# design 1

### Wiring by layer, design 1

Bar = 20 microns.
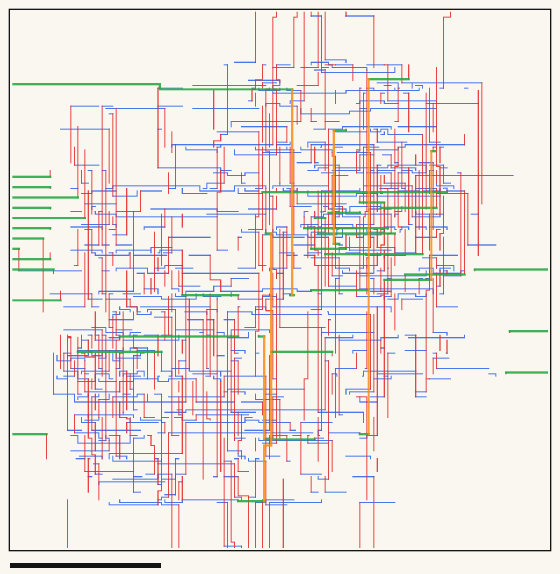
### Gate families picked out, design 1

Bar = 20 microns.
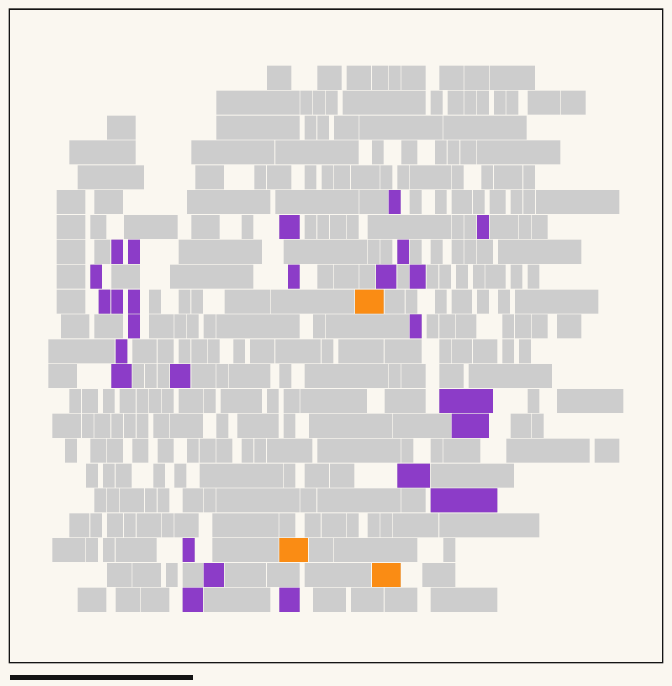
### Clock distribution, design 1

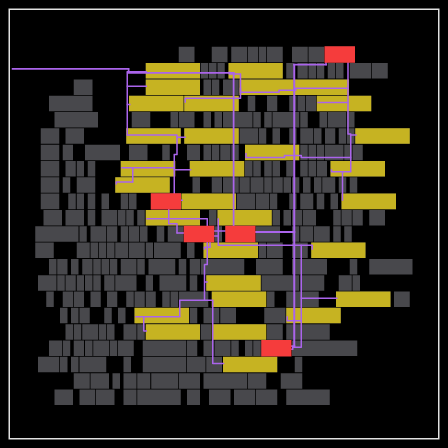
File: src/rtl/fsm_ctrl_pkg.sv
// fsm_ctrl_pkg: state encoding and default parameters for the shared-detector scheduler
package fsm_ctrl_pkg;
    localparam int N_REQ_DEF = 4;
    localparam int DW_DEF    = 2;
    localparam int CNT_W_DEF = 8;
    typedef enum logic [2:0] {
        S_IDLE   = 3'd0,
        S_CLR    = 3'd1,
        S_STREAM = 3'd2,
        S_DRAIN  = 3'd3,
        S_DONE   = 3'd4
    } state_t;
endpackage

File: src/rtl/rr_arbiter.sv
// rr_arbiter: rotating-priority pick among N valids, searching upward from ptr
module rr_arbiter #(
    parameter int N = 4,
    localparam int IW = $clog2(N)
) (
    input  logic [N-1:0]  valid,
    input  logic [IW-1:0] ptr,
    output logic [N-1:0]  gnt,
    output logic [IW-1:0] gnt_id,
    output logic          any
);
    localparam logic [IW:0] NL = (IW+1)'(N);
    logic [2*N-1:0] dbl;
    logic [N-1:0]   rot;
    logic [IW:0]    sum;
    always_comb begin
        dbl = {valid, valid} >> ptr;
        rot = dbl[N-1:0];
        sum = '0;
        // descending scan so the lowest rotated position (closest to ptr) wins
        for (int i = N - 1; i >= 0; i--)
            sum = rot[i] ? ({1'b0, ptr} + (IW+1)'(i)) : sum;
        gnt_id = IW'(sum >= NL ? sum - NL : sum);
        any    = |valid;
        gnt    = any ? N'(1) << gnt_id : '0;
    end
endmodule

File: src/rtl/fsm_detect_sched.sv
// fsm_detect_sched: round-robin burst scheduler sharing one two-in-a-row detector among N_REQ streams
module fsm_detect_sched
    import fsm_ctrl_pkg::*;
#(
    parameter int N_REQ = N_REQ_DEF,
    parameter int DW    = DW_DEF,
    parameter int CNT_W = CNT_W_DEF,
    localparam int IDW  = $clog2(N_REQ)
) (
    input  logic                clk,
    input  logic                rstn,
    input  logic [N_REQ-1:0]    i_req_valid,
    input  logic [N_REQ*DW-1:0] i_req_data,
    input  logic [N_REQ-1:0]    i_req_last,
    output logic [N_REQ-1:0]    o_req_ready,
    output logic                o_det_clr,
    output logic                o_det_valid,
    output logic [DW-1:0]       o_det_data,
    input  logic                i_det_match,
    output logic                o_done,
    output logic [IDW-1:0]      o_done_id,
    output logic [CNT_W-1:0]    o_done_cnt
);
    state_t           state, state_nx;
    logic [IDW-1:0]   r_gnt, r_ptr, arb_id, r_done_id;
    logic [N_REQ-1:0] r_gnt_oh, arb_gnt;
    logic             arb_any, r_beat_d, beat, last, cnt_inc;
    logic [CNT_W-1:0] r_cnt, cnt_nx, r_done_cnt;

    rr_arbiter #(.N(N_REQ)) u_arb (
        .valid  (i_req_valid),
        .ptr    (r_ptr),
        .gnt    (arb_gnt),
        .gnt_id (arb_id),
        .any    (arb_any)
    );

    always_comb begin
        beat     = state == S_STREAM && |(i_req_valid & r_gnt_oh);
        last     = |(i_req_last & r_gnt_oh);
        state_nx = state;
        unique case (state)
            S_IDLE:   state_nx = arb_any ? S_CLR : S_IDLE;
            S_CLR:    state_nx = S_STREAM;
            S_STREAM: state_nx = beat && last ? S_DRAIN : S_STREAM;
            S_DRAIN:  state_nx = S_DONE;
            S_DONE:   state_nx = S_IDLE;
            default:  state_nx = S_IDLE;
        endcase
        // the detector's Moore output lags its beat by one cycle, hence r_beat_d
        cnt_inc = r_beat_d && i_det_match && (state == S_STREAM || state == S_DRAIN);
        cnt_nx  = state == S_CLR ? '0 : (cnt_inc && r_cnt != '1) ? r_cnt + 1'b1 : r_cnt;
    end

    assign o_req_ready = state == S_STREAM ? r_gnt_oh : '0;
    assign o_det_valid = beat;
    assign o_det_data  = state == S_STREAM ? DW'(i_req_data >> (r_gnt * DW)) : '0;
    assign o_det_clr   = state == S_CLR;
    assign o_done      = state == S_DONE;
    assign o_done_id   = r_done_id;
    assign o_done_cnt  = r_done_cnt;

    always_ff @(posedge clk or negedge rstn) begin
        if (!rstn) begin
            state      <= S_IDLE;
            r_gnt      <= '0;
            r_gnt_oh   <= '0;
            r_ptr      <= '0;
            r_beat_d   <= 1'b0;
            r_cnt      <= '0;
            r_done_id  <= '0;
            r_done_cnt <= '0;
        end else begin
            state    <= state_nx;
            r_beat_d <= beat;
            r_cnt    <= cnt_nx;
            if (state == S_IDLE && arb_any) begin
                r_gnt    <= arb_id;
                r_gnt_oh <= arb_gnt;
                r_ptr    <= arb_id == IDW'(N_REQ - 1) ? '0 : arb_id + 1'b1;
            end
            // cnt_nx already includes the last beat's match sampled in DRAIN
            if (state == S_DRAIN) begin
                r_done_id  <= r_gnt;
                r_done_cnt <= cnt_nx;
            end
        end
    end
endmodule

File: config.mk
export PLATFORM = sky130hd
export DESIGN_NAME = fsm_detect_sched
export DESIGN_NICKNAME = d
export VERILOG_FILES = /design/src/rtl/fsm_ctrl_pkg.sv /design/src/rtl/rr_arbiter.sv /design/src/rtl/fsm_detect_sched.sv
export SDC_FILE = /design/constraint.sdc
export NUM_CORES = 1
export LEC_CHECK = 0
export ABC_AREA = 1
export CAP_MARGIN = 20
export CORE_MARGIN = 4
export CORE_UTILIZATION = 45
export CTS_CLUSTER_DIAMETER = 30
export DETAILED_ROUTE_END_ITERATION = 16
export GPL_ROUTABILITY_DRIVEN = 0
export PLACE_DENSITY = 0.84
export SKIP_LAST_GASP = 1
export SLEW_MARGIN = 20
export SYNTH_ARGS = -nofsm -noshare
export SYNTH_HDL_FRONTEND = slang
export SYNTH_SLANG_ARGS = --single-unit
File: constraint.sdc
create_clock -name clk -period 2.2 [get_ports clk]
set_clock_uncertainty 0.05 [all_clocks]
set_input_delay 0.66 -clock clk [delete_from_list [all_inputs] [get_ports clk]]
set_output_delay 0.66 -clock clk [all_outputs]
set_load 0.05 [all_outputs]
==> ci_impl_report.md <==
### Flow metrics

| Metric | Value |
|---|---|
| Run status | `finished clean` |
| Total gr overflow | `0` |
| Chip area line of the yosys report | `roughly 0.0018 sq mm` |
| Design area | `0.00260 sq mm` |
| Fa+ha+maj area frac | `under 10%` |
| Synthesized netlist cell count | `around 240` |
| Critical path depth | `6` |
| Sequential cell count | `30` |
| CP Capture Type | `primary output` |
| Dpl ws | `-0.302 ns` |
| Clock-cell share of area | `4.33%` |
| Top routing layer used | `met4` |
| Mi-comb count | `approximately 170` |
| Worst relative slew slack | `~75%` |
| Yosys cell count | `242` |
| Sequential Power Share | `24.4%` |
| Synth logic family | `simple AND/OR/NAND/NOR gates` |
| Cell internal pwr | `1.93 mW` |
| Grt met2 use | `between 30% and 40%` |
| Count leader, synth | `nand2_1` |
| R2r setup slk | `0.41 ns` |
| Init Core Util | `47.9%` |
| Nets at Floorplan | `266` |
| Startpoint Class | `primary input` |
| Post-synth area hogs | `dfrtp_1, nand2_1, inv_1` |
| Seq area share | `~29%` |
| R2r worst-path depth | `12` |
| Non-CTS inverters | `37` |
| Routed wl met2 | `2160 microns` |
| # clk buffers | `6` |
| Post-cts hold buffer count | `0` |
| Pre-Repair DR Iteration Count | `4` |
| Deepest clock path buffer count | `2` |
| Routed met3 length | `~280 microns` |
| Pwr/cell area | `roughly 1400 mW/mm^2` |
| Util after Layout | `69.0%` |
| Register area | `about 750 sq um` |
| GRT met3 Usage | `6.17%` |
| First-pass GRT wire length | `7480 microns` |
| Share of cells above drive strength 1 | `26.3%` |
| Initial antenna violation count | `0` |
| Vias in the first global route | `roughly 1800` |
| Crit Reg-Reg Endpoint | `r_ptr[1]` |
| Crit Path Max Fanout | `2` |
| CTS tree | `built` |
| Fin crit period | `2.17 ns` |
| Main power group | `combinational cells` |
| Top cells excl fill/tap | `nand2_1, inv_1, dfrtp_1, buf_4, nand3_1` |
| Buffers & Inverters on Critical Path | `3` |
| OpenROAD warning count | `32` |
| Hold Path End | `o_done_cnt[2]` |
| Total of max-cap violations | `0` |
| Ratio of final minimum period to clock period | `98.6%` |
| Core ar. | `0.00377 sq mm` |
| Met1 usage | `20.7%` |
| Largest cell class | `multi-input combinational cells` |
| Post-Synth Simple-Gate Area | `35.1%` |
| Reg clk slew, reported paths | `0.06 ns` |
| Comb pwr | `2.11 mW` |
| Starting DRT DRC Count | `121` |
| Slowest library cell on the worst path | `dlygate4sd2_1` |
| Final Non-Filler Cells | `around 350` |
| Cts repair resizes | `18` |
## Picture notes: 'Wiring by layer' of design 1
Key: red = met2 [wire length 2160 microns]; orange = met4 [wire length 156 microns]; green = met3 [wire length 283 microns]; blue = met1 [wire length 1760 microns]
GRT Util Overall: 18.4%
drt wl/cell: 12.4 microns
routed via count: 1779
final wirelength: 4360 microns

## Picture notes: 'Gate families picked out' of design 1
Key: orange = AND-OR and OR-AND gates [cells 3]; purple = NOR gates [cells 26]
Commonest Layout Cell: nand2_1
Comb/total area: 36.2%

## Picture notes: 'Clock distribution' of design 1
Key: yellow = flip-flops [count 30]; red = cells driving clock nets [count 5]; purple = clock wires [length 410 microns]
There are 6 routed clock nets.
P_clk: 563 uW
Clock Power Share: 15.9%


# design 2

### Wiring by layer, design 2

Bar = 20 microns.
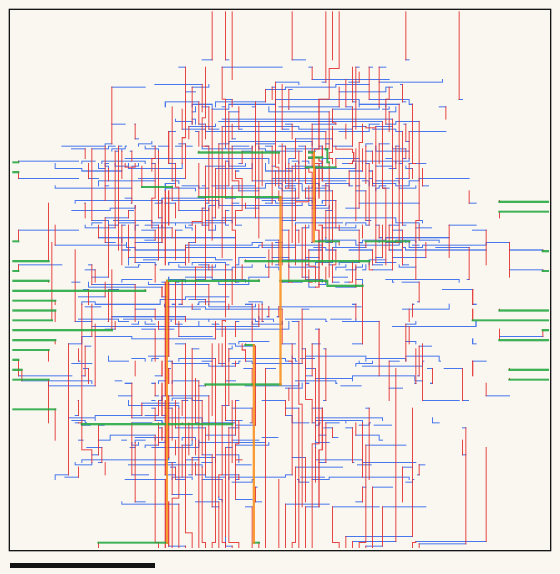
### Routing congestion map, design 2

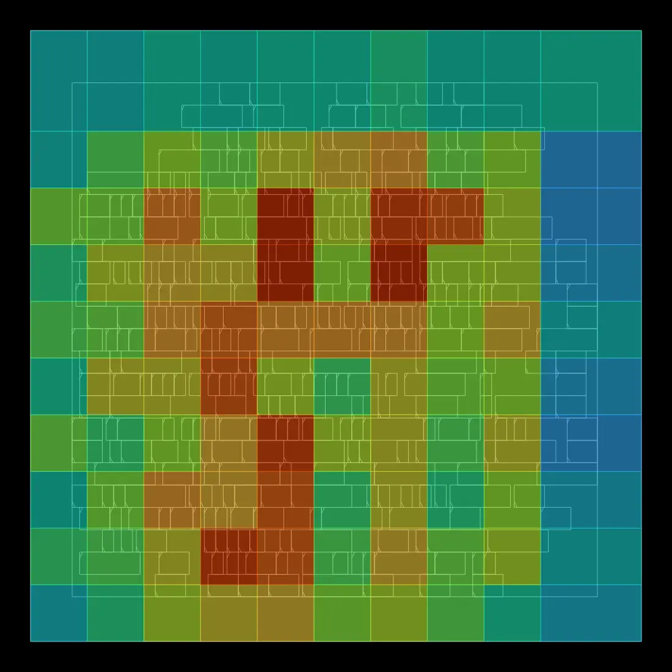
### Gate families picked out, design 2

Bar = 20 microns.
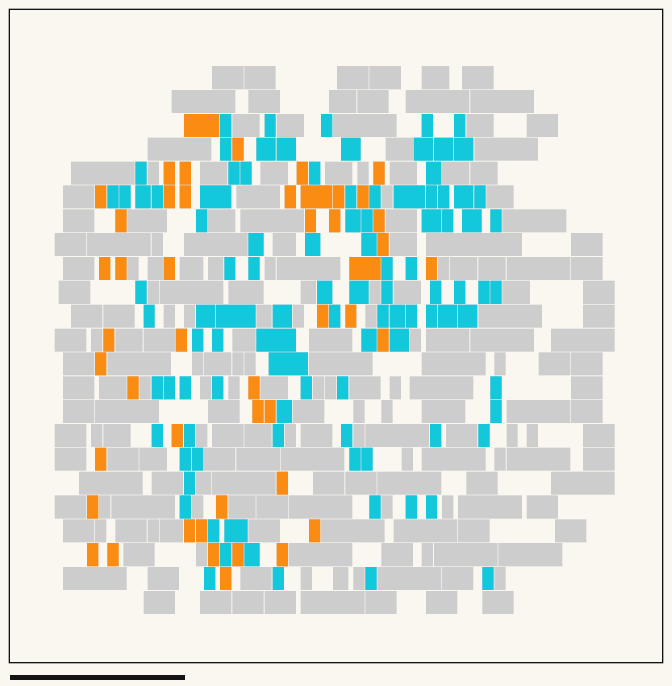
<file path="src/rtl/ctrl_pipe_hazard.sv">
// ctrl_pipe_hazard
//   ID-stage control decoder with registered ID/EX, EX/MEM and MEM/WB control
//   stages, load-use hazard detection (stall + bubble), branch flush and a
//   saturating stall-cycle counter for performance statistics.
//
// Ports
//   clk, rst_n            clock, synchronous active-low reset
//   id_valid              IF/ID holds a real instruction
//   id_opcode, id_func    instruction opcode / function fields
//   id_rs, id_rt, id_rd   source 1, source 2 (store data), destination
//   flush                 kill the instruction in ID (taken branch)
//   stat_clr              clear stall_cnt
//   stall                 hold PC and IF/ID this cycle (combinational)
//   ex_*                  ID/EX control bits
//   mem_*                 EX/MEM control bits
//   wb_*                  MEM/WB control bits
//   stall_cnt             saturating count of stall cycles
module ctrl_pipe_hazard #(
  parameter int unsigned OPW      = 4,
  parameter int unsigned FNW      = 4,
  parameter int unsigned RAW      = 4,
  parameter int unsigned OP_LOAD  = 8,
  parameter int unsigned OP_STORE = 11,
  parameter int unsigned CNTW     = 16,
  parameter bit          R0_NOHAZ = 1'b1
) (
  input  logic            clk,
  input  logic            rst_n,
  input  logic            id_valid,
  input  logic [OPW-1:0]  id_opcode,
  input  logic [FNW-1:0]  id_func,
  input  logic [RAW-1:0]  id_rs,
  input  logic [RAW-1:0]  id_rt,
  input  logic [RAW-1:0]  id_rd,
  input  logic            flush,
  input  logic            stat_clr,
  output logic            stall,
  output logic            ex_valid,
  output logic            ex_immd,
  output logic            ex_memwrite,
  output logic            ex_memread,
  output logic [1:0]      ex_regwrite,
  output logic [RAW-1:0]  ex_rd,
  output logic            mem_valid,
  output logic            mem_memwrite,
  output logic            mem_memread,
  output logic [1:0]      mem_regwrite,
  output logic [RAW-1:0]  mem_rd,
  output logic            wb_valid,
  output logic [1:0]      wb_regwrite,
  output logic [RAW-1:0]  wb_rd,
  output logic [CNTW-1:0] stall_cnt
);

  localparam logic [OPW-1:0]  OPC_LOAD  = OPW'(OP_LOAD);
  localparam logic [OPW-1:0]  OPC_STORE = OPW'(OP_STORE);
  localparam logic [OPW-1:0]  OPC_IMM_LO = OPW'(4);
  localparam logic [OPW-1:0]  OPC_IMM_HI = OPW'(6);
  localparam logic [FNW-1:0]  FN_IMM_LO = FNW'(8);
  localparam logic [FNW-1:0]  FN_IMM_HI = FNW'(11);
  localparam logic [FNW-1:0]  FN_RW2_A  = FNW'(4);
  localparam logic [FNW-1:0]  FN_RW2_B  = FNW'(5);
  localparam logic [CNTW-1:0] CNT_MAX   = '1;

  // ID-stage decode
  logic       op_zero;
  logic       dec_memwrite;
  logic       dec_memread;
  logic       dec_immd;
  logic [1:0] dec_regwrite;
  logic       rt_used;

  always_comb begin
    op_zero      = (id_opcode == '0);
    dec_memwrite = (id_opcode == OPC_STORE);
    dec_memread  = (id_opcode == OPC_LOAD);
    dec_immd     = ((id_opcode >= OPC_IMM_LO) && (id_opcode <= OPC_IMM_HI)) ||
                   (op_zero && (id_func >= FN_IMM_LO) && (id_func <= FN_IMM_HI));
    if (op_zero && ((id_func == FN_RW2_A) || (id_func == FN_RW2_B))) begin
      dec_regwrite = 2'd2;
    end else if (op_zero || dec_memread) begin
      dec_regwrite = 2'd1;
    end else begin
      dec_regwrite = 2'd0;
    end
    // Immediate forms replace rt with the immediate, except stores, which
    // still read rt as the data to be written.
    rt_used = ~dec_immd | dec_memwrite;
  end

  // Load-use hazard against the instruction sitting in EX. A bubble in EX
  // is excluded through ex_valid, so stale fields can never match.
  logic src_match;
  logic r0_exempt;
  logic hazard;
  logic id_load;

  always_comb begin
    src_match = (ex_rd == id_rs) || (rt_used && (ex_rd == id_rt));
    r0_exempt = R0_NOHAZ && (ex_rd == '0);
    hazard    = id_valid && ex_valid && ex_memread && src_match && !r0_exempt;
    // Flush outranks the hazard: the dependent instruction is being killed,
    // so there is nothing to hold.
    stall     = hazard && !flush;
    id_load   = id_valid && !flush && !hazard;
  end

  // ID/EX
  always_ff @(posedge clk) begin
    if (!rst_n) begin
      ex_valid    <= 1'b0;
      ex_immd     <= 1'b0;
      ex_memwrite <= 1'b0;
      ex_memread  <= 1'b0;
      ex_regwrite <= 2'd0;
      ex_rd       <= '0;
    end else if (id_load) begin
      ex_valid    <= 1'b1;
      ex_immd     <= dec_immd;
      ex_memwrite <= dec_memwrite;
      ex_memread  <= dec_memread;
      ex_regwrite <= dec_regwrite;
      ex_rd       <= id_rd;
    end else begin
      ex_valid    <= 1'b0;
      ex_immd     <= 1'b0;
      ex_memwrite <= 1'b0;
      ex_memread  <= 1'b0;
      ex_regwrite <= 2'd0;
      ex_rd       <= '0;
    end
  end

  // EX/MEM and MEM/WB always advance; bubbles are already all-zero in EX.
  always_ff @(posedge clk) begin
    if (!rst_n) begin
      mem_valid    <= 1'b0;
      mem_memwrite <= 1'b0;
      mem_memread  <= 1'b0;
      mem_regwrite <= 2'd0;
      mem_rd       <= '0;
      wb_valid     <= 1'b0;
      wb_regwrite  <= 2'd0;
      wb_rd        <= '0;
    end else begin
      mem_valid    <= ex_valid;
      mem_memwrite <= ex_memwrite;
      mem_memread  <= ex_memread;
      mem_regwrite <= ex_regwrite;
      mem_rd       <= ex_rd;
      wb_valid     <= mem_valid;
      wb_regwrite  <= mem_regwrite;
      wb_rd        <= mem_rd;
    end
  end

  // Stall statistics: clear beats increment, count holds at all-ones.
  always_ff @(posedge clk) begin
    if (!rst_n) begin
      stall_cnt <= '0;
    end else if (stat_clr) begin
      stall_cnt <= '0;
    end else if (stall && (stall_cnt != CNT_MAX)) begin
      stall_cnt <= stall_cnt + 1'b1;
    end
  end

endmodule

</file>
<file path="config.mk">
export PLATFORM = sky130hd
export DESIGN_NAME = ctrl_pipe_hazard
export DESIGN_NICKNAME = d
export VERILOG_FILES = /design/src/rtl/ctrl_pipe_hazard.sv
export SDC_FILE = /design/constraint.sdc
export NUM_CORES = 1
export LEC_CHECK = 0
export ABC_AREA = 1
export CORE_MARGIN = 5
export CORE_UTILIZATION = 48
export DETAILED_ROUTE_END_ITERATION = 10
export GPL_TIMING_DRIVEN = 0
export PLACE_DENSITY = 0.84
export SLEW_MARGIN = 10
export SYNTH_ARGS = -nofsm -noshare
export SYNTH_HDL_FRONTEND = slang
export SYNTH_SLANG_ARGS = --single-unit
</file>
<file path="constraint.sdc">
create_clock -name clk -period 4.1 [get_ports clk]
set_input_delay 0.615 -clock clk [delete_from_list [all_inputs] [get_ports clk]]
set_output_delay 0.615 -clock clk [all_outputs]
set_load 0.02 [all_outputs]
</file>
==> ci_impl_report.md <==
### Flow metrics

| Metric | Value |
|---|---|
| Ratio of final minimum period to clock period | `77.6%` |
| Req. time, crit path | `3.48 ns` |
| CTS tree | `built` |
| Crit path to | `stall` |
| Tot Pwr | `799 uW` |
| Met1 wire length | `2140 microns` |
| Yosys cell types | `25` |
| ANT nets after route | `0` |
| Logic pwr share | `7.8%` |
| Most used routing layer | `met2` |
| Post-Synth Simple-Gate Area | `33.9%` |
| Largest register FFs | `16` |
| Mean Syn Cell Area | `roughly 7.3 sq um` |
| GRT met3 Usage | `3.11%` |
| Crit path cell chain | `clkdlybuf4s50_1 > nor2_1 > nand2_1 > nor2_1 > nor2_1 > nand2_1 > a21oi_2 > inv_2 > nor2_1 > clkdlybuf4s50_1` |
| Setup CP Type | `primary input to primary output` |
| OpenROAD warning count | `27` |
| Clk sinks | `about 42` |
| Synth logic family | `simple AND/OR/NAND/NOR gates` |
| Residual DRC | `0` |
| Origin of the worst setup path | `id_opcode[1]` |
| Run status | `finished clean` |
| Sw frac | `21.7%` |
| Worst Hold Slack | `0.434 ns` |
| Cts repair resizes | `0` |
| # clk buffers | `6` |
| Pwr/cell area | `284 mW/mm^2` |
| Die ar. | `0.00553 sq mm` |
| Drt via density | `approximately 4.8` |
| Pleak | `1.18 nW` |
| Hold Crit Depth | `2` |
| Async S/R FF share, synth | `0%` |
| Port buffer count | `65` |
| Chip width | `74.4 microns` |
| Chip area line of the yosys report | `0.00199 sq mm` |
| Routed wl met2 | `2240 microns` |
## Picture notes: 'Wiring by layer' of design 2
Key: orange = met4 [wire length 101 microns]; blue = met1 [wire length 2140 microns]; green = met3 [wire length 262 microns]; red = met2 [wire length 2240 microns]
GRT Util Overall: 18.0%
final wirelength: 4750 microns
drt wl/cell: 12.0 microns
routed via count: 1895

## Picture notes: 'Routing congestion map' of design 2
grt met2 use: 28.6%
met1 usage: 23.7%
Util after Layout: 70.3%

## Picture notes: 'Gate families picked out' of design 2
Key: cyan = NAND gates [cells 100]; orange = NOR gates [cells 47]
Final Non-Filler Cells: 395
Commonest Layout Cell: nand2_1
Comb/total area: 33.9%


# design 3

[src/rtl/demux1x2_pipe_pkg.sv]
// Shared constants and helpers for the registered 1:2 stream demultiplexer.
package demux_pkg;

  localparam logic SEL_OUT0 = 1'b0;
  localparam logic SEL_OUT1 = 1'b1;

  // Pointer width for a DEPTH-entry buffer, never narrower than one bit.
  function automatic int unsigned clog2_min1(input int unsigned n);
    return (n <= 2) ? 1 : $clog2(n);
  endfunction

endpackage

[src/rtl/demux1x2_pipe_if.sv]
// Input stream plus the two steered output streams of demux1x2_pipe.
interface demux1x2_pipe_if #(
  parameter int unsigned WIDTH = 32
);
  logic             in_valid;
  logic             in_ready;
  logic             in_sel;
  logic [WIDTH-1:0] in_data;
  logic             out0_valid;
  logic             out0_ready;
  logic [WIDTH-1:0] out0_data;
  logic             out1_valid;
  logic             out1_ready;
  logic [WIDTH-1:0] out1_data;

  modport slave (
    input  in_valid, in_sel, in_data, out0_ready, out1_ready,
    output in_ready, out0_valid, out0_data, out1_valid, out1_data
  );

  modport master (
    output in_valid, in_sel, in_data, out0_ready, out1_ready,
    input  in_ready, out0_valid, out0_data, out1_valid, out1_data
  );
endinterface

[src/rtl/demux1x2_pipe_fifo.sv]
// Small synchronous FIFO with async reset and synchronous clear; rdata reads 0 when empty.
module demux_fifo
  import demux_pkg::*;
#(
  parameter int unsigned WIDTH = 32,
  parameter int unsigned DEPTH = 2
) (
  input  logic             clk,
  input  logic             rst_n,
  input  logic             clr,
  input  logic             push,
  input  logic [WIDTH-1:0] wdata,
  input  logic             pop,
  output logic             full,
  output logic             empty,
  output logic [WIDTH-1:0] rdata
);

  localparam int unsigned PW = clog2_min1(DEPTH);
  localparam int unsigned CW = PW + 1;

  logic [WIDTH-1:0] mem [DEPTH];
  logic [PW-1:0]    wptr;
  logic [PW-1:0]    rptr;
  logic [CW-1:0]    count;
  logic             do_push;
  logic             do_pop;

  // A clear voids any push or pop presented in the same cycle.
  assign do_push = push & ~clr;
  assign do_pop  = pop & ~empty & ~clr;

  assign full  = (count == CW'(DEPTH));
  assign empty = (count == '0);
  assign rdata = empty ? '0 : mem[rptr];

  always_ff @(posedge clk or negedge rst_n) begin
    if (!rst_n) begin
      wptr  <= '0;
      rptr  <= '0;
      count <= '0;
    end else if (clr) begin
      wptr  <= '0;
      rptr  <= '0;
      count <= '0;
    end else begin
      if (do_push) wptr <= wptr + 1'b1;
      if (do_pop)  rptr <= rptr + 1'b1;
      case ({do_push, do_pop})
        2'b10:   count <= count + 1'b1;
        2'b01:   count <= count - 1'b1;
        default: count <= count;
      endcase
    end
  end

  always_ff @(posedge clk) begin
    if (do_push) mem[wptr] <= wdata;
  end

  a_count_bound: assert property (@(posedge clk) disable iff (!rst_n) count <= CW'(DEPTH));

endmodule

[src/rtl/demux1x2_pipe.sv]
// Registered 1:2 demultiplexer: steers one valid/ready stream into two independently buffered outputs.
module demux1x2_pipe
  import demux_pkg::*;
#(
  parameter int unsigned WIDTH = 32,
  parameter int unsigned DEPTH = 2
) (
  input logic               clk,
  input logic               rst_n,
  input logic               flush,
  demux1x2_pipe_if.slave    bus
);

  logic full0, full1;
  logic empty0, empty1;
  logic push0, push1;
  logic pop0, pop1;
  logic sel_room;
  logic accept;

  // Only the selected FIFO gates acceptance; a full FIFO still takes a word when it pops this cycle.
  assign sel_room     = (bus.in_sel == SEL_OUT1) ? (~full1 | bus.out1_ready)
                                                 : (~full0 | bus.out0_ready);
  assign bus.in_ready = rst_n & ~flush & sel_room;
  assign accept       = bus.in_valid & bus.in_ready;

  assign push0 = accept & (bus.in_sel == SEL_OUT0);
  assign push1 = accept & (bus.in_sel == SEL_OUT1);
  assign pop0  = ~empty0 & bus.out0_ready;
  assign pop1  = ~empty1 & bus.out1_ready;

  assign bus.out0_valid = ~empty0;
  assign bus.out1_valid = ~empty1;

  demux_fifo #(
    .WIDTH (WIDTH),
    .DEPTH (DEPTH)
  ) u_fifo0 (
    .clk   (clk),
    .rst_n (rst_n),
    .clr   (flush),
    .push  (push0),
    .wdata (bus.in_data),
    .pop   (pop0),
    .full  (full0),
    .empty (empty0),
    .rdata (bus.out0_data)
  );

  demux_fifo #(
    .WIDTH (WIDTH),
    .DEPTH (DEPTH)
  ) u_fifo1 (
    .clk   (clk),
    .rst_n (rst_n),
    .clr   (flush),
    .push  (push1),
    .wdata (bus.in_data),
    .pop   (pop1),
    .full  (full1),
    .empty (empty1),
    .rdata (bus.out1_data)
  );

endmodule

[src/flat_wrapper.sv]
// flat-port wrapper written by rule: the top's interface ports become plain ports
module demux1x2_pipe_flat import demux_pkg::*;
#(
  parameter int unsigned WIDTH = 32,
  parameter int unsigned DEPTH = 2
)
  (clk, rst_n, flush, bus_in_valid, bus_in_sel, bus_in_data, bus_out0_ready, bus_out1_ready, bus_in_ready, bus_out0_valid, bus_out0_data, bus_out1_valid, bus_out1_data);
  demux1x2_pipe_if #(.WIDTH(WIDTH)) bus_i ();
  input logic clk;
  input logic rst_n;
  input logic flush;
  input wire logic [$bits(bus_i.in_valid)-1:0] bus_in_valid;
  input wire logic [$bits(bus_i.in_sel)-1:0] bus_in_sel;
  input wire logic [$bits(bus_i.in_data)-1:0] bus_in_data;
  input wire logic [$bits(bus_i.out0_ready)-1:0] bus_out0_ready;
  input wire logic [$bits(bus_i.out1_ready)-1:0] bus_out1_ready;
  output wire logic [$bits(bus_i.in_ready)-1:0] bus_in_ready;
  output wire logic [$bits(bus_i.out0_valid)-1:0] bus_out0_valid;
  output wire logic [$bits(bus_i.out0_data)-1:0] bus_out0_data;
  output wire logic [$bits(bus_i.out1_valid)-1:0] bus_out1_valid;
  output wire logic [$bits(bus_i.out1_data)-1:0] bus_out1_data;
  assign bus_i.in_valid = bus_in_valid;
  assign bus_i.in_sel = bus_in_sel;
  assign bus_i.in_data = bus_in_data;
  assign bus_i.out0_ready = bus_out0_ready;
  assign bus_i.out1_ready = bus_out1_ready;
  assign bus_in_ready = bus_i.in_ready;
  assign bus_out0_valid = bus_i.out0_valid;
  assign bus_out0_data = bus_i.out0_data;
  assign bus_out1_valid = bus_i.out1_valid;
  assign bus_out1_data = bus_i.out1_data;
  demux1x2_pipe #(.WIDTH(WIDTH), .DEPTH(DEPTH)) u_core (.clk(clk), .rst_n(rst_n), .flush(flush), .bus(bus_i));
endmodule
[config.mk]
export PLATFORM = sky130hd
export DESIGN_NAME = demux1x2_pipe_flat
export DESIGN_NICKNAME = d
export VERILOG_FILES = /design/src/rtl/demux1x2_pipe_pkg.sv /design/src/rtl/demux1x2_pipe_if.sv /design/src/rtl/demux1x2_pipe_fifo.sv /design/src/rtl/demux1x2_pipe.sv /design/src/flat_wrapper.sv
export SDC_FILE = /design/constraint.sdc
export NUM_CORES = 1
export LEC_CHECK = 0
export CORE_MARGIN = 4
export CORE_UTILIZATION = 51
export CTS_CLUSTER_SIZE = 10
export DETAILED_ROUTE_END_ITERATION = 6
export MAX_ROUTING_LAYER = met4
export PLACE_DENSITY = 0.79
export SLEW_MARGIN = 20
export SYNTH_ARGS = -nofsm -noshare
export SYNTH_HDL_FRONTEND = slang
export SYNTH_SLANG_ARGS = --single-unit
[constraint.sdc]
create_clock -name clk -period 3.7 [get_ports clk]
set_clock_uncertainty 0.05 [all_clocks]
set_input_delay 0.555 -clock clk [delete_from_list [all_inputs] [get_ports clk]]
set_output_delay 0.555 -clock clk [all_outputs]
set_load 0.03 [all_outputs]
### Clock distribution, design 3

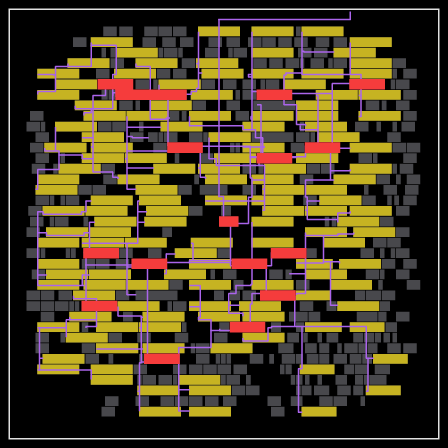
Key: purple = clock wires [length 1510 microns]; yellow = flip-flops [count 136]; red = cells driving clock nets [count 17]
Position of the flops: spread over the die. There are 18 routed clock nets.
Worst-Skew Late Latency: 0.50 ns
P_clk: 1.62 mW

==> ci_impl_report.md <==
### Flow metrics

| Metric | Value |
|---|---|
| Seq pwr | `1.71 mW` |
| Type of the worst min-delay path | `primary input to async pin` |
| Ys flop type | `edfxtp_1` |
| Crit path cell chain | `buf_4 > mux2i_1 > nor2_1 > clkdlybuf4s50_1` |
| Post-Synthesis Cell Area | `around 0.0053 sq mm` |
| Worst path max stage delay | `~0.7 ns` |
| Buffers & Inverters on Critical Path | `2` |
| Tot Pwr | `~3.5 mW` |
| Num CTS Buffers | `17` |
| Comb/total area | `between 15 and 20%` |
| First-pass GRT wire length | `16900 microns` |
| Area fraction in mux cells | `12.4%` |
| Root Buffer | `clkbuf_8` |
| R2r setup slk | `1.87 ns` |
| Final Non-Filler Cells | `597` |
| Yosys warns | `0` |
| CTS H-tree depth | `4` |
| Synthesized netlist cell count | `between 300 and 400` |
| Synth top area share | `72.1%` |
| Chip width | `roughly 110 microns` |
| Seq share, synth | `75.8%` |
| Endpoints failing setup | `0` |
| Largest regs | `u_core.u_fifo0.mem: 64 flops, u_core.u_fifo1.mem: 64 flops` |
| Run status | `finished clean` |
| Clock-cell share of area | `about 8%` |
| Async S/R FF share, synth | `5.88%` |
| Startpoint Class | `flip-flop` |
| Yosys cell count | `330` |
| Routed via count | `between 3000 and 4000` |
| Drt wl/cell | `18.8 microns` |
| Sequential cell count | `136` |
| CTS tree | `built` |
| Deepest clock path buffer count | `2` |
| Tap cells | `roughly 140` |
| Mean Syn Cell Area | `roughly 16 sq um` |
| Clock Power Share | `about 46%` |
| Signal buffers | `between 100 and 150` |
| Routed wl met2 | `6030 microns` |
| Worst Hold Slack | `0.322 ns` |
| Fin crit period | `around 3.1 ns` |
| Pwr/cell area | `between 400 and 500 mW/mm^2` |
| Grt met2 use | `34.8%` |
| Unrepaired setup endpoints after global routing | `no` |
| Met1 wire length | `4550 microns` |
| Worst slew pin tran | `between 0.5 and 0.6 ns` |
| Count leader, synth | `edfxtp_1` |
| Logic pwr share | `under 10%` |
| Main power group | `sequential cells` |
| Crit Reg-Reg Endpoint | `u_core.u_fifo0.mem[1][24]` |
| Port buffer count | `105` |
| Net switching power | `704 uW` |
| Chip area line of the yosys report | `0.00533 sq mm` |
| Count of library flops with an enable pin | `128` |
| Residual DRC | `0` |
### Routing congestion map, design 3

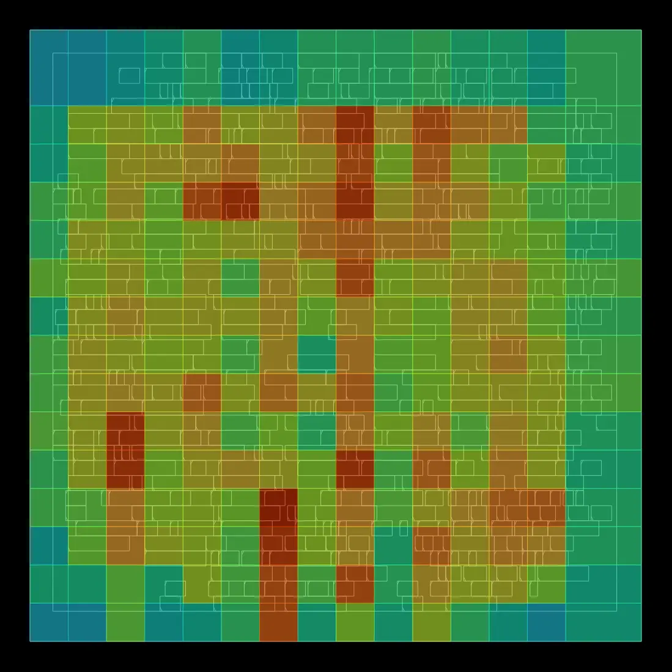
Util after Layout: 70.2%
most used routing layer: met2
GRT met3 Usage: 4.54%
GRT Util Overall: 19.8%


# design 4

### Clock distribution, design 4

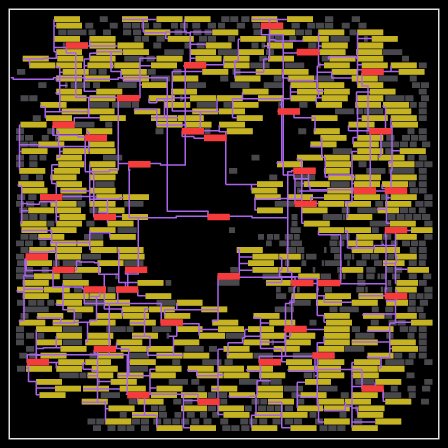
### Placement density heat map, design 4

18 x 18 tiles, from dark blue (low) to red (high), 0 to 100% covered.
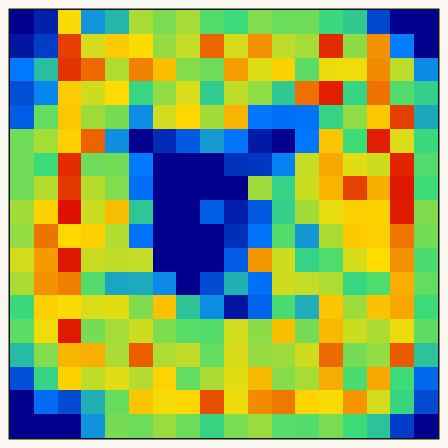
**src/rtl/if_id_queue_pkg.sv**
```systemverilog
// Shared constants and bundle layout helpers for the fetch->decode queue.
// A stored bundle is packed as {pc, pred, iv, instr}, with instr at bit 0.
package if_id_queue_pkg;

  localparam int IF_LANES = 2;
  localparam int IF_IW    = 16;
  localparam int IF_PCW   = 16;
  localparam int IF_IMMW  = 6;

  function automatic int off_iv(input int lanes, input int iw);
    return lanes * iw;
  endfunction

  function automatic int off_pred(input int lanes, input int iw);
    return lanes * (iw + 1);
  endfunction

  function automatic int off_pc(input int lanes, input int iw);
    return lanes * (iw + 2);
  endfunction

  function automatic int bundle_w(input int lanes, input int iw, input int pcw);
    return lanes * (iw + 2 + pcw);
  endfunction

endpackage

```
**src/rtl/if_id_queue_bundle_reg.sv**
```systemverilog
// One bundle of LANES instructions with load enable; holds data only, so no reset.
module if_id_bundle_reg
  import if_id_queue_pkg::*;
#(
  parameter int LANES = IF_LANES,
  parameter int IW    = IF_IW,
  parameter int PCW   = IF_PCW
) (
  input  logic                 clk,
  input  logic                 load,
  input  logic [LANES*IW-1:0]  d_instr,
  input  logic [LANES-1:0]     d_iv,
  input  logic [LANES-1:0]     d_pred,
  input  logic [LANES*PCW-1:0] d_pc,
  output logic [LANES*IW-1:0]  q_instr,
  output logic [LANES-1:0]     q_iv,
  output logic [LANES-1:0]     q_pred,
  output logic [LANES*PCW-1:0] q_pc
);

  logic [LANES*IW-1:0]  instr_q, instr_d;
  logic [LANES-1:0]     iv_q, iv_d;
  logic [LANES-1:0]     pred_q, pred_d;
  logic [LANES*PCW-1:0] pc_q, pc_d;

  always_comb begin
    instr_d = instr_q;
    iv_d    = iv_q;
    pred_d  = pred_q;
    pc_d    = pc_q;
    if (load) begin
      instr_d = d_instr;
      iv_d    = d_iv;
      pred_d  = d_pred;
      pc_d    = d_pc;
    end
  end

  always_ff @(posedge clk) begin
    instr_q <= instr_d;
    iv_q    <= iv_d;
    pred_q  <= pred_d;
    pc_q    <= pc_d;
  end

  assign q_instr = instr_q;
  assign q_iv    = iv_q;
  assign q_pred  = pred_q;
  assign q_pc    = pc_q;

endmodule

```
**src/rtl/if_id_queue.sv**
```systemverilog
// Fetch->decode bundle queue with a one-bundle replay slot that takes priority
// over the queue head, plus the registered immediate history used by decode.
module if_id_queue
  import if_id_queue_pkg::*;
#(
  parameter int LANES = IF_LANES,
  parameter int DEPTH = 4,
  parameter int IW    = IF_IW,
  parameter int PCW   = IF_PCW,
  parameter int IMMW  = IF_IMMW
) (
  input  logic                         clk,
  input  logic                         reset,
  input  logic                         flush,
  input  logic                         in_valid,
  output logic                         in_ready,
  input  logic [LANES*IW-1:0]          in_instr,
  input  logic [LANES-1:0]             in_iv,
  input  logic [LANES-1:0]             in_pred,
  input  logic [LANES*PCW-1:0]         in_pc,
  input  logic                         loop_valid,
  output logic                         loop_ready,
  input  logic [LANES*IW-1:0]          loop_instr,
  input  logic [LANES-1:0]             loop_iv,
  input  logic [LANES-1:0]             loop_pred,
  input  logic [LANES*PCW-1:0]         loop_pc,
  output logic                         out_valid,
  input  logic                         out_ready,
  output logic [LANES*IW-1:0]          out_instr,
  output logic [LANES-1:0]             out_iv,
  output logic [LANES-1:0]             out_pred,
  output logic [LANES*PCW-1:0]         out_pc,
  input  logic [LANES*IMMW-1:0]        imm_in,
  output logic [LANES*IMMW-1:0]        prev_imm,
  output logic [$clog2(DEPTH+1)-1:0]   occupancy
);

  localparam int PW  = $clog2(DEPTH);
  localparam int CW  = $clog2(DEPTH+1);
  localparam int OIV = off_iv(LANES, IW);
  localparam int OPR = off_pred(LANES, IW);
  localparam int OPC = off_pc(LANES, IW);
  localparam int BW  = bundle_w(LANES, IW, PCW);

  logic [BW-1:0]         mem_q [DEPTH];
  logic [PW-1:0]         wr_ptr_q, wr_ptr_d, rd_ptr_q, rd_ptr_d;
  logic [CW-1:0]         count_q, count_d;
  logic                  slot_full_q, slot_full_d;
  logic [LANES*IMMW-1:0] prev_imm_q, prev_imm_d;

  logic [LANES*IW-1:0]   slot_instr;
  logic [LANES-1:0]      slot_iv, slot_pred;
  logic [LANES*PCW-1:0]  slot_pc;
  logic [BW-1:0]         head, in_bundle;
  logic                  push, store, rpush, pop, pop_slot, pop_head, head_valid, mem_we;

  assign in_ready   = (count_q < CW'(DEPTH));
  assign loop_ready = !slot_full_q;
  assign head_valid = (count_q != '0);
  assign push       = in_valid & in_ready;
  // All-lanes-invalid bundles are accepted but never occupy an entry.
  assign store      = push & (|in_iv);
  assign rpush      = loop_valid & loop_ready;
  assign out_valid  = slot_full_q | head_valid;
  assign pop        = out_valid & out_ready;
  assign pop_slot   = pop & slot_full_q;
  assign pop_head   = pop & !slot_full_q;
  assign mem_we     = store & !flush;
  assign in_bundle  = {in_pc, in_pred, in_iv, in_instr};
  assign head       = mem_q[rd_ptr_q];
  assign prev_imm   = prev_imm_q;
  assign occupancy  = count_q;

  if_id_bundle_reg #(.LANES(LANES), .IW(IW), .PCW(PCW)) u_slot (
    .clk     (clk),
    .load    (rpush & !flush),
    .d_instr (loop_instr),
    .d_iv    (loop_iv),
    .d_pred  (loop_pred),
    .d_pc    (loop_pc),
    .q_instr (slot_instr),
    .q_iv    (slot_iv),
    .q_pred  (slot_pred),
    .q_pc    (slot_pc)
  );

  always_comb begin
    out_instr = '0;
    out_iv    = '0;
    out_pred  = '0;
    out_pc    = '0;
    if (slot_full_q) begin
      out_instr = slot_instr;
      out_iv    = slot_iv;
      out_pred  = slot_pred;
      out_pc    = slot_pc;
    end else if (head_valid) begin
      out_instr = head[0   +: LANES*IW];
      out_iv    = head[OIV +: LANES];
      out_pred  = head[OPR +: LANES];
      out_pc    = head[OPC +: LANES*PCW];
    end
  end

  always_comb begin
    wr_ptr_d    = wr_ptr_q + PW'(store);
    rd_ptr_d    = rd_ptr_q + PW'(pop_head);
    count_d     = count_q + CW'(store) - CW'(pop_head);
    // The slot can only be loaded while empty, so a pop and a load never coincide.
    slot_full_d = slot_full_q ? !pop_slot : rpush;
    prev_imm_d  = pop ? imm_in : prev_imm_q;
    if (flush) begin
      wr_ptr_d    = '0;
      rd_ptr_d    = '0;
      count_d     = '0;
      slot_full_d = 1'b0;
      prev_imm_d  = '0;
    end
  end

  always_ff @(posedge clk or negedge reset) begin
    if (!reset) begin
      wr_ptr_q    <= '0;
      rd_ptr_q    <= '0;
      count_q     <= '0;
      slot_full_q <= 1'b0;
      prev_imm_q  <= '0;
    end else begin
      wr_ptr_q    <= wr_ptr_d;
      rd_ptr_q    <= rd_ptr_d;
      count_q     <= count_d;
      slot_full_q <= slot_full_d;
      prev_imm_q  <= prev_imm_d;
    end
  end

  always_ff @(posedge clk) begin
    if (mem_we) mem_q[wr_ptr_q] <= in_bundle;
  end

endmodule

```
**config.mk**
```make
export PLATFORM = sky130hd
export DESIGN_NAME = if_id_queue
export DESIGN_NICKNAME = d
export VERILOG_FILES = /design/src/rtl/if_id_queue_pkg.sv /design/src/rtl/if_id_queue_bundle_reg.sv /design/src/rtl/if_id_queue.sv
export SDC_FILE = /design/constraint.sdc
export NUM_CORES = 1
export LEC_CHECK = 0
export CORE_MARGIN = 2
export CORE_UTILIZATION = 45
export DETAILED_ROUTE_END_ITERATION = 10
export GPL_TIMING_DRIVEN = 1
export PLACE_DENSITY = 0.73
export SYNTH_ARGS = -nofsm -noshare
export SYNTH_HDL_FRONTEND = slang
export SYNTH_SLANG_ARGS = --single-unit
```
**constraint.sdc**
```tcl
create_clock -name clk -period 9.9 [get_ports clk]
set_input_delay 1.98 -clock clk [delete_from_list [all_inputs] [get_ports clk]]
set_output_delay 1.98 -clock clk [all_outputs]
set_load 0.01 [all_outputs]
```
==> ci_impl_report.md <==
### Flow metrics

| Metric | Value |
|---|---|
| First-pass GRT wire length | `between 40000 and 50000 microns` |
| CTS tree | `built` |
| GRT met3 Usage | `between 4 and 5%` |
| OpenROAD warning count | `26` |
| Vias in the first global route | `roughly 7400` |
| # clk buffers | `56` |
| Pleak | `5.70 nW` |
| Largest cell class | `flip-flops and latches` |
| I/O pin cnt | `240` |
| Hold Path End | `prev_imm[11]` |
| Tap cells | `390` |
| Grt met2 use | `31.0%` |
| Seq share, synth | `80.0%` |
| Root Buffer | `clkbuf_16` |
| Post-cts hold buffer count | `0` |
| Residual DRC | `0` |
| Chip area line of the yosys report | `around 0.013 sq mm` |
| Run status | `finished clean` |
| Post-layout worst setup margin | `between 4 and 5 ns` |
| Seq area share | `61.5%` |
| Chip width | `176 microns` |
| Crit path cell chain | `nor2_4 > buf_4 > a22o_1 > clkdlybuf4s50_1` |
| Cts repair resizes | `0` |
| Most used routing layer | `met2` |
| Mean Syn Cell Area | `23.1 sq um` |
| Area fraction in mux cells | `11.5%` |
| Yosys warns | `0` |
| Endpoints failing setup | `0` |
| Comb gate area | `0.00251 sq mm` |
| Reg clk slew, reported paths | `around 0.06 ns` |
| Setup CP Type | `flip-flop to primary output` |
| Cell internal pwr | `3.06 mW` |
| Net switching power | `949 uW` |
| Deepest clock path buffer count | `3` |
| Non-CTS inverters | `6` |
| Worst path max stage delay | `~0.85 ns` |
| Post-Synth XOR/XNOR Area | `0.262%` |
| Largest net degree at the start of global routing | `74` |
| Count of library flops with an enable pin | `340` |
| Tot Pwr | `between 4 and 5 mW` |
| Comb pwr | `821 uW` |
| Post-DP HPWL | `between 15000 and 20000 microns` |
| Drt via density | `5.39` |
| Starting DRT DRC Count | `about 470` |
| Pwr/cell area | `230 mW/mm^2` |
| Largest Register | `mem_q` |
| Placed Cells | `between 1000 and 1500` |
| R2r setup slk | `7.09 ns` |
| Post-layout nets | `995` |
| Top routing layer used | `met5` |
| WP data arrival | `around 3.6 ns` |
| Design area | `0.0174 sq mm` |
Notes on 'Clock distribution' of design 4 above:
Key: purple = clock wires [length 3950 microns]; red = cells driving clock nets [count 39]; yellow = flip-flops [count 360]
Position of the flops: spread over the die.
Clock Power Share: 34.1%
Fin Clk Skew: 0.0124 ns
Worst-Skew Late Latency: 0.51 ns
P_clk: 1.37 mW

Notes on 'Placement density heat map' of design 4 above:
The emptiest ninth of the die: centre. 8.3% of the tiles are nearly empty. 25% of the tiles are over 75% full. The fullest tile reaches 98%. The mean over all tiles is 54%.
Core ar.: 0.0295 sq mm
Util after Layout: 59.1%


# design 5

### Placement density heat map, design 5

13 x 13 tiles, from dark blue (low) to red (high), 0 to 100% covered.
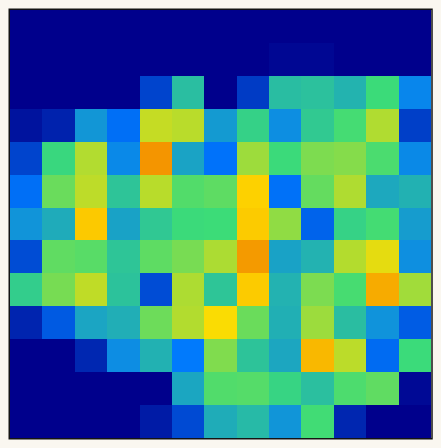
### Routing congestion map, design 5

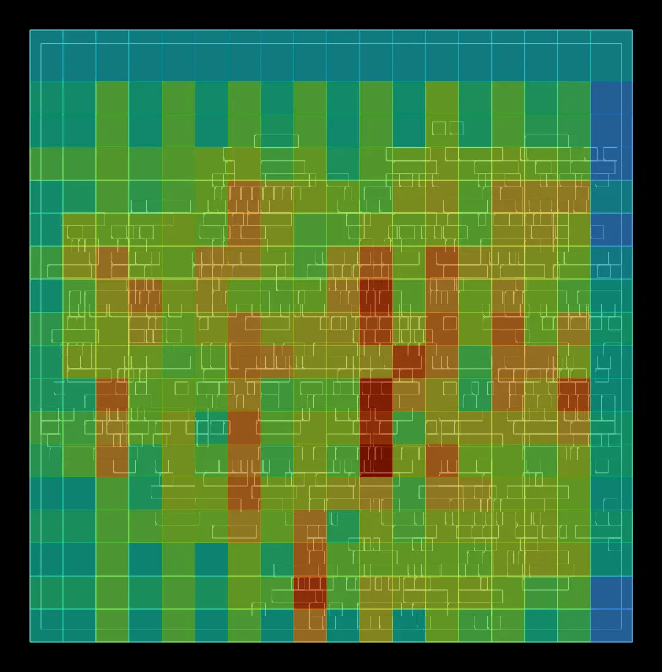
===== src/rtl/leak_mon_pkg.sv =====
// rtl/leak_mon_pkg.sv - shared FSM encoding and saturating increment for leak_monitor
package leak_mon_pkg;

  typedef enum logic [1:0] {
    IDLE   = 2'd0,
    RUN    = 2'd1,
    REPORT = 2'd2,
    HALT   = 2'd3
  } state_t;

  // Increment that sticks at the all-ones value of a width-bit counter
  function automatic logic [31:0] sat_inc(input logic [31:0] value, input int width);
    logic [31:0] max_val;
    max_val = 32'hFFFF_FFFF >> (32 - width);
    return (value == max_val) ? value : value + 32'd1;
  endfunction

endpackage


===== src/rtl/leak_lat_capture.sv =====
// rtl/leak_lat_capture.sv - first-done latency capture for one multiplier copy
module leak_lat_capture
  import leak_mon_pkg::*;
#(
  parameter int CNT_WIDTH = 8
) (
  input  logic                 clk,
  input  logic                 rst,
  input  logic                 arm,
  input  logic [CNT_WIDTH-1:0] cnt,
  input  logic                 done,
  output logic                 got,
  output logic [CNT_WIDTH-1:0] lat
);

  // arm covers the trial window; outside it the capture is held cleared so
  // every trial starts from got=0, lat=0. Only the first done is recorded.
  always_ff @(posedge clk or negedge rst) begin
    if (!rst) begin
      got <= 1'b0;
      lat <= '0;
    end else if (!arm) begin
      got <= 1'b0;
      lat <= '0;
    end else if (done && !got) begin
      got <= 1'b1;
      lat <= cnt + 1'b1;
    end
  end

endmodule


===== src/rtl/leak_monitor.sv =====
// rtl/leak_monitor.sv - two-copy latency leak monitor; optional LEAK_MON_STOP_ON_LEAK_EN halts on first leak
module leak_monitor
  import leak_mon_pkg::*;
#(
  parameter int CNT_WIDTH  = 8,
  parameter int TIMEOUT    = 64,
  parameter int STAT_WIDTH = 16
) (
  input  logic                  clk,
  input  logic                  rst,
  input  logic                  start,
  input  logic                  done_one,
  input  logic                  done_two,
  input  logic                  clear,
  output logic                  trial_valid,
  output logic                  trial_leak,
  output logic                  trial_timeout,
  output logic [CNT_WIDTH-1:0]  lat_delta,
  output logic                  leak_sticky,
  output logic [STAT_WIDTH-1:0] trial_count,
  output logic [STAT_WIDTH-1:0] leak_count,
  output logic                  busy
);

  localparam logic [CNT_WIDTH-1:0] TIMEOUT_C = CNT_WIDTH'(TIMEOUT);

  state_t               state;
  logic [CNT_WIDTH-1:0] cnt;
  logic [CNT_WIDTH-1:0] cnt_inc;
  logic                 timeout_q;
  logic                 arm;
  logic                 got_one, got_two;
  logic [CNT_WIDTH-1:0] lat_one, lat_two;
  logic                 both_next;
  logic                 leak;
  logic [CNT_WIDTH-1:0] delta;

  assign cnt_inc   = cnt + 1'b1;
  assign arm       = (state == RUN) || (state == REPORT);
  // Counts a done arriving on this very edge so the final capture and the
  // transition to REPORT happen together.
  assign both_next = (got_one | done_one) & (got_two | done_two);
  assign leak      = timeout_q | (lat_one != lat_two);

  leak_lat_capture #(.CNT_WIDTH(CNT_WIDTH)) u_cap_one (
    .clk  (clk),
    .rst  (rst),
    .arm  (arm),
    .cnt  (cnt),
    .done (done_one),
    .got  (got_one),
    .lat  (lat_one)
  );

  leak_lat_capture #(.CNT_WIDTH(CNT_WIDTH)) u_cap_two (
    .clk  (clk),
    .rst  (rst),
    .arm  (arm),
    .cnt  (cnt),
    .done (done_two),
    .got  (got_two),
    .lat  (lat_two)
  );

  // Absolute latency difference; ordering the operands means it cannot underflow
  always_comb begin
    delta = '0;
    if (lat_one >= lat_two) delta = lat_one - lat_two;
    else                    delta = lat_two - lat_one;
  end

  // Trial FSM with registered results and statistics; clear is applied last so it wins
  always_ff @(posedge clk or negedge rst) begin
    if (!rst) begin
      state         <= IDLE;
      cnt           <= '0;
      timeout_q     <= 1'b0;
      busy          <= 1'b0;
      trial_valid   <= 1'b0;
      trial_leak    <= 1'b0;
      trial_timeout <= 1'b0;
      lat_delta     <= '0;
      leak_sticky   <= 1'b0;
      trial_count   <= '0;
      leak_count    <= '0;
    end else begin
      trial_valid <= 1'b0;
      case (state)
        IDLE: begin
          if (start) begin
            cnt       <= '0;
            timeout_q <= 1'b0;
            busy      <= 1'b1;
            state     <= RUN;
          end
        end
        RUN: begin
          cnt <= cnt_inc;
          if (both_next) begin
            state <= REPORT;
          end else if (cnt_inc == TIMEOUT_C) begin
            timeout_q <= 1'b1;
            state     <= REPORT;
          end
        end
        REPORT: begin
          trial_valid   <= 1'b1;
          trial_leak    <= leak;
          trial_timeout <= timeout_q;
          lat_delta     <= delta;
          trial_count   <= STAT_WIDTH'(sat_inc(32'(trial_count), STAT_WIDTH));
          if (leak) begin
            leak_count  <= STAT_WIDTH'(sat_inc(32'(leak_count), STAT_WIDTH));
            leak_sticky <= 1'b1;
          end
          state <= IDLE;
          busy  <= 1'b0;
`ifdef LEAK_MON_STOP_ON_LEAK_EN
          if (leak) begin
            state <= HALT;
            busy  <= 1'b1;
          end
`endif
        end
`ifdef LEAK_MON_STOP_ON_LEAK_EN
        HALT: begin
          if (clear) begin
            state <= IDLE;
            busy  <= 1'b0;
          end
        end
`endif
        default: begin
          state <= IDLE;
          busy  <= 1'b0;
        end
      endcase
      if (clear) begin
        trial_leak    <= 1'b0;
        trial_timeout <= 1'b0;
        lat_delta     <= '0;
        leak_sticky   <= 1'b0;
        trial_count   <= '0;
        leak_count    <= '0;
      end
    end
  end

endmodule


===== config.mk =====
export PLATFORM = sky130hd
export DESIGN_NAME = leak_monitor
export DESIGN_NICKNAME = d
export VERILOG_FILES = /design/src/rtl/leak_mon_pkg.sv /design/src/rtl/leak_lat_capture.sv /design/src/rtl/leak_monitor.sv
export SDC_FILE = /design/constraint.sdc
export NUM_CORES = 1
export LEC_CHECK = 0
export CAP_MARGIN = 40
export CORE_AREA = 2 2 124 126
export CTS_CLUSTER_SIZE = 14
export DETAILED_ROUTE_END_ITERATION = 6
export DIE_AREA = 0 0 126 128
export PLACE_DENSITY = 0.53
export SETUP_SLACK_MARGIN = 0.4
export SKIP_CTS_REPAIR_TIMING = 1
export SLEW_MARGIN = 20
export SYNTH_ARGS = -nofsm -noshare
export SYNTH_HDL_FRONTEND = slang
export SYNTH_HIERARCHICAL = 1
export SYNTH_SLANG_ARGS = --single-unit

===== constraint.sdc =====
create_clock -name clk -period 2.8 [get_ports clk]
set_clock_uncertainty 0.1 [all_clocks]
set_input_delay 0.42 -clock clk [delete_from_list [all_inputs] [get_ports clk]]
set_output_delay 0.42 -clock clk [all_outputs]
set_load 0.1 [all_outputs]

==> ci_impl_report.md <==
### Flow metrics

| Metric | Value |
|---|---|
| DIE HEIGHT | `128 microns` |
| Routed met3 length | `449 microns` |
| Initial antenna violation count | `0` |
| Sequential cell count | `approximately 74` |
| Unrepaired setup endpoints after global routing | `yes` |
| Synthesized netlist cell count | `around 490` |
| Main power group | `combinational cells` |
| Drt via density | `5.10` |
| Largest cell class | `multi-input combinational cells` |
| TNS Setup | `0 ns` |
| Clock-cell share of area | `5.32%` |
| Pre-Repair DR Iteration Count | `4` |
| Run status | `finished clean` |
| Critical path depth | `10` |
| Crit path to | `lat_delta[7]` |
| Routability Congestion | `0.858` |
| Final wirelength | `approximately 10000 microns` |
| Top cells by count | `dfrtp_1, nor2_1, nand2_1, o21ai_0, inv_1` |
| FF-to-FF Start | `u_cap_one/lat[0]` |
| Startpoint Class | `flip-flop` |
| CP top delay family | `simple AND/OR/NAND/NOR gates` |
| Fin crit period | `2.30 ns` |
| Fillers | `1531` |
| Comb gate area | `0.00258 sq mm` |
| Seq area share | `33.5%` |
| Pwr/cell area | `1180 mW/mm^2` |
| Non-CTS inverters | `28` |
| Async S/R FF share, synth | `100%` |
| Synth top area share | `about two fifths` |
| R2r setup slk | `0.50 ns` |
| Deepest clock path buffer count | `2` |
| Crit Path Max Fanout | `4` |
| CTS H-tree depth | `3` |
Notes on 'Placement density heat map' of design 5 above:
The densest ninth of the die: centre. The emptiest ninth of the die: upper left. The mean over all tiles is 33%.
Init Core Util: 30.1%
Util after Layout: 37.3%
Core ar.: 0.0149 sq mm

Notes on 'Routing congestion map' of design 5 above:
grt met2 use: 22.5%
most used routing layer: met2
GRT met3 Usage: 3.38%
met1 usage: 16.9%


# design 6

### Placement density heat map, design 6

9 x 11 tiles, from dark blue (low) to red (high), 0 to 100% covered.
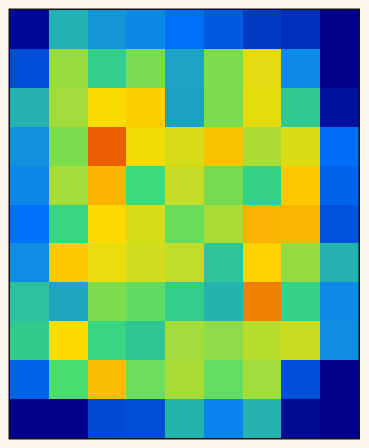
### Wiring by layer, design 6

Bar = 20 microns.
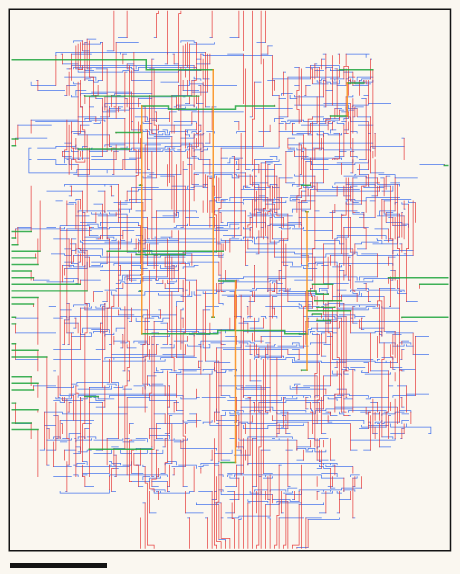
$ cat config.mk
export PLATFORM = sky130hd
export DESIGN_NAME = output_interface
export DESIGN_NICKNAME = d
export VERILOG_FILES = /design/src/rtl/acc_pkg.sv /design/src/rtl/output_interface_uart_tx.sv /design/src/rtl/output_interface.sv
export SDC_FILE = /design/constraint.sdc
export NUM_CORES = 1
export LEC_CHECK = 0
export ABC_AREA = 1
export CORE_ASPECT_RATIO = 1.25
export CORE_MARGIN = 4
export CORE_UTILIZATION = 45
export CTS_CLUSTER_SIZE = 25
export DETAILED_ROUTE_END_ITERATION = 8
export PLACE_DENSITY = 0.67
export SLEW_MARGIN = 20
export SYNTH_ARGS = -nofsm -noshare
export SYNTH_HDL_FRONTEND = slang
export SYNTH_SLANG_ARGS = --single-unit
$ cat constraint.sdc
create_clock -name clk -period 2.4 [get_ports clk]
set_input_delay 0.48 -clock clk [delete_from_list [all_inputs] [get_ports clk]]
set_output_delay 0.48 -clock clk [all_outputs]
set_load 0.005 [all_outputs]
$ cat src/rtl/acc_pkg.sv
// acc_pkg: command codes, BRAM address width and output FSM states shared by the accelerator return path
package acc_pkg;
  localparam logic [3:0] CMD_LOAD_A = 4'd0;
  localparam logic [3:0] CMD_LOAD_B = 4'd1;
  localparam logic [3:0] CMD_READ_A = 4'd2;
  localparam logic [3:0] CMD_READ_B = 4'd3;
  localparam logic [3:0] CMD_RESULT = 4'd4;
  localparam int BRAM_AW = 10;
  typedef enum logic [2:0] {IDLE, RD, WAIT, LOAD, SEND, NEXT, FIN} out_state_t;
endpackage

$ cat src/rtl/output_interface_uart_tx.sv
// uart_tx: 8N1 serial transmitter, LSB first, one-cycle Tx_Done pulse after the stop bit
module uart_tx #(
  parameter int CLKS_PER_BIT = 100
) (
  input  logic       Clock,
  input  logic       reset,
  input  logic       Tx_DV,
  input  logic [7:0] Tx_Byte,
  output logic       Tx_Active,
  output logic       Tx_Serial,
  output logic       Tx_Done
);
  localparam int CW = $clog2(CLKS_PER_BIT + 1);
  localparam logic [CW-1:0] LAST_CLK = CW'(CLKS_PER_BIT - 1);
  logic [CW-1:0] clk_cnt;
  logic [3:0] bit_idx;
  logic [9:0] frame;
  always_ff @(posedge Clock) begin
    if (reset) begin
      Tx_Active <= 1'b0;
      Tx_Serial <= 1'b1;
      Tx_Done   <= 1'b0;
      clk_cnt   <= '0;
      bit_idx   <= '0;
      frame     <= '1;
    end else begin
      Tx_Done <= 1'b0;
      if (!Tx_Active) begin
        Tx_Serial <= 1'b1;
        if (Tx_DV) begin
          frame     <= {1'b1, Tx_Byte, 1'b0};
          Tx_Active <= 1'b1;
          Tx_Serial <= 1'b0;
          clk_cnt   <= '0;
          bit_idx   <= '0;
        end
      end else if (clk_cnt == LAST_CLK) begin
        clk_cnt <= '0;
        if (bit_idx == 4'd9) begin
          Tx_Active <= 1'b0;
          Tx_Done   <= 1'b1;
          Tx_Serial <= 1'b1;
        end else begin
          bit_idx   <= bit_idx + 4'd1;
          frame     <= {1'b1, frame[9:1]};
          Tx_Serial <= frame[1];
        end
      end else begin
        clk_cnt <= clk_cnt + 1'b1;
      end
    end
  end
endmodule

$ cat src/rtl/output_interface.sv
// output_interface: streams BRAM_A/BRAM_B contents or the latched scalar result over UART TX, then pulses done
module output_interface
  import acc_pkg::*;
#(
  parameter int NBytes       = 1024,
  parameter int CLKS_PER_BIT = 100
) (
  input  logic               clk,
  input  logic               reset,
  input  logic [3:0]         command,
  input  logic [31:0]        result_word,
  input  logic [7:0]         bramA_data,
  input  logic [7:0]         bramB_data,
  output logic               bramA_en,
  output logic               bramB_en,
  output logic [BRAM_AW-1:0] bram_addr,
  output logic               uart_tx,
  output logic               busy,
  output logic               done
);
  localparam logic [BRAM_AW-1:0] LAST_ADDR = BRAM_AW'(NBytes - 1);
  out_state_t state, next_state;
  logic [1:0] byte_idx;
  logic [7:0] tx_byte;
  logic [31:0] result_q;
  logic sel_b, is_res, tx_dv, tx_active, tx_done, accept;
  assign accept   = state == IDLE && command inside {CMD_READ_A, CMD_READ_B, CMD_RESULT};
  assign bramA_en = state == RD && !sel_b;
  assign bramB_en = state == RD && sel_b;
  assign busy     = state != IDLE && state != FIN;
  assign done     = state == FIN;
  assign tx_dv    = state == LOAD && !tx_active;
  always_comb begin
    next_state = state;
    case (state)
      IDLE: next_state = (command == CMD_READ_A || command == CMD_READ_B) ? RD :
                         command == CMD_RESULT ? LOAD :
                         command > CMD_RESULT ? FIN : IDLE;
      RD:   next_state = WAIT;
      WAIT: next_state = LOAD;
      LOAD: next_state = tx_active ? LOAD : SEND;
      SEND: next_state = tx_done ? NEXT : SEND;
      NEXT: next_state = is_res ? (byte_idx == 2'd3 ? FIN : LOAD) : (bram_addr == LAST_ADDR ? FIN : RD);
      FIN:  next_state = IDLE;
      default: next_state = IDLE;
    endcase
  end
  always_ff @(posedge clk) begin
    if (reset) begin
      state     <= IDLE;
      bram_addr <= '0;
      byte_idx  <= '0;
      tx_byte   <= '0;
      result_q  <= '0;
      sel_b     <= 1'b0;
      is_res    <= 1'b0;
    end else begin
      state <= next_state;
      if (accept) begin
        bram_addr <= '0;
        byte_idx  <= '0;
        sel_b     <= command == CMD_READ_B;
        is_res    <= command == CMD_RESULT;
        result_q  <= result_word;
        tx_byte   <= result_word[7:0];
      end
      if (state == WAIT) tx_byte <= sel_b ? bramB_data : bramA_data;
      // result bytes are shifted out of the latched copy, so result_word may change freely
      if (state == NEXT && is_res) begin
        byte_idx <= byte_idx + 2'd1;
        result_q <= result_q >> 8;
        tx_byte  <= result_q[15:8];
      end
      if (state == NEXT && !is_res && bram_addr != LAST_ADDR) bram_addr <= bram_addr + 1'b1;
    end
  end
  uart_tx #(.CLKS_PER_BIT(CLKS_PER_BIT)) u_tx (
    .Clock    (clk),
    .reset    (reset),
    .Tx_DV    (tx_dv),
    .Tx_Byte  (tx_byte),
    .Tx_Active(tx_active),
    .Tx_Serial(uart_tx),
    .Tx_Done  (tx_done)
  );
endmodule

==> ci_impl_report.md <==
### Flow metrics

| Metric | Value |
|---|---|
| Top routing layer used | `met4` |
| P_clk | `1.21 mW` |
| Worst relative slew slack | `62.2%` |
| Startpoint Class | `flip-flop` |
| Post-DP HPWL | `6810 microns` |
| Cell area after placement | `~0.0046 sq mm` |
| Post-Synthesis Cell Area | `around 0.0038 sq mm` |
| CTS tree | `built` |
| Comb pwr | `about 1.1 mW` |
| Post-layout nets | `729` |
| Endpoints failing setup | `0` |
| Pwr/cell area | `778 mW/mm^2` |
| Post-cts hold buffer count | `0` |
| Dpl ws | `between 0.2 and 0.25 ns` |
| Nets at Floorplan | `666` |
| Tot Pwr | `roughly 3.7 mW` |
| Post-CTS setup buffers | `0` |
| Run status | `finished clean` |
| Hold Crit Depth | `2` |
## Picture notes: 'Placement density heat map' of design 6
12% of the tiles are over 75% full. The emptiest ninth of the die: upper right. The fullest tile reaches 89%. 7.1% of the tiles are nearly empty. The densest ninth of the die: centre. The mean over all tiles is 47%.
Util after Layout: 58.0%
Init Core Util: 46.3%
Core ar.: 0.00829 sq mm

## Picture notes: 'Wiring by layer' of design 6
Key: red = met2 [wire length 4620 microns]; green = met3 [wire length 395 microns]; blue = met1 [wire length 4290 microns]; orange = met4 [wire length 175 microns]
drt wl/cell: 12.3 microns
final wirelength: 9480 microns
GRT Util Overall: 19.1%
routed via count: 3859


# design 7

### Routing congestion map, design 7

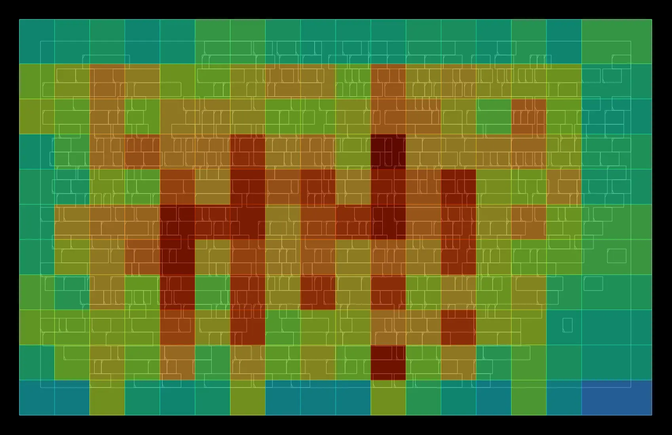
`config.mk`:
```
export PLATFORM = sky130hd
export DESIGN_NAME = array_shift_down
export DESIGN_NICKNAME = d
export VERILOG_FILES = /design/src/rtl/zero_pkg.sv /design/src/rtl/array_shift_down.sv
export SDC_FILE = /design/constraint.sdc
export NUM_CORES = 1
export LEC_CHECK = 0
export ABC_AREA = 0
export CORE_ASPECT_RATIO = 0.6
export CORE_MARGIN = 4
export CORE_UTILIZATION = 52
export CTS_CLUSTER_DIAMETER = 50
export DETAILED_ROUTE_END_ITERATION = 8
export PLACE_DENSITY = 0.83
export SLEW_MARGIN = 10
export SYNTH_ARGS = -nofsm -noshare
export SYNTH_HDL_FRONTEND = slang
export SYNTH_SLANG_ARGS = --single-unit
export TNS_END_PERCENT = 10
```
`constraint.sdc`:
```
create_clock -name clock -period 4.1 [get_ports clock]
set_input_delay 0.82 -clock clock [delete_from_list [all_inputs] [get_ports clock]]
set_output_delay 0.82 -clock clock [all_outputs]
set_load 0.01 [all_outputs]
```
`src/rtl/zero_pkg.sv`:
```
// Shared definitions for the heap array shift engines: default sizes,
// the shift-down state encoding and the heap address helper.
package zero_pkg;

  localparam int default_element_width = 12;
  localparam int default_n_area        = 4;
  localparam int default_n_arrays      = 2;

  typedef enum logic [2:0] {
    S_IDLE,
    S_RD0,
    S_CAP,
    S_RD,
    S_WR,
    S_CLR,
    S_SIZE,
    S_DONE
  } shift_down_state_t;

  // Element `index` of array `array` lives at n_area*array + index.
  function automatic int unsigned heap_addr(input int unsigned array,
                                            input int unsigned index,
                                            input int unsigned n_area);
    return n_area * array + index;
  endfunction

endpackage

```
`src/rtl/array_shift_down.sv`:
```
// Removes one element from a heap array, shifts the tail down and shrinks the length.
// Define SHIFT_DOWN_CLEAR_EN to zero the vacated top slot (adds one CLR cycle).
module array_shift_down
  import zero_pkg::*;
#(
  parameter int MemoryElementWidth = default_element_width,
  parameter int NArea              = default_n_area,
  parameter int NArrays            = default_n_arrays,
  localparam int AW = $clog2(NArea * NArrays),
  localparam int XW = $clog2(NArrays)
) (
  input  logic                          clock,
  input  logic                          reset,
  input  logic                          start,
  input  logic [XW-1:0]                 array,
  input  logic [MemoryElementWidth-1:0] pos,
  input  logic [MemoryElementWidth-1:0] sizeIn,
  output logic                          busy,
  output logic                          done,
  output logic                          error,
  output logic [MemoryElementWidth-1:0] value,
  output logic                          heapRe,
  output logic                          heapWe,
  output logic [AW-1:0]                 heapAddr,
  output logic [MemoryElementWidth-1:0] heapWData,
  input  logic [MemoryElementWidth-1:0] heapRData,
  output logic                          sizeWe,
  output logic [MemoryElementWidth-1:0] sizeOut
);

  localparam int MW = MemoryElementWidth;
  localparam logic [MW-1:0] ONE = MW'(1);
  localparam logic [MW-1:0] TWO = MW'(2);

`ifdef SHIFT_DOWN_CLEAR_EN
  localparam bit ClearEn = 1'b1;
`else
  localparam bit ClearEn = 1'b0;
`endif

  shift_down_state_t state;
  logic [XW-1:0]     arr_reg;
  logic [MW-1:0]     idx_reg;
  logic [MW-1:0]     size_reg;

  function automatic logic [AW-1:0] addr_of(input logic [XW-1:0] a, input logic [MW-1:0] i);
    return AW'(heap_addr(32'(a), 32'(i), NArea));
  endfunction

  // Move writes forward the word read in the previous cycle straight from the heap.
  assign heapWData = (state == S_WR) ? heapRData : '0;

  always_ff @(posedge clock or negedge reset) begin
    if (!reset) begin
      state    <= S_IDLE;
      arr_reg  <= '0;
      idx_reg  <= '0;
      size_reg <= '0;
      busy     <= 1'b0;
      done     <= 1'b0;
      error    <= 1'b0;
      value    <= '0;
      heapRe   <= 1'b0;
      heapWe   <= 1'b0;
      heapAddr <= '0;
      sizeWe   <= 1'b0;
      sizeOut  <= '0;
    end else begin
      heapRe <= 1'b0;
      heapWe <= 1'b0;
      sizeWe <= 1'b0;
      done   <= 1'b0;
      unique case (state)
        S_IDLE: begin
          if (start) begin
            busy <= 1'b1;
            if (pos >= sizeIn || sizeIn > MW'(NArea)) begin
              error <= 1'b1;
              done  <= 1'b1;
              state <= S_DONE;
            end else begin
              error    <= 1'b0;
              arr_reg  <= array;
              idx_reg  <= pos;
              size_reg <= sizeIn;
              heapRe   <= 1'b1;
              heapAddr <= addr_of(array, pos);
              state    <= S_RD0;
            end
          end
        end
        S_RD0: state <= S_CAP;
        S_CAP: begin
          value <= heapRData;
          if (idx_reg + ONE < size_reg) begin
            heapRe   <= 1'b1;
            heapAddr <= addr_of(arr_reg, idx_reg + ONE);
            state    <= S_RD;
          end else if (ClearEn) begin
            heapWe   <= 1'b1;
            heapAddr <= addr_of(arr_reg, size_reg - ONE);
            state    <= S_CLR;
          end else begin
            sizeWe  <= 1'b1;
            sizeOut <= size_reg - ONE;
            state   <= S_SIZE;
          end
        end
        S_RD: begin
          heapWe   <= 1'b1;
          heapAddr <= addr_of(arr_reg, idx_reg);
          state    <= S_WR;
        end
        S_WR: begin
          idx_reg <= idx_reg + ONE;
          if (idx_reg + TWO < size_reg) begin
            heapRe   <= 1'b1;
            heapAddr <= addr_of(arr_reg, idx_reg + TWO);
            state    <= S_RD;
          end else if (ClearEn) begin
            heapWe   <= 1'b1;
            heapAddr <= addr_of(arr_reg, size_reg - ONE);
            state    <= S_CLR;
          end else begin
            sizeWe  <= 1'b1;
            sizeOut <= size_reg - ONE;
            state   <= S_SIZE;
          end
        end
        S_CLR: begin
          sizeWe  <= 1'b1;
          sizeOut <= size_reg - ONE;
          state   <= S_SIZE;
        end
        S_SIZE: begin
          done  <= 1'b1;
          state <= S_DONE;
        end
        S_DONE: begin
          busy  <= 1'b0;
          state <= S_IDLE;
        end
        default: state <= S_IDLE;
      endcase
    end
  end

endmodule

```
==> ci_impl_report.md <==
### Flow metrics

| Metric | Value |
|---|---|
| Run status | `finished clean` |
| Port buffer count | `84` |
| Max-slew violation count | `0` |
| Routed via count | `3720` |
| Reg clk slew, reported paths | `0.05 ns` |
| Cell area after placement | `between 0.005 and 0.006 sq mm` |
| Nets at Floorplan | `530` |
| Commonest Layout Cell | `clkdlybuf4s50_1` |
| Chip width | `124 microns` |
| Cell internal pwr | `2.12 mW` |
| Most used routing layer | `met2` |
| Routability Congestion | `about 0.9` |
| Non-CTS inverters | `37` |
| Pre-Repair DR Iteration Count | `5` |
| Total of max-cap violations | `0` |
| Routed met3 length | `1190 microns` |
| Synth-to-Final Area Change | `27.8%` |
| Pwr/cell area | `671 mW/mm^2` |
| Area fraction in mux cells | `10.1%` |
| Routed wl met2 | `5190 microns` |
About 'Routing congestion map' of design 7:
GRT Util Overall: 25.2%
Util after Layout: 68.3%
grt met2 use: 38.2%


# design 8

**config.mk**
```make
export PLATFORM = sky130hd
export DESIGN_NAME = axilite_cmd_sequencer_flat
export DESIGN_NICKNAME = d
export VERILOG_FILES = /design/src/rtl/axilite_cmd_sequencer_if.sv /design/src/rtl/axilite_cmd_sequencer.sv /design/src/flat_wrapper.sv
export SDC_FILE = /design/constraint.sdc
export NUM_CORES = 1
export LEC_CHECK = 0
export ABC_AREA = 1
export ABC_CLOCK_PERIOD_IN_PS = 7350
export CELL_PAD_IN_SITES_DETAIL_PLACEMENT = 1
export CELL_PAD_IN_SITES_GLOBAL_PLACEMENT = 2
export CORE_ASPECT_RATIO = 1.2
export CORE_MARGIN = 4
export CORE_UTILIZATION = 30
export DETAILED_ROUTE_END_ITERATION = 6
export GPL_TIMING_DRIVEN = 0
export HOLD_SLACK_MARGIN = 0.05
export PLACE_DENSITY = 0.77
export SYNTH_ARGS = -nofsm -noshare
export SYNTH_HDL_FRONTEND = slang
export SYNTH_SLANG_ARGS = --single-unit
```
**constraint.sdc**
```tcl
create_clock -name axi_aclk -period 7.35 [get_ports axi_aclk]
set_clock_uncertainty 0.05 [all_clocks]
set_input_delay 0.735 -clock axi_aclk [delete_from_list [all_inputs] [get_ports axi_aclk]]
set_output_delay 0.735 -clock axi_aclk [all_outputs]
set_load 0.01 [all_outputs]
```
**src/rtl/axilite_cmd_sequencer_if.sv**
```systemverilog
// Command / response / backend bundle of the AXI-lite command sequencer.
// The master modport is the sequencer's view; the slave modport is the
// producer, response consumer and backend master seen from outside.
interface axilite_cmd_sequencer_if;
   logic        cmd_valid;
   logic        cmd_ready;
   logic        cmd_we;
   logic [31:0] cmd_addr;
   logic [31:0] cmd_wdata;
   logic [3:0]  cmd_wstrb;

   logic        rsp_valid;
   logic        rsp_ready;
   logic        rsp_we;
   logic [31:0] rsp_rdata;
   logic        rsp_err;

   logic        bk_wstart;
   logic [31:0] bk_waddr;
   logic [31:0] bk_wdata;
   logic [3:0]  bk_wstrb;
   logic        bk_wdone;
   logic        bk_rstart;
   logic [31:0] bk_raddr;
   logic [31:0] bk_rdata;
   logic        bk_rdone;

   modport master (
      input  cmd_valid, cmd_we, cmd_addr, cmd_wdata, cmd_wstrb,
      input  rsp_ready, bk_wdone, bk_rdata, bk_rdone,
      output cmd_ready, rsp_valid, rsp_we, rsp_rdata, rsp_err,
      output bk_wstart, bk_waddr, bk_wdata, bk_wstrb, bk_rstart, bk_raddr
   );

   modport slave (
      output cmd_valid, cmd_we, cmd_addr, cmd_wdata, cmd_wstrb,
      output rsp_ready, bk_wdone, bk_rdata, bk_rdone,
      input  cmd_ready, rsp_valid, rsp_we, rsp_rdata, rsp_err,
      input  bk_wstart, bk_waddr, bk_wdata, bk_wstrb, bk_rstart, bk_raddr
   );
endinterface

```
**src/rtl/axilite_cmd_sequencer.sv**
```systemverilog
// Command sequencer in front of the AXI-lite master backend: queues
// read/write commands, issues one start pulse at a time, waits for the
// matching done (or a watchdog timeout) and returns one response each.
module axilite_cmd_sequencer #(
   parameter int DEPTH   = 4,
   parameter int TIMEOUT = 256
) (
   input  logic                       axi_aclk,
   input  logic                       axi_aresetn,
   axilite_cmd_sequencer_if.master    bus,
   output logic [$clog2(DEPTH):0]     cmd_count,
   output logic                       busy
);
   localparam int AW = $clog2(DEPTH);
   localparam int CW = AW + 1;
   localparam int TW = $clog2(TIMEOUT);
   localparam logic [31:0] TIMEOUT_RDATA = 32'hDEAD_BEEF;

   typedef enum logic [1:0] {IDLE, ISSUE, WAIT, RESP} state_t;

   typedef struct packed {
      logic        we;
      logic [31:0] addr;
      logic [31:0] wdata;
      logic [3:0]  wstrb;
   } cmd_t;

   state_t        state;
   state_t        state_next;
   cmd_t          fifo_mem [DEPTH];
   cmd_t          head;
   logic [AW-1:0] wr_ptr;
   logic [AW-1:0] rd_ptr;
   logic [CW-1:0] count;
   logic          push;
   logic          pop;
   logic          iss_we;
   logic [31:0]   iss_waddr;
   logic [31:0]   iss_wdata;
   logic [3:0]    iss_wstrb;
   logic [31:0]   iss_raddr;
   logic [TW-1:0] wd_cnt;
   logic          wr_done_hit;
   logic          rd_done_hit;
   logic          timeout_hit;
   logic          rsp_we_q;
   logic [31:0]   rsp_rdata_q;
   logic          rsp_err_q;

   // cmd_ready comes from the registered count only, so a full FIFO refuses
   // a push even in a cycle where the FSM pops.
   assign bus.cmd_ready = (count < CW'(DEPTH));
   assign push          = bus.cmd_valid && bus.cmd_ready;
   assign pop           = (state == IDLE) && (count != '0);
   assign head          = fifo_mem[rd_ptr];

   assign wr_done_hit = (state == WAIT) && iss_we && bus.bk_wdone;
   assign rd_done_hit = (state == WAIT) && !iss_we && bus.bk_rdone;
   assign timeout_hit = (state == WAIT) && !wr_done_hit && !rd_done_hit &&
                        (wd_cnt == TW'(TIMEOUT - 1));

   assign bus.bk_wstart = (state == ISSUE) && iss_we;
   assign bus.bk_rstart = (state == ISSUE) && !iss_we;
   assign bus.bk_waddr  = iss_waddr;
   assign bus.bk_wdata  = iss_wdata;
   assign bus.bk_wstrb  = iss_wstrb;
   assign bus.bk_raddr  = iss_raddr;

   assign bus.rsp_valid = (state == RESP);
   assign bus.rsp_we    = rsp_we_q;
   assign bus.rsp_rdata = rsp_rdata_q;
   assign bus.rsp_err   = rsp_err_q;

   assign cmd_count = count;
   assign busy      = (state != IDLE) || (count != '0);

   // FIFO storage: payload only, no reset needed.
   always_ff @(posedge axi_aclk) begin
      if (push) begin
         fifo_mem[wr_ptr] <= '{we: bus.cmd_we, addr: bus.cmd_addr,
                               wdata: bus.cmd_wdata, wstrb: bus.cmd_wstrb};
      end
   end

   // FIFO pointers and occupancy; pointers wrap naturally at DEPTH.
   always_ff @(posedge axi_aclk or negedge axi_aresetn) begin
      if (!axi_aresetn) begin
         wr_ptr <= '0;
         rd_ptr <= '0;
         count  <= '0;
      end else begin
         if (push) wr_ptr <= wr_ptr + AW'(1);
         if (pop)  rd_ptr <= rd_ptr + AW'(1);
         case ({push, pop})
            2'b10:   count <= count + CW'(1);
            2'b01:   count <= count - CW'(1);
            default: count <= count;
         endcase
      end
   end

   // FSM state register.
   always_ff @(posedge axi_aclk or negedge axi_aresetn) begin
      if (!axi_aresetn) state <= IDLE;
      else              state <= state_next;
   end

   // FSM next-state logic.
   always_comb begin
      state_next = state;
      case (state)
         IDLE:    if (pop) state_next = ISSUE;
         ISSUE:   state_next = WAIT;
         WAIT:    if (wr_done_hit || rd_done_hit || timeout_hit) state_next = RESP;
         RESP:    if (bus.rsp_ready) state_next = IDLE;
         default: state_next = IDLE;
      endcase
   end

   // Issue registers: only the side matching the popped command is updated,
   // the other side keeps its last value.
   always_ff @(posedge axi_aclk or negedge axi_aresetn) begin
      if (!axi_aresetn) begin
         iss_we    <= 1'b0;
         iss_waddr <= '0;
         iss_wdata <= '0;
         iss_wstrb <= '0;
         iss_raddr <= '0;
      end else if (pop) begin
         iss_we <= head.we;
         if (head.we) begin
            iss_waddr <= head.addr;
            iss_wdata <= head.wdata;
            iss_wstrb <= head.wstrb;
         end else begin
            iss_raddr <= head.addr;
         end
      end
   end

   // Watchdog: counts WAIT cycles, restarted by every issue.
   always_ff @(posedge axi_aclk or negedge axi_aresetn) begin
      if (!axi_aresetn)        wd_cnt <= '0;
      else if (state == ISSUE) wd_cnt <= '0;
      else if (state == WAIT)  wd_cnt <= wd_cnt + TW'(1);
   end

   // Response registers, loaded when leaving WAIT and held through RESP.
   always_ff @(posedge axi_aclk or negedge axi_aresetn) begin
      if (!axi_aresetn) begin
         rsp_we_q    <= 1'b0;
         rsp_rdata_q <= '0;
         rsp_err_q   <= 1'b0;
      end else if (wr_done_hit) begin
         rsp_we_q    <= 1'b1;
         rsp_rdata_q <= '0;
         rsp_err_q   <= 1'b0;
      end else if (rd_done_hit) begin
         rsp_we_q    <= 1'b0;
         rsp_rdata_q <= bus.bk_rdata;
         rsp_err_q   <= 1'b0;
      end else if (timeout_hit) begin
         rsp_we_q    <= iss_we;
         rsp_rdata_q <= TIMEOUT_RDATA;
         rsp_err_q   <= 1'b1;
      end
   end
endmodule

```
**src/flat_wrapper.sv**
```systemverilog
// flat-port wrapper written by rule: the top's interface ports become plain ports
module axilite_cmd_sequencer_flat 
#(
   parameter int DEPTH   = 4,
   parameter int TIMEOUT = 256
)
  (axi_aclk, axi_aresetn, cmd_count, busy, bus_cmd_valid, bus_cmd_we, bus_cmd_addr, bus_cmd_wdata, bus_cmd_wstrb, bus_rsp_ready, bus_bk_wdone, bus_bk_rdata, bus_bk_rdone, bus_cmd_ready, bus_rsp_valid, bus_rsp_we, bus_rsp_rdata, bus_rsp_err, bus_bk_wstart, bus_bk_waddr, bus_bk_wdata, bus_bk_wstrb, bus_bk_rstart, bus_bk_raddr);
  axilite_cmd_sequencer_if bus_i ();
  input  logic axi_aclk;
  input  logic axi_aresetn;
  output logic [$clog2(DEPTH):0] cmd_count;
  output logic busy;
  input wire logic [$bits(bus_i.cmd_valid)-1:0] bus_cmd_valid;
  input wire logic [$bits(bus_i.cmd_we)-1:0] bus_cmd_we;
  input wire logic [$bits(bus_i.cmd_addr)-1:0] bus_cmd_addr;
  input wire logic [$bits(bus_i.cmd_wdata)-1:0] bus_cmd_wdata;
  input wire logic [$bits(bus_i.cmd_wstrb)-1:0] bus_cmd_wstrb;
  input wire logic [$bits(bus_i.rsp_ready)-1:0] bus_rsp_ready;
  input wire logic [$bits(bus_i.bk_wdone)-1:0] bus_bk_wdone;
  input wire logic [$bits(bus_i.bk_rdata)-1:0] bus_bk_rdata;
  input wire logic [$bits(bus_i.bk_rdone)-1:0] bus_bk_rdone;
  output wire logic [$bits(bus_i.cmd_ready)-1:0] bus_cmd_ready;
  output wire logic [$bits(bus_i.rsp_valid)-1:0] bus_rsp_valid;
  output wire logic [$bits(bus_i.rsp_we)-1:0] bus_rsp_we;
  output wire logic [$bits(bus_i.rsp_rdata)-1:0] bus_rsp_rdata;
  output wire logic [$bits(bus_i.rsp_err)-1:0] bus_rsp_err;
  output wire logic [$bits(bus_i.bk_wstart)-1:0] bus_bk_wstart;
  output wire logic [$bits(bus_i.bk_waddr)-1:0] bus_bk_waddr;
  output wire logic [$bits(bus_i.bk_wdata)-1:0] bus_bk_wdata;
  output wire logic [$bits(bus_i.bk_wstrb)-1:0] bus_bk_wstrb;
  output wire logic [$bits(bus_i.bk_rstart)-1:0] bus_bk_rstart;
  output wire logic [$bits(bus_i.bk_raddr)-1:0] bus_bk_raddr;
  assign bus_i.cmd_valid = bus_cmd_valid;
  assign bus_i.cmd_we = bus_cmd_we;
  assign bus_i.cmd_addr = bus_cmd_addr;
  assign bus_i.cmd_wdata = bus_cmd_wdata;
  assign bus_i.cmd_wstrb = bus_cmd_wstrb;
  assign bus_i.rsp_ready = bus_rsp_ready;
  assign bus_i.bk_wdone = bus_bk_wdone;
  assign bus_i.bk_rdata = bus_bk_rdata;
  assign bus_i.bk_rdone = bus_bk_rdone;
  assign bus_cmd_ready = bus_i.cmd_ready;
  assign bus_rsp_valid = bus_i.rsp_valid;
  assign bus_rsp_we = bus_i.rsp_we;
  assign bus_rsp_rdata = bus_i.rsp_rdata;
  assign bus_rsp_err = bus_i.rsp_err;
  assign bus_bk_wstart = bus_i.bk_wstart;
  assign bus_bk_waddr = bus_i.bk_waddr;
  assign bus_bk_wdata = bus_i.bk_wdata;
  assign bus_bk_wstrb = bus_i.bk_wstrb;
  assign bus_bk_rstart = bus_i.bk_rstart;
  assign bus_bk_raddr = bus_i.bk_raddr;
  axilite_cmd_sequencer #(.DEPTH(DEPTH), .TIMEOUT(TIMEOUT)) u_core (.axi_aclk(axi_aclk), .axi_aresetn(axi_aresetn), .bus(bus_i), .cmd_count(cmd_count), .busy(busy));
endmodule
```
### Clock distribution, design 8

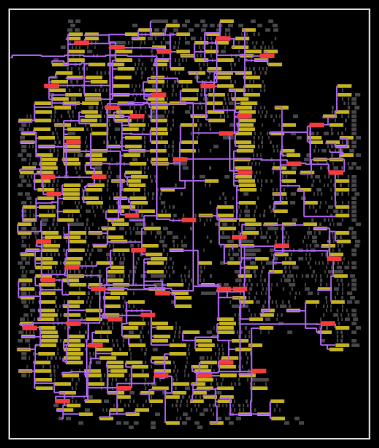
Key: red = cells driving clock nets [count 46]; yellow = flip-flops [count 428]; purple = clock wires [length 5690 microns]
There are 47 routed clock nets.
P_clk: 2.45 mW
Clock Power Share: 25.2%

### Wiring by layer, design 8

Bar = 50 microns.
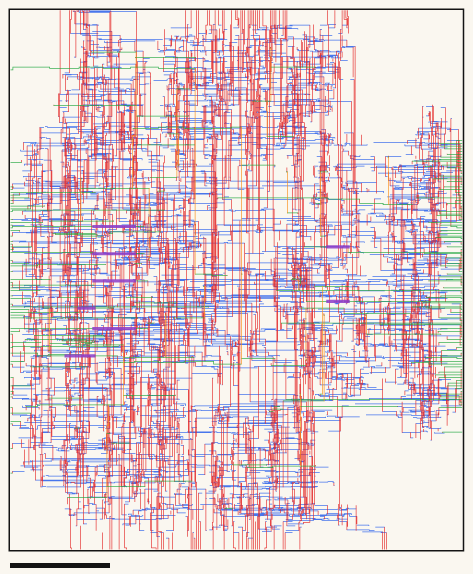
Key: green = met3 [wire length 3600 microns]; orange = met4 [wire length 843 microns]; blue = met1 [wire length 21.3 mm]; red = met2 [wire length 26.5 mm]; purple = met5 [wire length 122 microns]
final wirelength: 52300 microns
drt wl/cell: 19.3 microns
GRT Util Overall: 17.0%
routed via count: 12400

### Gate families picked out, design 8

Bar = 50 microns.
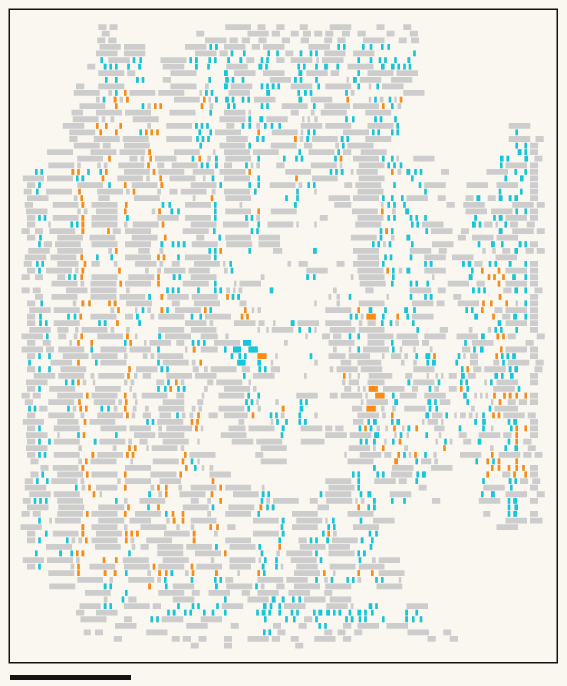
Key: cyan = NAND gates [cells 683, where spread over the die]; orange = NOR gates [cells 238]
Commonest Layout Cell: nand2_1
Final Non-Filler Cells: 2706

==> ci_impl_report.md <==
### Flow metrics

| Metric | Value |
|---|---|
| Run status | `finished clean` |
| Post-synth area hogs | `edfxtp_1, dfrtp_1, nand2_1` |
| TNS Setup | `0 ns` |
| Largest register FFs | `between 200 and 300` |
| Fa+ha+maj area frac | `0.849%` |
| Maximum vdd drop | `0.227 mV` |
| Init Core Util | `around 30%` |
| Top cells by count | `nand2_1, edfxtp_1, nor2_1, dfrtp_1, o21ai_0` |
| Placed Cells | `2615` |
| Max-slew violation count | `0` |
| Post-Synthesis Cell Area | `0.0171 sq mm` |
| Die ar. | `just over 0.06 sq mm` |
| ANT cells | `5` |
| Main power group | `combinational cells` |
| Met1 usage | `20.2%` |
| Worst relative slew slack | `between 40% and 50%` |
| Fin crit period | `2.96 ns` |
| Crit path to | `u_core.cmd_count[2]` |
| Non-CTS inverters | `63` |
| Pre-Repair DR Iteration Count | `6` |
| Comb/total area | `19.6%` |
| Sequential cell count | `between 400 and 500` |
| Sw frac | `a little under two fifths` |
| Logic pwr share | `~39%` |
| Seq area share | `between 50% and 60%` |
| Largest cell class | `flip-flops and latches` |
| Ys flop type | `edfxtp_1` |
| Initial antenna violation count | `12` |
| Yosys warns | `0` |
| Share of cells above drive strength 1 | `7.45%` |
| Vias in the first global route | `13500` |
| Yosys cell count | `~1600` |
| Origin of the worst setup path | `u_core.state[1]` |
| Post-cts hold buffer count | `0` |
| Chip width | `approximately 230 microns` |
| Met1 wire length | `21300 microns` |
| Count leader, synth | `nand2_1` |
| OpenROAD warning count | `32` |
| Req. time, crit path | `a little under 8 ns` |
| Synth logic family | `simple AND/OR/NAND/NOR gates` |
| Drt via density | `4.57` |
| Fmax | `338 MHz` |
| Deepest clock path buffer count | `3` |
| Clk sinks | `428` |
| Root Buffer | `clkbuf_16` |
| Area fraction in mux cells | `0%` |
| Core ar. | `0.0562 sq mm` |
| Post-DP HPWL | `36800 microns` |
| Post-Synth XOR/XNOR Area | `0.256%` |
| Post-Synth Simple-Gate Area | `21.0%` |
| Ao+oa area frac | `3.44%` |
| Slowest library cell on the worst path | `buf_1` |
| Top routing layer used | `met5` |
| DIE HEIGHT | `between 200 and 300 microns` |
| Mean Syn Cell Area | `10.5 sq um` |
| Crit Reg-Reg Endpoint | `u_core.cmd_count[2]` |
| Total of max-cap violations | `0` |
| Post-layout nets | `2054` |
| Cts repair resizes | `0` |

# design 9

**src/rtl/sub_serial.sv**
```systemverilog
// ============================================================================
// Module   : sub_serial
// Brief    : Bit-serial subtractor, a - b LSB first with a single ripple borrow.
// Revision : 1.0 - initial release
// ============================================================================
`default_nettype none

module sub_serial #(
    parameter int WIDTH = 8
) (
    input  logic             clk,
    input  logic             rst,
    input  logic             en,
    input  logic [WIDTH-1:0] a,
    input  logic [WIDTH-1:0] b,
    output logic [WIDTH-1:0] out,
    output logic             borrow_out,
    output logic             busy,
    output logic             done
);

    localparam int              c_CW   = (WIDTH > 1) ? $clog2(WIDTH) : 1;
    localparam logic [c_CW-1:0] c_LAST = c_CW'(WIDTH - 1);

    typedef enum logic [1:0] {
        S_IDLE = 2'd0,
        S_SUB  = 2'd1,
        S_DONE = 2'd2
    } state_t;

    state_t            r_state;
    state_t            w_state_nxt;
    logic [WIDTH-1:0]  r_a;
    logic [WIDTH-1:0]  r_b;
    logic [WIDTH-1:0]  r_out;
    logic              r_borrow;
    logic              r_borrow_out;
    logic [c_CW-1:0]   r_count;

    logic              w_diff;
    logic              w_borrow_nxt;
    logic              w_last;

    assign w_diff       = r_a[0] ^ r_b[0] ^ r_borrow;
    assign w_borrow_nxt = (~r_a[0] & r_b[0]) | (~(r_a[0] ^ r_b[0]) & r_borrow);
    assign w_last       = (r_count == c_LAST);

    always_ff @(posedge clk or posedge rst) begin
        if (rst) begin
            r_state <= S_IDLE;
        end else begin
            r_state <= w_state_nxt;
        end
    end

    // Unused encoding 3 falls into the default arm and recovers to IDLE.
    always_comb begin
        w_state_nxt = r_state;
        case (r_state)
            S_IDLE:  if (en)     w_state_nxt = S_SUB;
            S_SUB:   if (w_last) w_state_nxt = S_DONE;
            S_DONE:  if (!en)    w_state_nxt = S_IDLE;
            default: w_state_nxt = S_IDLE;
        endcase
    end

    always_ff @(posedge clk or posedge rst) begin
        if (rst) begin
            r_a          <= '0;
            r_b          <= '0;
            r_out        <= '0;
            r_borrow     <= 1'b0;
            r_borrow_out <= 1'b0;
            r_count      <= '0;
        end else begin
            case (r_state)
                S_IDLE: begin
                    if (en) begin
                        r_a      <= a;
                        r_b      <= b;
                        r_out    <= '0;
                        r_borrow <= 1'b0;
                        r_count  <= '0;
                    end
                end
                S_SUB: begin
                    // Difference bits enter at the MSB so bit i lands at out[i].
                    r_out    <= {w_diff, r_out[WIDTH-1:1]};
                    r_borrow <= w_borrow_nxt;
                    r_a      <= r_a >> 1;
                    r_b      <= r_b >> 1;
                    r_count  <= r_count + c_CW'(1);
                    if (w_last) begin
                        r_borrow_out <= w_borrow_nxt;
                    end
                end
                default: begin
                end
            endcase
        end
    end

    assign out        = r_out;
    assign borrow_out = r_borrow_out;
    assign busy       = (r_state == S_SUB);
    assign done       = (r_state == S_DONE);

endmodule

`default_nettype wire
```
**config.mk**
```make
export PLATFORM = sky130hd
export DESIGN_NAME = sub_serial
export DESIGN_NICKNAME = d
export VERILOG_FILES = /design/src/rtl/sub_serial.sv
export SDC_FILE = /design/constraint.sdc
export NUM_CORES = 1
export LEC_CHECK = 0
export CORE_MARGIN = 2
export CORE_UTILIZATION = 51
export CTS_CLUSTER_DIAMETER = 100
export DETAILED_ROUTE_END_ITERATION = 16
export PLACE_DENSITY = 0.78
export SETUP_SLACK_MARGIN = 0.2
export SYNTH_ARGS = -nofsm -noshare
export SYNTH_HDL_FRONTEND = slang
export SYNTH_SLANG_ARGS = --single-unit
```
**constraint.sdc**
```tcl
create_clock -name clk -period 1.44 [get_ports clk]
set_input_delay 0.36 -clock clk [delete_from_list [all_inputs] [get_ports clk]]
set_output_delay 0.36 -clock clk [all_outputs]
set_load 0.1 [all_outputs]
```
### Placement density heat map, design 9

6 x 6 tiles, from dark blue (low) to red (high), 0 to 100% covered.
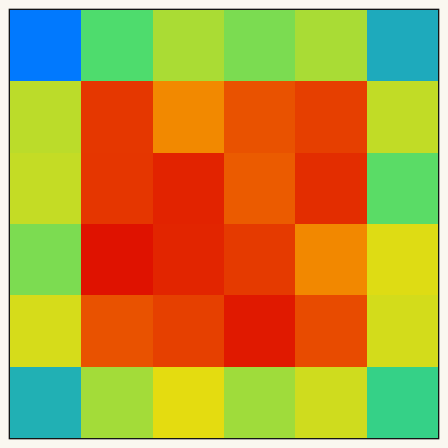
The densest ninth of the die: centre. 44% of the tiles are over 75% full. The fullest tile reaches 98%. The mean over all tiles is 74%.
Core ar.: 0.00303 sq mm
Init Core Util: 53.4%
Util after Layout: 90.4%

### Wiring by layer, design 9

Bar = 20 microns.
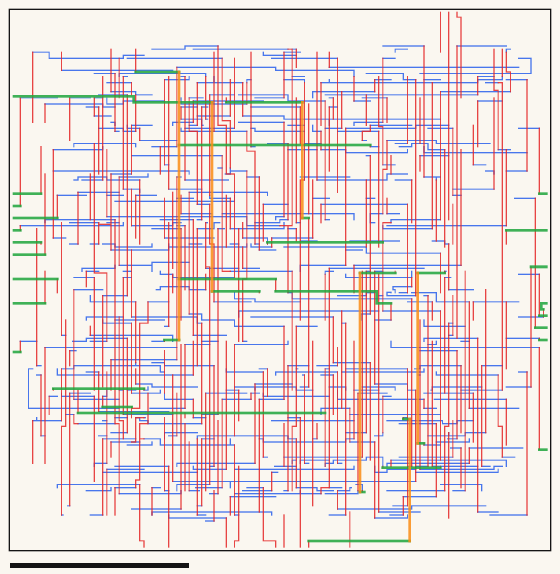
Key: green = met3 [wire length 207 microns]; blue = met1 [wire length 1910 microns]; orange = met4 [wire length 121 microns]; red = met2 [wire length 2590 microns]
drt wl/cell: 20.8 microns
GRT Util Overall: 27.9%

### Routing congestion map, design 9

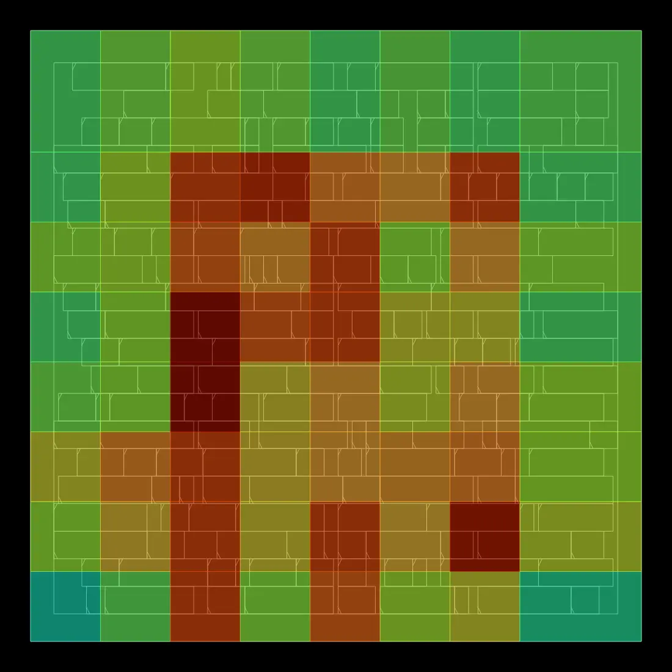
GRT met3 Usage: 8.23%
grt met2 use: 45.3%

==> ci_impl_report.md <==
### Flow metrics

| Metric | Value |
|---|---|
| Run status | `complete, but fails checks` |
| Violated checks | `setup timing` |
| Worst-Skew Late Latency | `approximately 0.34 ns` |
| Commonest Layout Cell | `dfrtp_1` |
| CTS H-tree depth | `2` |
| Root Buffer | `clkbuf_4` |
| Fin crit period | `1.57 ns` |
| # clk buffers | `8` |
| Largest cell class | `multi-input combinational cells` |
| Buffering overhead | `28.3%` |
| Pre-Repair DR Iteration Count | `4` |
| Share of cells above drive strength 1 | `56.9%` |
| Critical path depth | `3` |
| Post-layout worst setup margin | `-0.130 ns` |
| First-pass GRT wire length | `slightly above 7000 microns` |
| TNS Setup | `-0.311 ns` |
| Met1 usage | `roughly a third` |
| Ao+oa area frac | `18.7%` |
| Net switching power | `2.94 mW` |
| Synthesized netlist cell count | `128` |
| Routed met3 length | `206 microns` |
| Post-synth area hogs | `dfrtp_1, nor4b_2, a22o_1` |
| Endpoints failing setup | `11` |
| Starting DRT DRC Count | `a little under 70` |
| Ratio of final minimum period to clock period | `109%` |
| Mi-comb count | `69` |
| Clk sinks | `31` |
| Worst path max stage delay | `roughly 0.43 ns` |
| Ys flop type | `dfrtp_1` |
| CP Capture Type | `primary output` |
| Largest net degree at the start of global routing | `32` |
| Crit Reg-Reg Endpoint | `r_a[1]` |
| FF-to-FF Start | `r_state[1]` |
| Max-slew violation count | `0` |
| Final wirelength | `a little under 5000 microns` |
| Cts repair resizes | `around 47` |
| Count leader, synth | `dfrtp_1` |
| Total gr overflow | `0` |
| Top cells by count | `dfrtp_1, inv_1, a22o_1, nor3b_1` |
| Routed wl met2 | `2590 microns` |
| Dpl ws | `-0.183 ns` |

# design 10

<file path="config.mk">
export PLATFORM = sky130hd
export DESIGN_NAME = qmult_seq
export DESIGN_NICKNAME = d
export VERILOG_FILES = /design/src/rtl/qpoint_pkg.sv /design/src/rtl/qmult_seq.sv
export SDC_FILE = /design/constraint.sdc
export NUM_CORES = 1
export LEC_CHECK = 0
export CORE_UTILIZATION = 25
export DETAILED_ROUTE_END_ITERATION = 8
export PLACE_DENSITY = 0.45
export SLEW_MARGIN = 20
export SYNTH_ARGS = -nofsm -noshare
export SYNTH_HDL_FRONTEND = slang
export SYNTH_SLANG_ARGS = --single-unit
</file>
<file path="constraint.sdc">
create_clock -name i_clk -period 5.5 [get_ports i_clk]
set_input_delay 0.55 -clock i_clk [delete_from_list [all_inputs] [get_ports i_clk]]
set_output_delay 0.55 -clock i_clk [all_outputs]
set_load 0.02 [all_outputs]
</file>
<file path="src/rtl/qpoint_pkg.sv">
// rtl/qpoint_pkg.sv - shared definitions for the sign-magnitude Qm.n arithmetic blocks
package qpoint_pkg;

  localparam logic [1:0] ST_IDLE = 2'd0;
  localparam logic [1:0] ST_RUN  = 2'd1;
  localparam logic [1:0] ST_DONE = 2'd2;

  localparam int DEF_Q = 15;
  localparam int DEF_N = 32;

  // A zero magnitude always carries a positive sign, so -0 never leaves a block.
  function automatic logic normalize_sign(input logic sign, input logic mag_is_zero);
    return sign & ~mag_is_zero;
  endfunction

endpackage

</file>
<file path="src/rtl/qmult_seq.sv">
// rtl/qmult_seq.sv - iterative shift-and-add sign-magnitude Qm.n multiplier
module qmult_seq
  import qpoint_pkg::*;
#(
  parameter int Q = DEF_Q,
  parameter int N = DEF_N
) (
  input  logic         i_clk,
  input  logic         i_rst_n,
  input  logic         i_start,
  input  logic [N-1:0] i_multiplicand,
  input  logic [N-1:0] i_multiplier,
  output logic [N-1:0] o_result,
  output logic         o_complete,
  output logic         o_busy,
  output logic         o_overflow
);

  localparam int AW = 2*N-2;
  localparam int CW = $clog2(N);
  localparam logic [CW-1:0] LAST_COUNT = CW'(N-1);

  logic [1:0]    state;
  logic [AW-1:0] mag_a;
  logic [AW-1:0] acc;
  logic [N-2:0]  mag_b;
  logic [CW-1:0] count;
  logic          sign;

  logic          ovf_w;
  logic [N-2:0]  mag_w;

  always_comb begin
    ovf_w = |acc[AW-1:N-1+Q];
    mag_w = ovf_w ? {(N-1){1'b1}} : acc[N-2+Q:Q];
  end

  // Counts 0..N-2 are accumulation steps; the cycle at N-1 registers the result.
  always_ff @(posedge i_clk or negedge i_rst_n) begin
    if (!i_rst_n) begin
      state      <= ST_IDLE;
      mag_a      <= '0;
      mag_b      <= '0;
      acc        <= '0;
      count      <= '0;
      sign       <= 1'b0;
      o_result   <= '0;
      o_complete <= 1'b0;
      o_busy     <= 1'b0;
      o_overflow <= 1'b0;
    end else begin
      case (state)
        ST_IDLE, ST_DONE: begin
          if (i_start) begin
            mag_a      <= {{(N-1){1'b0}}, i_multiplicand[N-2:0]};
            mag_b      <= i_multiplier[N-2:0];
            sign       <= i_multiplicand[N-1] ^ i_multiplier[N-1];
            acc        <= '0;
            count      <= '0;
            o_complete <= 1'b0;
            o_overflow <= 1'b0;
            o_busy     <= 1'b1;
            state      <= ST_RUN;
          end
        end
        ST_RUN: begin
          if (count == LAST_COUNT) begin
            o_busy     <= 1'b0;
            o_complete <= 1'b1;
            o_overflow <= ovf_w;
            o_result   <= {normalize_sign(sign, mag_w == '0), mag_w};
            state      <= ST_DONE;
          end else begin
            if (mag_b[0]) begin
              acc <= acc + mag_a;
            end
            mag_a <= mag_a << 1;
            mag_b <= mag_b >> 1;
            count <= count + CW'(1);
          end
        end
        default: state <= ST_IDLE;
      endcase
    end
  end

endmodule
</file>
### Clock distribution, design 10

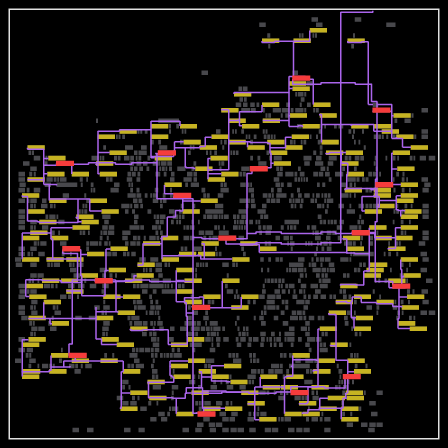
Key: purple = clock wires [length 3260 microns]; red = cells driving clock nets [count 17]; yellow = flip-flops [count 198]
There are 18 routed clock nets.
P_clk: 1.39 mW
Worst-Skew Late Latency: 0.49 ns
Clock Power Share: 16.7%
Fin Clk Skew: 0.0101 ns

### Placement density heat map, design 10

22 x 22 tiles, from dark blue (low) to red (high), 0 to 100% covered.
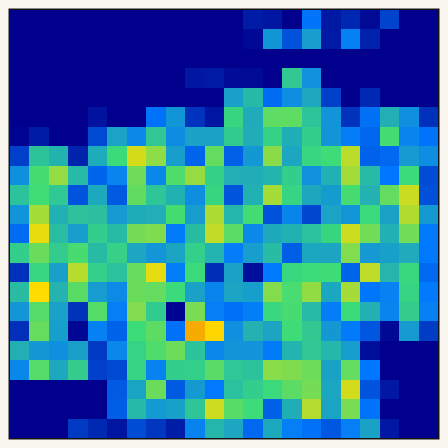
The fullest tile reaches 81%. 25% of the tiles are nearly empty. The mean over all tiles is 28%. The emptiest ninth of the die: upper left. 0.60% of the tiles are over 75% full.
Util after Layout: 30.4%
Init Core Util: 25.6%

==> ci_impl_report.md <==
### Flow metrics

| Metric | Value |
|---|---|
| Comb gate area | `between 0.006 and 0.007 sq mm` |
| Post-Synth Simple-Gate Area | `18.4%` |
| Residual DRC | `0` |
| Buffers & Inverters on Critical Path | `1` |
| Post-cts hold buffer count | `0` |
| Ao+oa area frac | `19.4%` |
| Seq share, synth | `42.3%` |
| Max-slew violation count | `0` |
| Crit path to | `acc[52]` |
| Die ar. | `0.0477 sq mm` |
| Sequential cell count | `198` |
| Sequential Power Share | `31.4%` |
| Unrepaired setup endpoints after global routing | `no` |
| Slowest library cell on the worst path | `o21ai_1` |
| Pre-Repair DR Iteration Count | `5` |
| Maximum vdd drop | `0.197 mV` |
| Crit Path Max Fanout | `4` |
| Placed Cells | `1966` |
| Cell Rows | `approximately 78` |
| Worst path max stage delay | `0.47 ns` |
| Clock-cell share of area | `4.52%` |
| Fillers | `4857` |
| Top routing layer used | `met4` |
| Cts repair resizes | `0` |
| Initial antenna violation count | `1` |
| Hold Fails Final Rpt | `0` |
| Cell area after placement | `about 0.013 sq mm` |
| Req. time, crit path | `5.84 ns` |
| Synth top area share | `42.3%` |
| Count leader, synth | `nand2_1` |
| Yosys cell count | `1337` |
| Num CTS Buffers | `17` |
| Core ar. | `0.0458 sq mm` |
| Register area | `0.00495 sq mm` |
| Worst slew pin tran | `0.888 ns` |
| Largest cell class | `multi-input combinational cells` |
| Design area | `~0.014 sq mm` |
| Share of cells above drive strength 1 | `5.29%` |
| Post-synth area hogs | `dfrtp_1, o21ai_0, nand2_1` |
| ANT nets after route | `0` |
| Run status | `finished clean` |
| Tap cells | `about 600` |
| Crit path cell chain | `ha_1 > inv_1 > fa_1 > nor2b_1 > o31ai_4 > a211oi_1 > a21o_1 > a31oi_1 > nor3_1 > a31oi_1 > o21ai_1 > a21oi_1 > xnor2_1 > o21ai_0` |
| Drt wl/cell | `16.1 microns` |
| Top cells by count | `nand2_1, dfrtp_1, o21ai_0, nand3_1` |
| Yosys warns | `0` |
| Post-DP HPWL | `between 20000 and 25000 microns` |
| Cell internal pwr | `4.54 mW` |
| CTS H-tree depth | `4` |
| Mi-comb count | `1036` |
| Post-Synthesis Cell Area | `0.0117 sq mm` |
| Fin crit period | `3.65 ns` |
| Grt met2 use | `~22%` |
| Critical path depth | `14` |
| Largest regs | `acc: 62 flops, mag_a: 62 flops, o_result: 32 flops` |
| Count of library flops with an enable pin | `0` |
| Routability Congestion | `roughly 0.87` |
| R2r worst-path depth | `14` |

# design 11

<file path="config.mk">
export PLATFORM = sky130hd
export DESIGN_NAME = mac_seq_p_flat
export DESIGN_NICKNAME = d
export VERILOG_FILES = /design/src/rtl/mac_pkg.sv /design/src/rtl/mac_seq_p_if.sv /design/src/rtl/mac_ctrl_p.sv /design/src/rtl/mac_seq_p.sv /design/src/flat_wrapper.sv
export SDC_FILE = /design/constraint.sdc
export NUM_CORES = 1
export LEC_CHECK = 0
export ABC_AREA = 1
export CAP_MARGIN = 0
export CORE_ASPECT_RATIO = 1.5
export CORE_UTILIZATION = 51
export CTS_CLUSTER_SIZE = 25
export DETAILED_ROUTE_END_ITERATION = 8
export PLACE_DENSITY = 0.85
export SLEW_MARGIN = 15
export SYNTH_ARGS = -nofsm -noshare
export SYNTH_HDL_FRONTEND = slang
export SYNTH_HIERARCHICAL = 1
export SYNTH_SLANG_ARGS = --single-unit
</file>
<file path="constraint.sdc">
create_clock -name clk -period 2.8 [get_ports clk]
set_input_delay 0.7 -clock clk [delete_from_list [all_inputs] [get_ports clk]]
set_output_delay 0.7 -clock clk [all_outputs]
set_load 0.05 [all_outputs]
</file>
<file path="src/rtl/mac_pkg.sv">
// mac_pkg: shared types and constants for the parametrised sequential MAC.
//   state_e    : controller states (IDLE, RUN, DRAIN, FINISH)
//   clog2()    : ceiling log2 helper used to size the term counter
//   DEF_*      : default parameter values for the MAC and its interface
package mac_pkg;

   localparam int unsigned DEF_DW     = 4;
   localparam int unsigned DEF_N      = 8;
   localparam int unsigned DEF_ACCW   = 12;
   localparam bit          DEF_SIGNED = 1'b0;

   typedef enum logic [1:0] {
      IDLE   = 2'd0,
      RUN    = 2'd1,
      DRAIN  = 2'd2,
      FINISH = 2'd3
   } state_e;

   // Ceiling log2, never narrower than one bit so a counter width is always legal.
   function automatic int unsigned clog2(input int unsigned v);
      int unsigned r;
      r = 0;
      while ((64'd1 << r) < 64'(v)) r++;
      return (r == 0) ? 1 : r;
   endfunction

endpackage

</file>
<file path="src/rtl/mac_seq_p_if.sv">
// mac_seq_p_if: operand stream handshake for mac_seq_p.
//   a, b      : operand pair, DW bits each
//   in_valid  : producer has a pair on a/b
//   in_ready  : MAC accepts the pair this cycle
// master = operand producer, slave = MAC.
interface mac_seq_p_if
   import mac_pkg::*;
#(
   parameter int unsigned DW = DEF_DW
);

   logic [DW-1:0] a;
   logic [DW-1:0] b;
   logic          in_valid;
   logic          in_ready;

   modport master (output a, b, in_valid, input  in_ready);
   modport slave  (input  a, b, in_valid, output in_ready);

endinterface

</file>
<file path="src/rtl/mac_ctrl_p.sv">
// mac_ctrl_p: controller for mac_seq_p (FSM + term counter).
//   clk, rst  : clock, synchronous active-low reset
//   go        : start request, honoured only in IDLE
//   in_valid  : operand pair present
//   in_ready  : decoded from state (RUN)
//   ld_m      : capture product of the pair accepted this cycle
//   ld_acc    : product register holds an unaccumulated product (registered)
//   clr       : clear datapath run state at start
//   ld_out    : publish accumulator to the outputs (FINISH)
//   cmp       : term counter has reached N
module mac_ctrl_p
   import mac_pkg::*;
#(
   parameter int unsigned N = DEF_N
) (
   input  logic clk,
   input  logic rst,
   input  logic go,
   input  logic in_valid,
   output logic in_ready,
   output logic ld_m,
   output logic ld_acc,
   output logic clr,
   output logic ld_out,
   output logic cmp
);

   localparam int unsigned CW = clog2(N + 1);

   state_e        state_q;
   logic [CW-1:0] cnt_q;
   logic          ld_acc_q;
   logic          accept;

   assign in_ready = (state_q == RUN);
   assign accept   = in_ready & in_valid;
   assign ld_m     = accept;
   assign clr      = (state_q == IDLE) & go;
   assign ld_out   = (state_q == FINISH);
   assign cmp      = (cnt_q == CW'(N));
   assign ld_acc   = ld_acc_q;

   always_ff @(posedge clk) begin
      if (!rst) begin
         state_q  <= IDLE;
         cnt_q    <= '0;
         ld_acc_q <= 1'b0;
      end else begin
         // Product-valid bit: one cycle behind each accepted pair.
         ld_acc_q <= accept;
         case (state_q)
            IDLE: begin
               if (go) begin
                  state_q <= RUN;
                  cnt_q   <= '0;
               end
            end
            RUN: begin
               if (accept) begin
                  cnt_q <= cnt_q + CW'(1);
                  if (cnt_q == CW'(N - 1)) state_q <= DRAIN;
               end
            end
            DRAIN:   state_q <= FINISH;
            FINISH:  state_q <= IDLE;
            default: state_q <= IDLE;
         endcase
      end
   end

endmodule

</file>
<file path="src/rtl/mac_seq_p.sv">
// mac_seq_p: parametrised sequential multiply-accumulate engine.
//   clk, rst : clock, synchronous active-low reset
//   go       : start a run of N operand pairs (sampled in IDLE)
//   s        : operand stream (a, b, in_valid, in_ready), slave side
//   out      : final ACCW-bit sum, held until the next completion
//   done     : one-cycle pulse, out/ovf valid
//   ovf      : overflow seen anywhere during the last run
// Datapath lives here (product reg, accumulator, overflow, output regs);
// sequencing is in mac_ctrl_p.
module mac_seq_p
   import mac_pkg::*;
#(
   parameter int unsigned DW     = DEF_DW,
   parameter int unsigned N      = DEF_N,
   parameter int unsigned ACCW   = DEF_ACCW,
   parameter bit          SIGNED = DEF_SIGNED
) (
   input  logic            clk,
   input  logic            rst,
   input  logic            go,
   mac_seq_p_if.slave      s,
   output logic [ACCW-1:0] out,
   output logic            done,
   output logic            ovf
);

   logic            ld_m, ld_acc, clr, ld_out, cmp;
   logic [2*DW-1:0] prod_q, prod_d;
   logic [ACCW-1:0] acc_q, prod_ext, sum_d, out_q;
   logic            carry, step_ovf, publish;
   logic            ovf_run_q, ovf_q, done_q;

   mac_ctrl_p #(
      .N (N)
   ) u_ctrl (
      .clk      (clk),
      .rst      (rst),
      .go       (go),
      .in_valid (s.in_valid),
      .in_ready (s.in_ready),
      .ld_m     (ld_m),
      .ld_acc   (ld_acc),
      .clr      (clr),
      .ld_out   (ld_out),
      .cmp      (cmp)
   );

   always_comb begin
      prod_d   = '0;
      prod_ext = '0;
      if (SIGNED) begin
         prod_d   = (2*DW)'($signed(s.a)) * (2*DW)'($signed(s.b));
         prod_ext = ACCW'($signed(prod_q));
      end else begin
         prod_d   = (2*DW)'(s.a) * (2*DW)'(s.b);
         prod_ext = ACCW'(prod_q);
      end
      {carry, sum_d} = {1'b0, acc_q} + {1'b0, prod_ext};
      if (SIGNED)
         step_ovf = (acc_q[ACCW-1] == prod_ext[ACCW-1]) && (sum_d[ACCW-1] != acc_q[ACCW-1]);
      else
         step_ovf = carry;
   end

   // cmp qualifies the publish so a run cut short can never present a sum.
   assign publish = ld_out & cmp;

   always_ff @(posedge clk) begin
      if (!rst) begin
         prod_q    <= '0;
         acc_q     <= '0;
         ovf_run_q <= 1'b0;
         out_q     <= '0;
         ovf_q     <= 1'b0;
         done_q    <= 1'b0;
      end else begin
         if (clr) begin
            prod_q    <= '0;
            acc_q     <= '0;
            ovf_run_q <= 1'b0;
         end else begin
            if (ld_m) prod_q <= prod_d;
            if (ld_acc) begin
               acc_q     <= sum_d;
               ovf_run_q <= ovf_run_q | step_ovf;
            end
         end
         done_q <= publish;
         if (publish) begin
            out_q <= acc_q;
            ovf_q <= ovf_run_q;
         end
      end
   end

   assign out  = out_q;
   assign done = done_q;
   assign ovf  = ovf_q;

endmodule

</file>
<file path="src/flat_wrapper.sv">
// flat-port wrapper written by rule: the top's interface ports become plain ports
module mac_seq_p_flat import mac_pkg::*;
#(
   parameter int unsigned DW     = DEF_DW,
   parameter int unsigned N      = DEF_N,
   parameter int unsigned ACCW   = DEF_ACCW,
   parameter bit          SIGNED = DEF_SIGNED
)
  (clk, rst, go, out, done, ovf, s_a, s_b, s_in_valid, s_in_ready);
  mac_seq_p_if #(.DW(DW)) s_i ();
  input  logic clk;
  input  logic rst;
  input  logic go;
  output logic [ACCW-1:0] out;
  output logic done;
  output logic ovf;
  input wire logic [$bits(s_i.a)-1:0] s_a;
  input wire logic [$bits(s_i.b)-1:0] s_b;
  input wire logic [$bits(s_i.in_valid)-1:0] s_in_valid;
  output wire logic [$bits(s_i.in_ready)-1:0] s_in_ready;
  assign s_i.a = s_a;
  assign s_i.b = s_b;
  assign s_i.in_valid = s_in_valid;
  assign s_in_ready = s_i.in_ready;
  mac_seq_p #(.DW(DW), .N(N), .ACCW(ACCW), .SIGNED(SIGNED)) u_core (.clk(clk), .rst(rst), .go(go), .s(s_i), .out(out), .done(done), .ovf(ovf));
endmodule
</file>
### Routing congestion map, design 11

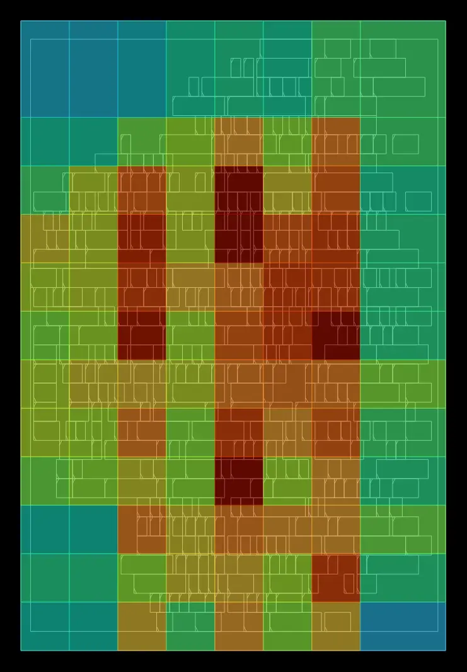
GRT met3 Usage: 3.87%
most used routing layer: met2

### Wiring by layer, design 11

Bar = 20 microns.
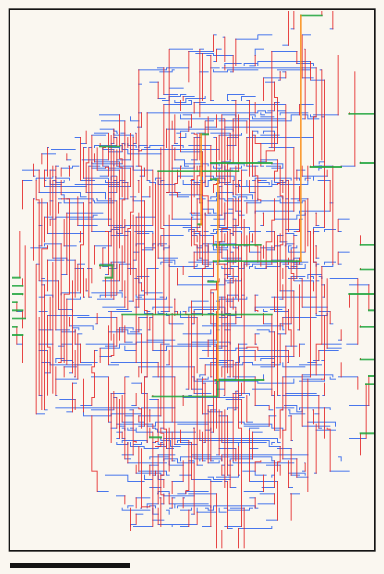
Key: red = met2 [wire length 3070 microns]; green = met3 [wire length 149 microns]; blue = met1 [wire length 2120 microns]; orange = met4 [wire length 89.1 microns]
GRT Util Overall: 22.3%
drt wl/cell: 11.3 microns
routed via count: 2388
final wirelength: 5430 microns

==> ci_impl_report.md <==
### Flow metrics

| Metric | Value |
|---|---|
| Mean Syn Cell Area | `6.91 sq um` |
| Pwr/cell area | `592 mW/mm^2` |
| CTS H-tree depth | `2` |
| Cell Rows | `31` |
| Type of the worst min-delay path | `flip-flop to flip-flop` |
| Buffers & Inverters on Critical Path | `4` |
| Commonest Layout Cell | `nand2_1` |
| Count of library flops with an enable pin | `0` |
| Post-DP HPWL | `~4100 microns` |
| Run status | `finished clean` |
| Pleak | `1.59 nW` |
| Clock-cell share of area | `~4.5%` |
| Worst path max stage delay | `0.57 ns` |
| Maximum vdd drop | `roughly 0.31 mV` |
| Critical path depth | `11` |
### Clock distribution, design 11

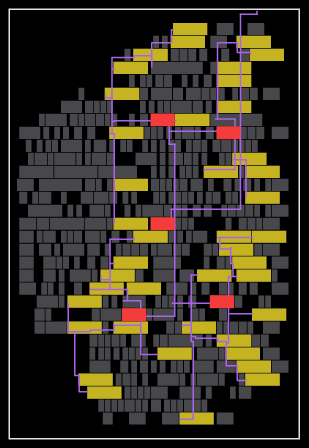
Key: yellow = flip-flops [count 42]; purple = clock wires [length 464 microns]; red = cells driving clock nets [count 5]
There are 6 routed clock nets.
Clock Power Share: 31.0%
Fin Clk Skew: 0.00933 ns
Worst-Skew Late Latency: 0.30 ns
P_clk: 581 uW


# design 12

<file path="config.mk">
export PLATFORM = sky130hd
export DESIGN_NAME = ll_dequeue_arbiter
export DESIGN_NICKNAME = d
export VERILOG_FILES = /design/src/rtl/ll_dequeue_arbiter_pkg.sv /design/src/rtl/ll_dequeue_arbiter_rr_arbiter.sv /design/src/rtl/ll_dequeue_arbiter.sv
export SDC_FILE = /design/constraint.sdc
export NUM_CORES = 1
export LEC_CHECK = 0
export ABC_AREA = 1
export CAP_MARGIN = 20
export CORE_MARGIN = 2
export CORE_UTILIZATION = 37
export CTS_CLUSTER_DIAMETER = 200
export DETAILED_ROUTE_END_ITERATION = 7
export PLACE_DENSITY_LB_ADDON = 0.12
export RECOVER_POWER = 50
export SLEW_MARGIN = 20
export SYNTH_ARGS = -nofsm -noshare
export SYNTH_HDL_FRONTEND = slang
export SYNTH_SLANG_ARGS = --single-unit
</file>
<file path="constraint.sdc">
create_clock -name clk -period 1.2 [get_ports clk]
set_input_delay 0.24 -clock clk [delete_from_list [all_inputs] [get_ports clk]]
set_output_delay 0.24 -clock clk [all_outputs]
set_load 0.05 [all_outputs]
</file>
<file path="src/rtl/ll_dequeue_arbiter_pkg.sv">
// Shared definitions for the linked-list dequeue arbiter and its pointer manager.
// Holds the FSM encoding and the index-width helpers both blocks size their ports with.
package ll_dequeue_arbiter_pkg;

  typedef enum logic [1:0] {
    ST_IDLE  = 2'd0,
    ST_FETCH = 2'd1,
    ST_VALID = 2'd2
  } state_t;

  function automatic int ptr_width(input int elems);
    return (elems > 1) ? $clog2(elems) : 1;
  endfunction

  function automatic int id_width(input int lists);
    return (lists > 1) ? $clog2(lists) : 1;
  endfunction

endpackage

</file>
<file path="src/rtl/ll_dequeue_arbiter_rr_arbiter.sv">
// Combinational round-robin arbiter: grants the first request after index 'last',
// wrapping modulo NUM_LISTS (which need not be a power of two).
module rr_arbiter
  import ll_dequeue_arbiter_pkg::*;
#(
  parameter int NUM_LISTS = 2,
  parameter int ID_WIDTH  = id_width(NUM_LISTS)
) (
  input  logic [NUM_LISTS-1:0] req,
  input  logic [ID_WIDTH-1:0]  last,
  output logic [NUM_LISTS-1:0] grant_onehot,
  output logic [ID_WIDTH-1:0]  grant_id,
  output logic                 any_grant
);

  always_comb begin
    grant_onehot = '0;
    grant_id     = '0;
    any_grant    = 1'b0;
    // Candidate order is last+1, last+2, ...; j only ever indexes req with a loop constant.
    for (int k = 1; k <= NUM_LISTS; k++) begin
      for (int j = 0; j < NUM_LISTS; j++) begin
        if (!any_grant && req[j] && (j == ((int'(last) + k) % NUM_LISTS))) begin
          any_grant       = 1'b1;
          grant_onehot[j] = 1'b1;
          grant_id        = ID_WIDTH'(j);
        end
      end
    end
  end

endmodule

</file>
<file path="src/rtl/ll_dequeue_arbiter.sv">
// Read-side companion to the shared-memory linked-list manager: picks a non-empty list
// round-robin, pops it, reads the head word from the data RAM and presents it valid/ready.
module ll_dequeue_arbiter
  import ll_dequeue_arbiter_pkg::*;
#(
  parameter int NUM_ELEMS  = 4,
  parameter int NUM_LISTS  = 2,
  parameter int PTR_WIDTH  = ptr_width(NUM_ELEMS),
  parameter int DATA_WIDTH = 8,
  parameter int ID_WIDTH   = id_width(NUM_LISTS)
) (
  input  logic                           clk,
  input  logic                           rst,
  input  logic                           en,
  input  logic [NUM_LISTS-1:0]           empty,
  input  logic [NUM_LISTS*PTR_WIDTH-1:0] head,
  output logic [NUM_LISTS-1:0]           pop,
  output logic                           rd_en,
  output logic [PTR_WIDTH-1:0]           rd_addr,
  input  logic [DATA_WIDTH-1:0]          rd_data,
  output logic                           out_valid,
  input  logic                           out_ready,
  output logic [DATA_WIDTH-1:0]          out_data,
  output logic [ID_WIDTH-1:0]            out_id
);

  state_t                state, state_next;
  logic [ID_WIDTH-1:0]   rr_last, id_q;
  logic [NUM_LISTS-1:0]  eligible, grant_onehot;
  logic [ID_WIDTH-1:0]   grant_id;
  logic                  any_grant, issue;
  logic [PTR_WIDTH-1:0]  head_sel;

  assign eligible = en ? ~empty : '0;

  rr_arbiter #(
    .NUM_LISTS (NUM_LISTS),
    .ID_WIDTH  (ID_WIDTH)
  ) u_rr (
    .req          (eligible),
    .last         (rr_last),
    .grant_onehot (grant_onehot),
    .grant_id     (grant_id),
    .any_grant    (any_grant)
  );

  always_comb begin
    head_sel = '0;
    for (int i = 0; i < NUM_LISTS; i++) begin
      if (grant_onehot[i]) head_sel = head_sel | head[PTR_WIDTH*i +: PTR_WIDTH];
    end
  end

  always_comb begin
    state_next = state;
    issue      = 1'b0;
    unique case (state)
      ST_IDLE: begin
        if (any_grant) begin
          issue      = 1'b1;
          state_next = ST_FETCH;
        end
      end
      // empty is not trusted here: the manager's count lags the pop by a cycle.
      ST_FETCH: state_next = ST_VALID;
      ST_VALID: begin
        if (out_ready) begin
          if (any_grant) begin
            issue      = 1'b1;
            state_next = ST_FETCH;
          end else begin
            state_next = ST_IDLE;
          end
        end
      end
      default: state_next = ST_IDLE;
    endcase
    // Keep pop/rd_en quiet while reset is held, even though state already reads IDLE.
    if (rst) issue = 1'b0;
  end

  assign pop       = issue ? grant_onehot : '0;
  assign rd_en     = issue;
  assign rd_addr   = issue ? head_sel : '0;
  assign out_valid = (state == ST_VALID);

  always_ff @(posedge clk or posedge rst) begin
    if (rst) state <= ST_IDLE;
    else     state <= state_next;
  end

  always_ff @(posedge clk or posedge rst) begin
    if (rst) begin
      rr_last  <= ID_WIDTH'(NUM_LISTS - 1);
      id_q     <= '0;
      out_data <= '0;
      out_id   <= '0;
    end else begin
      if (issue) begin
        id_q    <= grant_id;
        rr_last <= grant_id;
      end
      if (state == ST_FETCH) begin
        out_data <= rd_data;
        out_id   <= id_q;
      end
    end
  end

endmodule

</file>
==> ci_impl_report.md <==
### Flow metrics

| Metric | Value |
|---|---|
| Synth-to-Final Area Change | `108%` |
| Critical path depth | `7` |
| Most used routing layer | `met2` |
| Unrepaired setup endpoints after global routing | `yes` |
| Yosys cell count | `83` |
| Comb pwr | `1.27 mW` |
| Fin crit period | `1.64 ns` |
| Nets at Floorplan | `101` |
| Fa+ha+maj area frac | `0%` |
| Tot Pwr | `2.25 mW` |
| Die ar. | `0.00205 sq mm` |
| Chip width | `45.2 microns` |
| Routed via count | `around 700` |
| Top routing layer used | `met4` |
| Post-CTS setup buffers | `2` |
| Drt via density | `4.86` |
| Routed wl met2 | `993 microns` |
| Post-layout worst setup margin | `-0.436 ns` |
| Max-slew violation count | `0` |
| Clock Power Share | `12.0%` |
| Port buffer count | `32` |
| Hold path startpoint | `out_ready` |
| Crit path cell chain | `inv_2 > nand2_2 > nand3_1 > o21ai_2 > nand2_2 > clkinvlp_4 > buf_12` |
| Maximum vdd drop | `1.41 mV` |
| Cts repair resizes | `18` |
| Seq share, synth | `51.9%` |
| Seq area share | `approximately a quarter` |
| Non-CTS inverters | `15` |
| CTS H-tree depth | `1` |
| Cell Rows | `14` |
| R2r setup slk | `-0.16 ns` |
| First-pass GRT wire length | `2900 microns` |
| Fin Clk Skew | `0.00791 ns` |
| Share of cells above drive strength 1 | `40.0%` |
| Total gr overflow | `0` |
| Violated checks | `setup timing` |
| Count leader, synth | `nand2_1` |
| GRT Util Overall | `20.2%` |
| Origin of the worst setup path | `rr_last` |
| Worst relative slew slack | `75.1%` |
| Endpoints failing setup | `8` |
| Routed met3 length | `102 microns` |
| TNS Setup | `-2.43 ns` |
| Sequential cell count | `13` |
| Slowest library cell on the worst path | `dfstp_2` |
| Largest regs | `out_data: 8 flops, state: 2 flops` |
| Area fraction in mux cells | `0%` |
| Post-Synthesis Cell Area | `629 sq um` |
| Chip area line of the yosys report | `629 sq um` |
| Pleak | `0.645 nW` |
| GRT met3 Usage | `roughly 4.8%` |
| Main power group | `combinational cells` |
| Starting DRT DRC Count | `14` |
| CP most frequent cell | `nand2_2` |
| DIE HEIGHT | `45.2 microns` |
| Total of max-cap violations | `0` |
| Root Buffer | `clkbuf_4` |
| Ratio of final minimum period to clock period | `136%` |
| Setup CP Type | `flip-flop to primary output` |
| Drt wl/cell | `12.5 microns` |
| Pwr/cell area | `1710 mW/mm^2` |
| Grt met2 use | `a little over a third` |
| Pre-Repair DR Iteration Count | `4` |
| Final wirelength | `roughly 1800 microns` |
| Largest cell class | `non-clock buffers` |
| Met1 wire length | `approximately 690 microns` |
| Run status | `complete, but fails checks` |
### Gate families picked out, design 12

Bar = 10 microns.
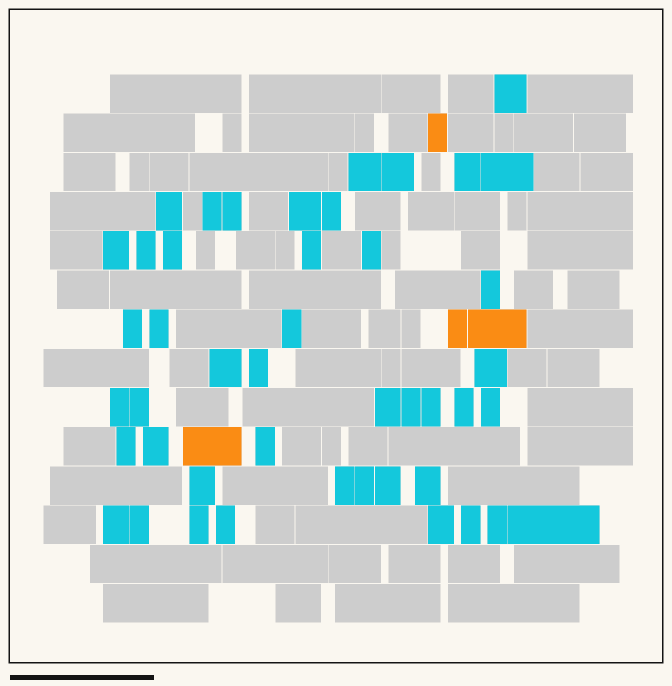
Key: cyan = NAND gates [cells 45]; orange = NOR gates [cells 4]
Final Non-Filler Cells: 146
Comb/total area: 22.6%
Commonest Layout Cell: nand2_1


# design 13

### Clock distribution, design 13

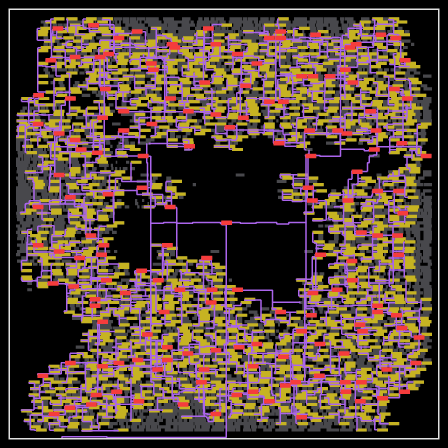
### Placement density heat map, design 13

37 x 37 tiles, from dark blue (low) to red (high), 0 to 100% covered.
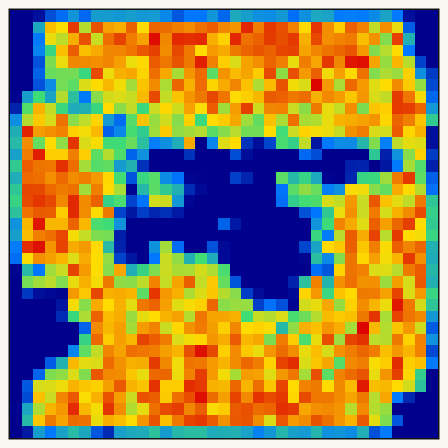
===== config.mk =====
export PLATFORM = sky130hd
export DESIGN_NAME = systolic_skew_buffer
export DESIGN_NICKNAME = d
export VERILOG_FILES = /design/src/rtl/systolic_skew_buffer.sv
export SDC_FILE = /design/constraint.sdc
export NUM_CORES = 2
export LEC_CHECK = 0
export CAP_MARGIN = 20
export CORE_MARGIN = 5
export CORE_UTILIZATION = 50
export DETAILED_ROUTE_END_ITERATION = 10
export HOLD_SLACK_MARGIN = 0.1
export PLACE_DENSITY = 0.78
export SLEW_MARGIN = 10
export SYNTH_ARGS = -nofsm -noshare
export SYNTH_HDL_FRONTEND = slang
export SYNTH_SLANG_ARGS = --single-unit

===== constraint.sdc =====
create_clock -name clk -period 1.7 [get_ports clk]
set_clock_uncertainty 0.05 [all_clocks]
set_input_delay 0.17 -clock clk [delete_from_list [all_inputs] [get_ports clk]]
set_output_delay 0.17 -clock clk [all_outputs]
set_load 0.1 [all_outputs]

===== src/rtl/systolic_skew_buffer.sv =====
// Per-lane staircase delay buffer for the systolic array edge.
// Skew mode gives lane i a delay of BASE_DELAY+i cycles and deskew mode gives
// BASE_DELAY+LANES-1-i. Every lane shares one shift chain of depth
// BASE_DELAY+LANES-1, and each lane taps that chain at a fixed, mode-selected
// stage, so no output depends combinationally on din.
module systolic_skew_buffer #(
  parameter int DATA_WIDTH = 8,
  parameter int LANES      = 16,
  parameter int BASE_DELAY = 1
) (
  input  logic                        clk,
  input  logic                        rstn,
  input  logic                        ce,
  input  logic                        mode_in,
  input  logic                        in_valid,
  input  logic                        in_last,
  input  logic [DATA_WIDTH*LANES-1:0] din,
  output logic [DATA_WIDTH*LANES-1:0] dout,
  output logic [LANES-1:0]            out_valid,
  output logic                        out_last,
  output logic                        mode,
  output logic                        busy
);

  localparam int DEPTH = BASE_DELAY + LANES - 1;

  // Stage j holds whatever beat was sampled j+1 enabled edges ago.
  logic [DATA_WIDTH*LANES-1:0] r_data [DEPTH];
  // Every lane loads the same in_valid, so a single valid chain serves all lanes.
  logic [DEPTH-1:0]            r_vld;
  logic [DEPTH-1:0]            r_last;
  logic                        r_mode;
  logic                        w_busy;

  // Shift the data, valid and last chains on every enabled edge.
  // A bubble loads zero data so idle lanes always present zero.
  always_ff @(posedge clk or negedge rstn) begin
    if (!rstn) begin
      for (int j = 0; j < DEPTH; j++) begin
        r_data[j] <= '0;
      end
      r_vld  <= '0;
      r_last <= '0;
    end else if (ce) begin
      r_data[0] <= in_valid ? din : '0;
      for (int j = 1; j < DEPTH; j++) begin
        r_data[j] <= r_data[j-1];
      end
      r_vld  <= {r_vld[DEPTH-2:0], in_valid};
      r_last <= {r_last[DEPTH-2:0], in_valid & in_last};
    end
  end

  assign w_busy = |r_vld;

  // Mode changes only while the pipe is empty and no beat is entering.
  // This keeps the tap selection fixed for every beat already in flight.
  always_ff @(posedge clk or negedge rstn) begin
    if (!rstn) begin
      r_mode <= 1'b0;
    end else if (ce && !w_busy && !in_valid) begin
      r_mode <= mode_in;
    end
  end

  // Fixed per-lane taps: the skew tap index rises with the lane number,
  // and the deskew tap index falls with it.
  for (genvar g = 0; g < LANES; g++) begin : g_lane
    localparam int SKEW_TAP   = BASE_DELAY - 1 + g;
    localparam int DESKEW_TAP = BASE_DELAY + LANES - 2 - g;

    assign dout[DATA_WIDTH*g +: DATA_WIDTH] =
        r_mode ? r_data[DESKEW_TAP][DATA_WIDTH*g +: DATA_WIDTH]
               : r_data[SKEW_TAP][DATA_WIDTH*g +: DATA_WIDTH];
    assign out_valid[g] = r_mode ? r_vld[DESKEW_TAP] : r_vld[SKEW_TAP];
  end

  // The last tag leaves with the lane that has the longest delay in either mode.
  assign out_last = r_last[DEPTH-1];
  assign mode     = r_mode;
  assign busy     = w_busy;

endmodule


==> ci_impl_report.md <==
### Flow metrics

| Metric | Value |
|---|---|
| Startpoint Class | `flip-flop` |
| Critical path depth | `4` |
| Routability Congestion | `0.753` |
| Violated checks | `setup timing` |
| OpenROAD warning count | `30` |
| Top cells excl fill/tap | `dfrtp_1, mux2_2, buf_12, clkbuf_16, mux2_4` |
| Buffers & Inverters on Critical Path | `3` |
| Crit path to | `dout[74]` |
| Hold Path End | `mode` |
| Routed wl met2 | `57000 microns` |
| Pwr/cell area | `1640 mW/mm^2` |
| WP data arrival | `2.26 ns` |
| Async S/R FF share, synth | `100%` |
| Crit path cell chain | `buf_12 > clkbuf_16 > mux2_4 > buf_12` |
| Port buffer count | `~280` |
| Worst relative slew slack | `67.9%` |
| Comb gate area | `0.0205 sq mm` |
| Top cells by count | `mux2_2, dfrtp_1, o21ai_0, inv_1, nand3_1` |
| Total of max-cap violations | `0` |
| Dpl ws | `about 0.058 ns` |
| CP top delay family | `buffers and inverters` |
| Endpoints failing setup | `147` |
| Design area | `0.0777 sq mm` |
| Setup CP Type | `flip-flop to primary output` |
| Comb pwr | `35.4 mW` |
| Cell Rows | `130` |
| Ao+oa area frac | `1.09%` |
| Reg clk slew, reported paths | `0.06 ns` |
| Post-cts hold buffer count | `between 100 and 150` |
| Mi-comb count | `between 1500 and 2000` |
| Grt met2 use | `28.8%` |
| Run status | `complete, but fails checks` |
| Post-layout worst setup margin | `-0.778 ns` |
| Comb/total area | `26.4%` |
| Post-CTS setup buffers | `9` |
| Largest cell class | `flip-flops and latches` |
| Total gr overflow | `0` |
| Fillers | `8753` |
| Yosys warns | `0` |
| Routed via count | `around 32000` |
| Synthesized netlist cell count | `3910` |
| Clk sinks | `1633` |
| Net switching power | `39.3 mW` |
| Req. time, crit path | `1.48 ns` |
| Crit Path Max Fanout | `15` |
| Met1 usage | `23.2%` |
| Post-Synthesis Cell Area | `~0.063 sq mm` |
| Most used routing layer | `met2` |
| Origin of the worst setup path | `mode` |
| Maximum vdd drop | `1.94 mV` |
| Count leader, synth | `mux2_2` |
| Post-DP HPWL | `about 73000 microns` |
| Cts repair resizes | `11` |
| FF-to-FF Start | `r_vld[7]` |
| Routed met3 length | `4180 microns` |
| R2r setup slk | `-0.08 ns` |
| Largest regs | `r_data: 1600 flops, r_last: 16 flops, r_vld: 16 flops` |
| Largest register FFs | `1600` |
| Tap cells | `1650` |
| Chip area line of the yosys report | `0.0631 sq mm` |
| Sequential cell count | `1633` |
| Post-layout nets | `4599` |
## Picture notes: 'Clock distribution' of design 13
Key: purple = clock wires [length 18200 microns]; red = cells driving clock nets [count 162]; yellow = flip-flops [count 1633]
Position of the flops: spread over the die.
P_clk: 36.0 mW
Clock Power Share: 28.2%
Worst-Skew Late Latency: 0.78 ns

## Picture notes: 'Placement density heat map' of design 13
The emptiest ninth of the die: centre. The mean over all tiles is 57%. 15% of the tiles are nearly empty.
Init Core Util: 50.2%
Core ar.: 0.126 sq mm
Util after Layout: 61.9%


# design 14

**src/rtl/mem_bus_pkg.sv**
```systemverilog
// Shared types and bus widths for the memory bus scheduler.
package mem_bus_pkg;

  localparam int BUS_ADDR_W = 32;
  localparam int BUS_DATA_W = 32;
  localparam int BUS_MASK_W = 4;

  localparam int DEFAULT_TIMEOUT_CYCLES = 255;

  typedef enum logic [0:0] {
    IDLE = 1'b0,
    BUSY = 1'b1
  } state_t;

  // A master is requesting when it reads or asserts any byte strobe.
  function automatic logic has_request(input logic rd, input logic [BUS_MASK_W-1:0] mask);
    return rd | (|mask);
  endfunction

endpackage

```
**src/rtl/rr_pick.sv**
```systemverilog
// Combinational round-robin picker: first requester after `last`, wrapping.
module rr_pick #(
  parameter int NUM_MASTERS = 3
) (
  input  logic [NUM_MASTERS-1:0]         req,
  input  logic [$clog2(NUM_MASTERS)-1:0] last,
  output logic                           valid,
  output logic [$clog2(NUM_MASTERS)-1:0] pick
);

  localparam int IDX_W = $clog2(NUM_MASTERS);

  // NOTE: every output gets a default before the loop so no latch is inferred.
  always_comb begin
    valid = 1'b0;
    pick  = '0;
    // Walk from the farthest candidate to the nearest so the nearest hit wins.
    for (int off = NUM_MASTERS; off >= 1; off--) begin
      int cand;
      cand = int'(last) + off;
      if (cand >= NUM_MASTERS) cand = cand - NUM_MASTERS;
      if (req[cand]) begin
        valid = 1'b1;
        pick  = IDX_W'(cand);
      end
    end
  end

endmodule

```
**src/rtl/mem_bus_scheduler.sv**
```systemverilog
// Round-robin arbiter sharing the single memory bus between several masters,
// with a watchdog that completes stalled transactions with a fault.
module mem_bus_scheduler
  import mem_bus_pkg::*;
#(
  parameter int NUM_MASTERS    = 3,
  parameter int TIMEOUT_CYCLES = DEFAULT_TIMEOUT_CYCLES
) (
  input  logic                                   clk,
  input  logic                                   reset_n,
  input  logic [NUM_MASTERS-1:0][BUS_ADDR_W-1:0] address_in,
  input  logic [NUM_MASTERS-1:0]                 read_in,
  input  logic [NUM_MASTERS-1:0][BUS_MASK_W-1:0] write_mask_in,
  input  logic [NUM_MASTERS-1:0][BUS_DATA_W-1:0] write_value_in,
  output logic [NUM_MASTERS-1:0]                 ready_out,
  output logic [NUM_MASTERS-1:0]                 fault_out,
  output logic [BUS_DATA_W-1:0]                  read_value_out,
  output logic [BUS_ADDR_W-1:0]                  address_out,
  output logic                                   read_out,
  output logic [BUS_MASK_W-1:0]                  write_mask_out,
  output logic [BUS_DATA_W-1:0]                  write_value_out,
  input  logic [BUS_DATA_W-1:0]                  read_value_in,
  input  logic                                   ready_in,
  input  logic                                   fault_in
);

  localparam int IDX_W = $clog2(NUM_MASTERS);
  localparam int WD_W  = (TIMEOUT_CYCLES > 0) ? $clog2(TIMEOUT_CYCLES + 1) : 1;
  localparam logic [WD_W-1:0]  WD_LIMIT = WD_W'(TIMEOUT_CYCLES);
  localparam logic [IDX_W-1:0] LAST_RST = IDX_W'(NUM_MASTERS - 1);

  state_t           state;
  logic [IDX_W-1:0] grant;
  logic [IDX_W-1:0] last;
  logic [WD_W-1:0]  wd;

  logic [NUM_MASTERS-1:0] req_vec;
  logic                   pick_valid;
  logic [IDX_W-1:0]       pick;
  logic                   grant_req;
  logic                   timeout_hit;

  always_comb begin
    req_vec = '0;
    for (int i = 0; i < NUM_MASTERS; i++) begin
      req_vec[i] = has_request(read_in[i], write_mask_in[i]);
    end
  end

  rr_pick #(
    .NUM_MASTERS(NUM_MASTERS)
  ) u_rr_pick (
    .req  (req_vec),
    .last (last),
    .valid(pick_valid),
    .pick (pick)
  );

  assign grant_req   = req_vec[grant];
  assign timeout_hit = (TIMEOUT_CYCLES != 0) && (wd == WD_LIMIT);

  // NOTE: state registers use non-blocking assignments so every flop samples
  // pre-edge values regardless of statement order.
  always_ff @(posedge clk or negedge reset_n) begin
    if (!reset_n) begin
      state <= IDLE;
      grant <= '0;
      last  <= LAST_RST;
      wd    <= '0;
    end else begin
      case (state)
        IDLE: begin
          if (pick_valid) begin
            grant <= pick;
            wd    <= '0;
            state <= BUSY;
          end
        end
        BUSY: begin
          if (!grant_req) begin
            // Master withdrew its request: abandon without touching `last`.
            state <= IDLE;
          end else if (ready_in || timeout_hit) begin
            last  <= grant;
            state <= IDLE;
          end else if (wd != WD_LIMIT) begin
            wd <= wd + WD_W'(1);
          end
        end
        default: state <= IDLE;
      endcase
    end
  end

  always_comb begin
    ready_out       = '0;
    fault_out       = '0;
    read_value_out  = '0;
    address_out     = '0;
    read_out        = 1'b0;
    write_mask_out  = '0;
    write_value_out = '0;
    if (state == BUSY && grant_req) begin
      if (ready_in || !timeout_hit) begin
        address_out     = address_in[grant];
        read_out        = read_in[grant];
        write_mask_out  = write_mask_in[grant];
        write_value_out = write_value_in[grant];
      end
      // A late ready_in still beats the watchdog in the same cycle.
      if (ready_in) begin
        ready_out[grant] = 1'b1;
        fault_out[grant] = fault_in;
        read_value_out   = read_value_in;
      end else if (timeout_hit) begin
        ready_out[grant] = 1'b1;
        fault_out[grant] = 1'b1;
      end
    end
  end

endmodule
```
**config.mk**
```make
export PLATFORM = sky130hd
export DESIGN_NAME = mem_bus_scheduler
export DESIGN_NICKNAME = d
export VERILOG_FILES = /design/src/rtl/mem_bus_pkg.sv /design/src/rtl/rr_pick.sv /design/src/rtl/mem_bus_scheduler.sv
export SDC_FILE = /design/constraint.sdc
export NUM_CORES = 1
export LEC_CHECK = 0
export CORE_AREA = 2 2 134 136
export CTS_CLUSTER_DIAMETER = 100
export DETAILED_ROUTE_END_ITERATION = 10
export DIE_AREA = 0 0 136 138
export SETUP_SLACK_MARGIN = 0.5
export SYNTH_ARGS = -nofsm -noshare
export SYNTH_HDL_FRONTEND = slang
export SYNTH_SLANG_ARGS = --single-unit
```
**constraint.sdc**
```tcl
create_clock -name clk -period 2.7 [get_ports clk]
set_clock_uncertainty 0.05 [all_clocks]
set_input_delay 0.54 -clock clk [delete_from_list [all_inputs] [get_ports clk]]
set_output_delay 0.54 -clock clk [all_outputs]
set_load 0.02 [all_outputs]
```
### Gate families picked out, design 14

Bar = 50 microns.
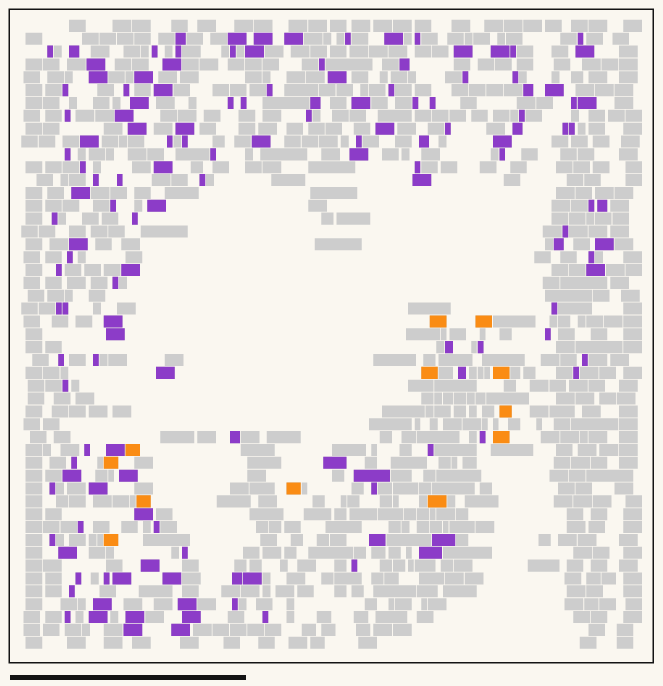
Key: purple = NOR gates [cells 145, where spread over the die]; orange = AND-OR and OR-AND gates [cells 12]
Commonest Layout Cell: clkdlybuf4s50_1
Final Non-Filler Cells: 1104
Comb/total area: 35.3%

==> ci_impl_report.md <==
### Flow metrics

| Metric | Value |
|---|---|
| Run status | `complete, but fails checks` |
| Violated checks | `setup timing` |
| CTS H-tree depth | `1` |
| Mi-comb count | `391` |
| Post-layout worst setup margin | `-0.304 ns` |
| Signal buffers | `458` |
| Port buffer count | `349` |
| Setup CP Type | `primary input to primary output` |
| Pwr/cell area | `1200 mW/mm^2` |
| Worst Hold Slack | `slightly above 0.5 ns` |
| Worst path max stage delay | `0.56 ns` |
| ANT nets after route | `0` |
| Top routing layer used | `met4` |
| DIE HEIGHT | `138 microns` |
| Synth logic family | `simple AND/OR/NAND/NOR gates` |
| Chip width | `approximately 140 microns` |
| Async S/R FF share, synth | `100%` |
| FF-to-FF Start | `grant[1]` |
| Endpoints failing setup | `106` |
### Placement density heat map, design 14

14 x 14 tiles, from dark blue (low) to red (high), 0 to 100% covered.
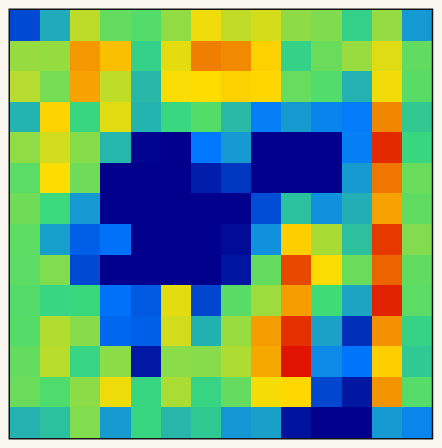
The mean over all tiles is 46%. The emptiest ninth of the die: centre. 14% of the tiles are over 75% full.
Core ar.: 0.0175 sq mm
Util after Layout: 50.7%
Init Core Util: 16.4%


# design 15

===== src/rtl/hvsync_generator.sv =====
// Free-running raster timing: pixel/line counters, registered sync pulses and a visible-area flag.
// Syncs are decoded from the counters' next values, so they line up with hpos/vpos with no lag.
module hvsync_generator #(
  parameter int H_DISPLAY        = 256,
  parameter int H_FRONT          = 7,
  parameter int H_SYNC           = 23,
  parameter int H_BACK           = 23,
  parameter int V_DISPLAY        = 240,
  parameter int V_BOTTOM         = 14,
  parameter int V_SYNC           = 3,
  parameter int V_TOP            = 5,
  parameter int SYNC_ACTIVE_HIGH = 1
) (
  input  logic       clk,
  input  logic       reset,
  output logic       hsync,
  output logic       vsync,
  output logic       display_on,
  output logic [8:0] hpos,
  output logic [8:0] vpos
);

  localparam logic [8:0] H_MAX        = 9'(H_DISPLAY + H_FRONT + H_SYNC + H_BACK - 1);
  localparam logic [8:0] H_SYNC_START = 9'(H_DISPLAY + H_FRONT);
  localparam logic [8:0] H_SYNC_END   = 9'(H_DISPLAY + H_FRONT + H_SYNC - 1);
  localparam logic [8:0] H_VISIBLE    = 9'(H_DISPLAY);
  localparam logic [8:0] V_MAX        = 9'(V_DISPLAY + V_BOTTOM + V_SYNC + V_TOP - 1);
  localparam logic [8:0] V_SYNC_START = 9'(V_DISPLAY + V_BOTTOM);
  localparam logic [8:0] V_SYNC_END   = 9'(V_DISPLAY + V_BOTTOM + V_SYNC - 1);
  localparam logic [8:0] V_VISIBLE    = 9'(V_DISPLAY);
  localparam logic       SYNC_ON      = (SYNC_ACTIVE_HIGH != 0);

  logic [8:0] hpos_q, hpos_d;
  logic [8:0] vpos_q, vpos_d;
  logic       hsync_q, hsync_d;
  logic       vsync_q, vsync_d;

  always_comb begin
    hpos_d  = hpos_q + 9'd1;
    vpos_d  = vpos_q;
    if (hpos_q == H_MAX) begin
      hpos_d = 9'd0;
      vpos_d = (vpos_q == V_MAX) ? 9'd0 : vpos_q + 9'd1;
    end
    // Decode from the values the counters are about to take, so sync and position change together.
    hsync_d = ((hpos_d >= H_SYNC_START) && (hpos_d <= H_SYNC_END)) ? SYNC_ON : ~SYNC_ON;
    vsync_d = ((vpos_d >= V_SYNC_START) && (vpos_d <= V_SYNC_END)) ? SYNC_ON : ~SYNC_ON;
  end

  always_ff @(posedge clk or negedge reset) begin
    if (!reset) begin
      hpos_q  <= 9'd0;
      vpos_q  <= 9'd0;
      hsync_q <= ~SYNC_ON;
      vsync_q <= ~SYNC_ON;
    end else begin
      hpos_q  <= hpos_d;
      vpos_q  <= vpos_d;
      hsync_q <= hsync_d;
      vsync_q <= vsync_d;
    end
  end

  assign hpos       = hpos_q;
  assign vpos       = vpos_q;
  assign hsync      = hsync_q;
  assign vsync      = vsync_q;
  assign display_on = (hpos_q < H_VISIBLE) && (vpos_q < V_VISIBLE);

endmodule


===== config.mk =====
export PLATFORM = sky130hd
export DESIGN_NAME = hvsync_generator
export DESIGN_NICKNAME = d
export VERILOG_FILES = /design/src/rtl/hvsync_generator.sv
export SDC_FILE = /design/constraint.sdc
export NUM_CORES = 1
export LEC_CHECK = 0
export CORE_ASPECT_RATIO = 0.6
export CORE_MARGIN = 2
export CORE_UTILIZATION = 35
export DETAILED_ROUTE_END_ITERATION = 12
export GPL_TIMING_DRIVEN = 0
export SYNTH_ARGS = -nofsm -noshare
export SYNTH_HDL_FRONTEND = slang
export SYNTH_SLANG_ARGS = --single-unit

===== constraint.sdc =====
create_clock -name clk -period 2.8 [get_ports clk]
set_clock_uncertainty 0.15 [all_clocks]
set_input_delay 0.42 -clock clk [delete_from_list [all_inputs] [get_ports clk]]
set_output_delay 0.42 -clock clk [all_outputs]
set_load 0.01 [all_outputs]

### Wiring by layer, design 15

Bar = 20 microns.
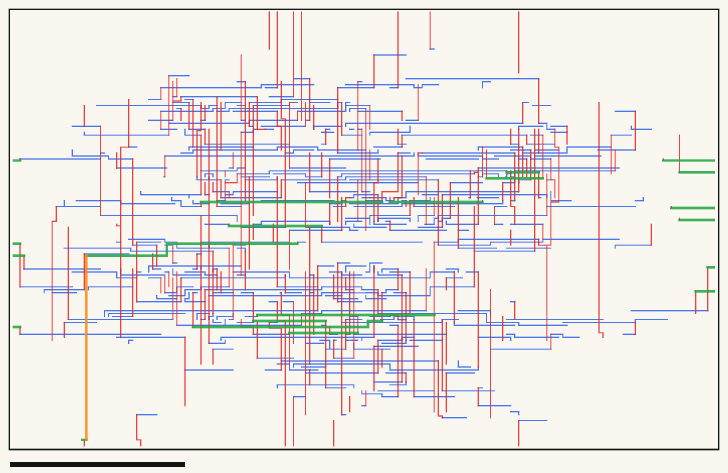
Key: red = met2 [wire length 1170 microns]; orange = met4 [wire length 21.1 microns]; green = met3 [wire length 161 microns]; blue = met1 [wire length 1680 microns]
GRT Util Overall: 16.3%
final wirelength: 3030 microns
routed via count: 1085
drt wl/cell: 14.8 microns

### Routing congestion map, design 15

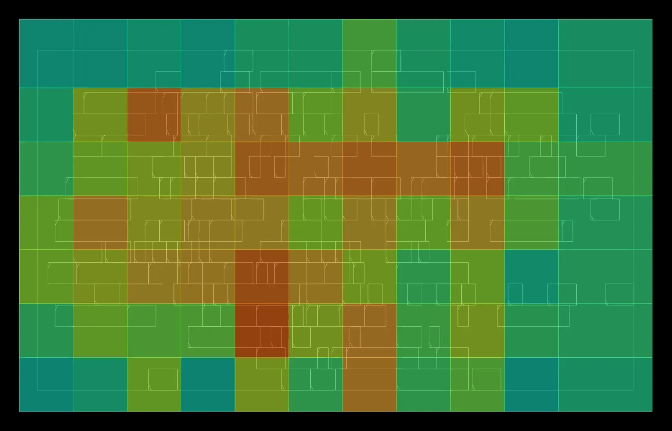
grt met2 use: 20.5%
Util after Layout: 47.0%
GRT met3 Usage: 3.24%
most used routing layer: met1
met1 usage: 28.0%

==> ci_impl_report.md <==
### Flow metrics

| Metric | Value |
|---|---|
| Comb/total area | `43.2%` |
| Nets at Floorplan | `approximately 140` |
| DIE HEIGHT | `50.2 microns` |
| TNS Setup | `0 ns` |
| Critical path depth | `8` |
| Root Buffer | `clkbuf_8` |
| Post-layout nets | `between 150 and 200` |
| I/O pin cnt | `23` |
| Cts repair resizes | `0` |
| Core ar. | `0.00332 sq mm` |
| Post-cts hold buffer count | `0` |
| Logic pwr share | `1.4%` |
| Worst Hold Slack | `0.458 ns` |
| Crit Path Max Fanout | `10` |
| Non-CTS inverters | `8` |
| Cell area after placement | `0.00152 sq mm` |
| Total of max-cap violations | `0` |
| Pleak | `between 0.6 and 0.7 nW` |
| Routed met3 length | `160 microns` |
| Clk sinks | `20` |
| ANT nets after route | `0` |
| Starting DRT DRC Count | `76` |
| Yosys warns | `0` |
| Mi-comb count | `101` |
| Post-layout worst setup margin | `0.295 ns` |
| Port buffer count | `22` |
| Top cells by count | `dfrtp_1, nor2_1, nand2_1, o21ai_0, inv_1` |
| Count leader, synth | `dfrtp_1` |
| Top routing layer used | `met4` |
| Net switching power | `97.6 uW` |
| Endpoints failing setup | `0` |
| CTS H-tree depth | `1` |
| Sequential cell count | `20` |
| Comb pwr | `6.82 uW` |
| R2r worst-path depth | `8` |
| Run status | `finished clean` |
| Met1 wire length | `1680 microns` |
| Fa+ha+maj area frac | `around 4.0%` |
| Startpoint Class | `flip-flop` |
| Yosys cell types | `43` |
| Seq area share | `32.0%` |
### Clock distribution, design 15

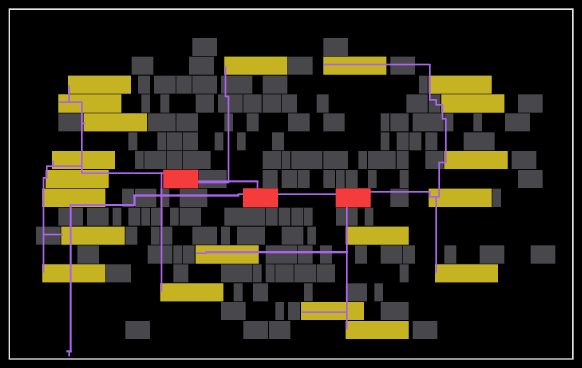
Key: red = cells driving clock nets [count 3]; purple = clock wires [length 282 microns]; yellow = flip-flops [count 20]
Position of the flops: spread over the die. There are 4 routed clock nets.
Clock Power Share: 38.8%
Worst-Skew Late Latency: 0.25 ns


# design 16

### Placement density heat map, design 16

9 x 9 tiles, from dark blue (low) to red (high), 0 to 100% covered.
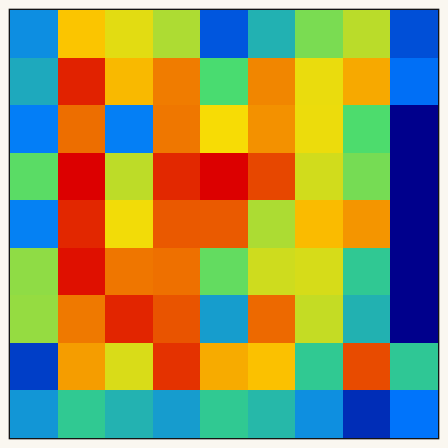
### Gate families picked out, design 16

Bar = 10 microns.
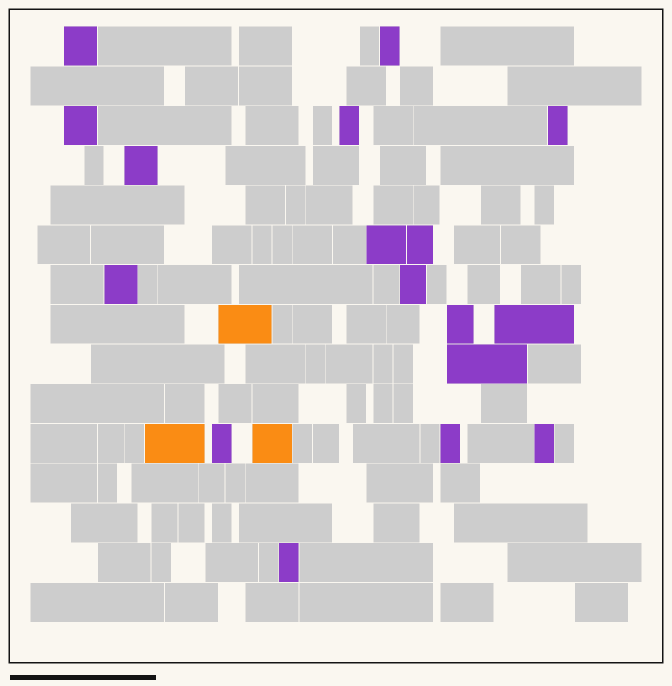
===== src/rtl/code_stretch_dec_pkg.sv =====
// -----------------------------------------------------------------------------
// code_stretch_dec_pkg
//   Shared definitions for the code_stretch_dec block:
//     - FSM state encoding (IDLE / HOLD / GAP) as plain localparams so the
//       encoding stays visible to legacy tools and waveform viewers
//     - hold/gap counter width and its type
//     - onehot4(): 2-bit code to 4-bit one-hot line decode
// -----------------------------------------------------------------------------
package code_stretch_dec_pkg;

  // Hold/gap counter width. Wide enough for the full 1..255 cycle range.
  localparam int CNT_W = 8;

  typedef logic [CNT_W-1:0] cnt_t;

  // FSM state encoding.
  localparam logic [1:0] ST_IDLE = 2'd0;
  localparam logic [1:0] ST_HOLD = 2'd1;
  localparam logic [1:0] ST_GAP  = 2'd2;

  // Decode a 2-bit code into the matching one-hot line.
  function automatic logic [3:0] onehot4(input logic [1:0] code);
    onehot4 = 4'b0001 << code;
  endfunction

endpackage


===== src/rtl/code_stretch_dec_if.sv =====
// -----------------------------------------------------------------------------
// code_stretch_dec_if
//   Bundle of the request handshake and strobe outputs of code_stretch_dec.
//   Signal names follow the block's published pin names.
//
//   Signals
//     EN          decoder enable, active-high
//     CODE_VALID  source presents a code on CODEin
//     CODEin[1:0] code to decode (0..3)
//     CODE_READY  decoder accepts CODEin this cycle
//     DECout[3:0] registered one-hot strobe
//     BUSY        decoder in HOLD or GAP
//     DROP        one-cycle pulse: a code was discarded
//
//   Modports
//     master  request source / downstream side (drives EN, CODE_VALID, CODEin)
//     slave   the decoder itself
// -----------------------------------------------------------------------------
interface code_stretch_dec_if;

  logic       EN;
  logic       CODE_VALID;
  logic [1:0] CODEin;
  logic       CODE_READY;
  logic [3:0] DECout;
  logic       BUSY;
  logic       DROP;

  modport master (
    output EN,
    output CODE_VALID,
    output CODEin,
    input  CODE_READY,
    input  DECout,
    input  BUSY,
    input  DROP
  );

  modport slave (
    input  EN,
    input  CODE_VALID,
    input  CODEin,
    output CODE_READY,
    output DECout,
    output BUSY,
    output DROP
  );

endinterface


===== src/rtl/code_stretch_dec_cyc_down_counter.sv =====
// -----------------------------------------------------------------------------
// cyc_down_counter
//   Loadable down counter that times the HOLD and GAP phases. It saturates at
//   zero instead of wrapping; the owner reloads it for every new phase.
//
//   Ports
//     clk       system clock, rising-edge
//     rst_n     asynchronous active-low reset (count -> 0)
//     clr       synchronous clear to 0 (highest priority)
//     load      load load_val (beats dec)
//     load_val  value loaded on load
//     dec       decrement by one, ignored once the count is 0
//     zero      count is 0
// -----------------------------------------------------------------------------
module cyc_down_counter
  import code_stretch_dec_pkg::*;
(
  input  logic clk,
  input  logic rst_n,
  input  logic clr,
  input  logic load,
  input  cnt_t load_val,
  input  logic dec,
  output logic zero
);

  cnt_t count;

  // NOTE: state is updated with non-blocking assignments so every register
  // samples the pre-edge values of the others, independent of block order.
  always_ff @(posedge clk or negedge rst_n) begin
    if (!rst_n) begin
      count <= '0;
    end else if (clr) begin
      count <= '0;
    end else if (load) begin
      count <= load_val;
    end else if (dec && (count != '0)) begin
      count <= count - cnt_t'(1);
    end
  end

  assign zero = (count == '0);

endmodule


===== src/rtl/code_stretch_dec.sv =====
// -----------------------------------------------------------------------------
// code_stretch_dec
//   Receive-side partner of a 4-to-2 priority encoder. A 2-bit code accepted
//   over a valid/ready handshake is turned into a registered one-hot strobe
//   held for HOLD_CYC cycles, followed by GAP_CYC forced all-zero cycles.
//
//   Parameters
//     HOLD_CYC  cycles each strobe stays asserted (1..255)
//     GAP_CYC   all-zero cycles after each strobe (0..255)
//
//   Ports
//     CLK    system clock, rising-edge
//     RST_N  asynchronous active-low reset
//     bus    code_stretch_dec_if.slave: EN, CODE_VALID, CODEin, CODE_READY,
//            DECout, BUSY, DROP
//
//   Build option
//     DEC_SKID_EN  when defined, adds a one-entry skid register so a second
//                  code can be accepted during HOLD/GAP and launched
//                  back-to-back at the end of the current strobe. Undefined
//                  (default): CODE_READY is low for the whole HOLD/GAP.
//
//   A code accepted while EN is low is discarded and DROP pulses for one
//   cycle. EN dropping during HOLD/GAP returns to IDLE on the next edge and
//   discards any queued code (again with a DROP pulse).
// -----------------------------------------------------------------------------
module code_stretch_dec
  import code_stretch_dec_pkg::*;
#(
  parameter int unsigned HOLD_CYC = 4,
  parameter int unsigned GAP_CYC  = 1
) (
  input  logic                CLK,
  input  logic                RST_N,
  code_stretch_dec_if.slave   bus
);

  // Counter reload values: a phase of N cycles runs the counter N-1 .. 0.
  localparam cnt_t HOLD_LOAD = cnt_t'(HOLD_CYC - 1);
  localparam cnt_t GAP_LOAD  = cnt_t'(GAP_CYC - 1);

  logic [1:0] state_q,  state_d;
  logic [1:0] code_q,   code_d;
  logic [3:0] dec_q,    dec_d;
  logic       drop_q,   drop_d;

  logic       ready;
  logic       xfer;

  logic       cnt_clr;
  logic       cnt_load;
  cnt_t       cnt_load_val;
  logic       cnt_dec;
  logic       cnt_zero;

`ifdef DEC_SKID_EN
  logic       skid_valid_q, skid_valid_d;
  logic [1:0] skid_code_q,  skid_code_d;

  // Accept while idle, or while busy as long as the skid slot is free.
  assign ready = (state_q == ST_IDLE) || !skid_valid_q;
`else
  assign ready = (state_q == ST_IDLE);
`endif

  assign xfer = bus.CODE_VALID && ready;

  // ---------------------------------------------------------------------------
  // Hold/gap timer
  // ---------------------------------------------------------------------------
  cyc_down_counter u_cnt (
    .clk      (CLK),
    .rst_n    (RST_N),
    .clr      (cnt_clr),
    .load     (cnt_load),
    .load_val (cnt_load_val),
    .dec      (cnt_dec),
    .zero     (cnt_zero)
  );

  // ---------------------------------------------------------------------------
  // Next-state logic
  // ---------------------------------------------------------------------------
  always_comb begin
    // NOTE: every output of this block gets a default first, so no path can
    // leave one unassigned and infer a latch.
    state_d      = state_q;
    code_d       = code_q;
    drop_d       = 1'b0;
    cnt_clr      = 1'b0;
    cnt_load     = 1'b0;
    cnt_load_val = HOLD_LOAD;
    cnt_dec      = 1'b0;
`ifdef DEC_SKID_EN
    skid_valid_d = skid_valid_q;
    skid_code_d  = skid_code_q;
    // A code accepted while busy parks in the skid slot; the end-of-strobe
    // and EN-low paths below override this where it matters.
    if (xfer && (state_q != ST_IDLE)) begin
      skid_valid_d = 1'b1;
      skid_code_d  = bus.CODEin;
    end
`endif

    case (state_q)
      ST_IDLE: begin
        if (xfer) begin
          if (bus.EN) begin
            code_d   = bus.CODEin;
            cnt_load = 1'b1;
            state_d  = ST_HOLD;
          end else begin
            drop_d = 1'b1;
          end
        end
      end

      ST_HOLD, ST_GAP: begin
        if (!bus.EN) begin
          // Abort: back to IDLE, timer cleared, queued work thrown away.
          state_d = ST_IDLE;
          cnt_clr = 1'b1;
`ifdef DEC_SKID_EN
          drop_d       = skid_valid_q || xfer;
          skid_valid_d = 1'b0;
`endif
        end else if (!cnt_zero) begin
          cnt_dec = 1'b1;
        end else if ((state_q == ST_HOLD) && (GAP_CYC != 0)) begin
          state_d      = ST_GAP;
          cnt_load     = 1'b1;
          cnt_load_val = GAP_LOAD;
        end else begin
          // End of strobe.
`ifdef DEC_SKID_EN
          if (skid_valid_q) begin
            code_d       = skid_code_q;
            cnt_load     = 1'b1;
            state_d      = ST_HOLD;
            skid_valid_d = 1'b0;
          end else if (xfer) begin
            // Code arriving on the very last cycle launches straight away.
            code_d       = bus.CODEin;
            cnt_load     = 1'b1;
            state_d      = ST_HOLD;
            skid_valid_d = 1'b0;
          end else begin
            state_d = ST_IDLE;
          end
`else
          state_d = ST_IDLE;
`endif
        end
      end

      default: begin
        state_d = ST_IDLE;
        cnt_clr = 1'b1;
      end
    endcase

    // DECout is registered: it shows the strobe for the state being entered.
    dec_d = (state_d == ST_HOLD) ? onehot4(code_d) : 4'b0000;
  end

  // ---------------------------------------------------------------------------
  // State registers
  // ---------------------------------------------------------------------------
  always_ff @(posedge CLK or negedge RST_N) begin
    if (!RST_N) begin
      state_q <= ST_IDLE;
      // NOTE: the latched code is reset as well even though it only matters
      // in HOLD; it keeps the register deterministic right after reset.
      code_q  <= 2'd0;
      dec_q   <= 4'b0000;
      drop_q  <= 1'b0;
    end else begin
      state_q <= state_d;
      code_q  <= code_d;
      dec_q   <= dec_d;
      drop_q  <= drop_d;
    end
  end

`ifdef DEC_SKID_EN
  always_ff @(posedge CLK or negedge RST_N) begin
    if (!RST_N) begin
      skid_valid_q <= 1'b0;
      skid_code_q  <= 2'd0;
    end else begin
      skid_valid_q <= skid_valid_d;
      skid_code_q  <= skid_code_d;
    end
  end
`endif

  // ---------------------------------------------------------------------------
  // Outputs
  // ---------------------------------------------------------------------------
  assign bus.CODE_READY = ready;
  assign bus.DECout     = dec_q;
  assign bus.BUSY       = (state_q != ST_IDLE);
  assign bus.DROP       = drop_q;

endmodule


===== src/flat_wrapper.sv =====
// flat-port wrapper written by rule: the top's interface ports become plain ports
module code_stretch_dec_flat import code_stretch_dec_pkg::*;
#(
  parameter int unsigned HOLD_CYC = 4,
  parameter int unsigned GAP_CYC  = 1
)
  (CLK, RST_N, bus_EN, bus_CODE_VALID, bus_CODEin, bus_CODE_READY, bus_DECout, bus_BUSY, bus_DROP);
  code_stretch_dec_if bus_i ();
  input  logic CLK;
  input  logic RST_N;
  input wire logic [$bits(bus_i.EN)-1:0] bus_EN;
  input wire logic [$bits(bus_i.CODE_VALID)-1:0] bus_CODE_VALID;
  input wire logic [$bits(bus_i.CODEin)-1:0] bus_CODEin;
  output wire logic [$bits(bus_i.CODE_READY)-1:0] bus_CODE_READY;
  output wire logic [$bits(bus_i.DECout)-1:0] bus_DECout;
  output wire logic [$bits(bus_i.BUSY)-1:0] bus_BUSY;
  output wire logic [$bits(bus_i.DROP)-1:0] bus_DROP;
  assign bus_i.EN = bus_EN;
  assign bus_i.CODE_VALID = bus_CODE_VALID;
  assign bus_i.CODEin = bus_CODEin;
  assign bus_CODE_READY = bus_i.CODE_READY;
  assign bus_DECout = bus_i.DECout;
  assign bus_BUSY = bus_i.BUSY;
  assign bus_DROP = bus_i.DROP;
  code_stretch_dec #(.HOLD_CYC(HOLD_CYC), .GAP_CYC(GAP_CYC)) u_core (.CLK(CLK), .RST_N(RST_N), .bus(bus_i));
endmodule

===== config.mk =====
export PLATFORM = sky130hd
export DESIGN_NAME = code_stretch_dec_flat
export DESIGN_NICKNAME = d
export VERILOG_FILES = /design/src/rtl/code_stretch_dec_pkg.sv /design/src/rtl/code_stretch_dec_if.sv /design/src/rtl/code_stretch_dec_cyc_down_counter.sv /design/src/rtl/code_stretch_dec.sv /design/src/flat_wrapper.sv
export SDC_FILE = /design/constraint.sdc
export NUM_CORES = 1
export LEC_CHECK = 0
export ABC_AREA = 0
export CAP_MARGIN = 20
export CORE_UTILIZATION = 57
export CTS_CLUSTER_SIZE = 30
export DETAILED_ROUTE_END_ITERATION = 6
export PLACE_DENSITY = 0.81
export SLEW_MARGIN = 25
export SYNTH_ARGS = -nofsm -noshare
export SYNTH_HDL_FRONTEND = slang
export SYNTH_HIERARCHICAL = 1
export SYNTH_SLANG_ARGS = --single-unit

===== constraint.sdc =====
create_clock -name CLK -period 4.4 [get_ports CLK]
set_input_delay 1.1 -clock CLK [delete_from_list [all_inputs] [get_ports CLK]]
set_output_delay 1.1 -clock CLK [all_outputs]
set_load 0.05 [all_outputs]

==> ci_impl_report.md <==
### Flow metrics

| Metric | Value |
|---|---|
| Yosys cell count | `104` |
| Largest cell class | `multi-input combinational cells` |
| Top cells excl fill/tap | `dfrtp_1, clkdlybuf4s50_1, inv_1, nand2_1, nor2_1` |
| Hold Path End | `u_core/code_q[1]` |
| Type of the worst min-delay path | `flip-flop to flip-flop` |
| Hold Fails Final Rpt | `0` |
| Ao+oa area frac | `15.3%` |
| Worst slew pin tran | `between 0.7 and 0.8 ns` |
| # clk buffers | `4` |
| Worst path max stage delay | `0.87 ns` |
| Clock Power Share | `9.6%` |
| Non-CTS inverters | `11` |
| GRT met3 Usage | `about 2.9%` |
| Hold path startpoint | `u_core/code_q[1]` |
| Vias in the first global route | `731` |
| Post-synth area hogs | `dfrtp_1, ha_1, a211oi_1` |
| Post-Synthesis Cell Area | `0.00104 sq mm` |
| Run status | `finished clean` |
| Setup CP Type | `flip-flop to primary output` |
About 'Placement density heat map' of design 16:
37% of the tiles are over 75% full. The mean over all tiles is 60%. 6.2% of the tiles are nearly empty.
Init Core Util: 60.7%
Util after Layout: 71.4%
Core ar.: 0.00171 sq mm

About 'Gate families picked out' of design 16:
Key: orange = AND-OR and OR-AND gates [cells 3]; purple = NOR gates [cells 17]
Comb/total area: 47.2%
Commonest Layout Cell: dfrtp_1
Final Non-Filler Cells: 147


# design 17

$ cat config.mk
export PLATFORM = sky130hd
export DESIGN_NAME = multicycle_controller_flat
export DESIGN_NICKNAME = d
export VERILOG_FILES = /design/src/rtl/multicycle_controller_if.sv /design/src/rtl/multicycle_controller.sv /design/src/flat_wrapper.sv
export SDC_FILE = /design/constraint.sdc
export NUM_CORES = 1
export LEC_CHECK = 0
export CAP_MARGIN = 10
export CELL_PAD_IN_SITES_DETAIL_PLACEMENT = 1
export CELL_PAD_IN_SITES_GLOBAL_PLACEMENT = 2
export CORE_ASPECT_RATIO = 1.1
export CORE_MARGIN = 3
export CORE_UTILIZATION = 28
export CTS_BUF_LIST = sky130_fd_sc_hd__clkbuf_16
export CTS_CLUSTER_DIAMETER = 40
export DETAILED_ROUTE_END_ITERATION = 12
export PLACE_DENSITY = 0.88
export SYNTH_ARGS = -nofsm -noshare
export SYNTH_HDL_FRONTEND = slang
export SYNTH_SLANG_ARGS = --single-unit
$ cat constraint.sdc
create_clock -name clk -period 5.6 [get_ports clk]
set_input_delay 1.12 -clock clk [delete_from_list [all_inputs] [get_ports clk]]
set_output_delay 1.12 -clock clk [all_outputs]
set_load 0.01 [all_outputs]
$ cat src/rtl/multicycle_controller_if.sv
// Memory-port bundle between the multi-cycle controller and the shared memory.
// The master raises mem_req and holds it, along with mem_we and addr_sel, until it
// sees mem_ready. The transfer completes in that cycle.
interface multicycle_controller_if;
    logic mem_req;
    logic mem_we;
    logic addr_sel;
    logic mem_ready;

    modport master (output mem_req, output mem_we, output addr_sel, input mem_ready);
    modport slave  (input mem_req, input mem_we, input addr_sel, output mem_ready);
endinterface

$ cat src/rtl/multicycle_controller.sv
// Multi-cycle RV32I control FSM: fetch/decode/execute/memory/writeback sequencing,
// illegal-opcode and bus-timeout traps, and a retired-instruction counter.
module multicycle_controller #(
    parameter int CNT_W   = 32,
    parameter int TIMEOUT = 15
) (
    input  logic                 clk,
    input  logic                 rst_n,
    multicycle_controller_if.master mem,
    input  logic [31:0]          instr_i,
    input  logic                 branch_taken_i,
    output logic                 ir_we_o,
    output logic                 pc_we_o,
    output logic [1:0]           pc_sel_o,
    output logic                 reg_we_o,
    output logic [1:0]           rd_src_o,
    output logic [1:0]           op1_sel_o,
    output logic [1:0]           op2_sel_o,
    output logic [2:0]           imm_sel_o,
    output logic [1:0]           alu_sub_sel_o,
    output logic [2:0]           state_o,
    output logic                 trap_o,
    output logic [1:0]           trap_cause_o,
    output logic [CNT_W-1:0]     instret_o
);
    typedef enum logic [2:0] {
        S_IDLE   = 3'd0,
        S_FETCH  = 3'd1,
        S_DECODE = 3'd2,
        S_EXEC   = 3'd3,
        S_MEM    = 3'd4,
        S_WB     = 3'd5,
        S_TRAP   = 3'd7
    } state_t;

    localparam logic [6:0] OP_LUI    = 7'b0110111;
    localparam logic [6:0] OP_AUIPC  = 7'b0010111;
    localparam logic [6:0] OP_JAL    = 7'b1101111;
    localparam logic [6:0] OP_JALR   = 7'b1100111;
    localparam logic [6:0] OP_BRANCH = 7'b1100011;
    localparam logic [6:0] OP_LOAD   = 7'b0000011;
    localparam logic [6:0] OP_STORE  = 7'b0100011;
    localparam logic [6:0] OP_IMM    = 7'b0010011;
    localparam logic [6:0] OP_REG    = 7'b0110011;

    localparam int WAIT_W = (TIMEOUT < 2) ? 1 : $clog2(TIMEOUT + 1);

    state_t             state_q, state_d;
    logic [WAIT_W-1:0]  wait_q, wait_d;
    logic [1:0]         cause_q, cause_d;
    logic [CNT_W-1:0]   instret_q;
    logic               retire;
    logic               timeout_hit;
    logic               mem_req, mem_we, addr_sel;

    logic [6:0] opcode;
    logic [2:0] funct3;
    logic       is_shift, is_cmp, legal;
    logic       unused_instr_bits;

    assign opcode            = instr_i[6:0];
    assign funct3            = instr_i[14:12];
    assign unused_instr_bits = ^{instr_i[31:15], instr_i[11:7]};
    assign is_shift          = (funct3 == 3'b001) || (funct3 == 3'b101);
    assign is_cmp            = (funct3 == 3'b010) || (funct3 == 3'b011);
    assign legal = (opcode == OP_LUI)    || (opcode == OP_AUIPC) || (opcode == OP_JAL)   ||
                   (opcode == OP_JALR)   || (opcode == OP_BRANCH) || (opcode == OP_LOAD) ||
                   (opcode == OP_STORE)  || (opcode == OP_IMM)   || (opcode == OP_REG);

    // This wait cycle would be the TIMEOUT-th consecutive one without mem_ready.
    assign timeout_hit = (TIMEOUT != 0) && ((int'(wait_q) + 1) == TIMEOUT);

    always_comb begin
        state_d       = state_q;
        cause_d       = cause_q;
        wait_d        = wait_q;
        retire        = 1'b0;
        mem_req       = 1'b0;
        mem_we        = 1'b0;
        addr_sel      = 1'b0;
        ir_we_o       = 1'b0;
        pc_we_o       = 1'b0;
        pc_sel_o      = 2'b00;
        reg_we_o      = 1'b0;
        rd_src_o      = 2'b00;
        op1_sel_o     = 2'b00;
        op2_sel_o     = 2'b00;
        imm_sel_o     = 3'b000;
        alu_sub_sel_o = 2'b00;
        trap_o        = 1'b0;
        case (state_q)
            S_IDLE: state_d = S_FETCH;
            S_FETCH: begin
                mem_req = 1'b1;
                if (mem.mem_ready) begin
                    ir_we_o = 1'b1;
                    state_d = S_DECODE;
                end else if (timeout_hit) begin
                    state_d = S_TRAP;
                    cause_d = 2'b10;
                end
            end
            S_DECODE: begin
                if (legal) state_d = S_EXEC;
                else begin
                    state_d = S_TRAP;
                    cause_d = 2'b01;
                end
            end
            S_EXEC: begin
                state_d = S_WB;
                case (opcode)
                    OP_LUI:   begin op1_sel_o = 2'b10; op2_sel_o = 2'b10; imm_sel_o = 3'b010; end
                    OP_AUIPC: begin op1_sel_o = 2'b01; op2_sel_o = 2'b10; imm_sel_o = 3'b010; end
                    OP_JAL:   begin op1_sel_o = 2'b01; op2_sel_o = 2'b10; imm_sel_o = 3'b001; end
                    OP_JALR:  op2_sel_o = 2'b10;
                    OP_BRANCH: begin
                        imm_sel_o = 3'b100;
                        pc_we_o   = 1'b1;
                        pc_sel_o  = branch_taken_i ? 2'b01 : 2'b00;
                        retire    = 1'b1;
                        state_d   = S_FETCH;
                    end
                    OP_LOAD:  begin op2_sel_o = 2'b10; state_d = S_MEM; end
                    OP_STORE: begin op2_sel_o = 2'b10; imm_sel_o = 3'b101; state_d = S_MEM; end
                    OP_IMM: begin
                        op2_sel_o     = 2'b10;
                        imm_sel_o     = is_shift ? 3'b011 : 3'b000;
                        alu_sub_sel_o = is_cmp ? 2'b01 : (is_shift ? 2'b10 : 2'b00);
                    end
                    OP_REG: alu_sub_sel_o = is_cmp ? 2'b01 : (is_shift ? 2'b10 : 2'b00);
                    default: ;
                endcase
            end
            S_MEM: begin
                mem_req  = 1'b1;
                addr_sel = 1'b1;
                mem_we   = (opcode == OP_STORE);
                if (mem.mem_ready) begin
                    if (opcode == OP_STORE) begin
                        pc_we_o = 1'b1;
                        retire  = 1'b1;
                        state_d = S_FETCH;
                    end else begin
                        state_d = S_WB;
                    end
                end else if (timeout_hit) begin
                    state_d = S_TRAP;
                    cause_d = 2'b10;
                end
            end
            S_WB: begin
                reg_we_o = 1'b1;
                pc_we_o  = 1'b1;
                retire   = 1'b1;
                state_d  = S_FETCH;
                if (opcode == OP_LOAD) rd_src_o = 2'b01;
                else if ((opcode == OP_JAL) || (opcode == OP_JALR)) rd_src_o = 2'b10;
                if (opcode == OP_JAL) pc_sel_o = 2'b01;
                else if (opcode == OP_JALR) pc_sel_o = 2'b10;
            end
            S_TRAP: trap_o = 1'b1;
            default: state_d = S_IDLE;
        endcase

        if ((state_d != state_q) && ((state_d == S_FETCH) || (state_d == S_MEM)))
            wait_d = '0;
        else if (mem_req && !mem.mem_ready && (wait_q != '1))
            wait_d = wait_q + 1'b1;
    end

    always_ff @(posedge clk or negedge rst_n) begin
        if (!rst_n) begin
            state_q   <= S_IDLE;
            wait_q    <= '0;
            cause_q   <= 2'b00;
            instret_q <= '0;
        end else begin
            state_q <= state_d;
            wait_q  <= wait_d;
            cause_q <= cause_d;
            if (retire) instret_q <= instret_q + 1'b1;
        end
    end

    assign mem.mem_req   = mem_req;
    assign mem.mem_we    = mem_we;
    assign mem.addr_sel  = addr_sel;
    assign state_o       = state_q;
    assign trap_cause_o  = cause_q;
    assign instret_o     = instret_q;
endmodule
$ cat src/flat_wrapper.sv
// flat-port wrapper written by rule: the top's interface ports become plain ports
module multicycle_controller_flat 
#(
    parameter int CNT_W   = 32,
    parameter int TIMEOUT = 15
)
  (clk, rst_n, instr_i, branch_taken_i, ir_we_o, pc_we_o, pc_sel_o, reg_we_o, rd_src_o, op1_sel_o, op2_sel_o, imm_sel_o, alu_sub_sel_o, state_o, trap_o, trap_cause_o, instret_o, mem_mem_req, mem_mem_we, mem_addr_sel, mem_mem_ready);
  multicycle_controller_if mem_i ();
  input  logic clk;
  input  logic rst_n;
  input  logic [31:0] instr_i;
  input  logic branch_taken_i;
  output logic ir_we_o;
  output logic pc_we_o;
  output logic [1:0] pc_sel_o;
  output logic reg_we_o;
  output logic [1:0] rd_src_o;
  output logic [1:0] op1_sel_o;
  output logic [1:0] op2_sel_o;
  output logic [2:0] imm_sel_o;
  output logic [1:0] alu_sub_sel_o;
  output logic [2:0] state_o;
  output logic trap_o;
  output logic [1:0] trap_cause_o;
  output logic [CNT_W-1:0] instret_o;
  output wire logic [$bits(mem_i.mem_req)-1:0] mem_mem_req;
  output wire logic [$bits(mem_i.mem_we)-1:0] mem_mem_we;
  output wire logic [$bits(mem_i.addr_sel)-1:0] mem_addr_sel;
  input wire logic [$bits(mem_i.mem_ready)-1:0] mem_mem_ready;
  assign mem_mem_req = mem_i.mem_req;
  assign mem_mem_we = mem_i.mem_we;
  assign mem_addr_sel = mem_i.addr_sel;
  assign mem_i.mem_ready = mem_mem_ready;
  multicycle_controller #(.CNT_W(CNT_W), .TIMEOUT(TIMEOUT)) u_core (.clk(clk), .rst_n(rst_n), .mem(mem_i), .instr_i(instr_i), .branch_taken_i(branch_taken_i), .ir_we_o(ir_we_o), .pc_we_o(pc_we_o), .pc_sel_o(pc_sel_o), .reg_we_o(reg_we_o), .rd_src_o(rd_src_o), .op1_sel_o(op1_sel_o), .op2_sel_o(op2_sel_o), .imm_sel_o(imm_sel_o), .alu_sub_sel_o(alu_sub_sel_o), .state_o(state_o), .trap_o(trap_o), .trap_cause_o(trap_cause_o), .instret_o(instret_o));
endmodule
==> ci_impl_report.md <==
### Flow metrics

| Metric | Value |
|---|---|
| Crit Reg-Reg Endpoint | `u_core.instret_o[24]` |
| ANT nets after route | `0` |
| Worst slew pin tran | `between 0.9 and 1 ns` |
| First-pass GRT wire length | `11400 microns` |
| Post-Synth Simple-Gate Area | `26.1%` |
| Count of library flops with an enable pin | `0` |
| Share of cells above drive strength 1 | `between 6 and 7%` |
| Fin Clk Skew | `0.00830 ns` |
| Starting DRT DRC Count | `86` |
| GRT Util Overall | `14.7%` |
| Crit path cell chain | `clkdlybuf4s50_1 > nand4bb_1 > or4_4 > nand2_1 > clkdlybuf4s50_1` |
| CP Capture Type | `primary output` |
| Worst Hold Slack | `0.478 ns` |
| Nets at Floorplan | `about 290` |
| Routed via count | `2135` |
| Largest register FFs | `32` |
| Fillers | `924` |
| CTS H-tree depth | `2` |
| Flops out of synthesis | `41` |
| Synth logic family | `simple AND/OR/NAND/NOR gates` |
| Final Non-Filler Cells | `424` |
| Run status | `finished clean` |
| CTS tree | `built` |
| Hold Crit Depth | `1` |
### Placement density heat map, design 17

9 x 10 tiles, from dark blue (low) to red (high), 0 to 100% covered.
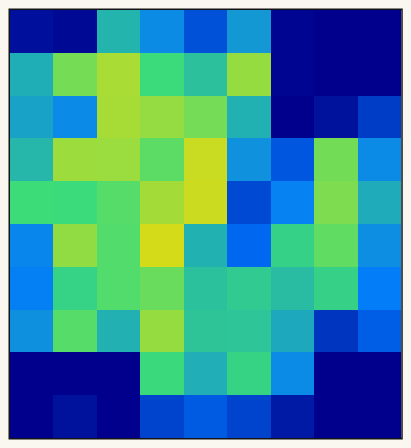
19% of the tiles are nearly empty. The fullest tile reaches 70%. The emptiest ninth of the die: upper right. The mean over all tiles is 33%.
Util after Layout: 40.8%
Init Core Util: 29.6%
Core ar.: 0.00817 sq mm


# design 18

### src/rtl/ram_stream_reader.sv
// Sweeps a RAM address window on start and streams the read data over valid/ready with a last-beat flag.
// Optional running checksum output when RAM_STREAM_READER_CHECKSUM_EN is defined.
module ram_stream_reader #(
  parameter int ADDR_WIDTH = 4,
  parameter int DATA_WIDTH = 8
) (
  input  logic                  clk,
  input  logic                  rst_n,
  input  logic                  start,
  input  logic [ADDR_WIDTH-1:0] base_addr,
  input  logic [ADDR_WIDTH:0]   length,
  output logic                  busy,
  output logic                  done,
  output logic [ADDR_WIDTH-1:0] ram_addr,
  output logic                  ram_we,
  input  logic [DATA_WIDTH-1:0] ram_q,
  output logic [DATA_WIDTH-1:0] out_data,
  output logic                  out_valid,
  input  logic                  out_ready,
  output logic                  out_last
`ifdef RAM_STREAM_READER_CHECKSUM_EN
  ,
  output logic [DATA_WIDTH-1:0] checksum
`endif
);

  localparam logic [1:0] ST_IDLE  = 2'd0;
  localparam logic [1:0] ST_RUN   = 2'd1;
  localparam logic [1:0] ST_DRAIN = 2'd2;
  localparam logic [1:0] ST_DONE  = 2'd3;
  localparam int CW = ADDR_WIDTH + 1;

  logic [1:0]            state_reg, state_next;
  logic [ADDR_WIDTH-1:0] addr_reg;
  logic [CW-1:0]         len_reg;
  logic [CW-1:0]         issue_cnt_reg;
  logic [CW-1:0]         sent_cnt_reg;
  logic                  inflight_reg;
  logic                  wr_ptr_reg, rd_ptr_reg;
  logic [1:0]            count_reg;
  logic [DATA_WIDTH-1:0] entry_q [2];

  logic       start_ok, issue, last_issue, push, pop;
  logic [1:0] credit_used;

  assign start_ok    = (state_reg == ST_IDLE) && start;
  assign pop         = out_valid && out_ready;
  assign push        = inflight_reg;
  assign credit_used = count_reg + {1'b0, inflight_reg};
  // A beat leaving this cycle frees the slot the new read will land in two edges later.
  assign issue       = (state_reg == ST_RUN) &&
                       ((credit_used < 2'd2) || ((credit_used == 2'd2) && pop));
  assign last_issue  = issue && (issue_cnt_reg == len_reg - CW'(1));

  assign busy      = (state_reg != ST_IDLE);
  assign done      = (state_reg == ST_DONE);
  assign ram_addr  = addr_reg;
  assign ram_we    = 1'b0;
  assign out_valid = (count_reg != 2'd0);
  assign out_data  = entry_q[rd_ptr_reg];
  assign out_last  = out_valid && (sent_cnt_reg == len_reg - CW'(1));

  always_comb begin
    state_next = state_reg;
    case (state_reg)
      ST_IDLE:  if (start) state_next = (length == '0) ? ST_DONE : ST_RUN;
      ST_RUN:   if (last_issue) state_next = ST_DRAIN;
      ST_DRAIN: if ((!inflight_reg && count_reg == 2'd0) || (pop && out_last))
                  state_next = ST_DONE;
      ST_DONE:  state_next = ST_IDLE;
      default:  state_next = ST_IDLE;
    endcase
  end

  always_ff @(posedge clk) begin
    if (!rst_n) begin
      state_reg     <= ST_IDLE;
      addr_reg      <= '0;
      len_reg       <= '0;
      issue_cnt_reg <= '0;
      sent_cnt_reg  <= '0;
      inflight_reg  <= 1'b0;
    end else begin
      state_reg    <= state_next;
      inflight_reg <= issue;
      if (start_ok) begin
        addr_reg      <= base_addr;
        len_reg       <= length;
        issue_cnt_reg <= '0;
        sent_cnt_reg  <= '0;
      end else begin
        if (issue) begin
          addr_reg      <= addr_reg + ADDR_WIDTH'(1);
          issue_cnt_reg <= issue_cnt_reg + CW'(1);
        end
        if (pop) sent_cnt_reg <= sent_cnt_reg + CW'(1);
      end
    end
  end

  // Two-entry output FIFO: pointers and occupancy.
  always_ff @(posedge clk) begin
    if (!rst_n) begin
      wr_ptr_reg <= 1'b0;
      rd_ptr_reg <= 1'b0;
      count_reg  <= 2'd0;
    end else begin
      if (push) wr_ptr_reg <= ~wr_ptr_reg;
      if (pop)  rd_ptr_reg <= ~rd_ptr_reg;
      case ({push, pop})
        2'b10:   count_reg <= count_reg + 2'd1;
        2'b01:   count_reg <= count_reg - 2'd1;
        default: count_reg <= count_reg;
      endcase
    end
  end

  genvar gi;
  generate
    for (gi = 0; gi < 2; gi++) begin : g_entry
      logic [DATA_WIDTH-1:0] entry_reg;
      always_ff @(posedge clk) begin
        if (!rst_n)
          entry_reg <= '0;
        else if (push && (wr_ptr_reg == 1'(gi)))
          entry_reg <= ram_q;
      end
      assign entry_q[gi] = entry_reg;
    end
  endgenerate

`ifdef RAM_STREAM_READER_CHECKSUM_EN
  logic [DATA_WIDTH-1:0] checksum_reg;
  always_ff @(posedge clk) begin
    if (!rst_n)
      checksum_reg <= '0;
    else if (start_ok)
      checksum_reg <= '0;
    else if (pop)
      checksum_reg <= checksum_reg + out_data;
  end
  assign checksum = checksum_reg;
`endif

endmodule

### config.mk
export PLATFORM = sky130hd
export DESIGN_NAME = ram_stream_reader
export DESIGN_NICKNAME = d
export VERILOG_FILES = /design/src/rtl/ram_stream_reader.sv
export SDC_FILE = /design/constraint.sdc
export NUM_CORES = 1
export LEC_CHECK = 0
export CORE_ASPECT_RATIO = 0.8
export CORE_UTILIZATION = 35
export DETAILED_ROUTE_END_ITERATION = 10
export GPL_ROUTABILITY_DRIVEN = 0
export SLEW_MARGIN = 20
export SYNTH_ARGS = -nofsm -noshare
export SYNTH_HDL_FRONTEND = slang
export SYNTH_SLANG_ARGS = --single-unit
### constraint.sdc
create_clock -name clk -period 1.9 [get_ports clk]
set_input_delay 0.38 -clock clk [delete_from_list [all_inputs] [get_ports clk]]
set_output_delay 0.38 -clock clk [all_outputs]
set_load 0.01 [all_outputs]
### Clock distribution, design 18

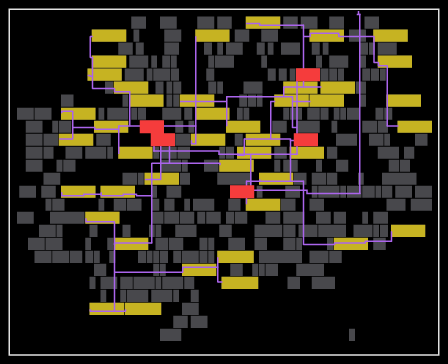
Key: yellow = flip-flops [count 42]; purple = clock wires [length 573 microns]; red = cells driving clock nets [count 5]
Position of the flops: spread over the die.
P_clk: 607 uW
Clock Power Share: 18.0%
Fin Clk Skew: 0.00749 ns
Worst-Skew Late Latency: 0.29 ns

### Routing congestion map, design 18

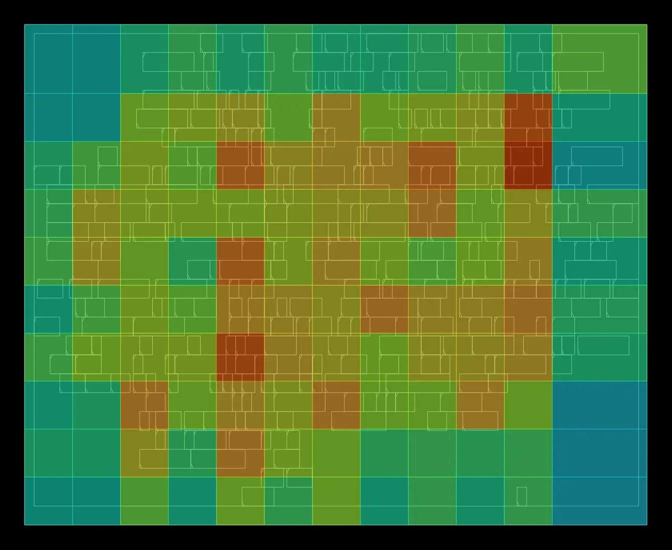
GRT Util Overall: 16.1%
Util after Layout: 48.9%
most used routing layer: met1
met1 usage: 23.9%
GRT met3 Usage: 3.07%

==> ci_impl_report.md <==
### Flow metrics

| Metric | Value |
|---|---|
| Run status | `complete, but fails checks` |
| Initial antenna violation count | `0` |
| Final wirelength | `4830 microns` |
| Max-slew violation count | `0` |
| Top cells by count | `nand2_1, dfxtp_1, a21oi_1, nor2_1, xor2_1` |
| Endpoints failing setup | `1` |
| Violated checks | `setup timing` |
| Comb gate area | `0.00128 sq mm` |
| # clk buffers | `6` |
| Post-layout worst setup margin | `-0.179 ns` |
| Grt met2 use | `23.4%` |
| Crit path cell chain | `inv_2 > ha_4 > xnor2_2 > a211oi_2 > o311ai_2 > and2b_2 > buf_6` |
| Setup CP Type | `flip-flop to primary output` |
| Vias in the first global route | `1723` |
| Tot Pwr | `3.38 mW` |
### Placement density heat map, design 18

9 x 7 tiles, from dark blue (low) to red (high), 0 to 100% covered.
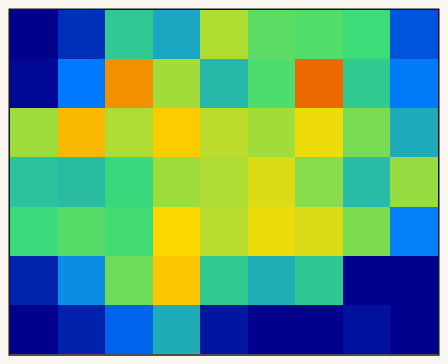
13% of the tiles are nearly empty. The mean over all tiles is 43%. The fullest tile reaches 88%.
Init Core Util: 36.3%
Core ar.: 0.00591 sq mm


# design 19

$ cat src/rtl/key_press_detector.sv
// N-channel pushbutton front end: 2-flop sync, debounce, press/release pulses, held level.
// Optional auto-repeat of press pulses while held, enabled by defining KEY_REPEAT_EN.
module key_press_detector #(
    parameter int unsigned N_KEYS          = 4,
    parameter bit          ACTIVE_LOW      = 1'b1,
    parameter int unsigned DEBOUNCE_CYCLES = 500000,
    parameter int unsigned REPEAT_DELAY    = 25000000,
    parameter int unsigned REPEAT_PERIOD   = 5000000
) (
    input  logic              Clock,
    input  logic              RST_n,
    input  logic [N_KEYS-1:0] key,
    output logic [N_KEYS-1:0] press,
    output logic [N_KEYS-1:0] released,
    output logic [N_KEYS-1:0] held
);

    localparam int unsigned   CNT_W    = $clog2(DEBOUNCE_CYCLES + 1);
    localparam logic [CNT_W-1:0] CNT_LAST = CNT_W'(DEBOUNCE_CYCLES - 1);

`ifdef KEY_REPEAT_EN
    localparam int unsigned RPT_MAX = (REPEAT_DELAY > REPEAT_PERIOD) ? REPEAT_DELAY : REPEAT_PERIOD;
    localparam int unsigned RPT_W   = $clog2(RPT_MAX + 1);
    localparam logic [RPT_W-1:0] RPT_DELAY_LAST  = RPT_W'(REPEAT_DELAY - 1);
    localparam logic [RPT_W-1:0] RPT_PERIOD_LAST = RPT_W'(REPEAT_PERIOD - 1);
`endif

    typedef enum logic [1:0] {
        HELD_LOCK = 2'd0,
        IDLE      = 2'd1,
        PRESSED   = 2'd2
    } state_t;

    for (genvar i = 0; i < N_KEYS; i++) begin : g_ch
        logic             sync1;
        logic             sync2;
        logic             level;
        logic             accepted;
        logic             accept;
        logic [CNT_W-1:0] cnt;
        logic             press_r;
        logic             release_r;
        logic             held_r;
        state_t           state;

        // Sync flops hold the raw pin; cleared flops read as "pressed" on active-low boards.
        assign level  = ACTIVE_LOW ? ~sync2 : sync2;
        assign accept = (level != accepted) && (cnt == CNT_LAST);

`ifdef KEY_REPEAT_EN
        logic [RPT_W-1:0] rpt;
        logic             rpt_first;
        logic             rpt_fire;

        assign rpt_fire = (rpt == (rpt_first ? RPT_DELAY_LAST : RPT_PERIOD_LAST));
`endif

        always_ff @(posedge Clock or negedge RST_n) begin
            if (!RST_n) begin
                sync1     <= 1'b0;
                sync2     <= 1'b0;
                accepted  <= 1'b1;
                cnt       <= '0;
                state     <= HELD_LOCK;
                press_r   <= 1'b0;
                release_r <= 1'b0;
                held_r    <= 1'b0;
`ifdef KEY_REPEAT_EN
                rpt       <= '0;
                rpt_first <= 1'b1;
`endif
            end else begin
                sync1     <= key[i];
                sync2     <= sync1;
                press_r   <= 1'b0;
                release_r <= 1'b0;

                // A bounce back to the accepted level restarts the count.
                if (level == accepted) begin
                    cnt <= '0;
                end else if (accept) begin
                    accepted <= level;
                    cnt      <= '0;
                end else begin
                    cnt <= cnt + CNT_W'(1);
                end

`ifdef KEY_REPEAT_EN
                if (state != PRESSED) begin
                    rpt       <= '0;
                    rpt_first <= 1'b1;
                end
`endif

                case (state)
                    HELD_LOCK: begin
                        if (accept) state <= IDLE;
                    end
                    IDLE: begin
                        if (accept) begin
                            state   <= PRESSED;
                            press_r <= 1'b1;
                            held_r  <= 1'b1;
                        end
                    end
                    PRESSED: begin
                        if (accept) begin
                            state     <= IDLE;
                            release_r <= 1'b1;
                            held_r    <= 1'b0;
                        end else begin
`ifdef KEY_REPEAT_EN
                            if (rpt_fire) begin
                                press_r   <= 1'b1;
                                rpt       <= '0;
                                rpt_first <= 1'b0;
                            end else begin
                                rpt <= rpt + RPT_W'(1);
                            end
`endif
                        end
                    end
                    default: begin
                        state  <= HELD_LOCK;
                        held_r <= 1'b0;
                    end
                endcase
            end
        end

        assign press[i]    = press_r;
        assign released[i] = release_r;
        assign held[i]     = held_r;
    end

endmodule

$ cat config.mk
export PLATFORM = sky130hd
export DESIGN_NAME = key_press_detector
export DESIGN_NICKNAME = d
export VERILOG_FILES = /design/src/rtl/key_press_detector.sv
export SDC_FILE = /design/constraint.sdc
export NUM_CORES = 1
export LEC_CHECK = 0
export ABC_CLOCK_PERIOD_IN_PS = 2800
export CELL_PAD_IN_SITES_DETAIL_PLACEMENT = 1
export CELL_PAD_IN_SITES_GLOBAL_PLACEMENT = 1
export CORE_MARGIN = 1
export CORE_UTILIZATION = 45
export DETAILED_ROUTE_END_ITERATION = 6
export HOLD_SLACK_MARGIN = 0.05
export PLACE_DENSITY_LB_ADDON = 0.1
export SYNTH_ARGS = -nofsm -noshare
export SYNTH_HDL_FRONTEND = slang
export SYNTH_SLANG_ARGS = --single-unit
$ cat constraint.sdc
create_clock -name Clock -period 2.8 [get_ports Clock]
set_input_delay 0.56 -clock Clock [delete_from_list [all_inputs] [get_ports Clock]]
set_output_delay 0.56 -clock Clock [all_outputs]
set_load 0.03 [all_outputs]
==> ci_impl_report.md <==
### Flow metrics

| Metric | Value |
|---|---|
| Endpoints failing setup | `0` |
| Count leader, synth | `dfrtp_1` |
| Seq pwr | `1.60 mW` |
| Comb pwr | `between 90 and 100 uW` |
| Residual DRC | `0` |
| Fin crit period | `~2.2 ns` |
| Largest register FFs | `76` |
| Routed met3 length | `312 microns` |
| Routability Congestion | `0.761` |
| Tot Pwr | `2.78 mW` |
| Run status | `finished clean` |
| Net switching power | `approximately 600 uW` |
| Pre-Repair DR Iteration Count | `4` |
| Initial antenna violation count | `0` |
| Largest area contributor in the netlist | `dfrtp_1` |
| Max-slew violation count | `0` |
| Deepest clock path buffer count | `2` |
| Fillers | `about 1200` |
| TNS Setup | `0 ns` |
| Fin Clk Skew | `0.00766 ns` |
| Buffering overhead | `3.96%` |
| Drt via density | `5.53` |
| Grt met2 use | `between 30 and 40%` |
| Placed Cells | `630` |
### Gate families picked out, design 19

Bar = 20 microns.
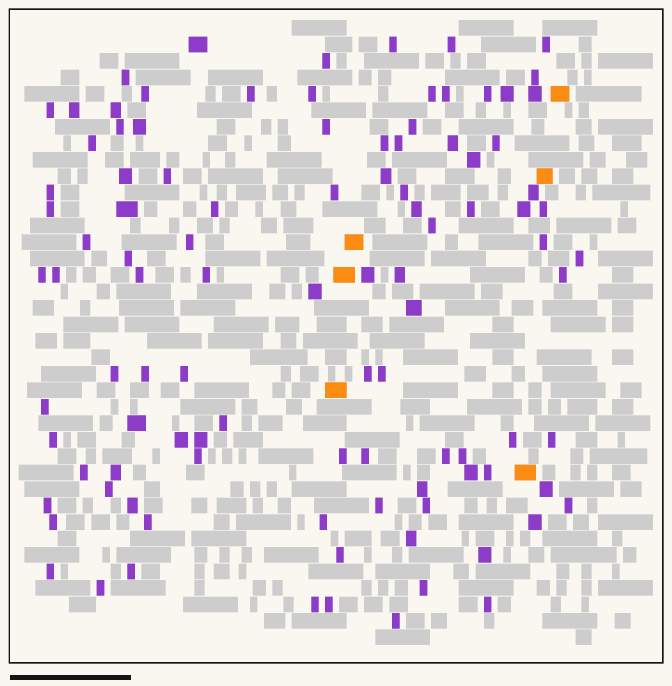
Key: purple = NOR gates [cells 102, where spread over the die]; orange = AND-OR and OR-AND gates [cells 6]
Comb/total area: 37.8%
Final Non-Filler Cells: 646

### Placement density heat map, design 19

11 x 11 tiles, from dark blue (low) to red (high), 0 to 100% covered.
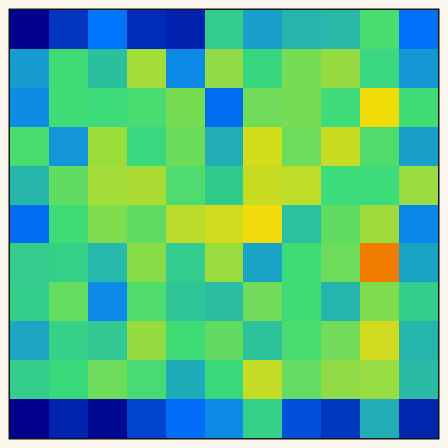
The fullest tile reaches 86%. 2.5% of the tiles are nearly empty. The mean over all tiles is 46%. 0.80% of the tiles are over 75% full.
Core ar.: 0.0108 sq mm
Util after Layout: 50.8%
Init Core Util: 46.4%

### Routing congestion map, design 19

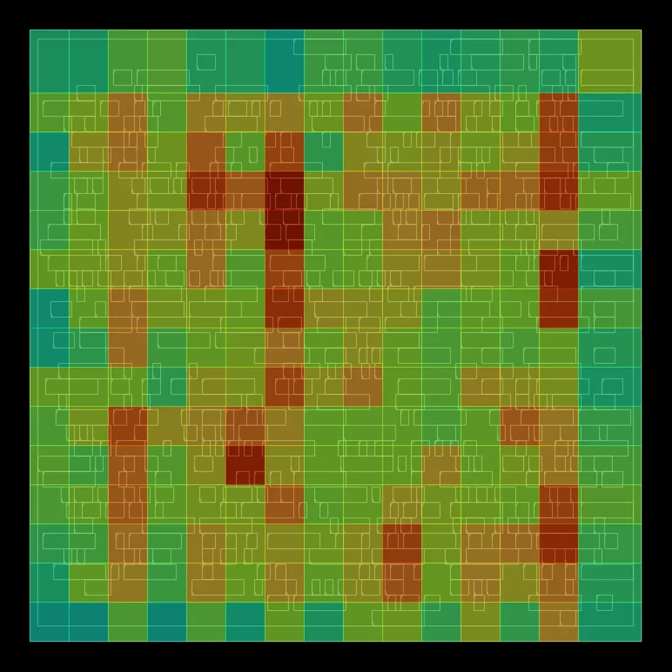
most used routing layer: met2
GRT met3 Usage: 5.57%
met1 usage: 25.0%
drt wl/cell: 15.9 microns
GRT Util Overall: 19.8%


# design 20

## src/rtl/key_scan_pkg.sv

```systemverilog
// Shared types and helpers for the key scanner that feeds the 8-to-3 encoder.
package key_scan_pkg;

    localparam int KEY_WIDTH            = 8;
    localparam int KEY_DEBOUNCE_DEFAULT = 16;

    typedef enum logic [2:0] {
        IDLE,
        DEBOUNCE,
        HELD,
        MULTI,
        RELEASE
    } key_state_t;

    // True only for a nonzero vector with a single bit set.
    function automatic logic is_onehot(input logic [KEY_WIDTH-1:0] v);
        return (v != '0) && ((v & (v - KEY_WIDTH'(1))) == '0);
    endfunction

endpackage

```

## src/rtl/sync_2ff.sv

```systemverilog
// Two-flop synchroniser for asynchronous level inputs; clears to zero on reset.
module sync_2ff #(
    parameter int WIDTH = 8
) (
    input  logic             clk,
    input  logic             rst_n,
    input  logic [WIDTH-1:0] d,
    output logic [WIDTH-1:0] q
);

    logic [WIDTH-1:0] meta_d, meta_q;
    logic [WIDTH-1:0] sync_d, sync_q;

    always_comb begin
        meta_d = d;
        sync_d = meta_q;
    end

    always_ff @(posedge clk or negedge rst_n) begin
        if (!rst_n) begin
            meta_q <= '0;
            sync_q <= '0;
        end else begin
            meta_q <= meta_d;
            sync_q <= sync_d;
        end
    end

    assign q = sync_q;

endmodule

```

## src/rtl/key_onehot_scanner.sv

```systemverilog
// Debounces eight key lines and presents a clean one-hot code (active-low en) to the encoder.
module key_onehot_scanner
    import key_scan_pkg::*;
#(
    parameter int WIDTH           = KEY_WIDTH,
    parameter int DEBOUNCE_CYCLES = KEY_DEBOUNCE_DEFAULT
) (
    input  logic             clk,
    input  logic             rst_n,
    input  logic [WIDTH-1:0] key_raw,
    output logic [WIDTH-1:0] Din,
    output logic             en,
    output logic             key_valid,
    output logic             multi_err
);

    localparam int CNT_W = (DEBOUNCE_CYCLES > 1) ? $clog2(DEBOUNCE_CYCLES) : 1;
    localparam logic [CNT_W-1:0] CNT_MAX = CNT_W'(DEBOUNCE_CYCLES - 1);

    logic [WIDTH-1:0] ks;

    key_state_t       state_d, state_q;
    logic [CNT_W-1:0] cnt_d, cnt_q;
    logic [WIDTH-1:0] captured_d, captured_q;
    logic [WIDTH-1:0] din_d, din_q;
    logic             en_d, en_q;
    logic             key_valid_d, key_valid_q;
    logic             multi_err_d, multi_err_q;

    sync_2ff #(
        .WIDTH(WIDTH)
    ) u_sync (
        .clk  (clk),
        .rst_n(rst_n),
        .d    (key_raw),
        .q    (ks)
    );

    always_ff @(posedge clk or negedge rst_n) begin
        if (!rst_n) begin
            state_q     <= IDLE;
            cnt_q       <= '0;
            captured_q  <= '0;
            din_q       <= '0;
            en_q        <= 1'b1;
            key_valid_q <= 1'b0;
            multi_err_q <= 1'b0;
        end else begin
            state_q     <= state_d;
            cnt_q       <= cnt_d;
            captured_q  <= captured_d;
            din_q       <= din_d;
            en_q        <= en_d;
            key_valid_q <= key_valid_d;
            multi_err_q <= multi_err_d;
        end
    end

    // Any change of the sampled pattern restarts the stability count in DEBOUNCE and RELEASE.
    always_comb begin
        state_d    = state_q;
        cnt_d      = cnt_q;
        captured_d = captured_q;
        case (state_q)
            IDLE: begin
                if (ks != '0) begin
                    state_d    = DEBOUNCE;
                    captured_d = ks;
                    cnt_d      = '0;
                end
            end
            DEBOUNCE: begin
                if (ks == '0) begin
                    state_d = IDLE;
                end else if (ks != captured_q) begin
                    captured_d = ks;
                    cnt_d      = '0;
                end else if (cnt_q != CNT_MAX) begin
                    cnt_d = cnt_q + CNT_W'(1);
                end else if (is_onehot(captured_q)) begin
                    state_d = HELD;
                end else begin
                    state_d = MULTI;
                end
            end
            HELD: begin
                if (ks != captured_q) begin
                    state_d = RELEASE;
                    cnt_d   = '0;
                end
            end
            MULTI: begin
                if (ks == '0) begin
                    state_d = RELEASE;
                    cnt_d   = '0;
                end
            end
            RELEASE: begin
                if (ks != '0) begin
                    cnt_d = '0;
                end else if (cnt_q != CNT_MAX) begin
                    cnt_d = cnt_q + CNT_W'(1);
                end else begin
                    state_d = IDLE;
                end
            end
            default: begin
                state_d = IDLE;
                cnt_d   = '0;
            end
        endcase
    end

    // Outputs are registered from the upcoming state so they change on the transition edge itself.
    always_comb begin
        din_d       = '0;
        en_d        = 1'b1;
        key_valid_d = 1'b0;
        multi_err_d = 1'b0;
        if (state_d == HELD) begin
            din_d = captured_q;
            en_d  = 1'b0;
        end
        if (state_q == DEBOUNCE && state_d == HELD) begin
            key_valid_d = 1'b1;
        end
        if (state_d == MULTI) begin
            multi_err_d = 1'b1;
        end
    end

    assign Din       = din_q;
    assign en        = en_q;
    assign key_valid = key_valid_q;
    assign multi_err = multi_err_q;

endmodule

```

## config.mk

```make
export PLATFORM = sky130hd
export DESIGN_NAME = key_onehot_scanner
export DESIGN_NICKNAME = d
export VERILOG_FILES = /design/src/rtl/key_scan_pkg.sv /design/src/rtl/sync_2ff.sv /design/src/rtl/key_onehot_scanner.sv
export SDC_FILE = /design/constraint.sdc
export NUM_CORES = 1
export LEC_CHECK = 0
export ABC_AREA = 1
export CAP_MARGIN = 0
export CORE_ASPECT_RATIO = 1.25
export CORE_MARGIN = 4
export CORE_UTILIZATION = 45
export CTS_CLUSTER_SIZE = 20
export DETAILED_ROUTE_END_ITERATION = 12
export GPL_TIMING_DRIVEN = 0
export HOLD_SLACK_MARGIN = 0.15
export MAX_ROUTING_LAYER = met4
export PLACE_DENSITY = 0.68
export SLEW_MARGIN = 20
export SYNTH_ARGS = -nofsm -noshare
export SYNTH_HDL_FRONTEND = slang
export SYNTH_HIERARCHICAL = 1
export SYNTH_SLANG_ARGS = --single-unit
```

## constraint.sdc

```tcl
create_clock -name clk -period 1.44 [get_ports clk]
set_input_delay 0.144 -clock clk [delete_from_list [all_inputs] [get_ports clk]]
set_output_delay 0.144 -clock clk [all_outputs]
set_load 0.02 [all_outputs]
```

==> ci_impl_report.md <==
### Flow metrics

| Metric | Value |
|---|---|
| Worst path max stage delay | `0.41 ns` |
| Worst-Skew Late Latency | `0.29 ns` |
| Share of cells above drive strength 1 | `between 40% and 50%` |
| Fin Clk Skew | `0.00959 ns` |
| Type of the worst min-delay path | `primary input to async pin` |
| Post-layout nets | `283` |
| Main power group | `sequential cells` |
| Cell area after placement | `0.00222 sq mm` |
| Yosys warns | `6` |
| Cell Rows | `26` |
| Buffering overhead | `20.4%` |
| Crit Path Max Fanout | `5` |
| Area fraction in mux cells | `0%` |
| Clock Power Share | `32.6%` |
| Req. time, crit path | `around 1.7 ns` |
| Top cells by count | `nand2_1, dfrtp_1, inv_1, nor2_2, o21ai_1` |
| Signal buffers | `65` |
| Comb pwr | `around 630 uW` |
| Count of library flops with an enable pin | `0` |
| Logic pwr share | `approximately 22%` |
| Chip area line of the yosys report | `0.00192 sq mm` |
| Final Non-Filler Cells | `between 300 and 400` |
| Origin of the worst setup path | `cnt_q[0]` |
| Yosys cell types | `33` |
| Total of max-cap violations | `0` |
| Starting DRT DRC Count | `90` |
| Crit Reg-Reg Endpoint | `Din[6]` |
| Post-Synthesis Cell Area | `0.00192 sq mm` |
| I/O pin cnt | `21` |
| Top cells excl fill/tap | `dfrtp_1, nand2_1, buf_4, clkdlybuf4s50_1, inv_2` |
| Dpl ws | `-0.258 ns` |
| ANT cells | `0` |
| Reg clk slew, reported paths | `0.08 ns` |
| Critical path depth | `11` |
| Startpoint Class | `flip-flop` |
| Met1 wire length | `1760 microns` |
| R2r worst-path depth | `11` |
| Design area | `0.00290 sq mm` |
| Grt met2 use | `30.5%` |
| Post-layout worst setup margin | `-0.242 ns` |
| FF-to-FF Start | `cnt_q[0]` |
| R2r setup slk | `-0.24 ns` |
| Endpoints failing setup | `25` |
| Clk sinks | `42` |
| Synth logic family | `simple AND/OR/NAND/NOR gates` |
| Flops out of synthesis | `42` |
| Post-DP HPWL | `2470 microns` |
| Buffers & Inverters on Critical Path | `0` |
| Clock-cell share of area | `4.01%` |
| Violated checks | `setup timing` |
| Init Core Util | `46.8%` |
| Run status | `complete, but fails checks` |
| Residual DRC | `0` |
| P_clk | `945 uW` |
| Num CTS Buffers | `5` |
| Port buffer count | `20` |
| Deepest clock path buffer count | `2` |
### Placement density heat map, design 20

7 x 8 tiles, from dark blue (low) to red (high), 0 to 100% covered.
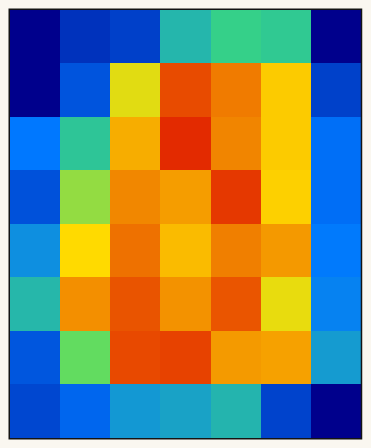
The fullest tile reaches 95%. The mean over all tiles is 53%. The densest ninth of the die: centre.
Util after Layout: 70.8%
Core ar.: 0.00410 sq mm

### Wiring by layer, design 20

Bar = 20 microns.
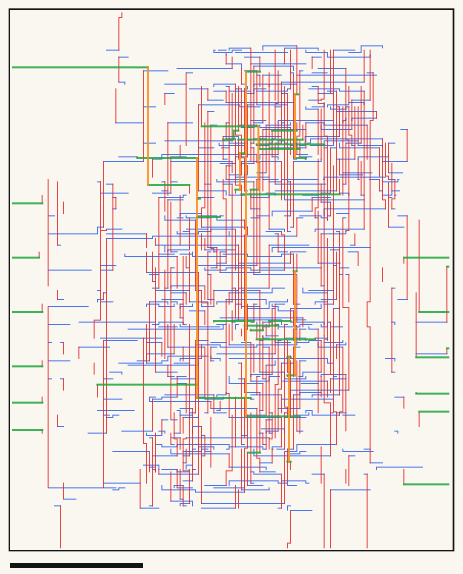
Key: red = met2 [wire length 2350 microns]; blue = met1 [wire length 1760 microns]; orange = met4 [wire length 161 microns]; green = met3 [wire length 219 microns]
routed via count: 1616
drt wl/cell: 13.6 microns


# design 21

### src/rtl/candle_pkg.sv
// Shared constants, level type and LFSR rotate helper for the candle LED driver.
package candle_pkg;

  localparam int unsigned NUM_CANDLES = 8;
  localparam int unsigned LFSR_WIDTH  = 16;
  localparam int unsigned LFSR_IDX_W  = 4;
  localparam logic [LFSR_WIDTH-1:0] LFSR_MASK = 16'hB400;
  localparam int unsigned LEVEL_BITS  = 8;

  typedef logic [LEVEL_BITS-1:0] level_t;

  // Rotate right by n positions.
  function automatic logic [LFSR_WIDTH-1:0] rotr(input logic [LFSR_WIDTH-1:0] v,
                                                 input int unsigned n);
    logic [LFSR_WIDTH-1:0] r;
    for (int unsigned k = 0; k < LFSR_WIDTH; k++) begin
      r[k] = v[LFSR_IDX_W'((k + n) % LFSR_WIDTH)];
    end
    return r;
  endfunction

endpackage

### src/rtl/candle_pwm_channel.sv
// One candle: saturating brightness ramp, flicker duty select and registered PWM compare.
module candle_pwm_channel
  import candle_pkg::*;
#(
  parameter int unsigned PWM_BITS     = LEVEL_BITS,
  parameter int unsigned RAMP_STEP    = 8,
  parameter int unsigned FLICKER_BITS = 3
) (
  input  logic                    clk,
  input  logic                    rst_n,
  input  logic                    tick,
  input  logic [PWM_BITS-1:0]     pwm_cnt,
  input  logic                    lit,
  input  logic [FLICKER_BITS-1:0] flick,
  input  logic                    flicker_en,
  output logic [PWM_BITS-1:0]     level,
  output logic                    led
);

  localparam logic [PWM_BITS-1:0] MAX    = '1;
  localparam logic [PWM_BITS:0]   STEP_W = (PWM_BITS + 1)'(RAMP_STEP);

  logic [PWM_BITS:0]   sum;
  logic [PWM_BITS:0]   diff;
  logic [PWM_BITS-1:0] next_level;
  logic [PWM_BITS-1:0] duty;

  // One extra bit on both sides so overflow and underflow show up as the MSB.
  always_comb begin
    sum  = {1'b0, level} + STEP_W;
    diff = {1'b0, level} - STEP_W;
    if (lit) begin
      next_level = (sum > {1'b0, MAX}) ? MAX : sum[PWM_BITS-1:0];
    end else begin
      next_level = diff[PWM_BITS] ? '0 : diff[PWM_BITS-1:0];
    end
  end

  always_comb begin
    duty = level;
    if (flicker_en && (level == MAX)) begin
      duty = MAX - PWM_BITS'(flick);
    end
  end

  always_ff @(posedge clk or negedge rst_n) begin
    if (!rst_n) begin
      level <= '0;
      led   <= 1'b0;
    end else begin
      if (tick) begin
        level <= next_level;
      end
      led <= (duty == MAX) || (pwm_cnt < duty);
    end
  end

endmodule

### src/rtl/candle_flicker_driver.sv
// Drives eight candle LEDs with ramped PWM brightness and optional LFSR flicker.
module candle_flicker_driver
  import candle_pkg::*;
#(
  parameter int unsigned           TICK_DIV     = 50000,
  parameter int unsigned           PWM_BITS     = LEVEL_BITS,
  parameter int unsigned           RAMP_STEP    = 8,
  parameter int unsigned           FLICKER_BITS = 3,
  parameter logic [LFSR_WIDTH-1:0] LFSR_SEED    = 16'hACE1
) (
  input  logic                   sys_clk,
  input  logic                   clr_n,
  input  logic [NUM_CANDLES-1:0] candle_state,
  input  logic                   flicker_en,
  output logic [NUM_CANDLES-1:0] led,
  output logic                   all_lit,
  output logic                   ramping
);

  localparam int unsigned           CNT_W = $clog2(TICK_DIV);
  localparam logic [PWM_BITS-1:0]   MAX   = '1;
  // An all-zero seed would lock the LFSR up, so it is replaced by 1.
  localparam logic [LFSR_WIDTH-1:0] SEED  = (LFSR_SEED == '0) ? LFSR_WIDTH'(1) : LFSR_SEED;

  logic [CNT_W-1:0]      prescaler;
  logic                  tick;
  logic [PWM_BITS-1:0]   pwm_cnt;
  logic [LFSR_WIDTH-1:0] lfsr;
  logic [PWM_BITS-1:0]   level [NUM_CANDLES];
  logic                  all_lit_c;
  logic                  ramping_c;

  assign tick = (prescaler == CNT_W'(TICK_DIV - 1));

  // Update-tick prescaler, free-running PWM counter and Galois LFSR.
  always_ff @(posedge sys_clk or negedge clr_n) begin
    if (!clr_n) begin
      prescaler <= '0;
      pwm_cnt   <= '0;
      lfsr      <= SEED;
    end else begin
      prescaler <= tick ? '0 : prescaler + CNT_W'(1);
      pwm_cnt   <= pwm_cnt + PWM_BITS'(1);
      if (tick) begin
        lfsr <= {1'b0, lfsr[LFSR_WIDTH-1:1]} ^ (lfsr[0] ? LFSR_MASK : '0);
      end
    end
  end

  for (genvar i = 0; i < NUM_CANDLES; i++) begin : g_chan
    localparam int unsigned ROT = 2 * i;
    logic [FLICKER_BITS-1:0] flick;

    assign flick = FLICKER_BITS'(rotr(lfsr, ROT));

    candle_pwm_channel #(
      .PWM_BITS    (PWM_BITS),
      .RAMP_STEP   (RAMP_STEP),
      .FLICKER_BITS(FLICKER_BITS)
    ) u_ch (
      .clk       (sys_clk),
      .rst_n     (clr_n),
      .tick      (tick),
      .pwm_cnt   (pwm_cnt),
      .lit       (candle_state[i]),
      .flick     (flick),
      .flicker_en(flicker_en),
      .level     (level[i]),
      .led       (led[i])
    );
  end

  always_comb begin
    all_lit_c = 1'b1;
    ramping_c = 1'b0;
    for (int i = 0; i < NUM_CANDLES; i++) begin
      all_lit_c = all_lit_c & (level[i] == MAX);
      ramping_c = ramping_c | (level[i] != (candle_state[i] ? MAX : '0));
    end
  end

  always_ff @(posedge sys_clk or negedge clr_n) begin
    if (!clr_n) begin
      all_lit <= 1'b0;
      ramping <= 1'b0;
    end else begin
      all_lit <= all_lit_c;
      ramping <= ramping_c;
    end
  end

endmodule

### config.mk
export PLATFORM = sky130hd
export DESIGN_NAME = candle_flicker_driver
export DESIGN_NICKNAME = d
export VERILOG_FILES = /design/src/rtl/candle_pkg.sv /design/src/rtl/candle_pwm_channel.sv /design/src/rtl/candle_flicker_driver.sv
export SDC_FILE = /design/constraint.sdc
export NUM_CORES = 1
export LEC_CHECK = 0
export ABC_AREA = 1
export CAP_MARGIN = 20
export CORE_UTILIZATION = 38
export CTS_CLUSTER_SIZE = 40
export DETAILED_ROUTE_END_ITERATION = 7
export PLACE_DENSITY = 0.63
export SETUP_SLACK_MARGIN = 0.1
export SYNTH_ARGS = -nofsm -noshare
export SYNTH_HDL_FRONTEND = slang
export SYNTH_HIERARCHICAL = 1
export SYNTH_SLANG_ARGS = --single-unit
### constraint.sdc
create_clock -name sys_clk -period 10.6 [get_ports sys_clk]
set_input_delay 1.06 -clock sys_clk [delete_from_list [all_inputs] [get_ports sys_clk]]
set_output_delay 1.06 -clock sys_clk [all_outputs]
set_load 0.005 [all_outputs]
### Placement density heat map, design 21

15 x 15 tiles, from dark blue (low) to red (high), 0 to 100% covered.
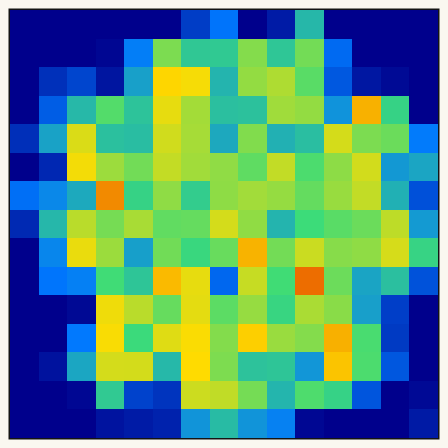
The densest ninth of the die: centre. 4.4% of the tiles are over 75% full. 20% of the tiles are nearly empty.
Core ar.: 0.0220 sq mm
Util after Layout: 41.7%

==> ci_impl_report.md <==
### Flow metrics

| Metric | Value |
|---|---|
| Chip width | `between 150 and 200 microns` |
| Root Buffer | `clkbuf_16` |
| Post-synth area hogs | `dfrtp_1, nand2_1, ha_1` |
| Dpl ws | `7.66 ns` |
| Critical path depth | `13` |
| CP most frequent cell | `nand2_1` |
| Violated checks | `DRC` |
| Nets at Floorplan | `1304` |
| Yosys warns | `6` |
| Synth logic family | `simple AND/OR/NAND/NOR gates` |
| Sequential cell count | `98` |
| CTS H-tree depth | `3` |
| Drt via density | `~5.0` |
| Initial antenna violation count | `0` |
| Hold Path End | `lfsr[15]` |
| Residual DRC | `1` |
| Run status | `complete, but fails checks` |
| Maximum vdd drop | `0.0601 mV` |
| Cell area after placement | `0.00888 sq mm` |
| Post-DP HPWL | `14300 microns` |
| Logic pwr share | `3.0%` |
| GRT met3 Usage | `about 1.8%` |
| Post-Synth Simple-Gate Area | `33.4%` |
| Clk sinks | `between 90 and 100` |
| Fillers | `between 2000 and 2500` |
### Clock distribution, design 21

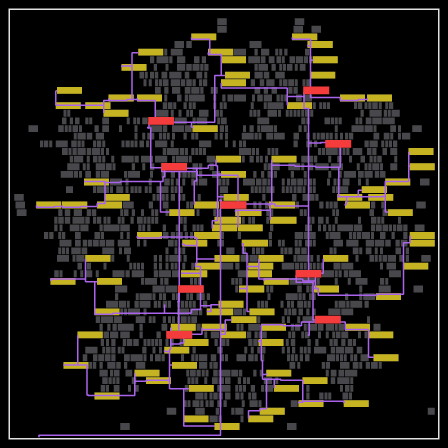
Key: yellow = flip-flops [count 98]; red = cells driving clock nets [count 9]; purple = clock wires [length 1520 microns]
Position of the flops: spread over the die. There are 10 routed clock nets.
P_clk: 330 uW
Fin Clk Skew: 0.0102 ns
Worst-Skew Late Latency: 0.36 ns
Clock Power Share: 45.5%


# design 22

--- config.mk ---
export PLATFORM = sky130hd
export DESIGN_NAME = pe_flow_sequencer_flat
export DESIGN_NICKNAME = d
export VERILOG_FILES = /design/src/rtl/pe_flow_sequencer_if.sv /design/src/rtl/pe_flow_sequencer.sv /design/src/flat_wrapper.sv
export SDC_FILE = /design/constraint.sdc
export NUM_CORES = 1
export LEC_CHECK = 0
export CORE_MARGIN = 2
export CORE_UTILIZATION = 40
export DETAILED_ROUTE_END_ITERATION = 6
export GPL_TIMING_DRIVEN = 0
export SYNTH_ARGS = -nofsm -noshare
export SYNTH_HDL_FRONTEND = slang
export SYNTH_SLANG_ARGS = --single-unit
--- constraint.sdc ---
create_clock -name i_clk -period 6.4 [get_ports i_clk]
set_input_delay 1.28 -clock i_clk [delete_from_list [all_inputs] [get_ports i_clk]]
set_output_delay 1.28 -clock i_clk [all_outputs]
set_load 0.005 [all_outputs]
--- src/rtl/pe_flow_sequencer_if.sv ---
// Scratch-pad side of the PE flow sequencer: input/weight/psum handshakes plus per-beat indices.
// master = sequencer (drives acks, Psum_rdy, indices); slave = scratch-pads.
interface pe_flow_sequencer_if #(
  parameter int PCH_W = 4,
  parameter int R_W   = 4,
  parameter int PM_W  = 4,
  parameter int TW_W  = 6,
  parameter int ROW_W = 9
);
  logic             Input_rdy;
  logic             Input_ack;
  logic             Weight_rdy;
  logic             Weight_ack;
  logic             Psum_rdy;
  logic             Psum_ack;
  logic [ROW_W-1:0] o_in_pix;
  logic [PCH_W-1:0] o_in_ch;
  logic [PCH_W-1:0] o_wt_ch;
  logic [R_W-1:0]   o_wt_r;
  logic [PM_W-1:0]  o_wt_m;
  logic [TW_W-1:0]  o_ps_t;
  logic [PCH_W-1:0] o_ps_ch;
  logic [R_W-1:0]   o_ps_r;
  logic [PM_W-1:0]  o_ps_m;
  logic [ROW_W-1:0] o_in_px;

  modport master (
    input  Input_rdy, Weight_rdy, Psum_ack,
    output Input_ack, Weight_ack, Psum_rdy,
    output o_in_pix, o_in_ch, o_wt_ch, o_wt_r, o_wt_m,
    output o_ps_t, o_ps_ch, o_ps_r, o_ps_m, o_in_px
  );

  modport slave (
    output Input_rdy, Weight_rdy, Psum_ack,
    input  Input_ack, Weight_ack, Psum_rdy,
    input  o_in_pix, o_in_ch, o_wt_ch, o_wt_r, o_wt_m,
    input  o_ps_t, o_ps_ch, o_ps_r, o_ps_m, o_in_px
  );
endinterface

--- src/rtl/pe_flow_sequencer.sv ---
// PE flow sequencer: nested-loop indices and dependency-gated handshakes for input/weight/psum streams.
// Zero-latency indices from registered counters; i_stall gates all handshakes; PE_SEQ_PREFETCH_EN widens the input window by U.
module pe_flow_sequencer #(
  parameter int PCH_W = 4,
  parameter int R_W   = 4,
  parameter int PM_W  = 4,
  parameter int TW_W  = 6,
  parameter int U_W   = 2,
  parameter int ROW_W = 9
) (
  input  logic             i_clk,
  input  logic             i_rst_n,
  input  logic             i_start,
  input  logic             i_abort,
  input  logic             i_stall,
  input  logic [PCH_W-1:0] i_pch,
  input  logic [R_W-1:0]   i_r,
  input  logic [PM_W-1:0]  i_pm,
  input  logic [TW_W-1:0]  i_tw,
  input  logic [U_W-1:0]   i_u,
  pe_flow_sequencer_if.master bus,
  output logic             o_busy,
  output logic             o_done
);

  typedef enum logic [1:0] {S_IDLE, S_LOAD, S_WORK, S_STALL} state_t;

  state_t state_q, state_nxt;

  logic [PCH_W-1:0] pch_q;
  logic [R_W-1:0]   r_q;
  logic [PM_W-1:0]  pm_q;
  logic [TW_W-1:0]  tw_q;
  logic [U_W-1:0]   u_q;
  logic [ROW_W-1:0] npix_q;

  logic [ROW_W-1:0] in_pix;
  logic [PCH_W-1:0] in_ch;
  logic             in_done;
  logic [PCH_W-1:0] wt_ch;
  logic [R_W-1:0]   wt_r;
  logic [PM_W-1:0]  wt_m;
  logic             wt_done;
  logic [TW_W-1:0]  ps_t;
  logic [PCH_W-1:0] ps_ch;
  logic [R_W-1:0]   ps_r;
  logic [PM_W-1:0]  ps_m;
  logic             ps_done;

  logic             run, clr;
  logic             in_xfer, wt_xfer, ps_xfer;
  logic             in_ok, wt_ok;
  logic [ROW_W-1:0] px_base, px, win_end;

  logic in_ch_last, in_pix_last;
  logic wt_ch_last, wt_r_last, wt_m_last;
  logic ps_t_last, ps_ch_last, ps_r_last, ps_m_last;

  // FSM
  always_ff @(posedge i_clk) begin
    if (!i_rst_n) state_q <= S_IDLE;
    else          state_q <= state_nxt;
  end

  always_comb begin
    state_nxt = state_q;
    o_done    = 1'b0;
    case (state_q)
      S_IDLE:  if (i_start) state_nxt = S_LOAD;
      S_LOAD:  state_nxt = i_abort ? S_IDLE : S_WORK;
      S_WORK: begin
        if (i_abort)      state_nxt = S_IDLE;
        else if (i_stall) state_nxt = S_STALL;
        else if (ps_done) begin
          state_nxt = S_IDLE;
          o_done    = 1'b1;
        end
      end
      S_STALL: begin
        if (i_abort)       state_nxt = S_IDLE;
        else if (!i_stall) state_nxt = S_WORK;
      end
      default: state_nxt = S_IDLE;
    endcase
  end

  assign o_busy = (state_q != S_IDLE);
  assign clr    = (state_nxt == S_IDLE);

  // Config is captured on start; NPIX is derived one cycle later in LOAD.
  always_ff @(posedge i_clk) begin
    if (!i_rst_n) begin
      pch_q  <= '0;
      r_q    <= '0;
      pm_q   <= '0;
      tw_q   <= '0;
      u_q    <= '0;
      npix_q <= '0;
    end else if (state_q == S_IDLE && i_start) begin
      pch_q <= i_pch;
      r_q   <= i_r;
      pm_q  <= i_pm;
      tw_q  <= i_tw;
      u_q   <= i_u;
    end else if (state_q == S_LOAD) begin
      npix_q <= (ROW_W'(tw_q) - ROW_W'(1)) * ROW_W'(u_q) + ROW_W'(r_q);
    end
  end

  assign px_base = ROW_W'(ps_t) * ROW_W'(u_q);
  assign px      = px_base + ROW_W'(ps_r);
`ifdef PE_SEQ_PREFETCH_EN
  assign win_end = px_base + ROW_W'(r_q) - ROW_W'(1) + ROW_W'(u_q);
`else
  assign win_end = px_base + ROW_W'(r_q) - ROW_W'(1);
`endif

  assign in_ch_last  = (in_ch == pch_q - PCH_W'(1));
  assign in_pix_last = (in_pix == npix_q - ROW_W'(1));
  assign wt_ch_last  = (wt_ch == pch_q - PCH_W'(1));
  assign wt_r_last   = (wt_r == r_q - R_W'(1));
  assign wt_m_last   = (wt_m == pm_q - PM_W'(1));
  assign ps_t_last   = (ps_t == tw_q - TW_W'(1));
  assign ps_ch_last  = (ps_ch == pch_q - PCH_W'(1));
  assign ps_r_last   = (ps_r == r_q - R_W'(1));
  assign ps_m_last   = (ps_m == pm_q - PM_W'(1));

  // Lexicographic "strictly past" compares stand in for linear counter compares.
  assign in_ok = in_done || (in_pix > px) || (in_pix == px && in_ch > ps_ch);
  assign wt_ok = wt_done || (wt_ch > ps_ch) ||
                 (wt_ch == ps_ch && (wt_r > ps_r || (wt_r == ps_r && wt_m > ps_m)));

  assign run = (state_q == S_WORK) && !i_stall && !i_abort;

  assign bus.Input_ack  = run && !in_done && (in_pix <= win_end);
  assign bus.Weight_ack = run && !wt_done;
  assign bus.Psum_rdy   = run && !ps_done && wt_ok && in_ok;

  assign in_xfer = bus.Input_rdy && bus.Input_ack;
  assign wt_xfer = bus.Weight_rdy && bus.Weight_ack;
  assign ps_xfer = bus.Psum_rdy && bus.Psum_ack;

  // Loop counters; each holds its final indices once done.
  always_ff @(posedge i_clk) begin
    if (!i_rst_n || clr) begin
      in_pix  <= '0;
      in_ch   <= '0;
      in_done <= 1'b0;
      wt_ch   <= '0;
      wt_r    <= '0;
      wt_m    <= '0;
      wt_done <= 1'b0;
      ps_t    <= '0;
      ps_ch   <= '0;
      ps_r    <= '0;
      ps_m    <= '0;
      ps_done <= 1'b0;
    end else begin
      if (in_xfer) begin
        if (in_ch_last && in_pix_last) in_done <= 1'b1;
        else if (!in_ch_last)          in_ch <= in_ch + PCH_W'(1);
        else begin
          in_ch  <= '0;
          in_pix <= in_pix + ROW_W'(1);
        end
      end
      if (wt_xfer) begin
        if (wt_m_last && wt_r_last && wt_ch_last) wt_done <= 1'b1;
        else if (!wt_m_last) wt_m <= wt_m + PM_W'(1);
        else begin
          wt_m <= '0;
          if (!wt_r_last) wt_r <= wt_r + R_W'(1);
          else begin
            wt_r  <= '0;
            wt_ch <= wt_ch + PCH_W'(1);
          end
        end
      end
      if (ps_xfer) begin
        if (ps_m_last && ps_r_last && ps_ch_last && ps_t_last) ps_done <= 1'b1;
        else if (!ps_m_last) ps_m <= ps_m + PM_W'(1);
        else begin
          ps_m <= '0;
          if (!ps_r_last) ps_r <= ps_r + R_W'(1);
          else begin
            ps_r <= '0;
            if (!ps_ch_last) ps_ch <= ps_ch + PCH_W'(1);
            else begin
              ps_ch <= '0;
              ps_t  <= ps_t + TW_W'(1);
            end
          end
        end
      end
    end
  end

  assign bus.o_in_pix = in_pix;
  assign bus.o_in_ch  = in_ch;
  assign bus.o_wt_ch  = wt_ch;
  assign bus.o_wt_r   = wt_r;
  assign bus.o_wt_m   = wt_m;
  assign bus.o_ps_t   = ps_t;
  assign bus.o_ps_ch  = ps_ch;
  assign bus.o_ps_r   = ps_r;
  assign bus.o_ps_m   = ps_m;
  assign bus.o_in_px  = px;

endmodule

--- src/flat_wrapper.sv ---
// flat-port wrapper written by rule: the top's interface ports become plain ports
module pe_flow_sequencer_flat 
#(
  parameter int PCH_W = 4,
  parameter int R_W   = 4,
  parameter int PM_W  = 4,
  parameter int TW_W  = 6,
  parameter int U_W   = 2,
  parameter int ROW_W = 9
)
  (i_clk, i_rst_n, i_start, i_abort, i_stall, i_pch, i_r, i_pm, i_tw, i_u, o_busy, o_done, bus_Input_rdy, bus_Weight_rdy, bus_Psum_ack, bus_Input_ack, bus_Weight_ack, bus_Psum_rdy, bus_o_in_pix, bus_o_in_ch, bus_o_wt_ch, bus_o_wt_r, bus_o_wt_m, bus_o_ps_t, bus_o_ps_ch, bus_o_ps_r, bus_o_ps_m, bus_o_in_px);
  pe_flow_sequencer_if #(.PCH_W(PCH_W), .R_W(R_W), .PM_W(PM_W), .TW_W(TW_W), .ROW_W(ROW_W)) bus_i ();
  input  logic i_clk;
  input  logic i_rst_n;
  input  logic i_start;
  input  logic i_abort;
  input  logic i_stall;
  input  logic [PCH_W-1:0] i_pch;
  input  logic [R_W-1:0] i_r;
  input  logic [PM_W-1:0] i_pm;
  input  logic [TW_W-1:0] i_tw;
  input  logic [U_W-1:0] i_u;
  output logic o_busy;
  output logic o_done;
  input wire logic [$bits(bus_i.Input_rdy)-1:0] bus_Input_rdy;
  input wire logic [$bits(bus_i.Weight_rdy)-1:0] bus_Weight_rdy;
  input wire logic [$bits(bus_i.Psum_ack)-1:0] bus_Psum_ack;
  output wire logic [$bits(bus_i.Input_ack)-1:0] bus_Input_ack;
  output wire logic [$bits(bus_i.Weight_ack)-1:0] bus_Weight_ack;
  output wire logic [$bits(bus_i.Psum_rdy)-1:0] bus_Psum_rdy;
  output wire logic [$bits(bus_i.o_in_pix)-1:0] bus_o_in_pix;
  output wire logic [$bits(bus_i.o_in_ch)-1:0] bus_o_in_ch;
  output wire logic [$bits(bus_i.o_wt_ch)-1:0] bus_o_wt_ch;
  output wire logic [$bits(bus_i.o_wt_r)-1:0] bus_o_wt_r;
  output wire logic [$bits(bus_i.o_wt_m)-1:0] bus_o_wt_m;
  output wire logic [$bits(bus_i.o_ps_t)-1:0] bus_o_ps_t;
  output wire logic [$bits(bus_i.o_ps_ch)-1:0] bus_o_ps_ch;
  output wire logic [$bits(bus_i.o_ps_r)-1:0] bus_o_ps_r;
  output wire logic [$bits(bus_i.o_ps_m)-1:0] bus_o_ps_m;
  output wire logic [$bits(bus_i.o_in_px)-1:0] bus_o_in_px;
  assign bus_i.Input_rdy = bus_Input_rdy;
  assign bus_i.Weight_rdy = bus_Weight_rdy;
  assign bus_i.Psum_ack = bus_Psum_ack;
  assign bus_Input_ack = bus_i.Input_ack;
  assign bus_Weight_ack = bus_i.Weight_ack;
  assign bus_Psum_rdy = bus_i.Psum_rdy;
  assign bus_o_in_pix = bus_i.o_in_pix;
  assign bus_o_in_ch = bus_i.o_in_ch;
  assign bus_o_wt_ch = bus_i.o_wt_ch;
  assign bus_o_wt_r = bus_i.o_wt_r;
  assign bus_o_wt_m = bus_i.o_wt_m;
  assign bus_o_ps_t = bus_i.o_ps_t;
  assign bus_o_ps_ch = bus_i.o_ps_ch;
  assign bus_o_ps_r = bus_i.o_ps_r;
  assign bus_o_ps_m = bus_i.o_ps_m;
  assign bus_o_in_px = bus_i.o_in_px;
  pe_flow_sequencer #(.PCH_W(PCH_W), .R_W(R_W), .PM_W(PM_W), .TW_W(TW_W), .U_W(U_W), .ROW_W(ROW_W)) u_core (.i_clk(i_clk), .i_rst_n(i_rst_n), .i_start(i_start), .i_abort(i_abort), .i_stall(i_stall), .i_pch(i_pch), .i_r(i_r), .i_pm(i_pm), .i_tw(i_tw), .i_u(i_u), .bus(bus_i), .o_busy(o_busy), .o_done(o_done));
endmodule
### Clock distribution, design 22

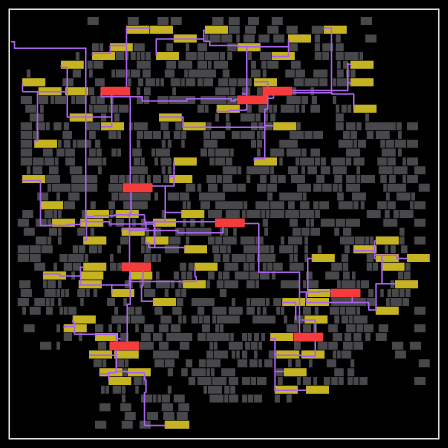
Key: purple = clock wires [length 1230 microns]; yellow = flip-flops [count 77]; red = cells driving clock nets [count 9]
There are 10 routed clock nets. Position of the flops: spread over the die.
Worst-Skew Late Latency: 0.35 ns
Fin Clk Skew: 0.0145 ns
Clock Power Share: 41.7%
P_clk: 527 uW

### Routing congestion map, design 22

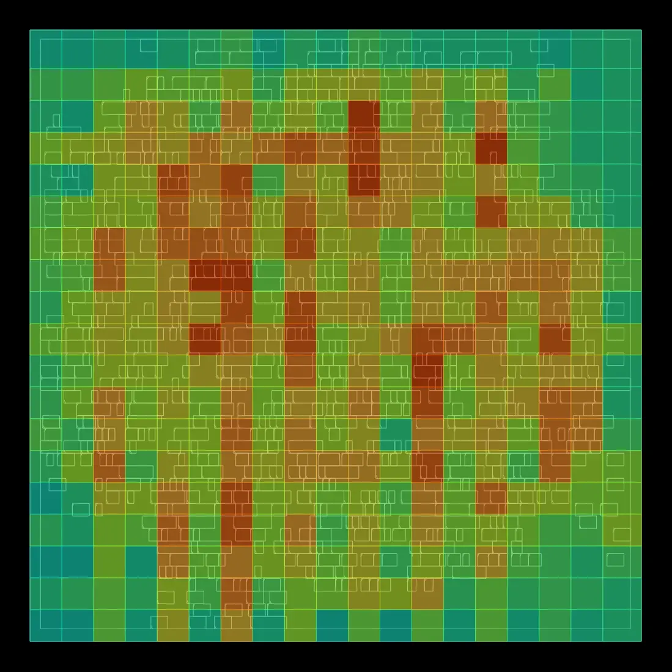
drt wl/cell: 15.9 microns
GRT Util Overall: 20.5%

==> ci_impl_report.md <==
### Flow metrics

| Metric | Value |
|---|---|
| Worst Hold Slack | `0.497 ns` |
| Pwr/cell area | `156 mW/mm^2` |
| Most used routing layer | `met2` |
| Endpoints failing setup | `0` |
| Comb pwr | `~230 uW` |
| Ao+oa area frac | `15.3%` |
| Cell area after placement | `0.00773 sq mm` |
| R2r worst-path depth | `23` |
| TNS Setup | `0 ns` |
| Final Non-Filler Cells | `1118` |
| Count leader, synth | `nand2_1` |
| Crit Path Max Fanout | `10` |
| Signal buffers | `105` |
| Synth-to-Final Area Change | `22.3%` |
| Sequential cell count | `77` |
| Logic pwr share | `18.1%` |
| Routed via count | `between 5000 and 6000` |
| Register area | `0.00154 sq mm` |
| Routability Congestion | `around 0.83` |
| Share of cells above drive strength 1 | `5.35%` |
| Drt via density | `5.12` |
| Num CTS Buffers | `9` |
| Sw frac | `28.6%` |
| Sequential Power Share | `about two fifths` |
| Ys flop type | `dfxtp_1` |
| Comb gate area | `0.00473 sq mm` |
| Maximum vdd drop | `0.134 mV` |
| Mi-comb count | `620` |
| Vias in the first global route | `5423` |
| Type of the worst min-delay path | `flip-flop to flip-flop` |
| Tot Pwr | `1.26 mW` |
| CTS tree | `built` |
| Synth top area share | `a little under a quarter` |
| OpenROAD warning count | `29` |
| Top cells excl fill/tap | `nand2_1, clkdlybuf4s50_1, ha_1, inv_1, dfxtp_1` |
| Root Buffer | `clkbuf_16` |
| Residual DRC | `0` |
| FF-to-FF Start | `u_core.u_q[1]` |
| Net switching power | `about 360 uW` |
| Count of library flops with an enable pin | `0` |
| Chip width | `133 microns` |
| Tap cells | `approximately 220` |
| # clk buffers | `9` |
| Util after Layout | `between 40% and 50%` |
| CP top delay family | `adder cells` |
| Seq area share | `approximately a fifth` |
| Clk sinks | `77` |
| Post-Synth XOR/XNOR Area | `about 13%` |
| Total of max-cap violations | `0` |
| Non-CTS inverters | `80` |
| Reg clk slew, reported paths | `0.06 ns` |
| Hold Fails Final Rpt | `0` |
| Yosys warns | `0` |
| Crit path to | `bus_Input_ack` |
| Crit Reg-Reg Endpoint | `u_core.bus.o_in_pix[6]` |
| Top routing layer used | `met4` |
| Run status | `finished clean` |
| Hold Path End | `u_core.npix_q[7]` |
| Fillers | `1658` |

# design 23

### Clock distribution, design 23

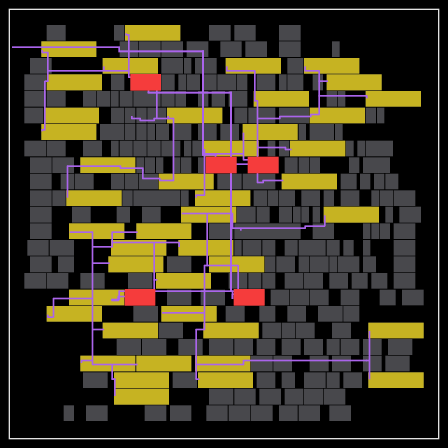
### Routing congestion map, design 23

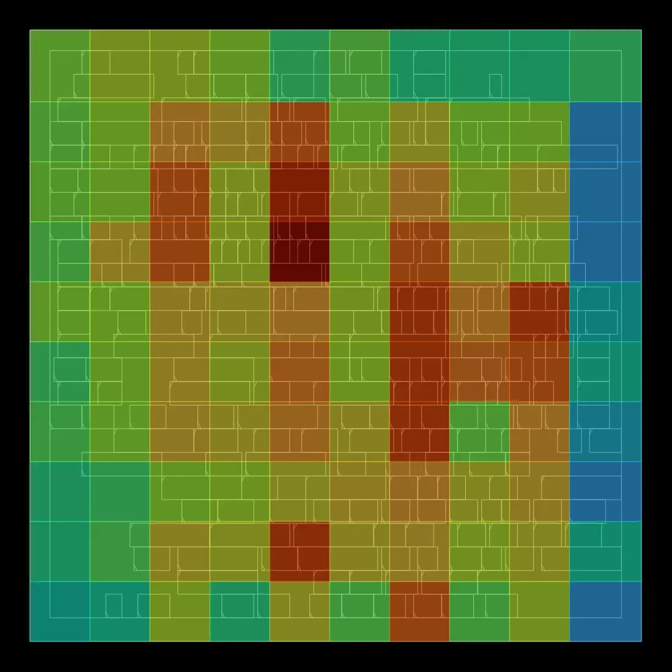
**src/rtl/pipe_hazard_sb.sv**
```systemverilog
// Hazard scoreboard for an in-order pipeline.
// Tracks which register each of the DEPTH post-decode stages will write.
// From that it picks a forwarding stage for each decode source, or stalls
// decode when the value is not yet available.
`timescale 1ns/1ps
module pipe_hazard_sb #(
  parameter int DEPTH  = 3,
  parameter int AW     = 5,
  parameter int FWD_EN = 1,
  parameter int CW     = 16,
  localparam int SW    = $clog2(DEPTH + 1)
) (
  input  logic          clock,
  input  logic          resetn,
  input  logic          id_valid,
  input  logic [AW-1:0] id_rs,
  input  logic [AW-1:0] id_rt,
  input  logic          id_use_rs,
  input  logic          id_use_rt,
  input  logic          id_wreg,
  input  logic [AW-1:0] id_rd,
  input  logic [SW-1:0] id_rdy,
  input  logic          flush,
  input  logic          hold,
  output logic [SW-1:0] fwda,
  output logic [SW-1:0] fwdb,
  output logic          stall,
  output logic          wpcir,
  output logic [CW-1:0] stall_cnt
);

  localparam logic [SW-1:0] DEPTH_S = SW'(DEPTH);

  // Entry k describes pipeline stage k (1 = just past decode, DEPTH = write-back).
  logic [DEPTH:1]         e_v;
  logic [DEPTH:1]         e_wreg;
  logic [DEPTH:1][AW-1:0] e_rd;
  logic [DEPTH:1][SW-1:0] e_rdy;

  logic [SW-1:0] rdy_norm;
  logic          hz;
  logic [AW-1:0] src   [2];
  logic          use_s [2];
  logic [SW-1:0] fwd   [2];
  logic          shz   [2];
  logic          found;
  logic [SW-1:0] kf;
  logic [SW-1:0] rdyf;

  // Out-of-range ready stages mean "only available from the write-back stage".
  always_comb begin
    rdy_norm = id_rdy;
    if (id_rdy == '0 || id_rdy > DEPTH_S) rdy_norm = DEPTH_S;
  end

  // Per-source lookup: the youngest matching stage decides forward vs hazard.
  always_comb begin
    src[0]   = id_rs;
    src[1]   = id_rt;
    use_s[0] = id_use_rs;
    use_s[1] = id_use_rt;
    fwd[0]   = '0;
    fwd[1]   = '0;
    shz[0]   = 1'b0;
    shz[1]   = 1'b0;
    found    = 1'b0;
    kf       = '0;
    rdyf     = '0;
    for (int j = 0; j < 2; j++) begin
      found = 1'b0;
      kf    = '0;
      rdyf  = '0;
      // Scan oldest to youngest so the youngest match is the one left standing.
      for (int k = DEPTH; k >= 1; k--) begin
        if (e_v[k] && e_wreg[k] && e_rd[k] == src[j]) begin
          found = 1'b1;
          kf    = SW'(k);
          rdyf  = e_rdy[k];
        end
      end
      if (use_s[j] && src[j] != '0 && found) begin
        if (FWD_EN != 0) begin
          if (kf >= rdyf) fwd[j] = kf;
          else            shz[j] = 1'b1;
        end else begin
          // Stall-only: the write-through register file covers the write-back stage.
          shz[j] = (kf < DEPTH_S);
        end
      end
    end
  end

  // Hazard and stall; a redirect kills the decode instruction, so it never stalls.
  always_comb begin
    hz    = id_valid & ~flush & (shz[0] | shz[1]);
    stall = hz | hold;
    wpcir = ~stall;
    fwda  = fwd[0];
    fwdb  = fwd[1];
  end

  // Stage shift register; frozen by hold, bubble inserted on stall or flush.
  always_ff @(posedge clock or negedge resetn) begin
    if (!resetn) begin
      e_v    <= '0;
      e_wreg <= '0;
      e_rd   <= '0;
      e_rdy  <= '0;
    end else if (!hold) begin
      e_v[DEPTH:2]    <= e_v[DEPTH-1:1];
      e_wreg[DEPTH:2] <= e_wreg[DEPTH-1:1];
      e_rd[DEPTH:2]   <= e_rd[DEPTH-1:1];
      e_rdy[DEPTH:2]  <= e_rdy[DEPTH-1:1];
      e_v[1]          <= id_valid & ~stall & ~flush;
      e_wreg[1]       <= id_wreg;
      e_rd[1]         <= id_rd;
      e_rdy[1]        <= rdy_norm;
    end
  end

  // Saturating count of cycles lost to real hazards (hold cycles excluded).
  always_ff @(posedge clock or negedge resetn) begin
    if (!resetn) begin
      stall_cnt <= '0;
    end else if (hz && !hold && stall_cnt != '1) begin
      stall_cnt <= stall_cnt + 1'b1;
    end
  end

endmodule

```
**config.mk**
```make
export PLATFORM = sky130hd
export DESIGN_NAME = pipe_hazard_sb
export DESIGN_NICKNAME = d
export VERILOG_FILES = /design/src/rtl/pipe_hazard_sb.sv
export SDC_FILE = /design/constraint.sdc
export NUM_CORES = 1
export LEC_CHECK = 0
export CAP_MARGIN = 15
export CORE_MARGIN = 2
export CORE_UTILIZATION = 56
export CTS_CLUSTER_SIZE = 30
export DETAILED_ROUTE_END_ITERATION = 8
export PLACE_DENSITY = 0.85
export SLEW_MARGIN = 15
export SYNTH_ARGS = -nofsm -noshare
export SYNTH_HDL_FRONTEND = slang
export SYNTH_SLANG_ARGS = --single-unit
```
**constraint.sdc**
```tcl
create_clock -name clock -period 8.4 [get_ports clock]
set_clock_uncertainty 0.1 [all_clocks]
set_input_delay 0.84 -clock clock [delete_from_list [all_inputs] [get_ports clock]]
set_output_delay 0.84 -clock clock [all_outputs]
set_load 0.005 [all_outputs]
```
==> ci_impl_report.md <==
### Flow metrics

| Metric | Value |
|---|---|
| Tap cells | `52` |
| Comb gate area | `around 0.0013 sq mm` |
| Pwr/cell area | `159 mW/mm^2` |
| Crit path cell chain | `clkdlybuf4s50_1 > xor2_1 > nor4_1 > and4_1 > nor2_1 > a221oi_1 > a21oi_1 > ha_1 > nand2b_1 > a21oi_1 > a2bb2oi_2 > nor2_1 > or2_2 > clkdlybuf4s50_1` |
| Seq area share | `a little over a third` |
| Worst Hold Slack | `approximately 0.39 ns` |
| Routability Congestion | `0.993` |
| Cell area after placement | `0.00296 sq mm` |
| Async S/R FF share, synth | `100%` |
| Seq share, synth | `about 44%` |
| Port buffer count | `46` |
| Hold Crit Depth | `1` |
| Post-layout worst setup margin | `2.81 ns` |
| Chip area line of the yosys report | `~0.0025 sq mm` |
| Sw frac | `around 26%` |
| CTS H-tree depth | `2` |
| Cell Rows | `24` |
| Mean Syn Cell Area | `~11 sq um` |
| Main power group | `sequential cells` |
| Starting DRT DRC Count | `about 150` |
| Largest register FFs | `16` |
| Buffering overhead | `15.0%` |
| Run status | `finished clean` |
| Largest cell class | `multi-input combinational cells` |
| Pre-Repair DR Iteration Count | `4` |
| Buffers & Inverters on Critical Path | `2` |
| Vias in the first global route | `1903` |
| R2r worst-path depth | `12` |
| Type of the worst min-delay path | `flip-flop to flip-flop` |
About 'Clock distribution' of design 23:
Key: purple = clock wires [length 518 microns]; red = cells driving clock nets [count 5]; yellow = flip-flops [count 43]
There are 6 routed clock nets. Position of the flops: spread over the die.
Worst-Skew Late Latency: 0.30 ns
P_clk: 168 uW
Clock Power Share: 34.2%

About 'Routing congestion map' of design 23:
most used routing layer: met2
Util after Layout: 71.7%
met1 usage: 33.1%
drt wl/cell: 15.9 microns



==> screenshots <==
Gate families picked out.
(a)
Bar = 20 microns.
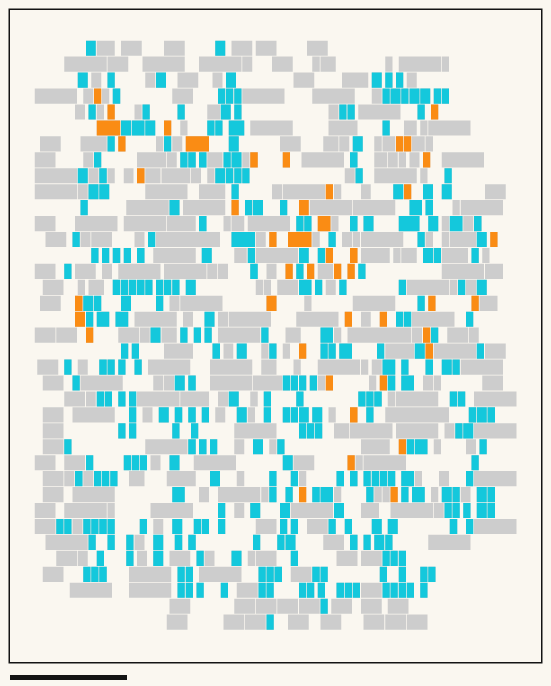
(b)
Bar = 50 microns.
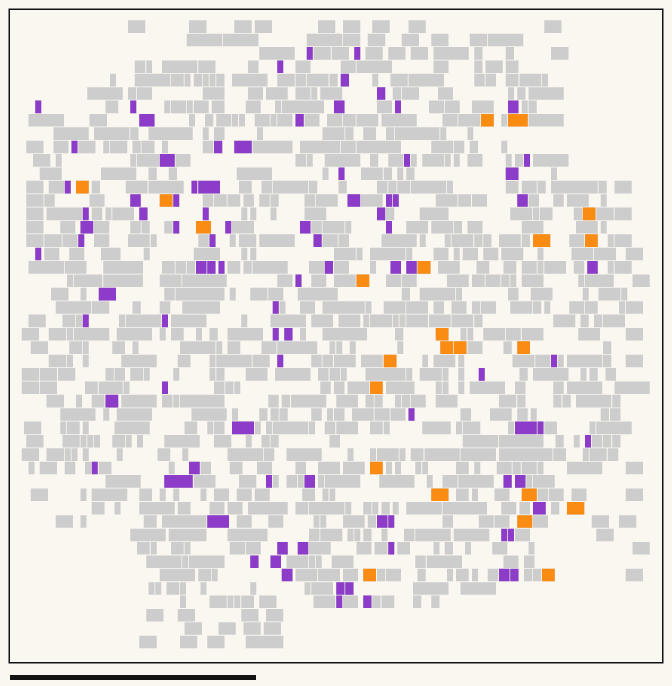
(c)
Bar = 50 microns.
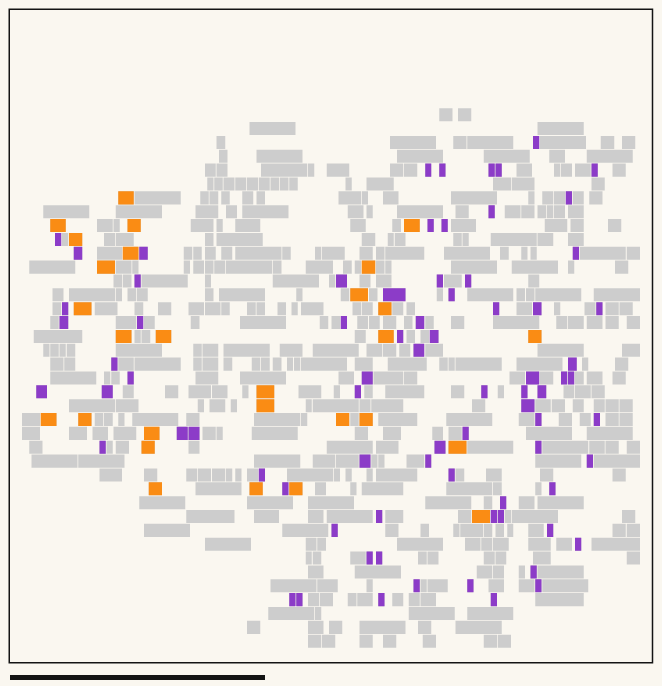
(d)
Bar = 20 microns.
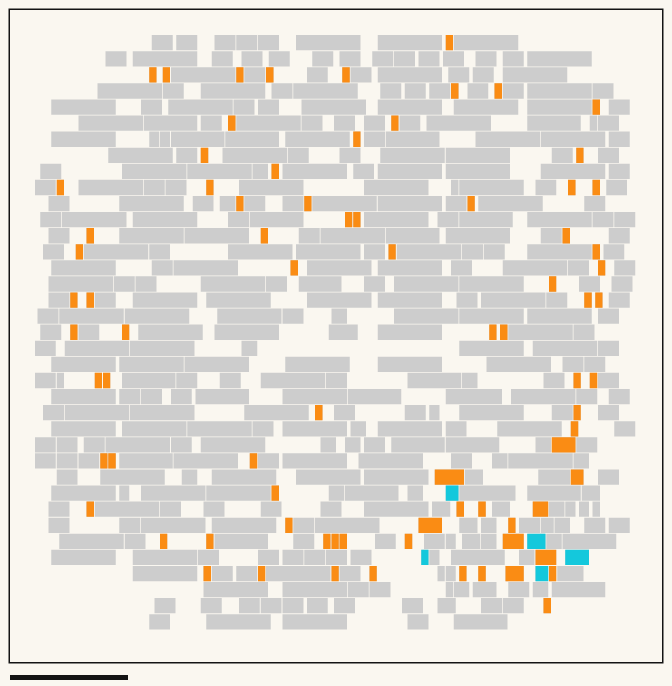
(e)
Bar = 20 microns.
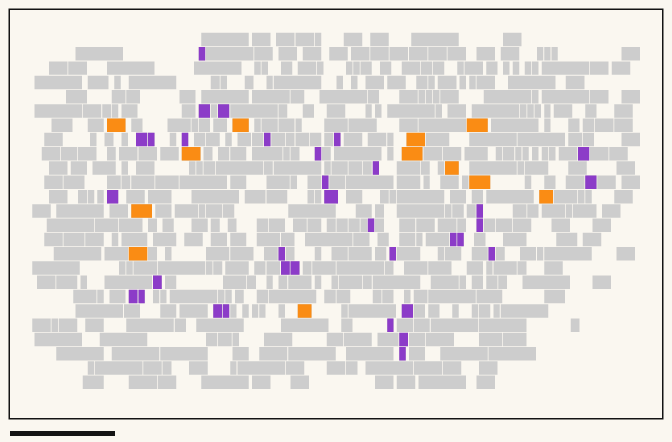
(f)
Bar = 50 microns.
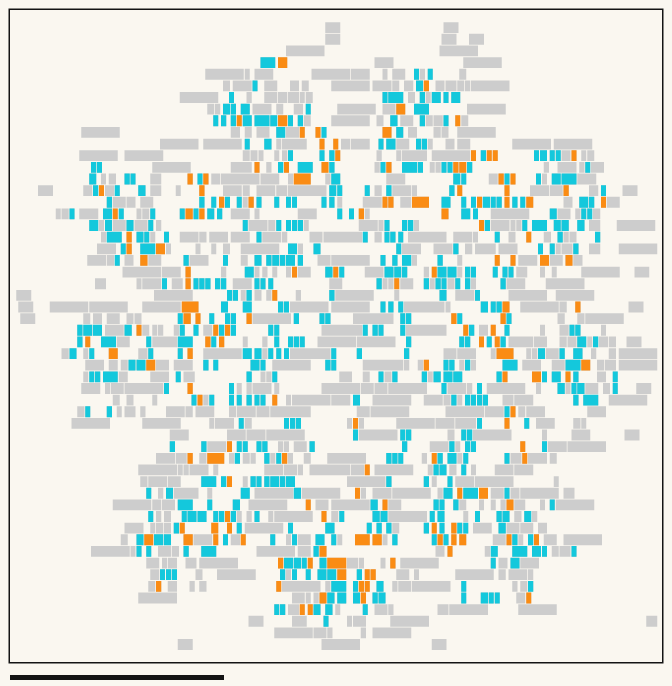
(f) -> design 21
(a) -> design 6
(e) -> design 7
(d) -> design 3
(b) -> design 22
(c) -> design 5
The one with the most cells is (f).
The one with the largest die is (f).


## Gallery

Gate families picked out.
image #1
Bar = 20 microns.
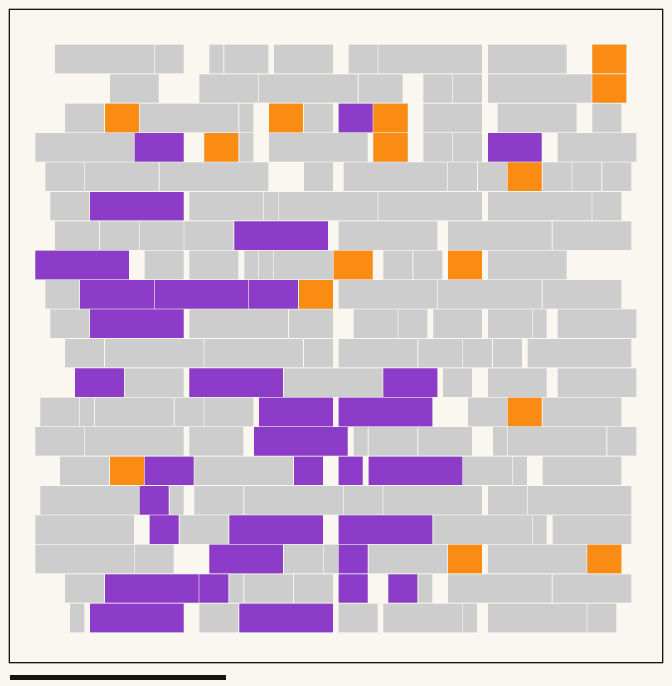
image #2
Bar = 50 microns.
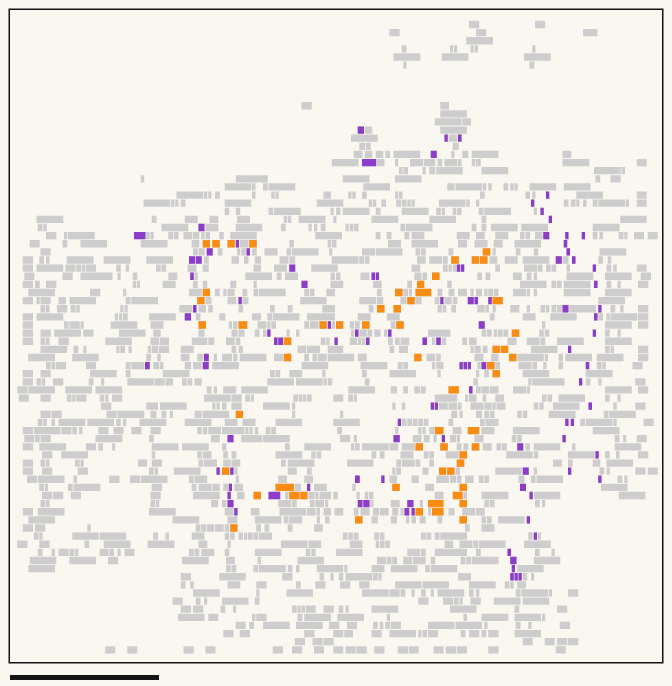
image #3
Bar = 50 microns.
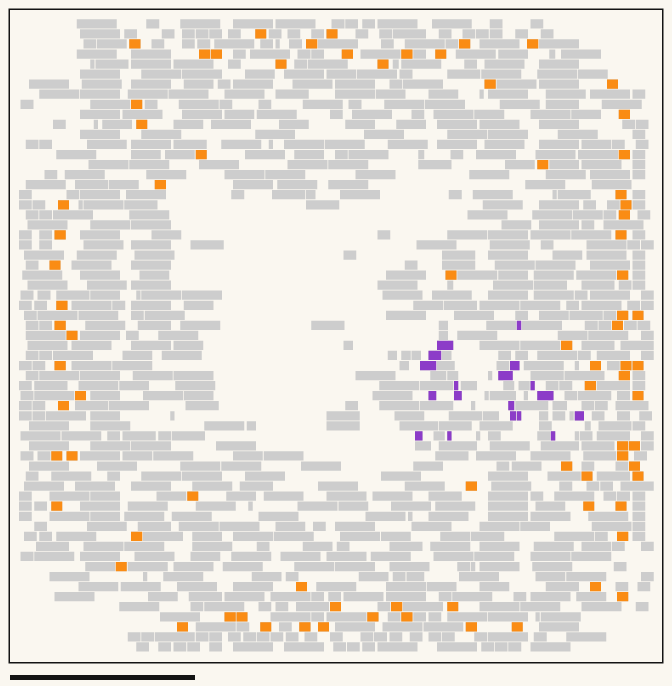
image #4
Bar = 20 microns.
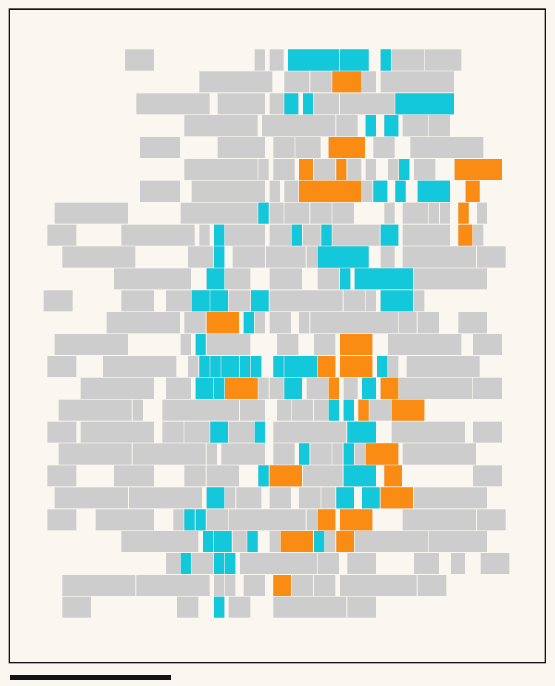
image #5
Bar = 20 microns.
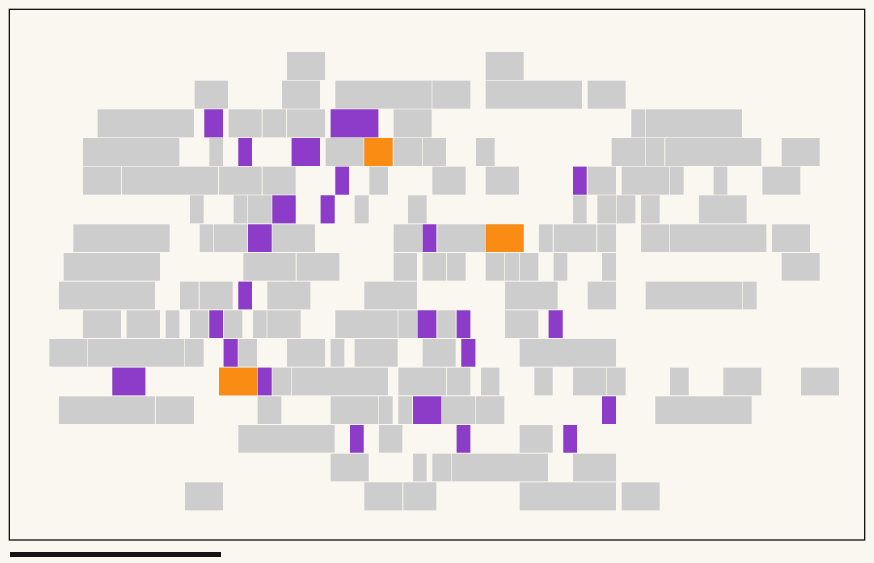
image #6
Bar = 20 microns.
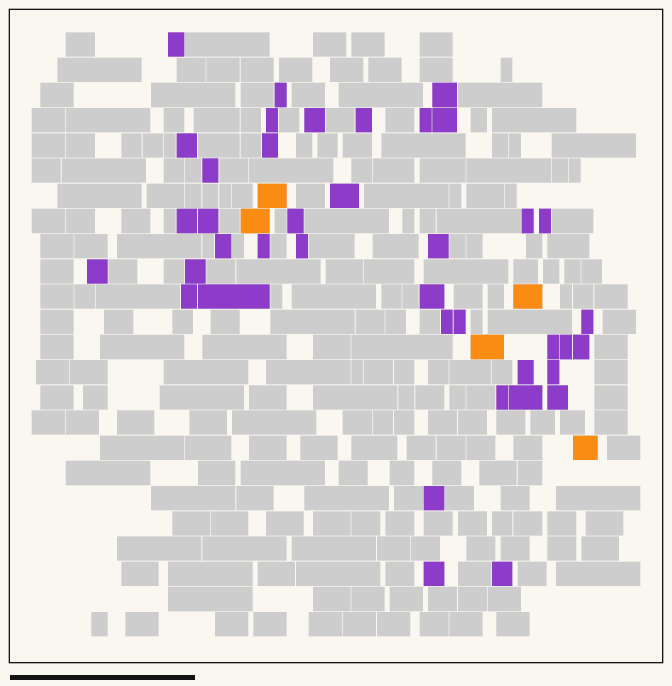
Image #2 comes from design 10.
Image #4 comes from design 20.
Image #5 comes from design 15.
Image #6 comes from design 23.
Image #3 comes from design 4.
Image #1 comes from design 9.
Of these, largest die: image #2

Key to image #1:
Key: orange = AND-OR and OR-AND gates [cells 15, where spread over the die]; purple = NOR gates [cells 32]

Power figures rest on the tool's default switching activity, not on a simulated workload.
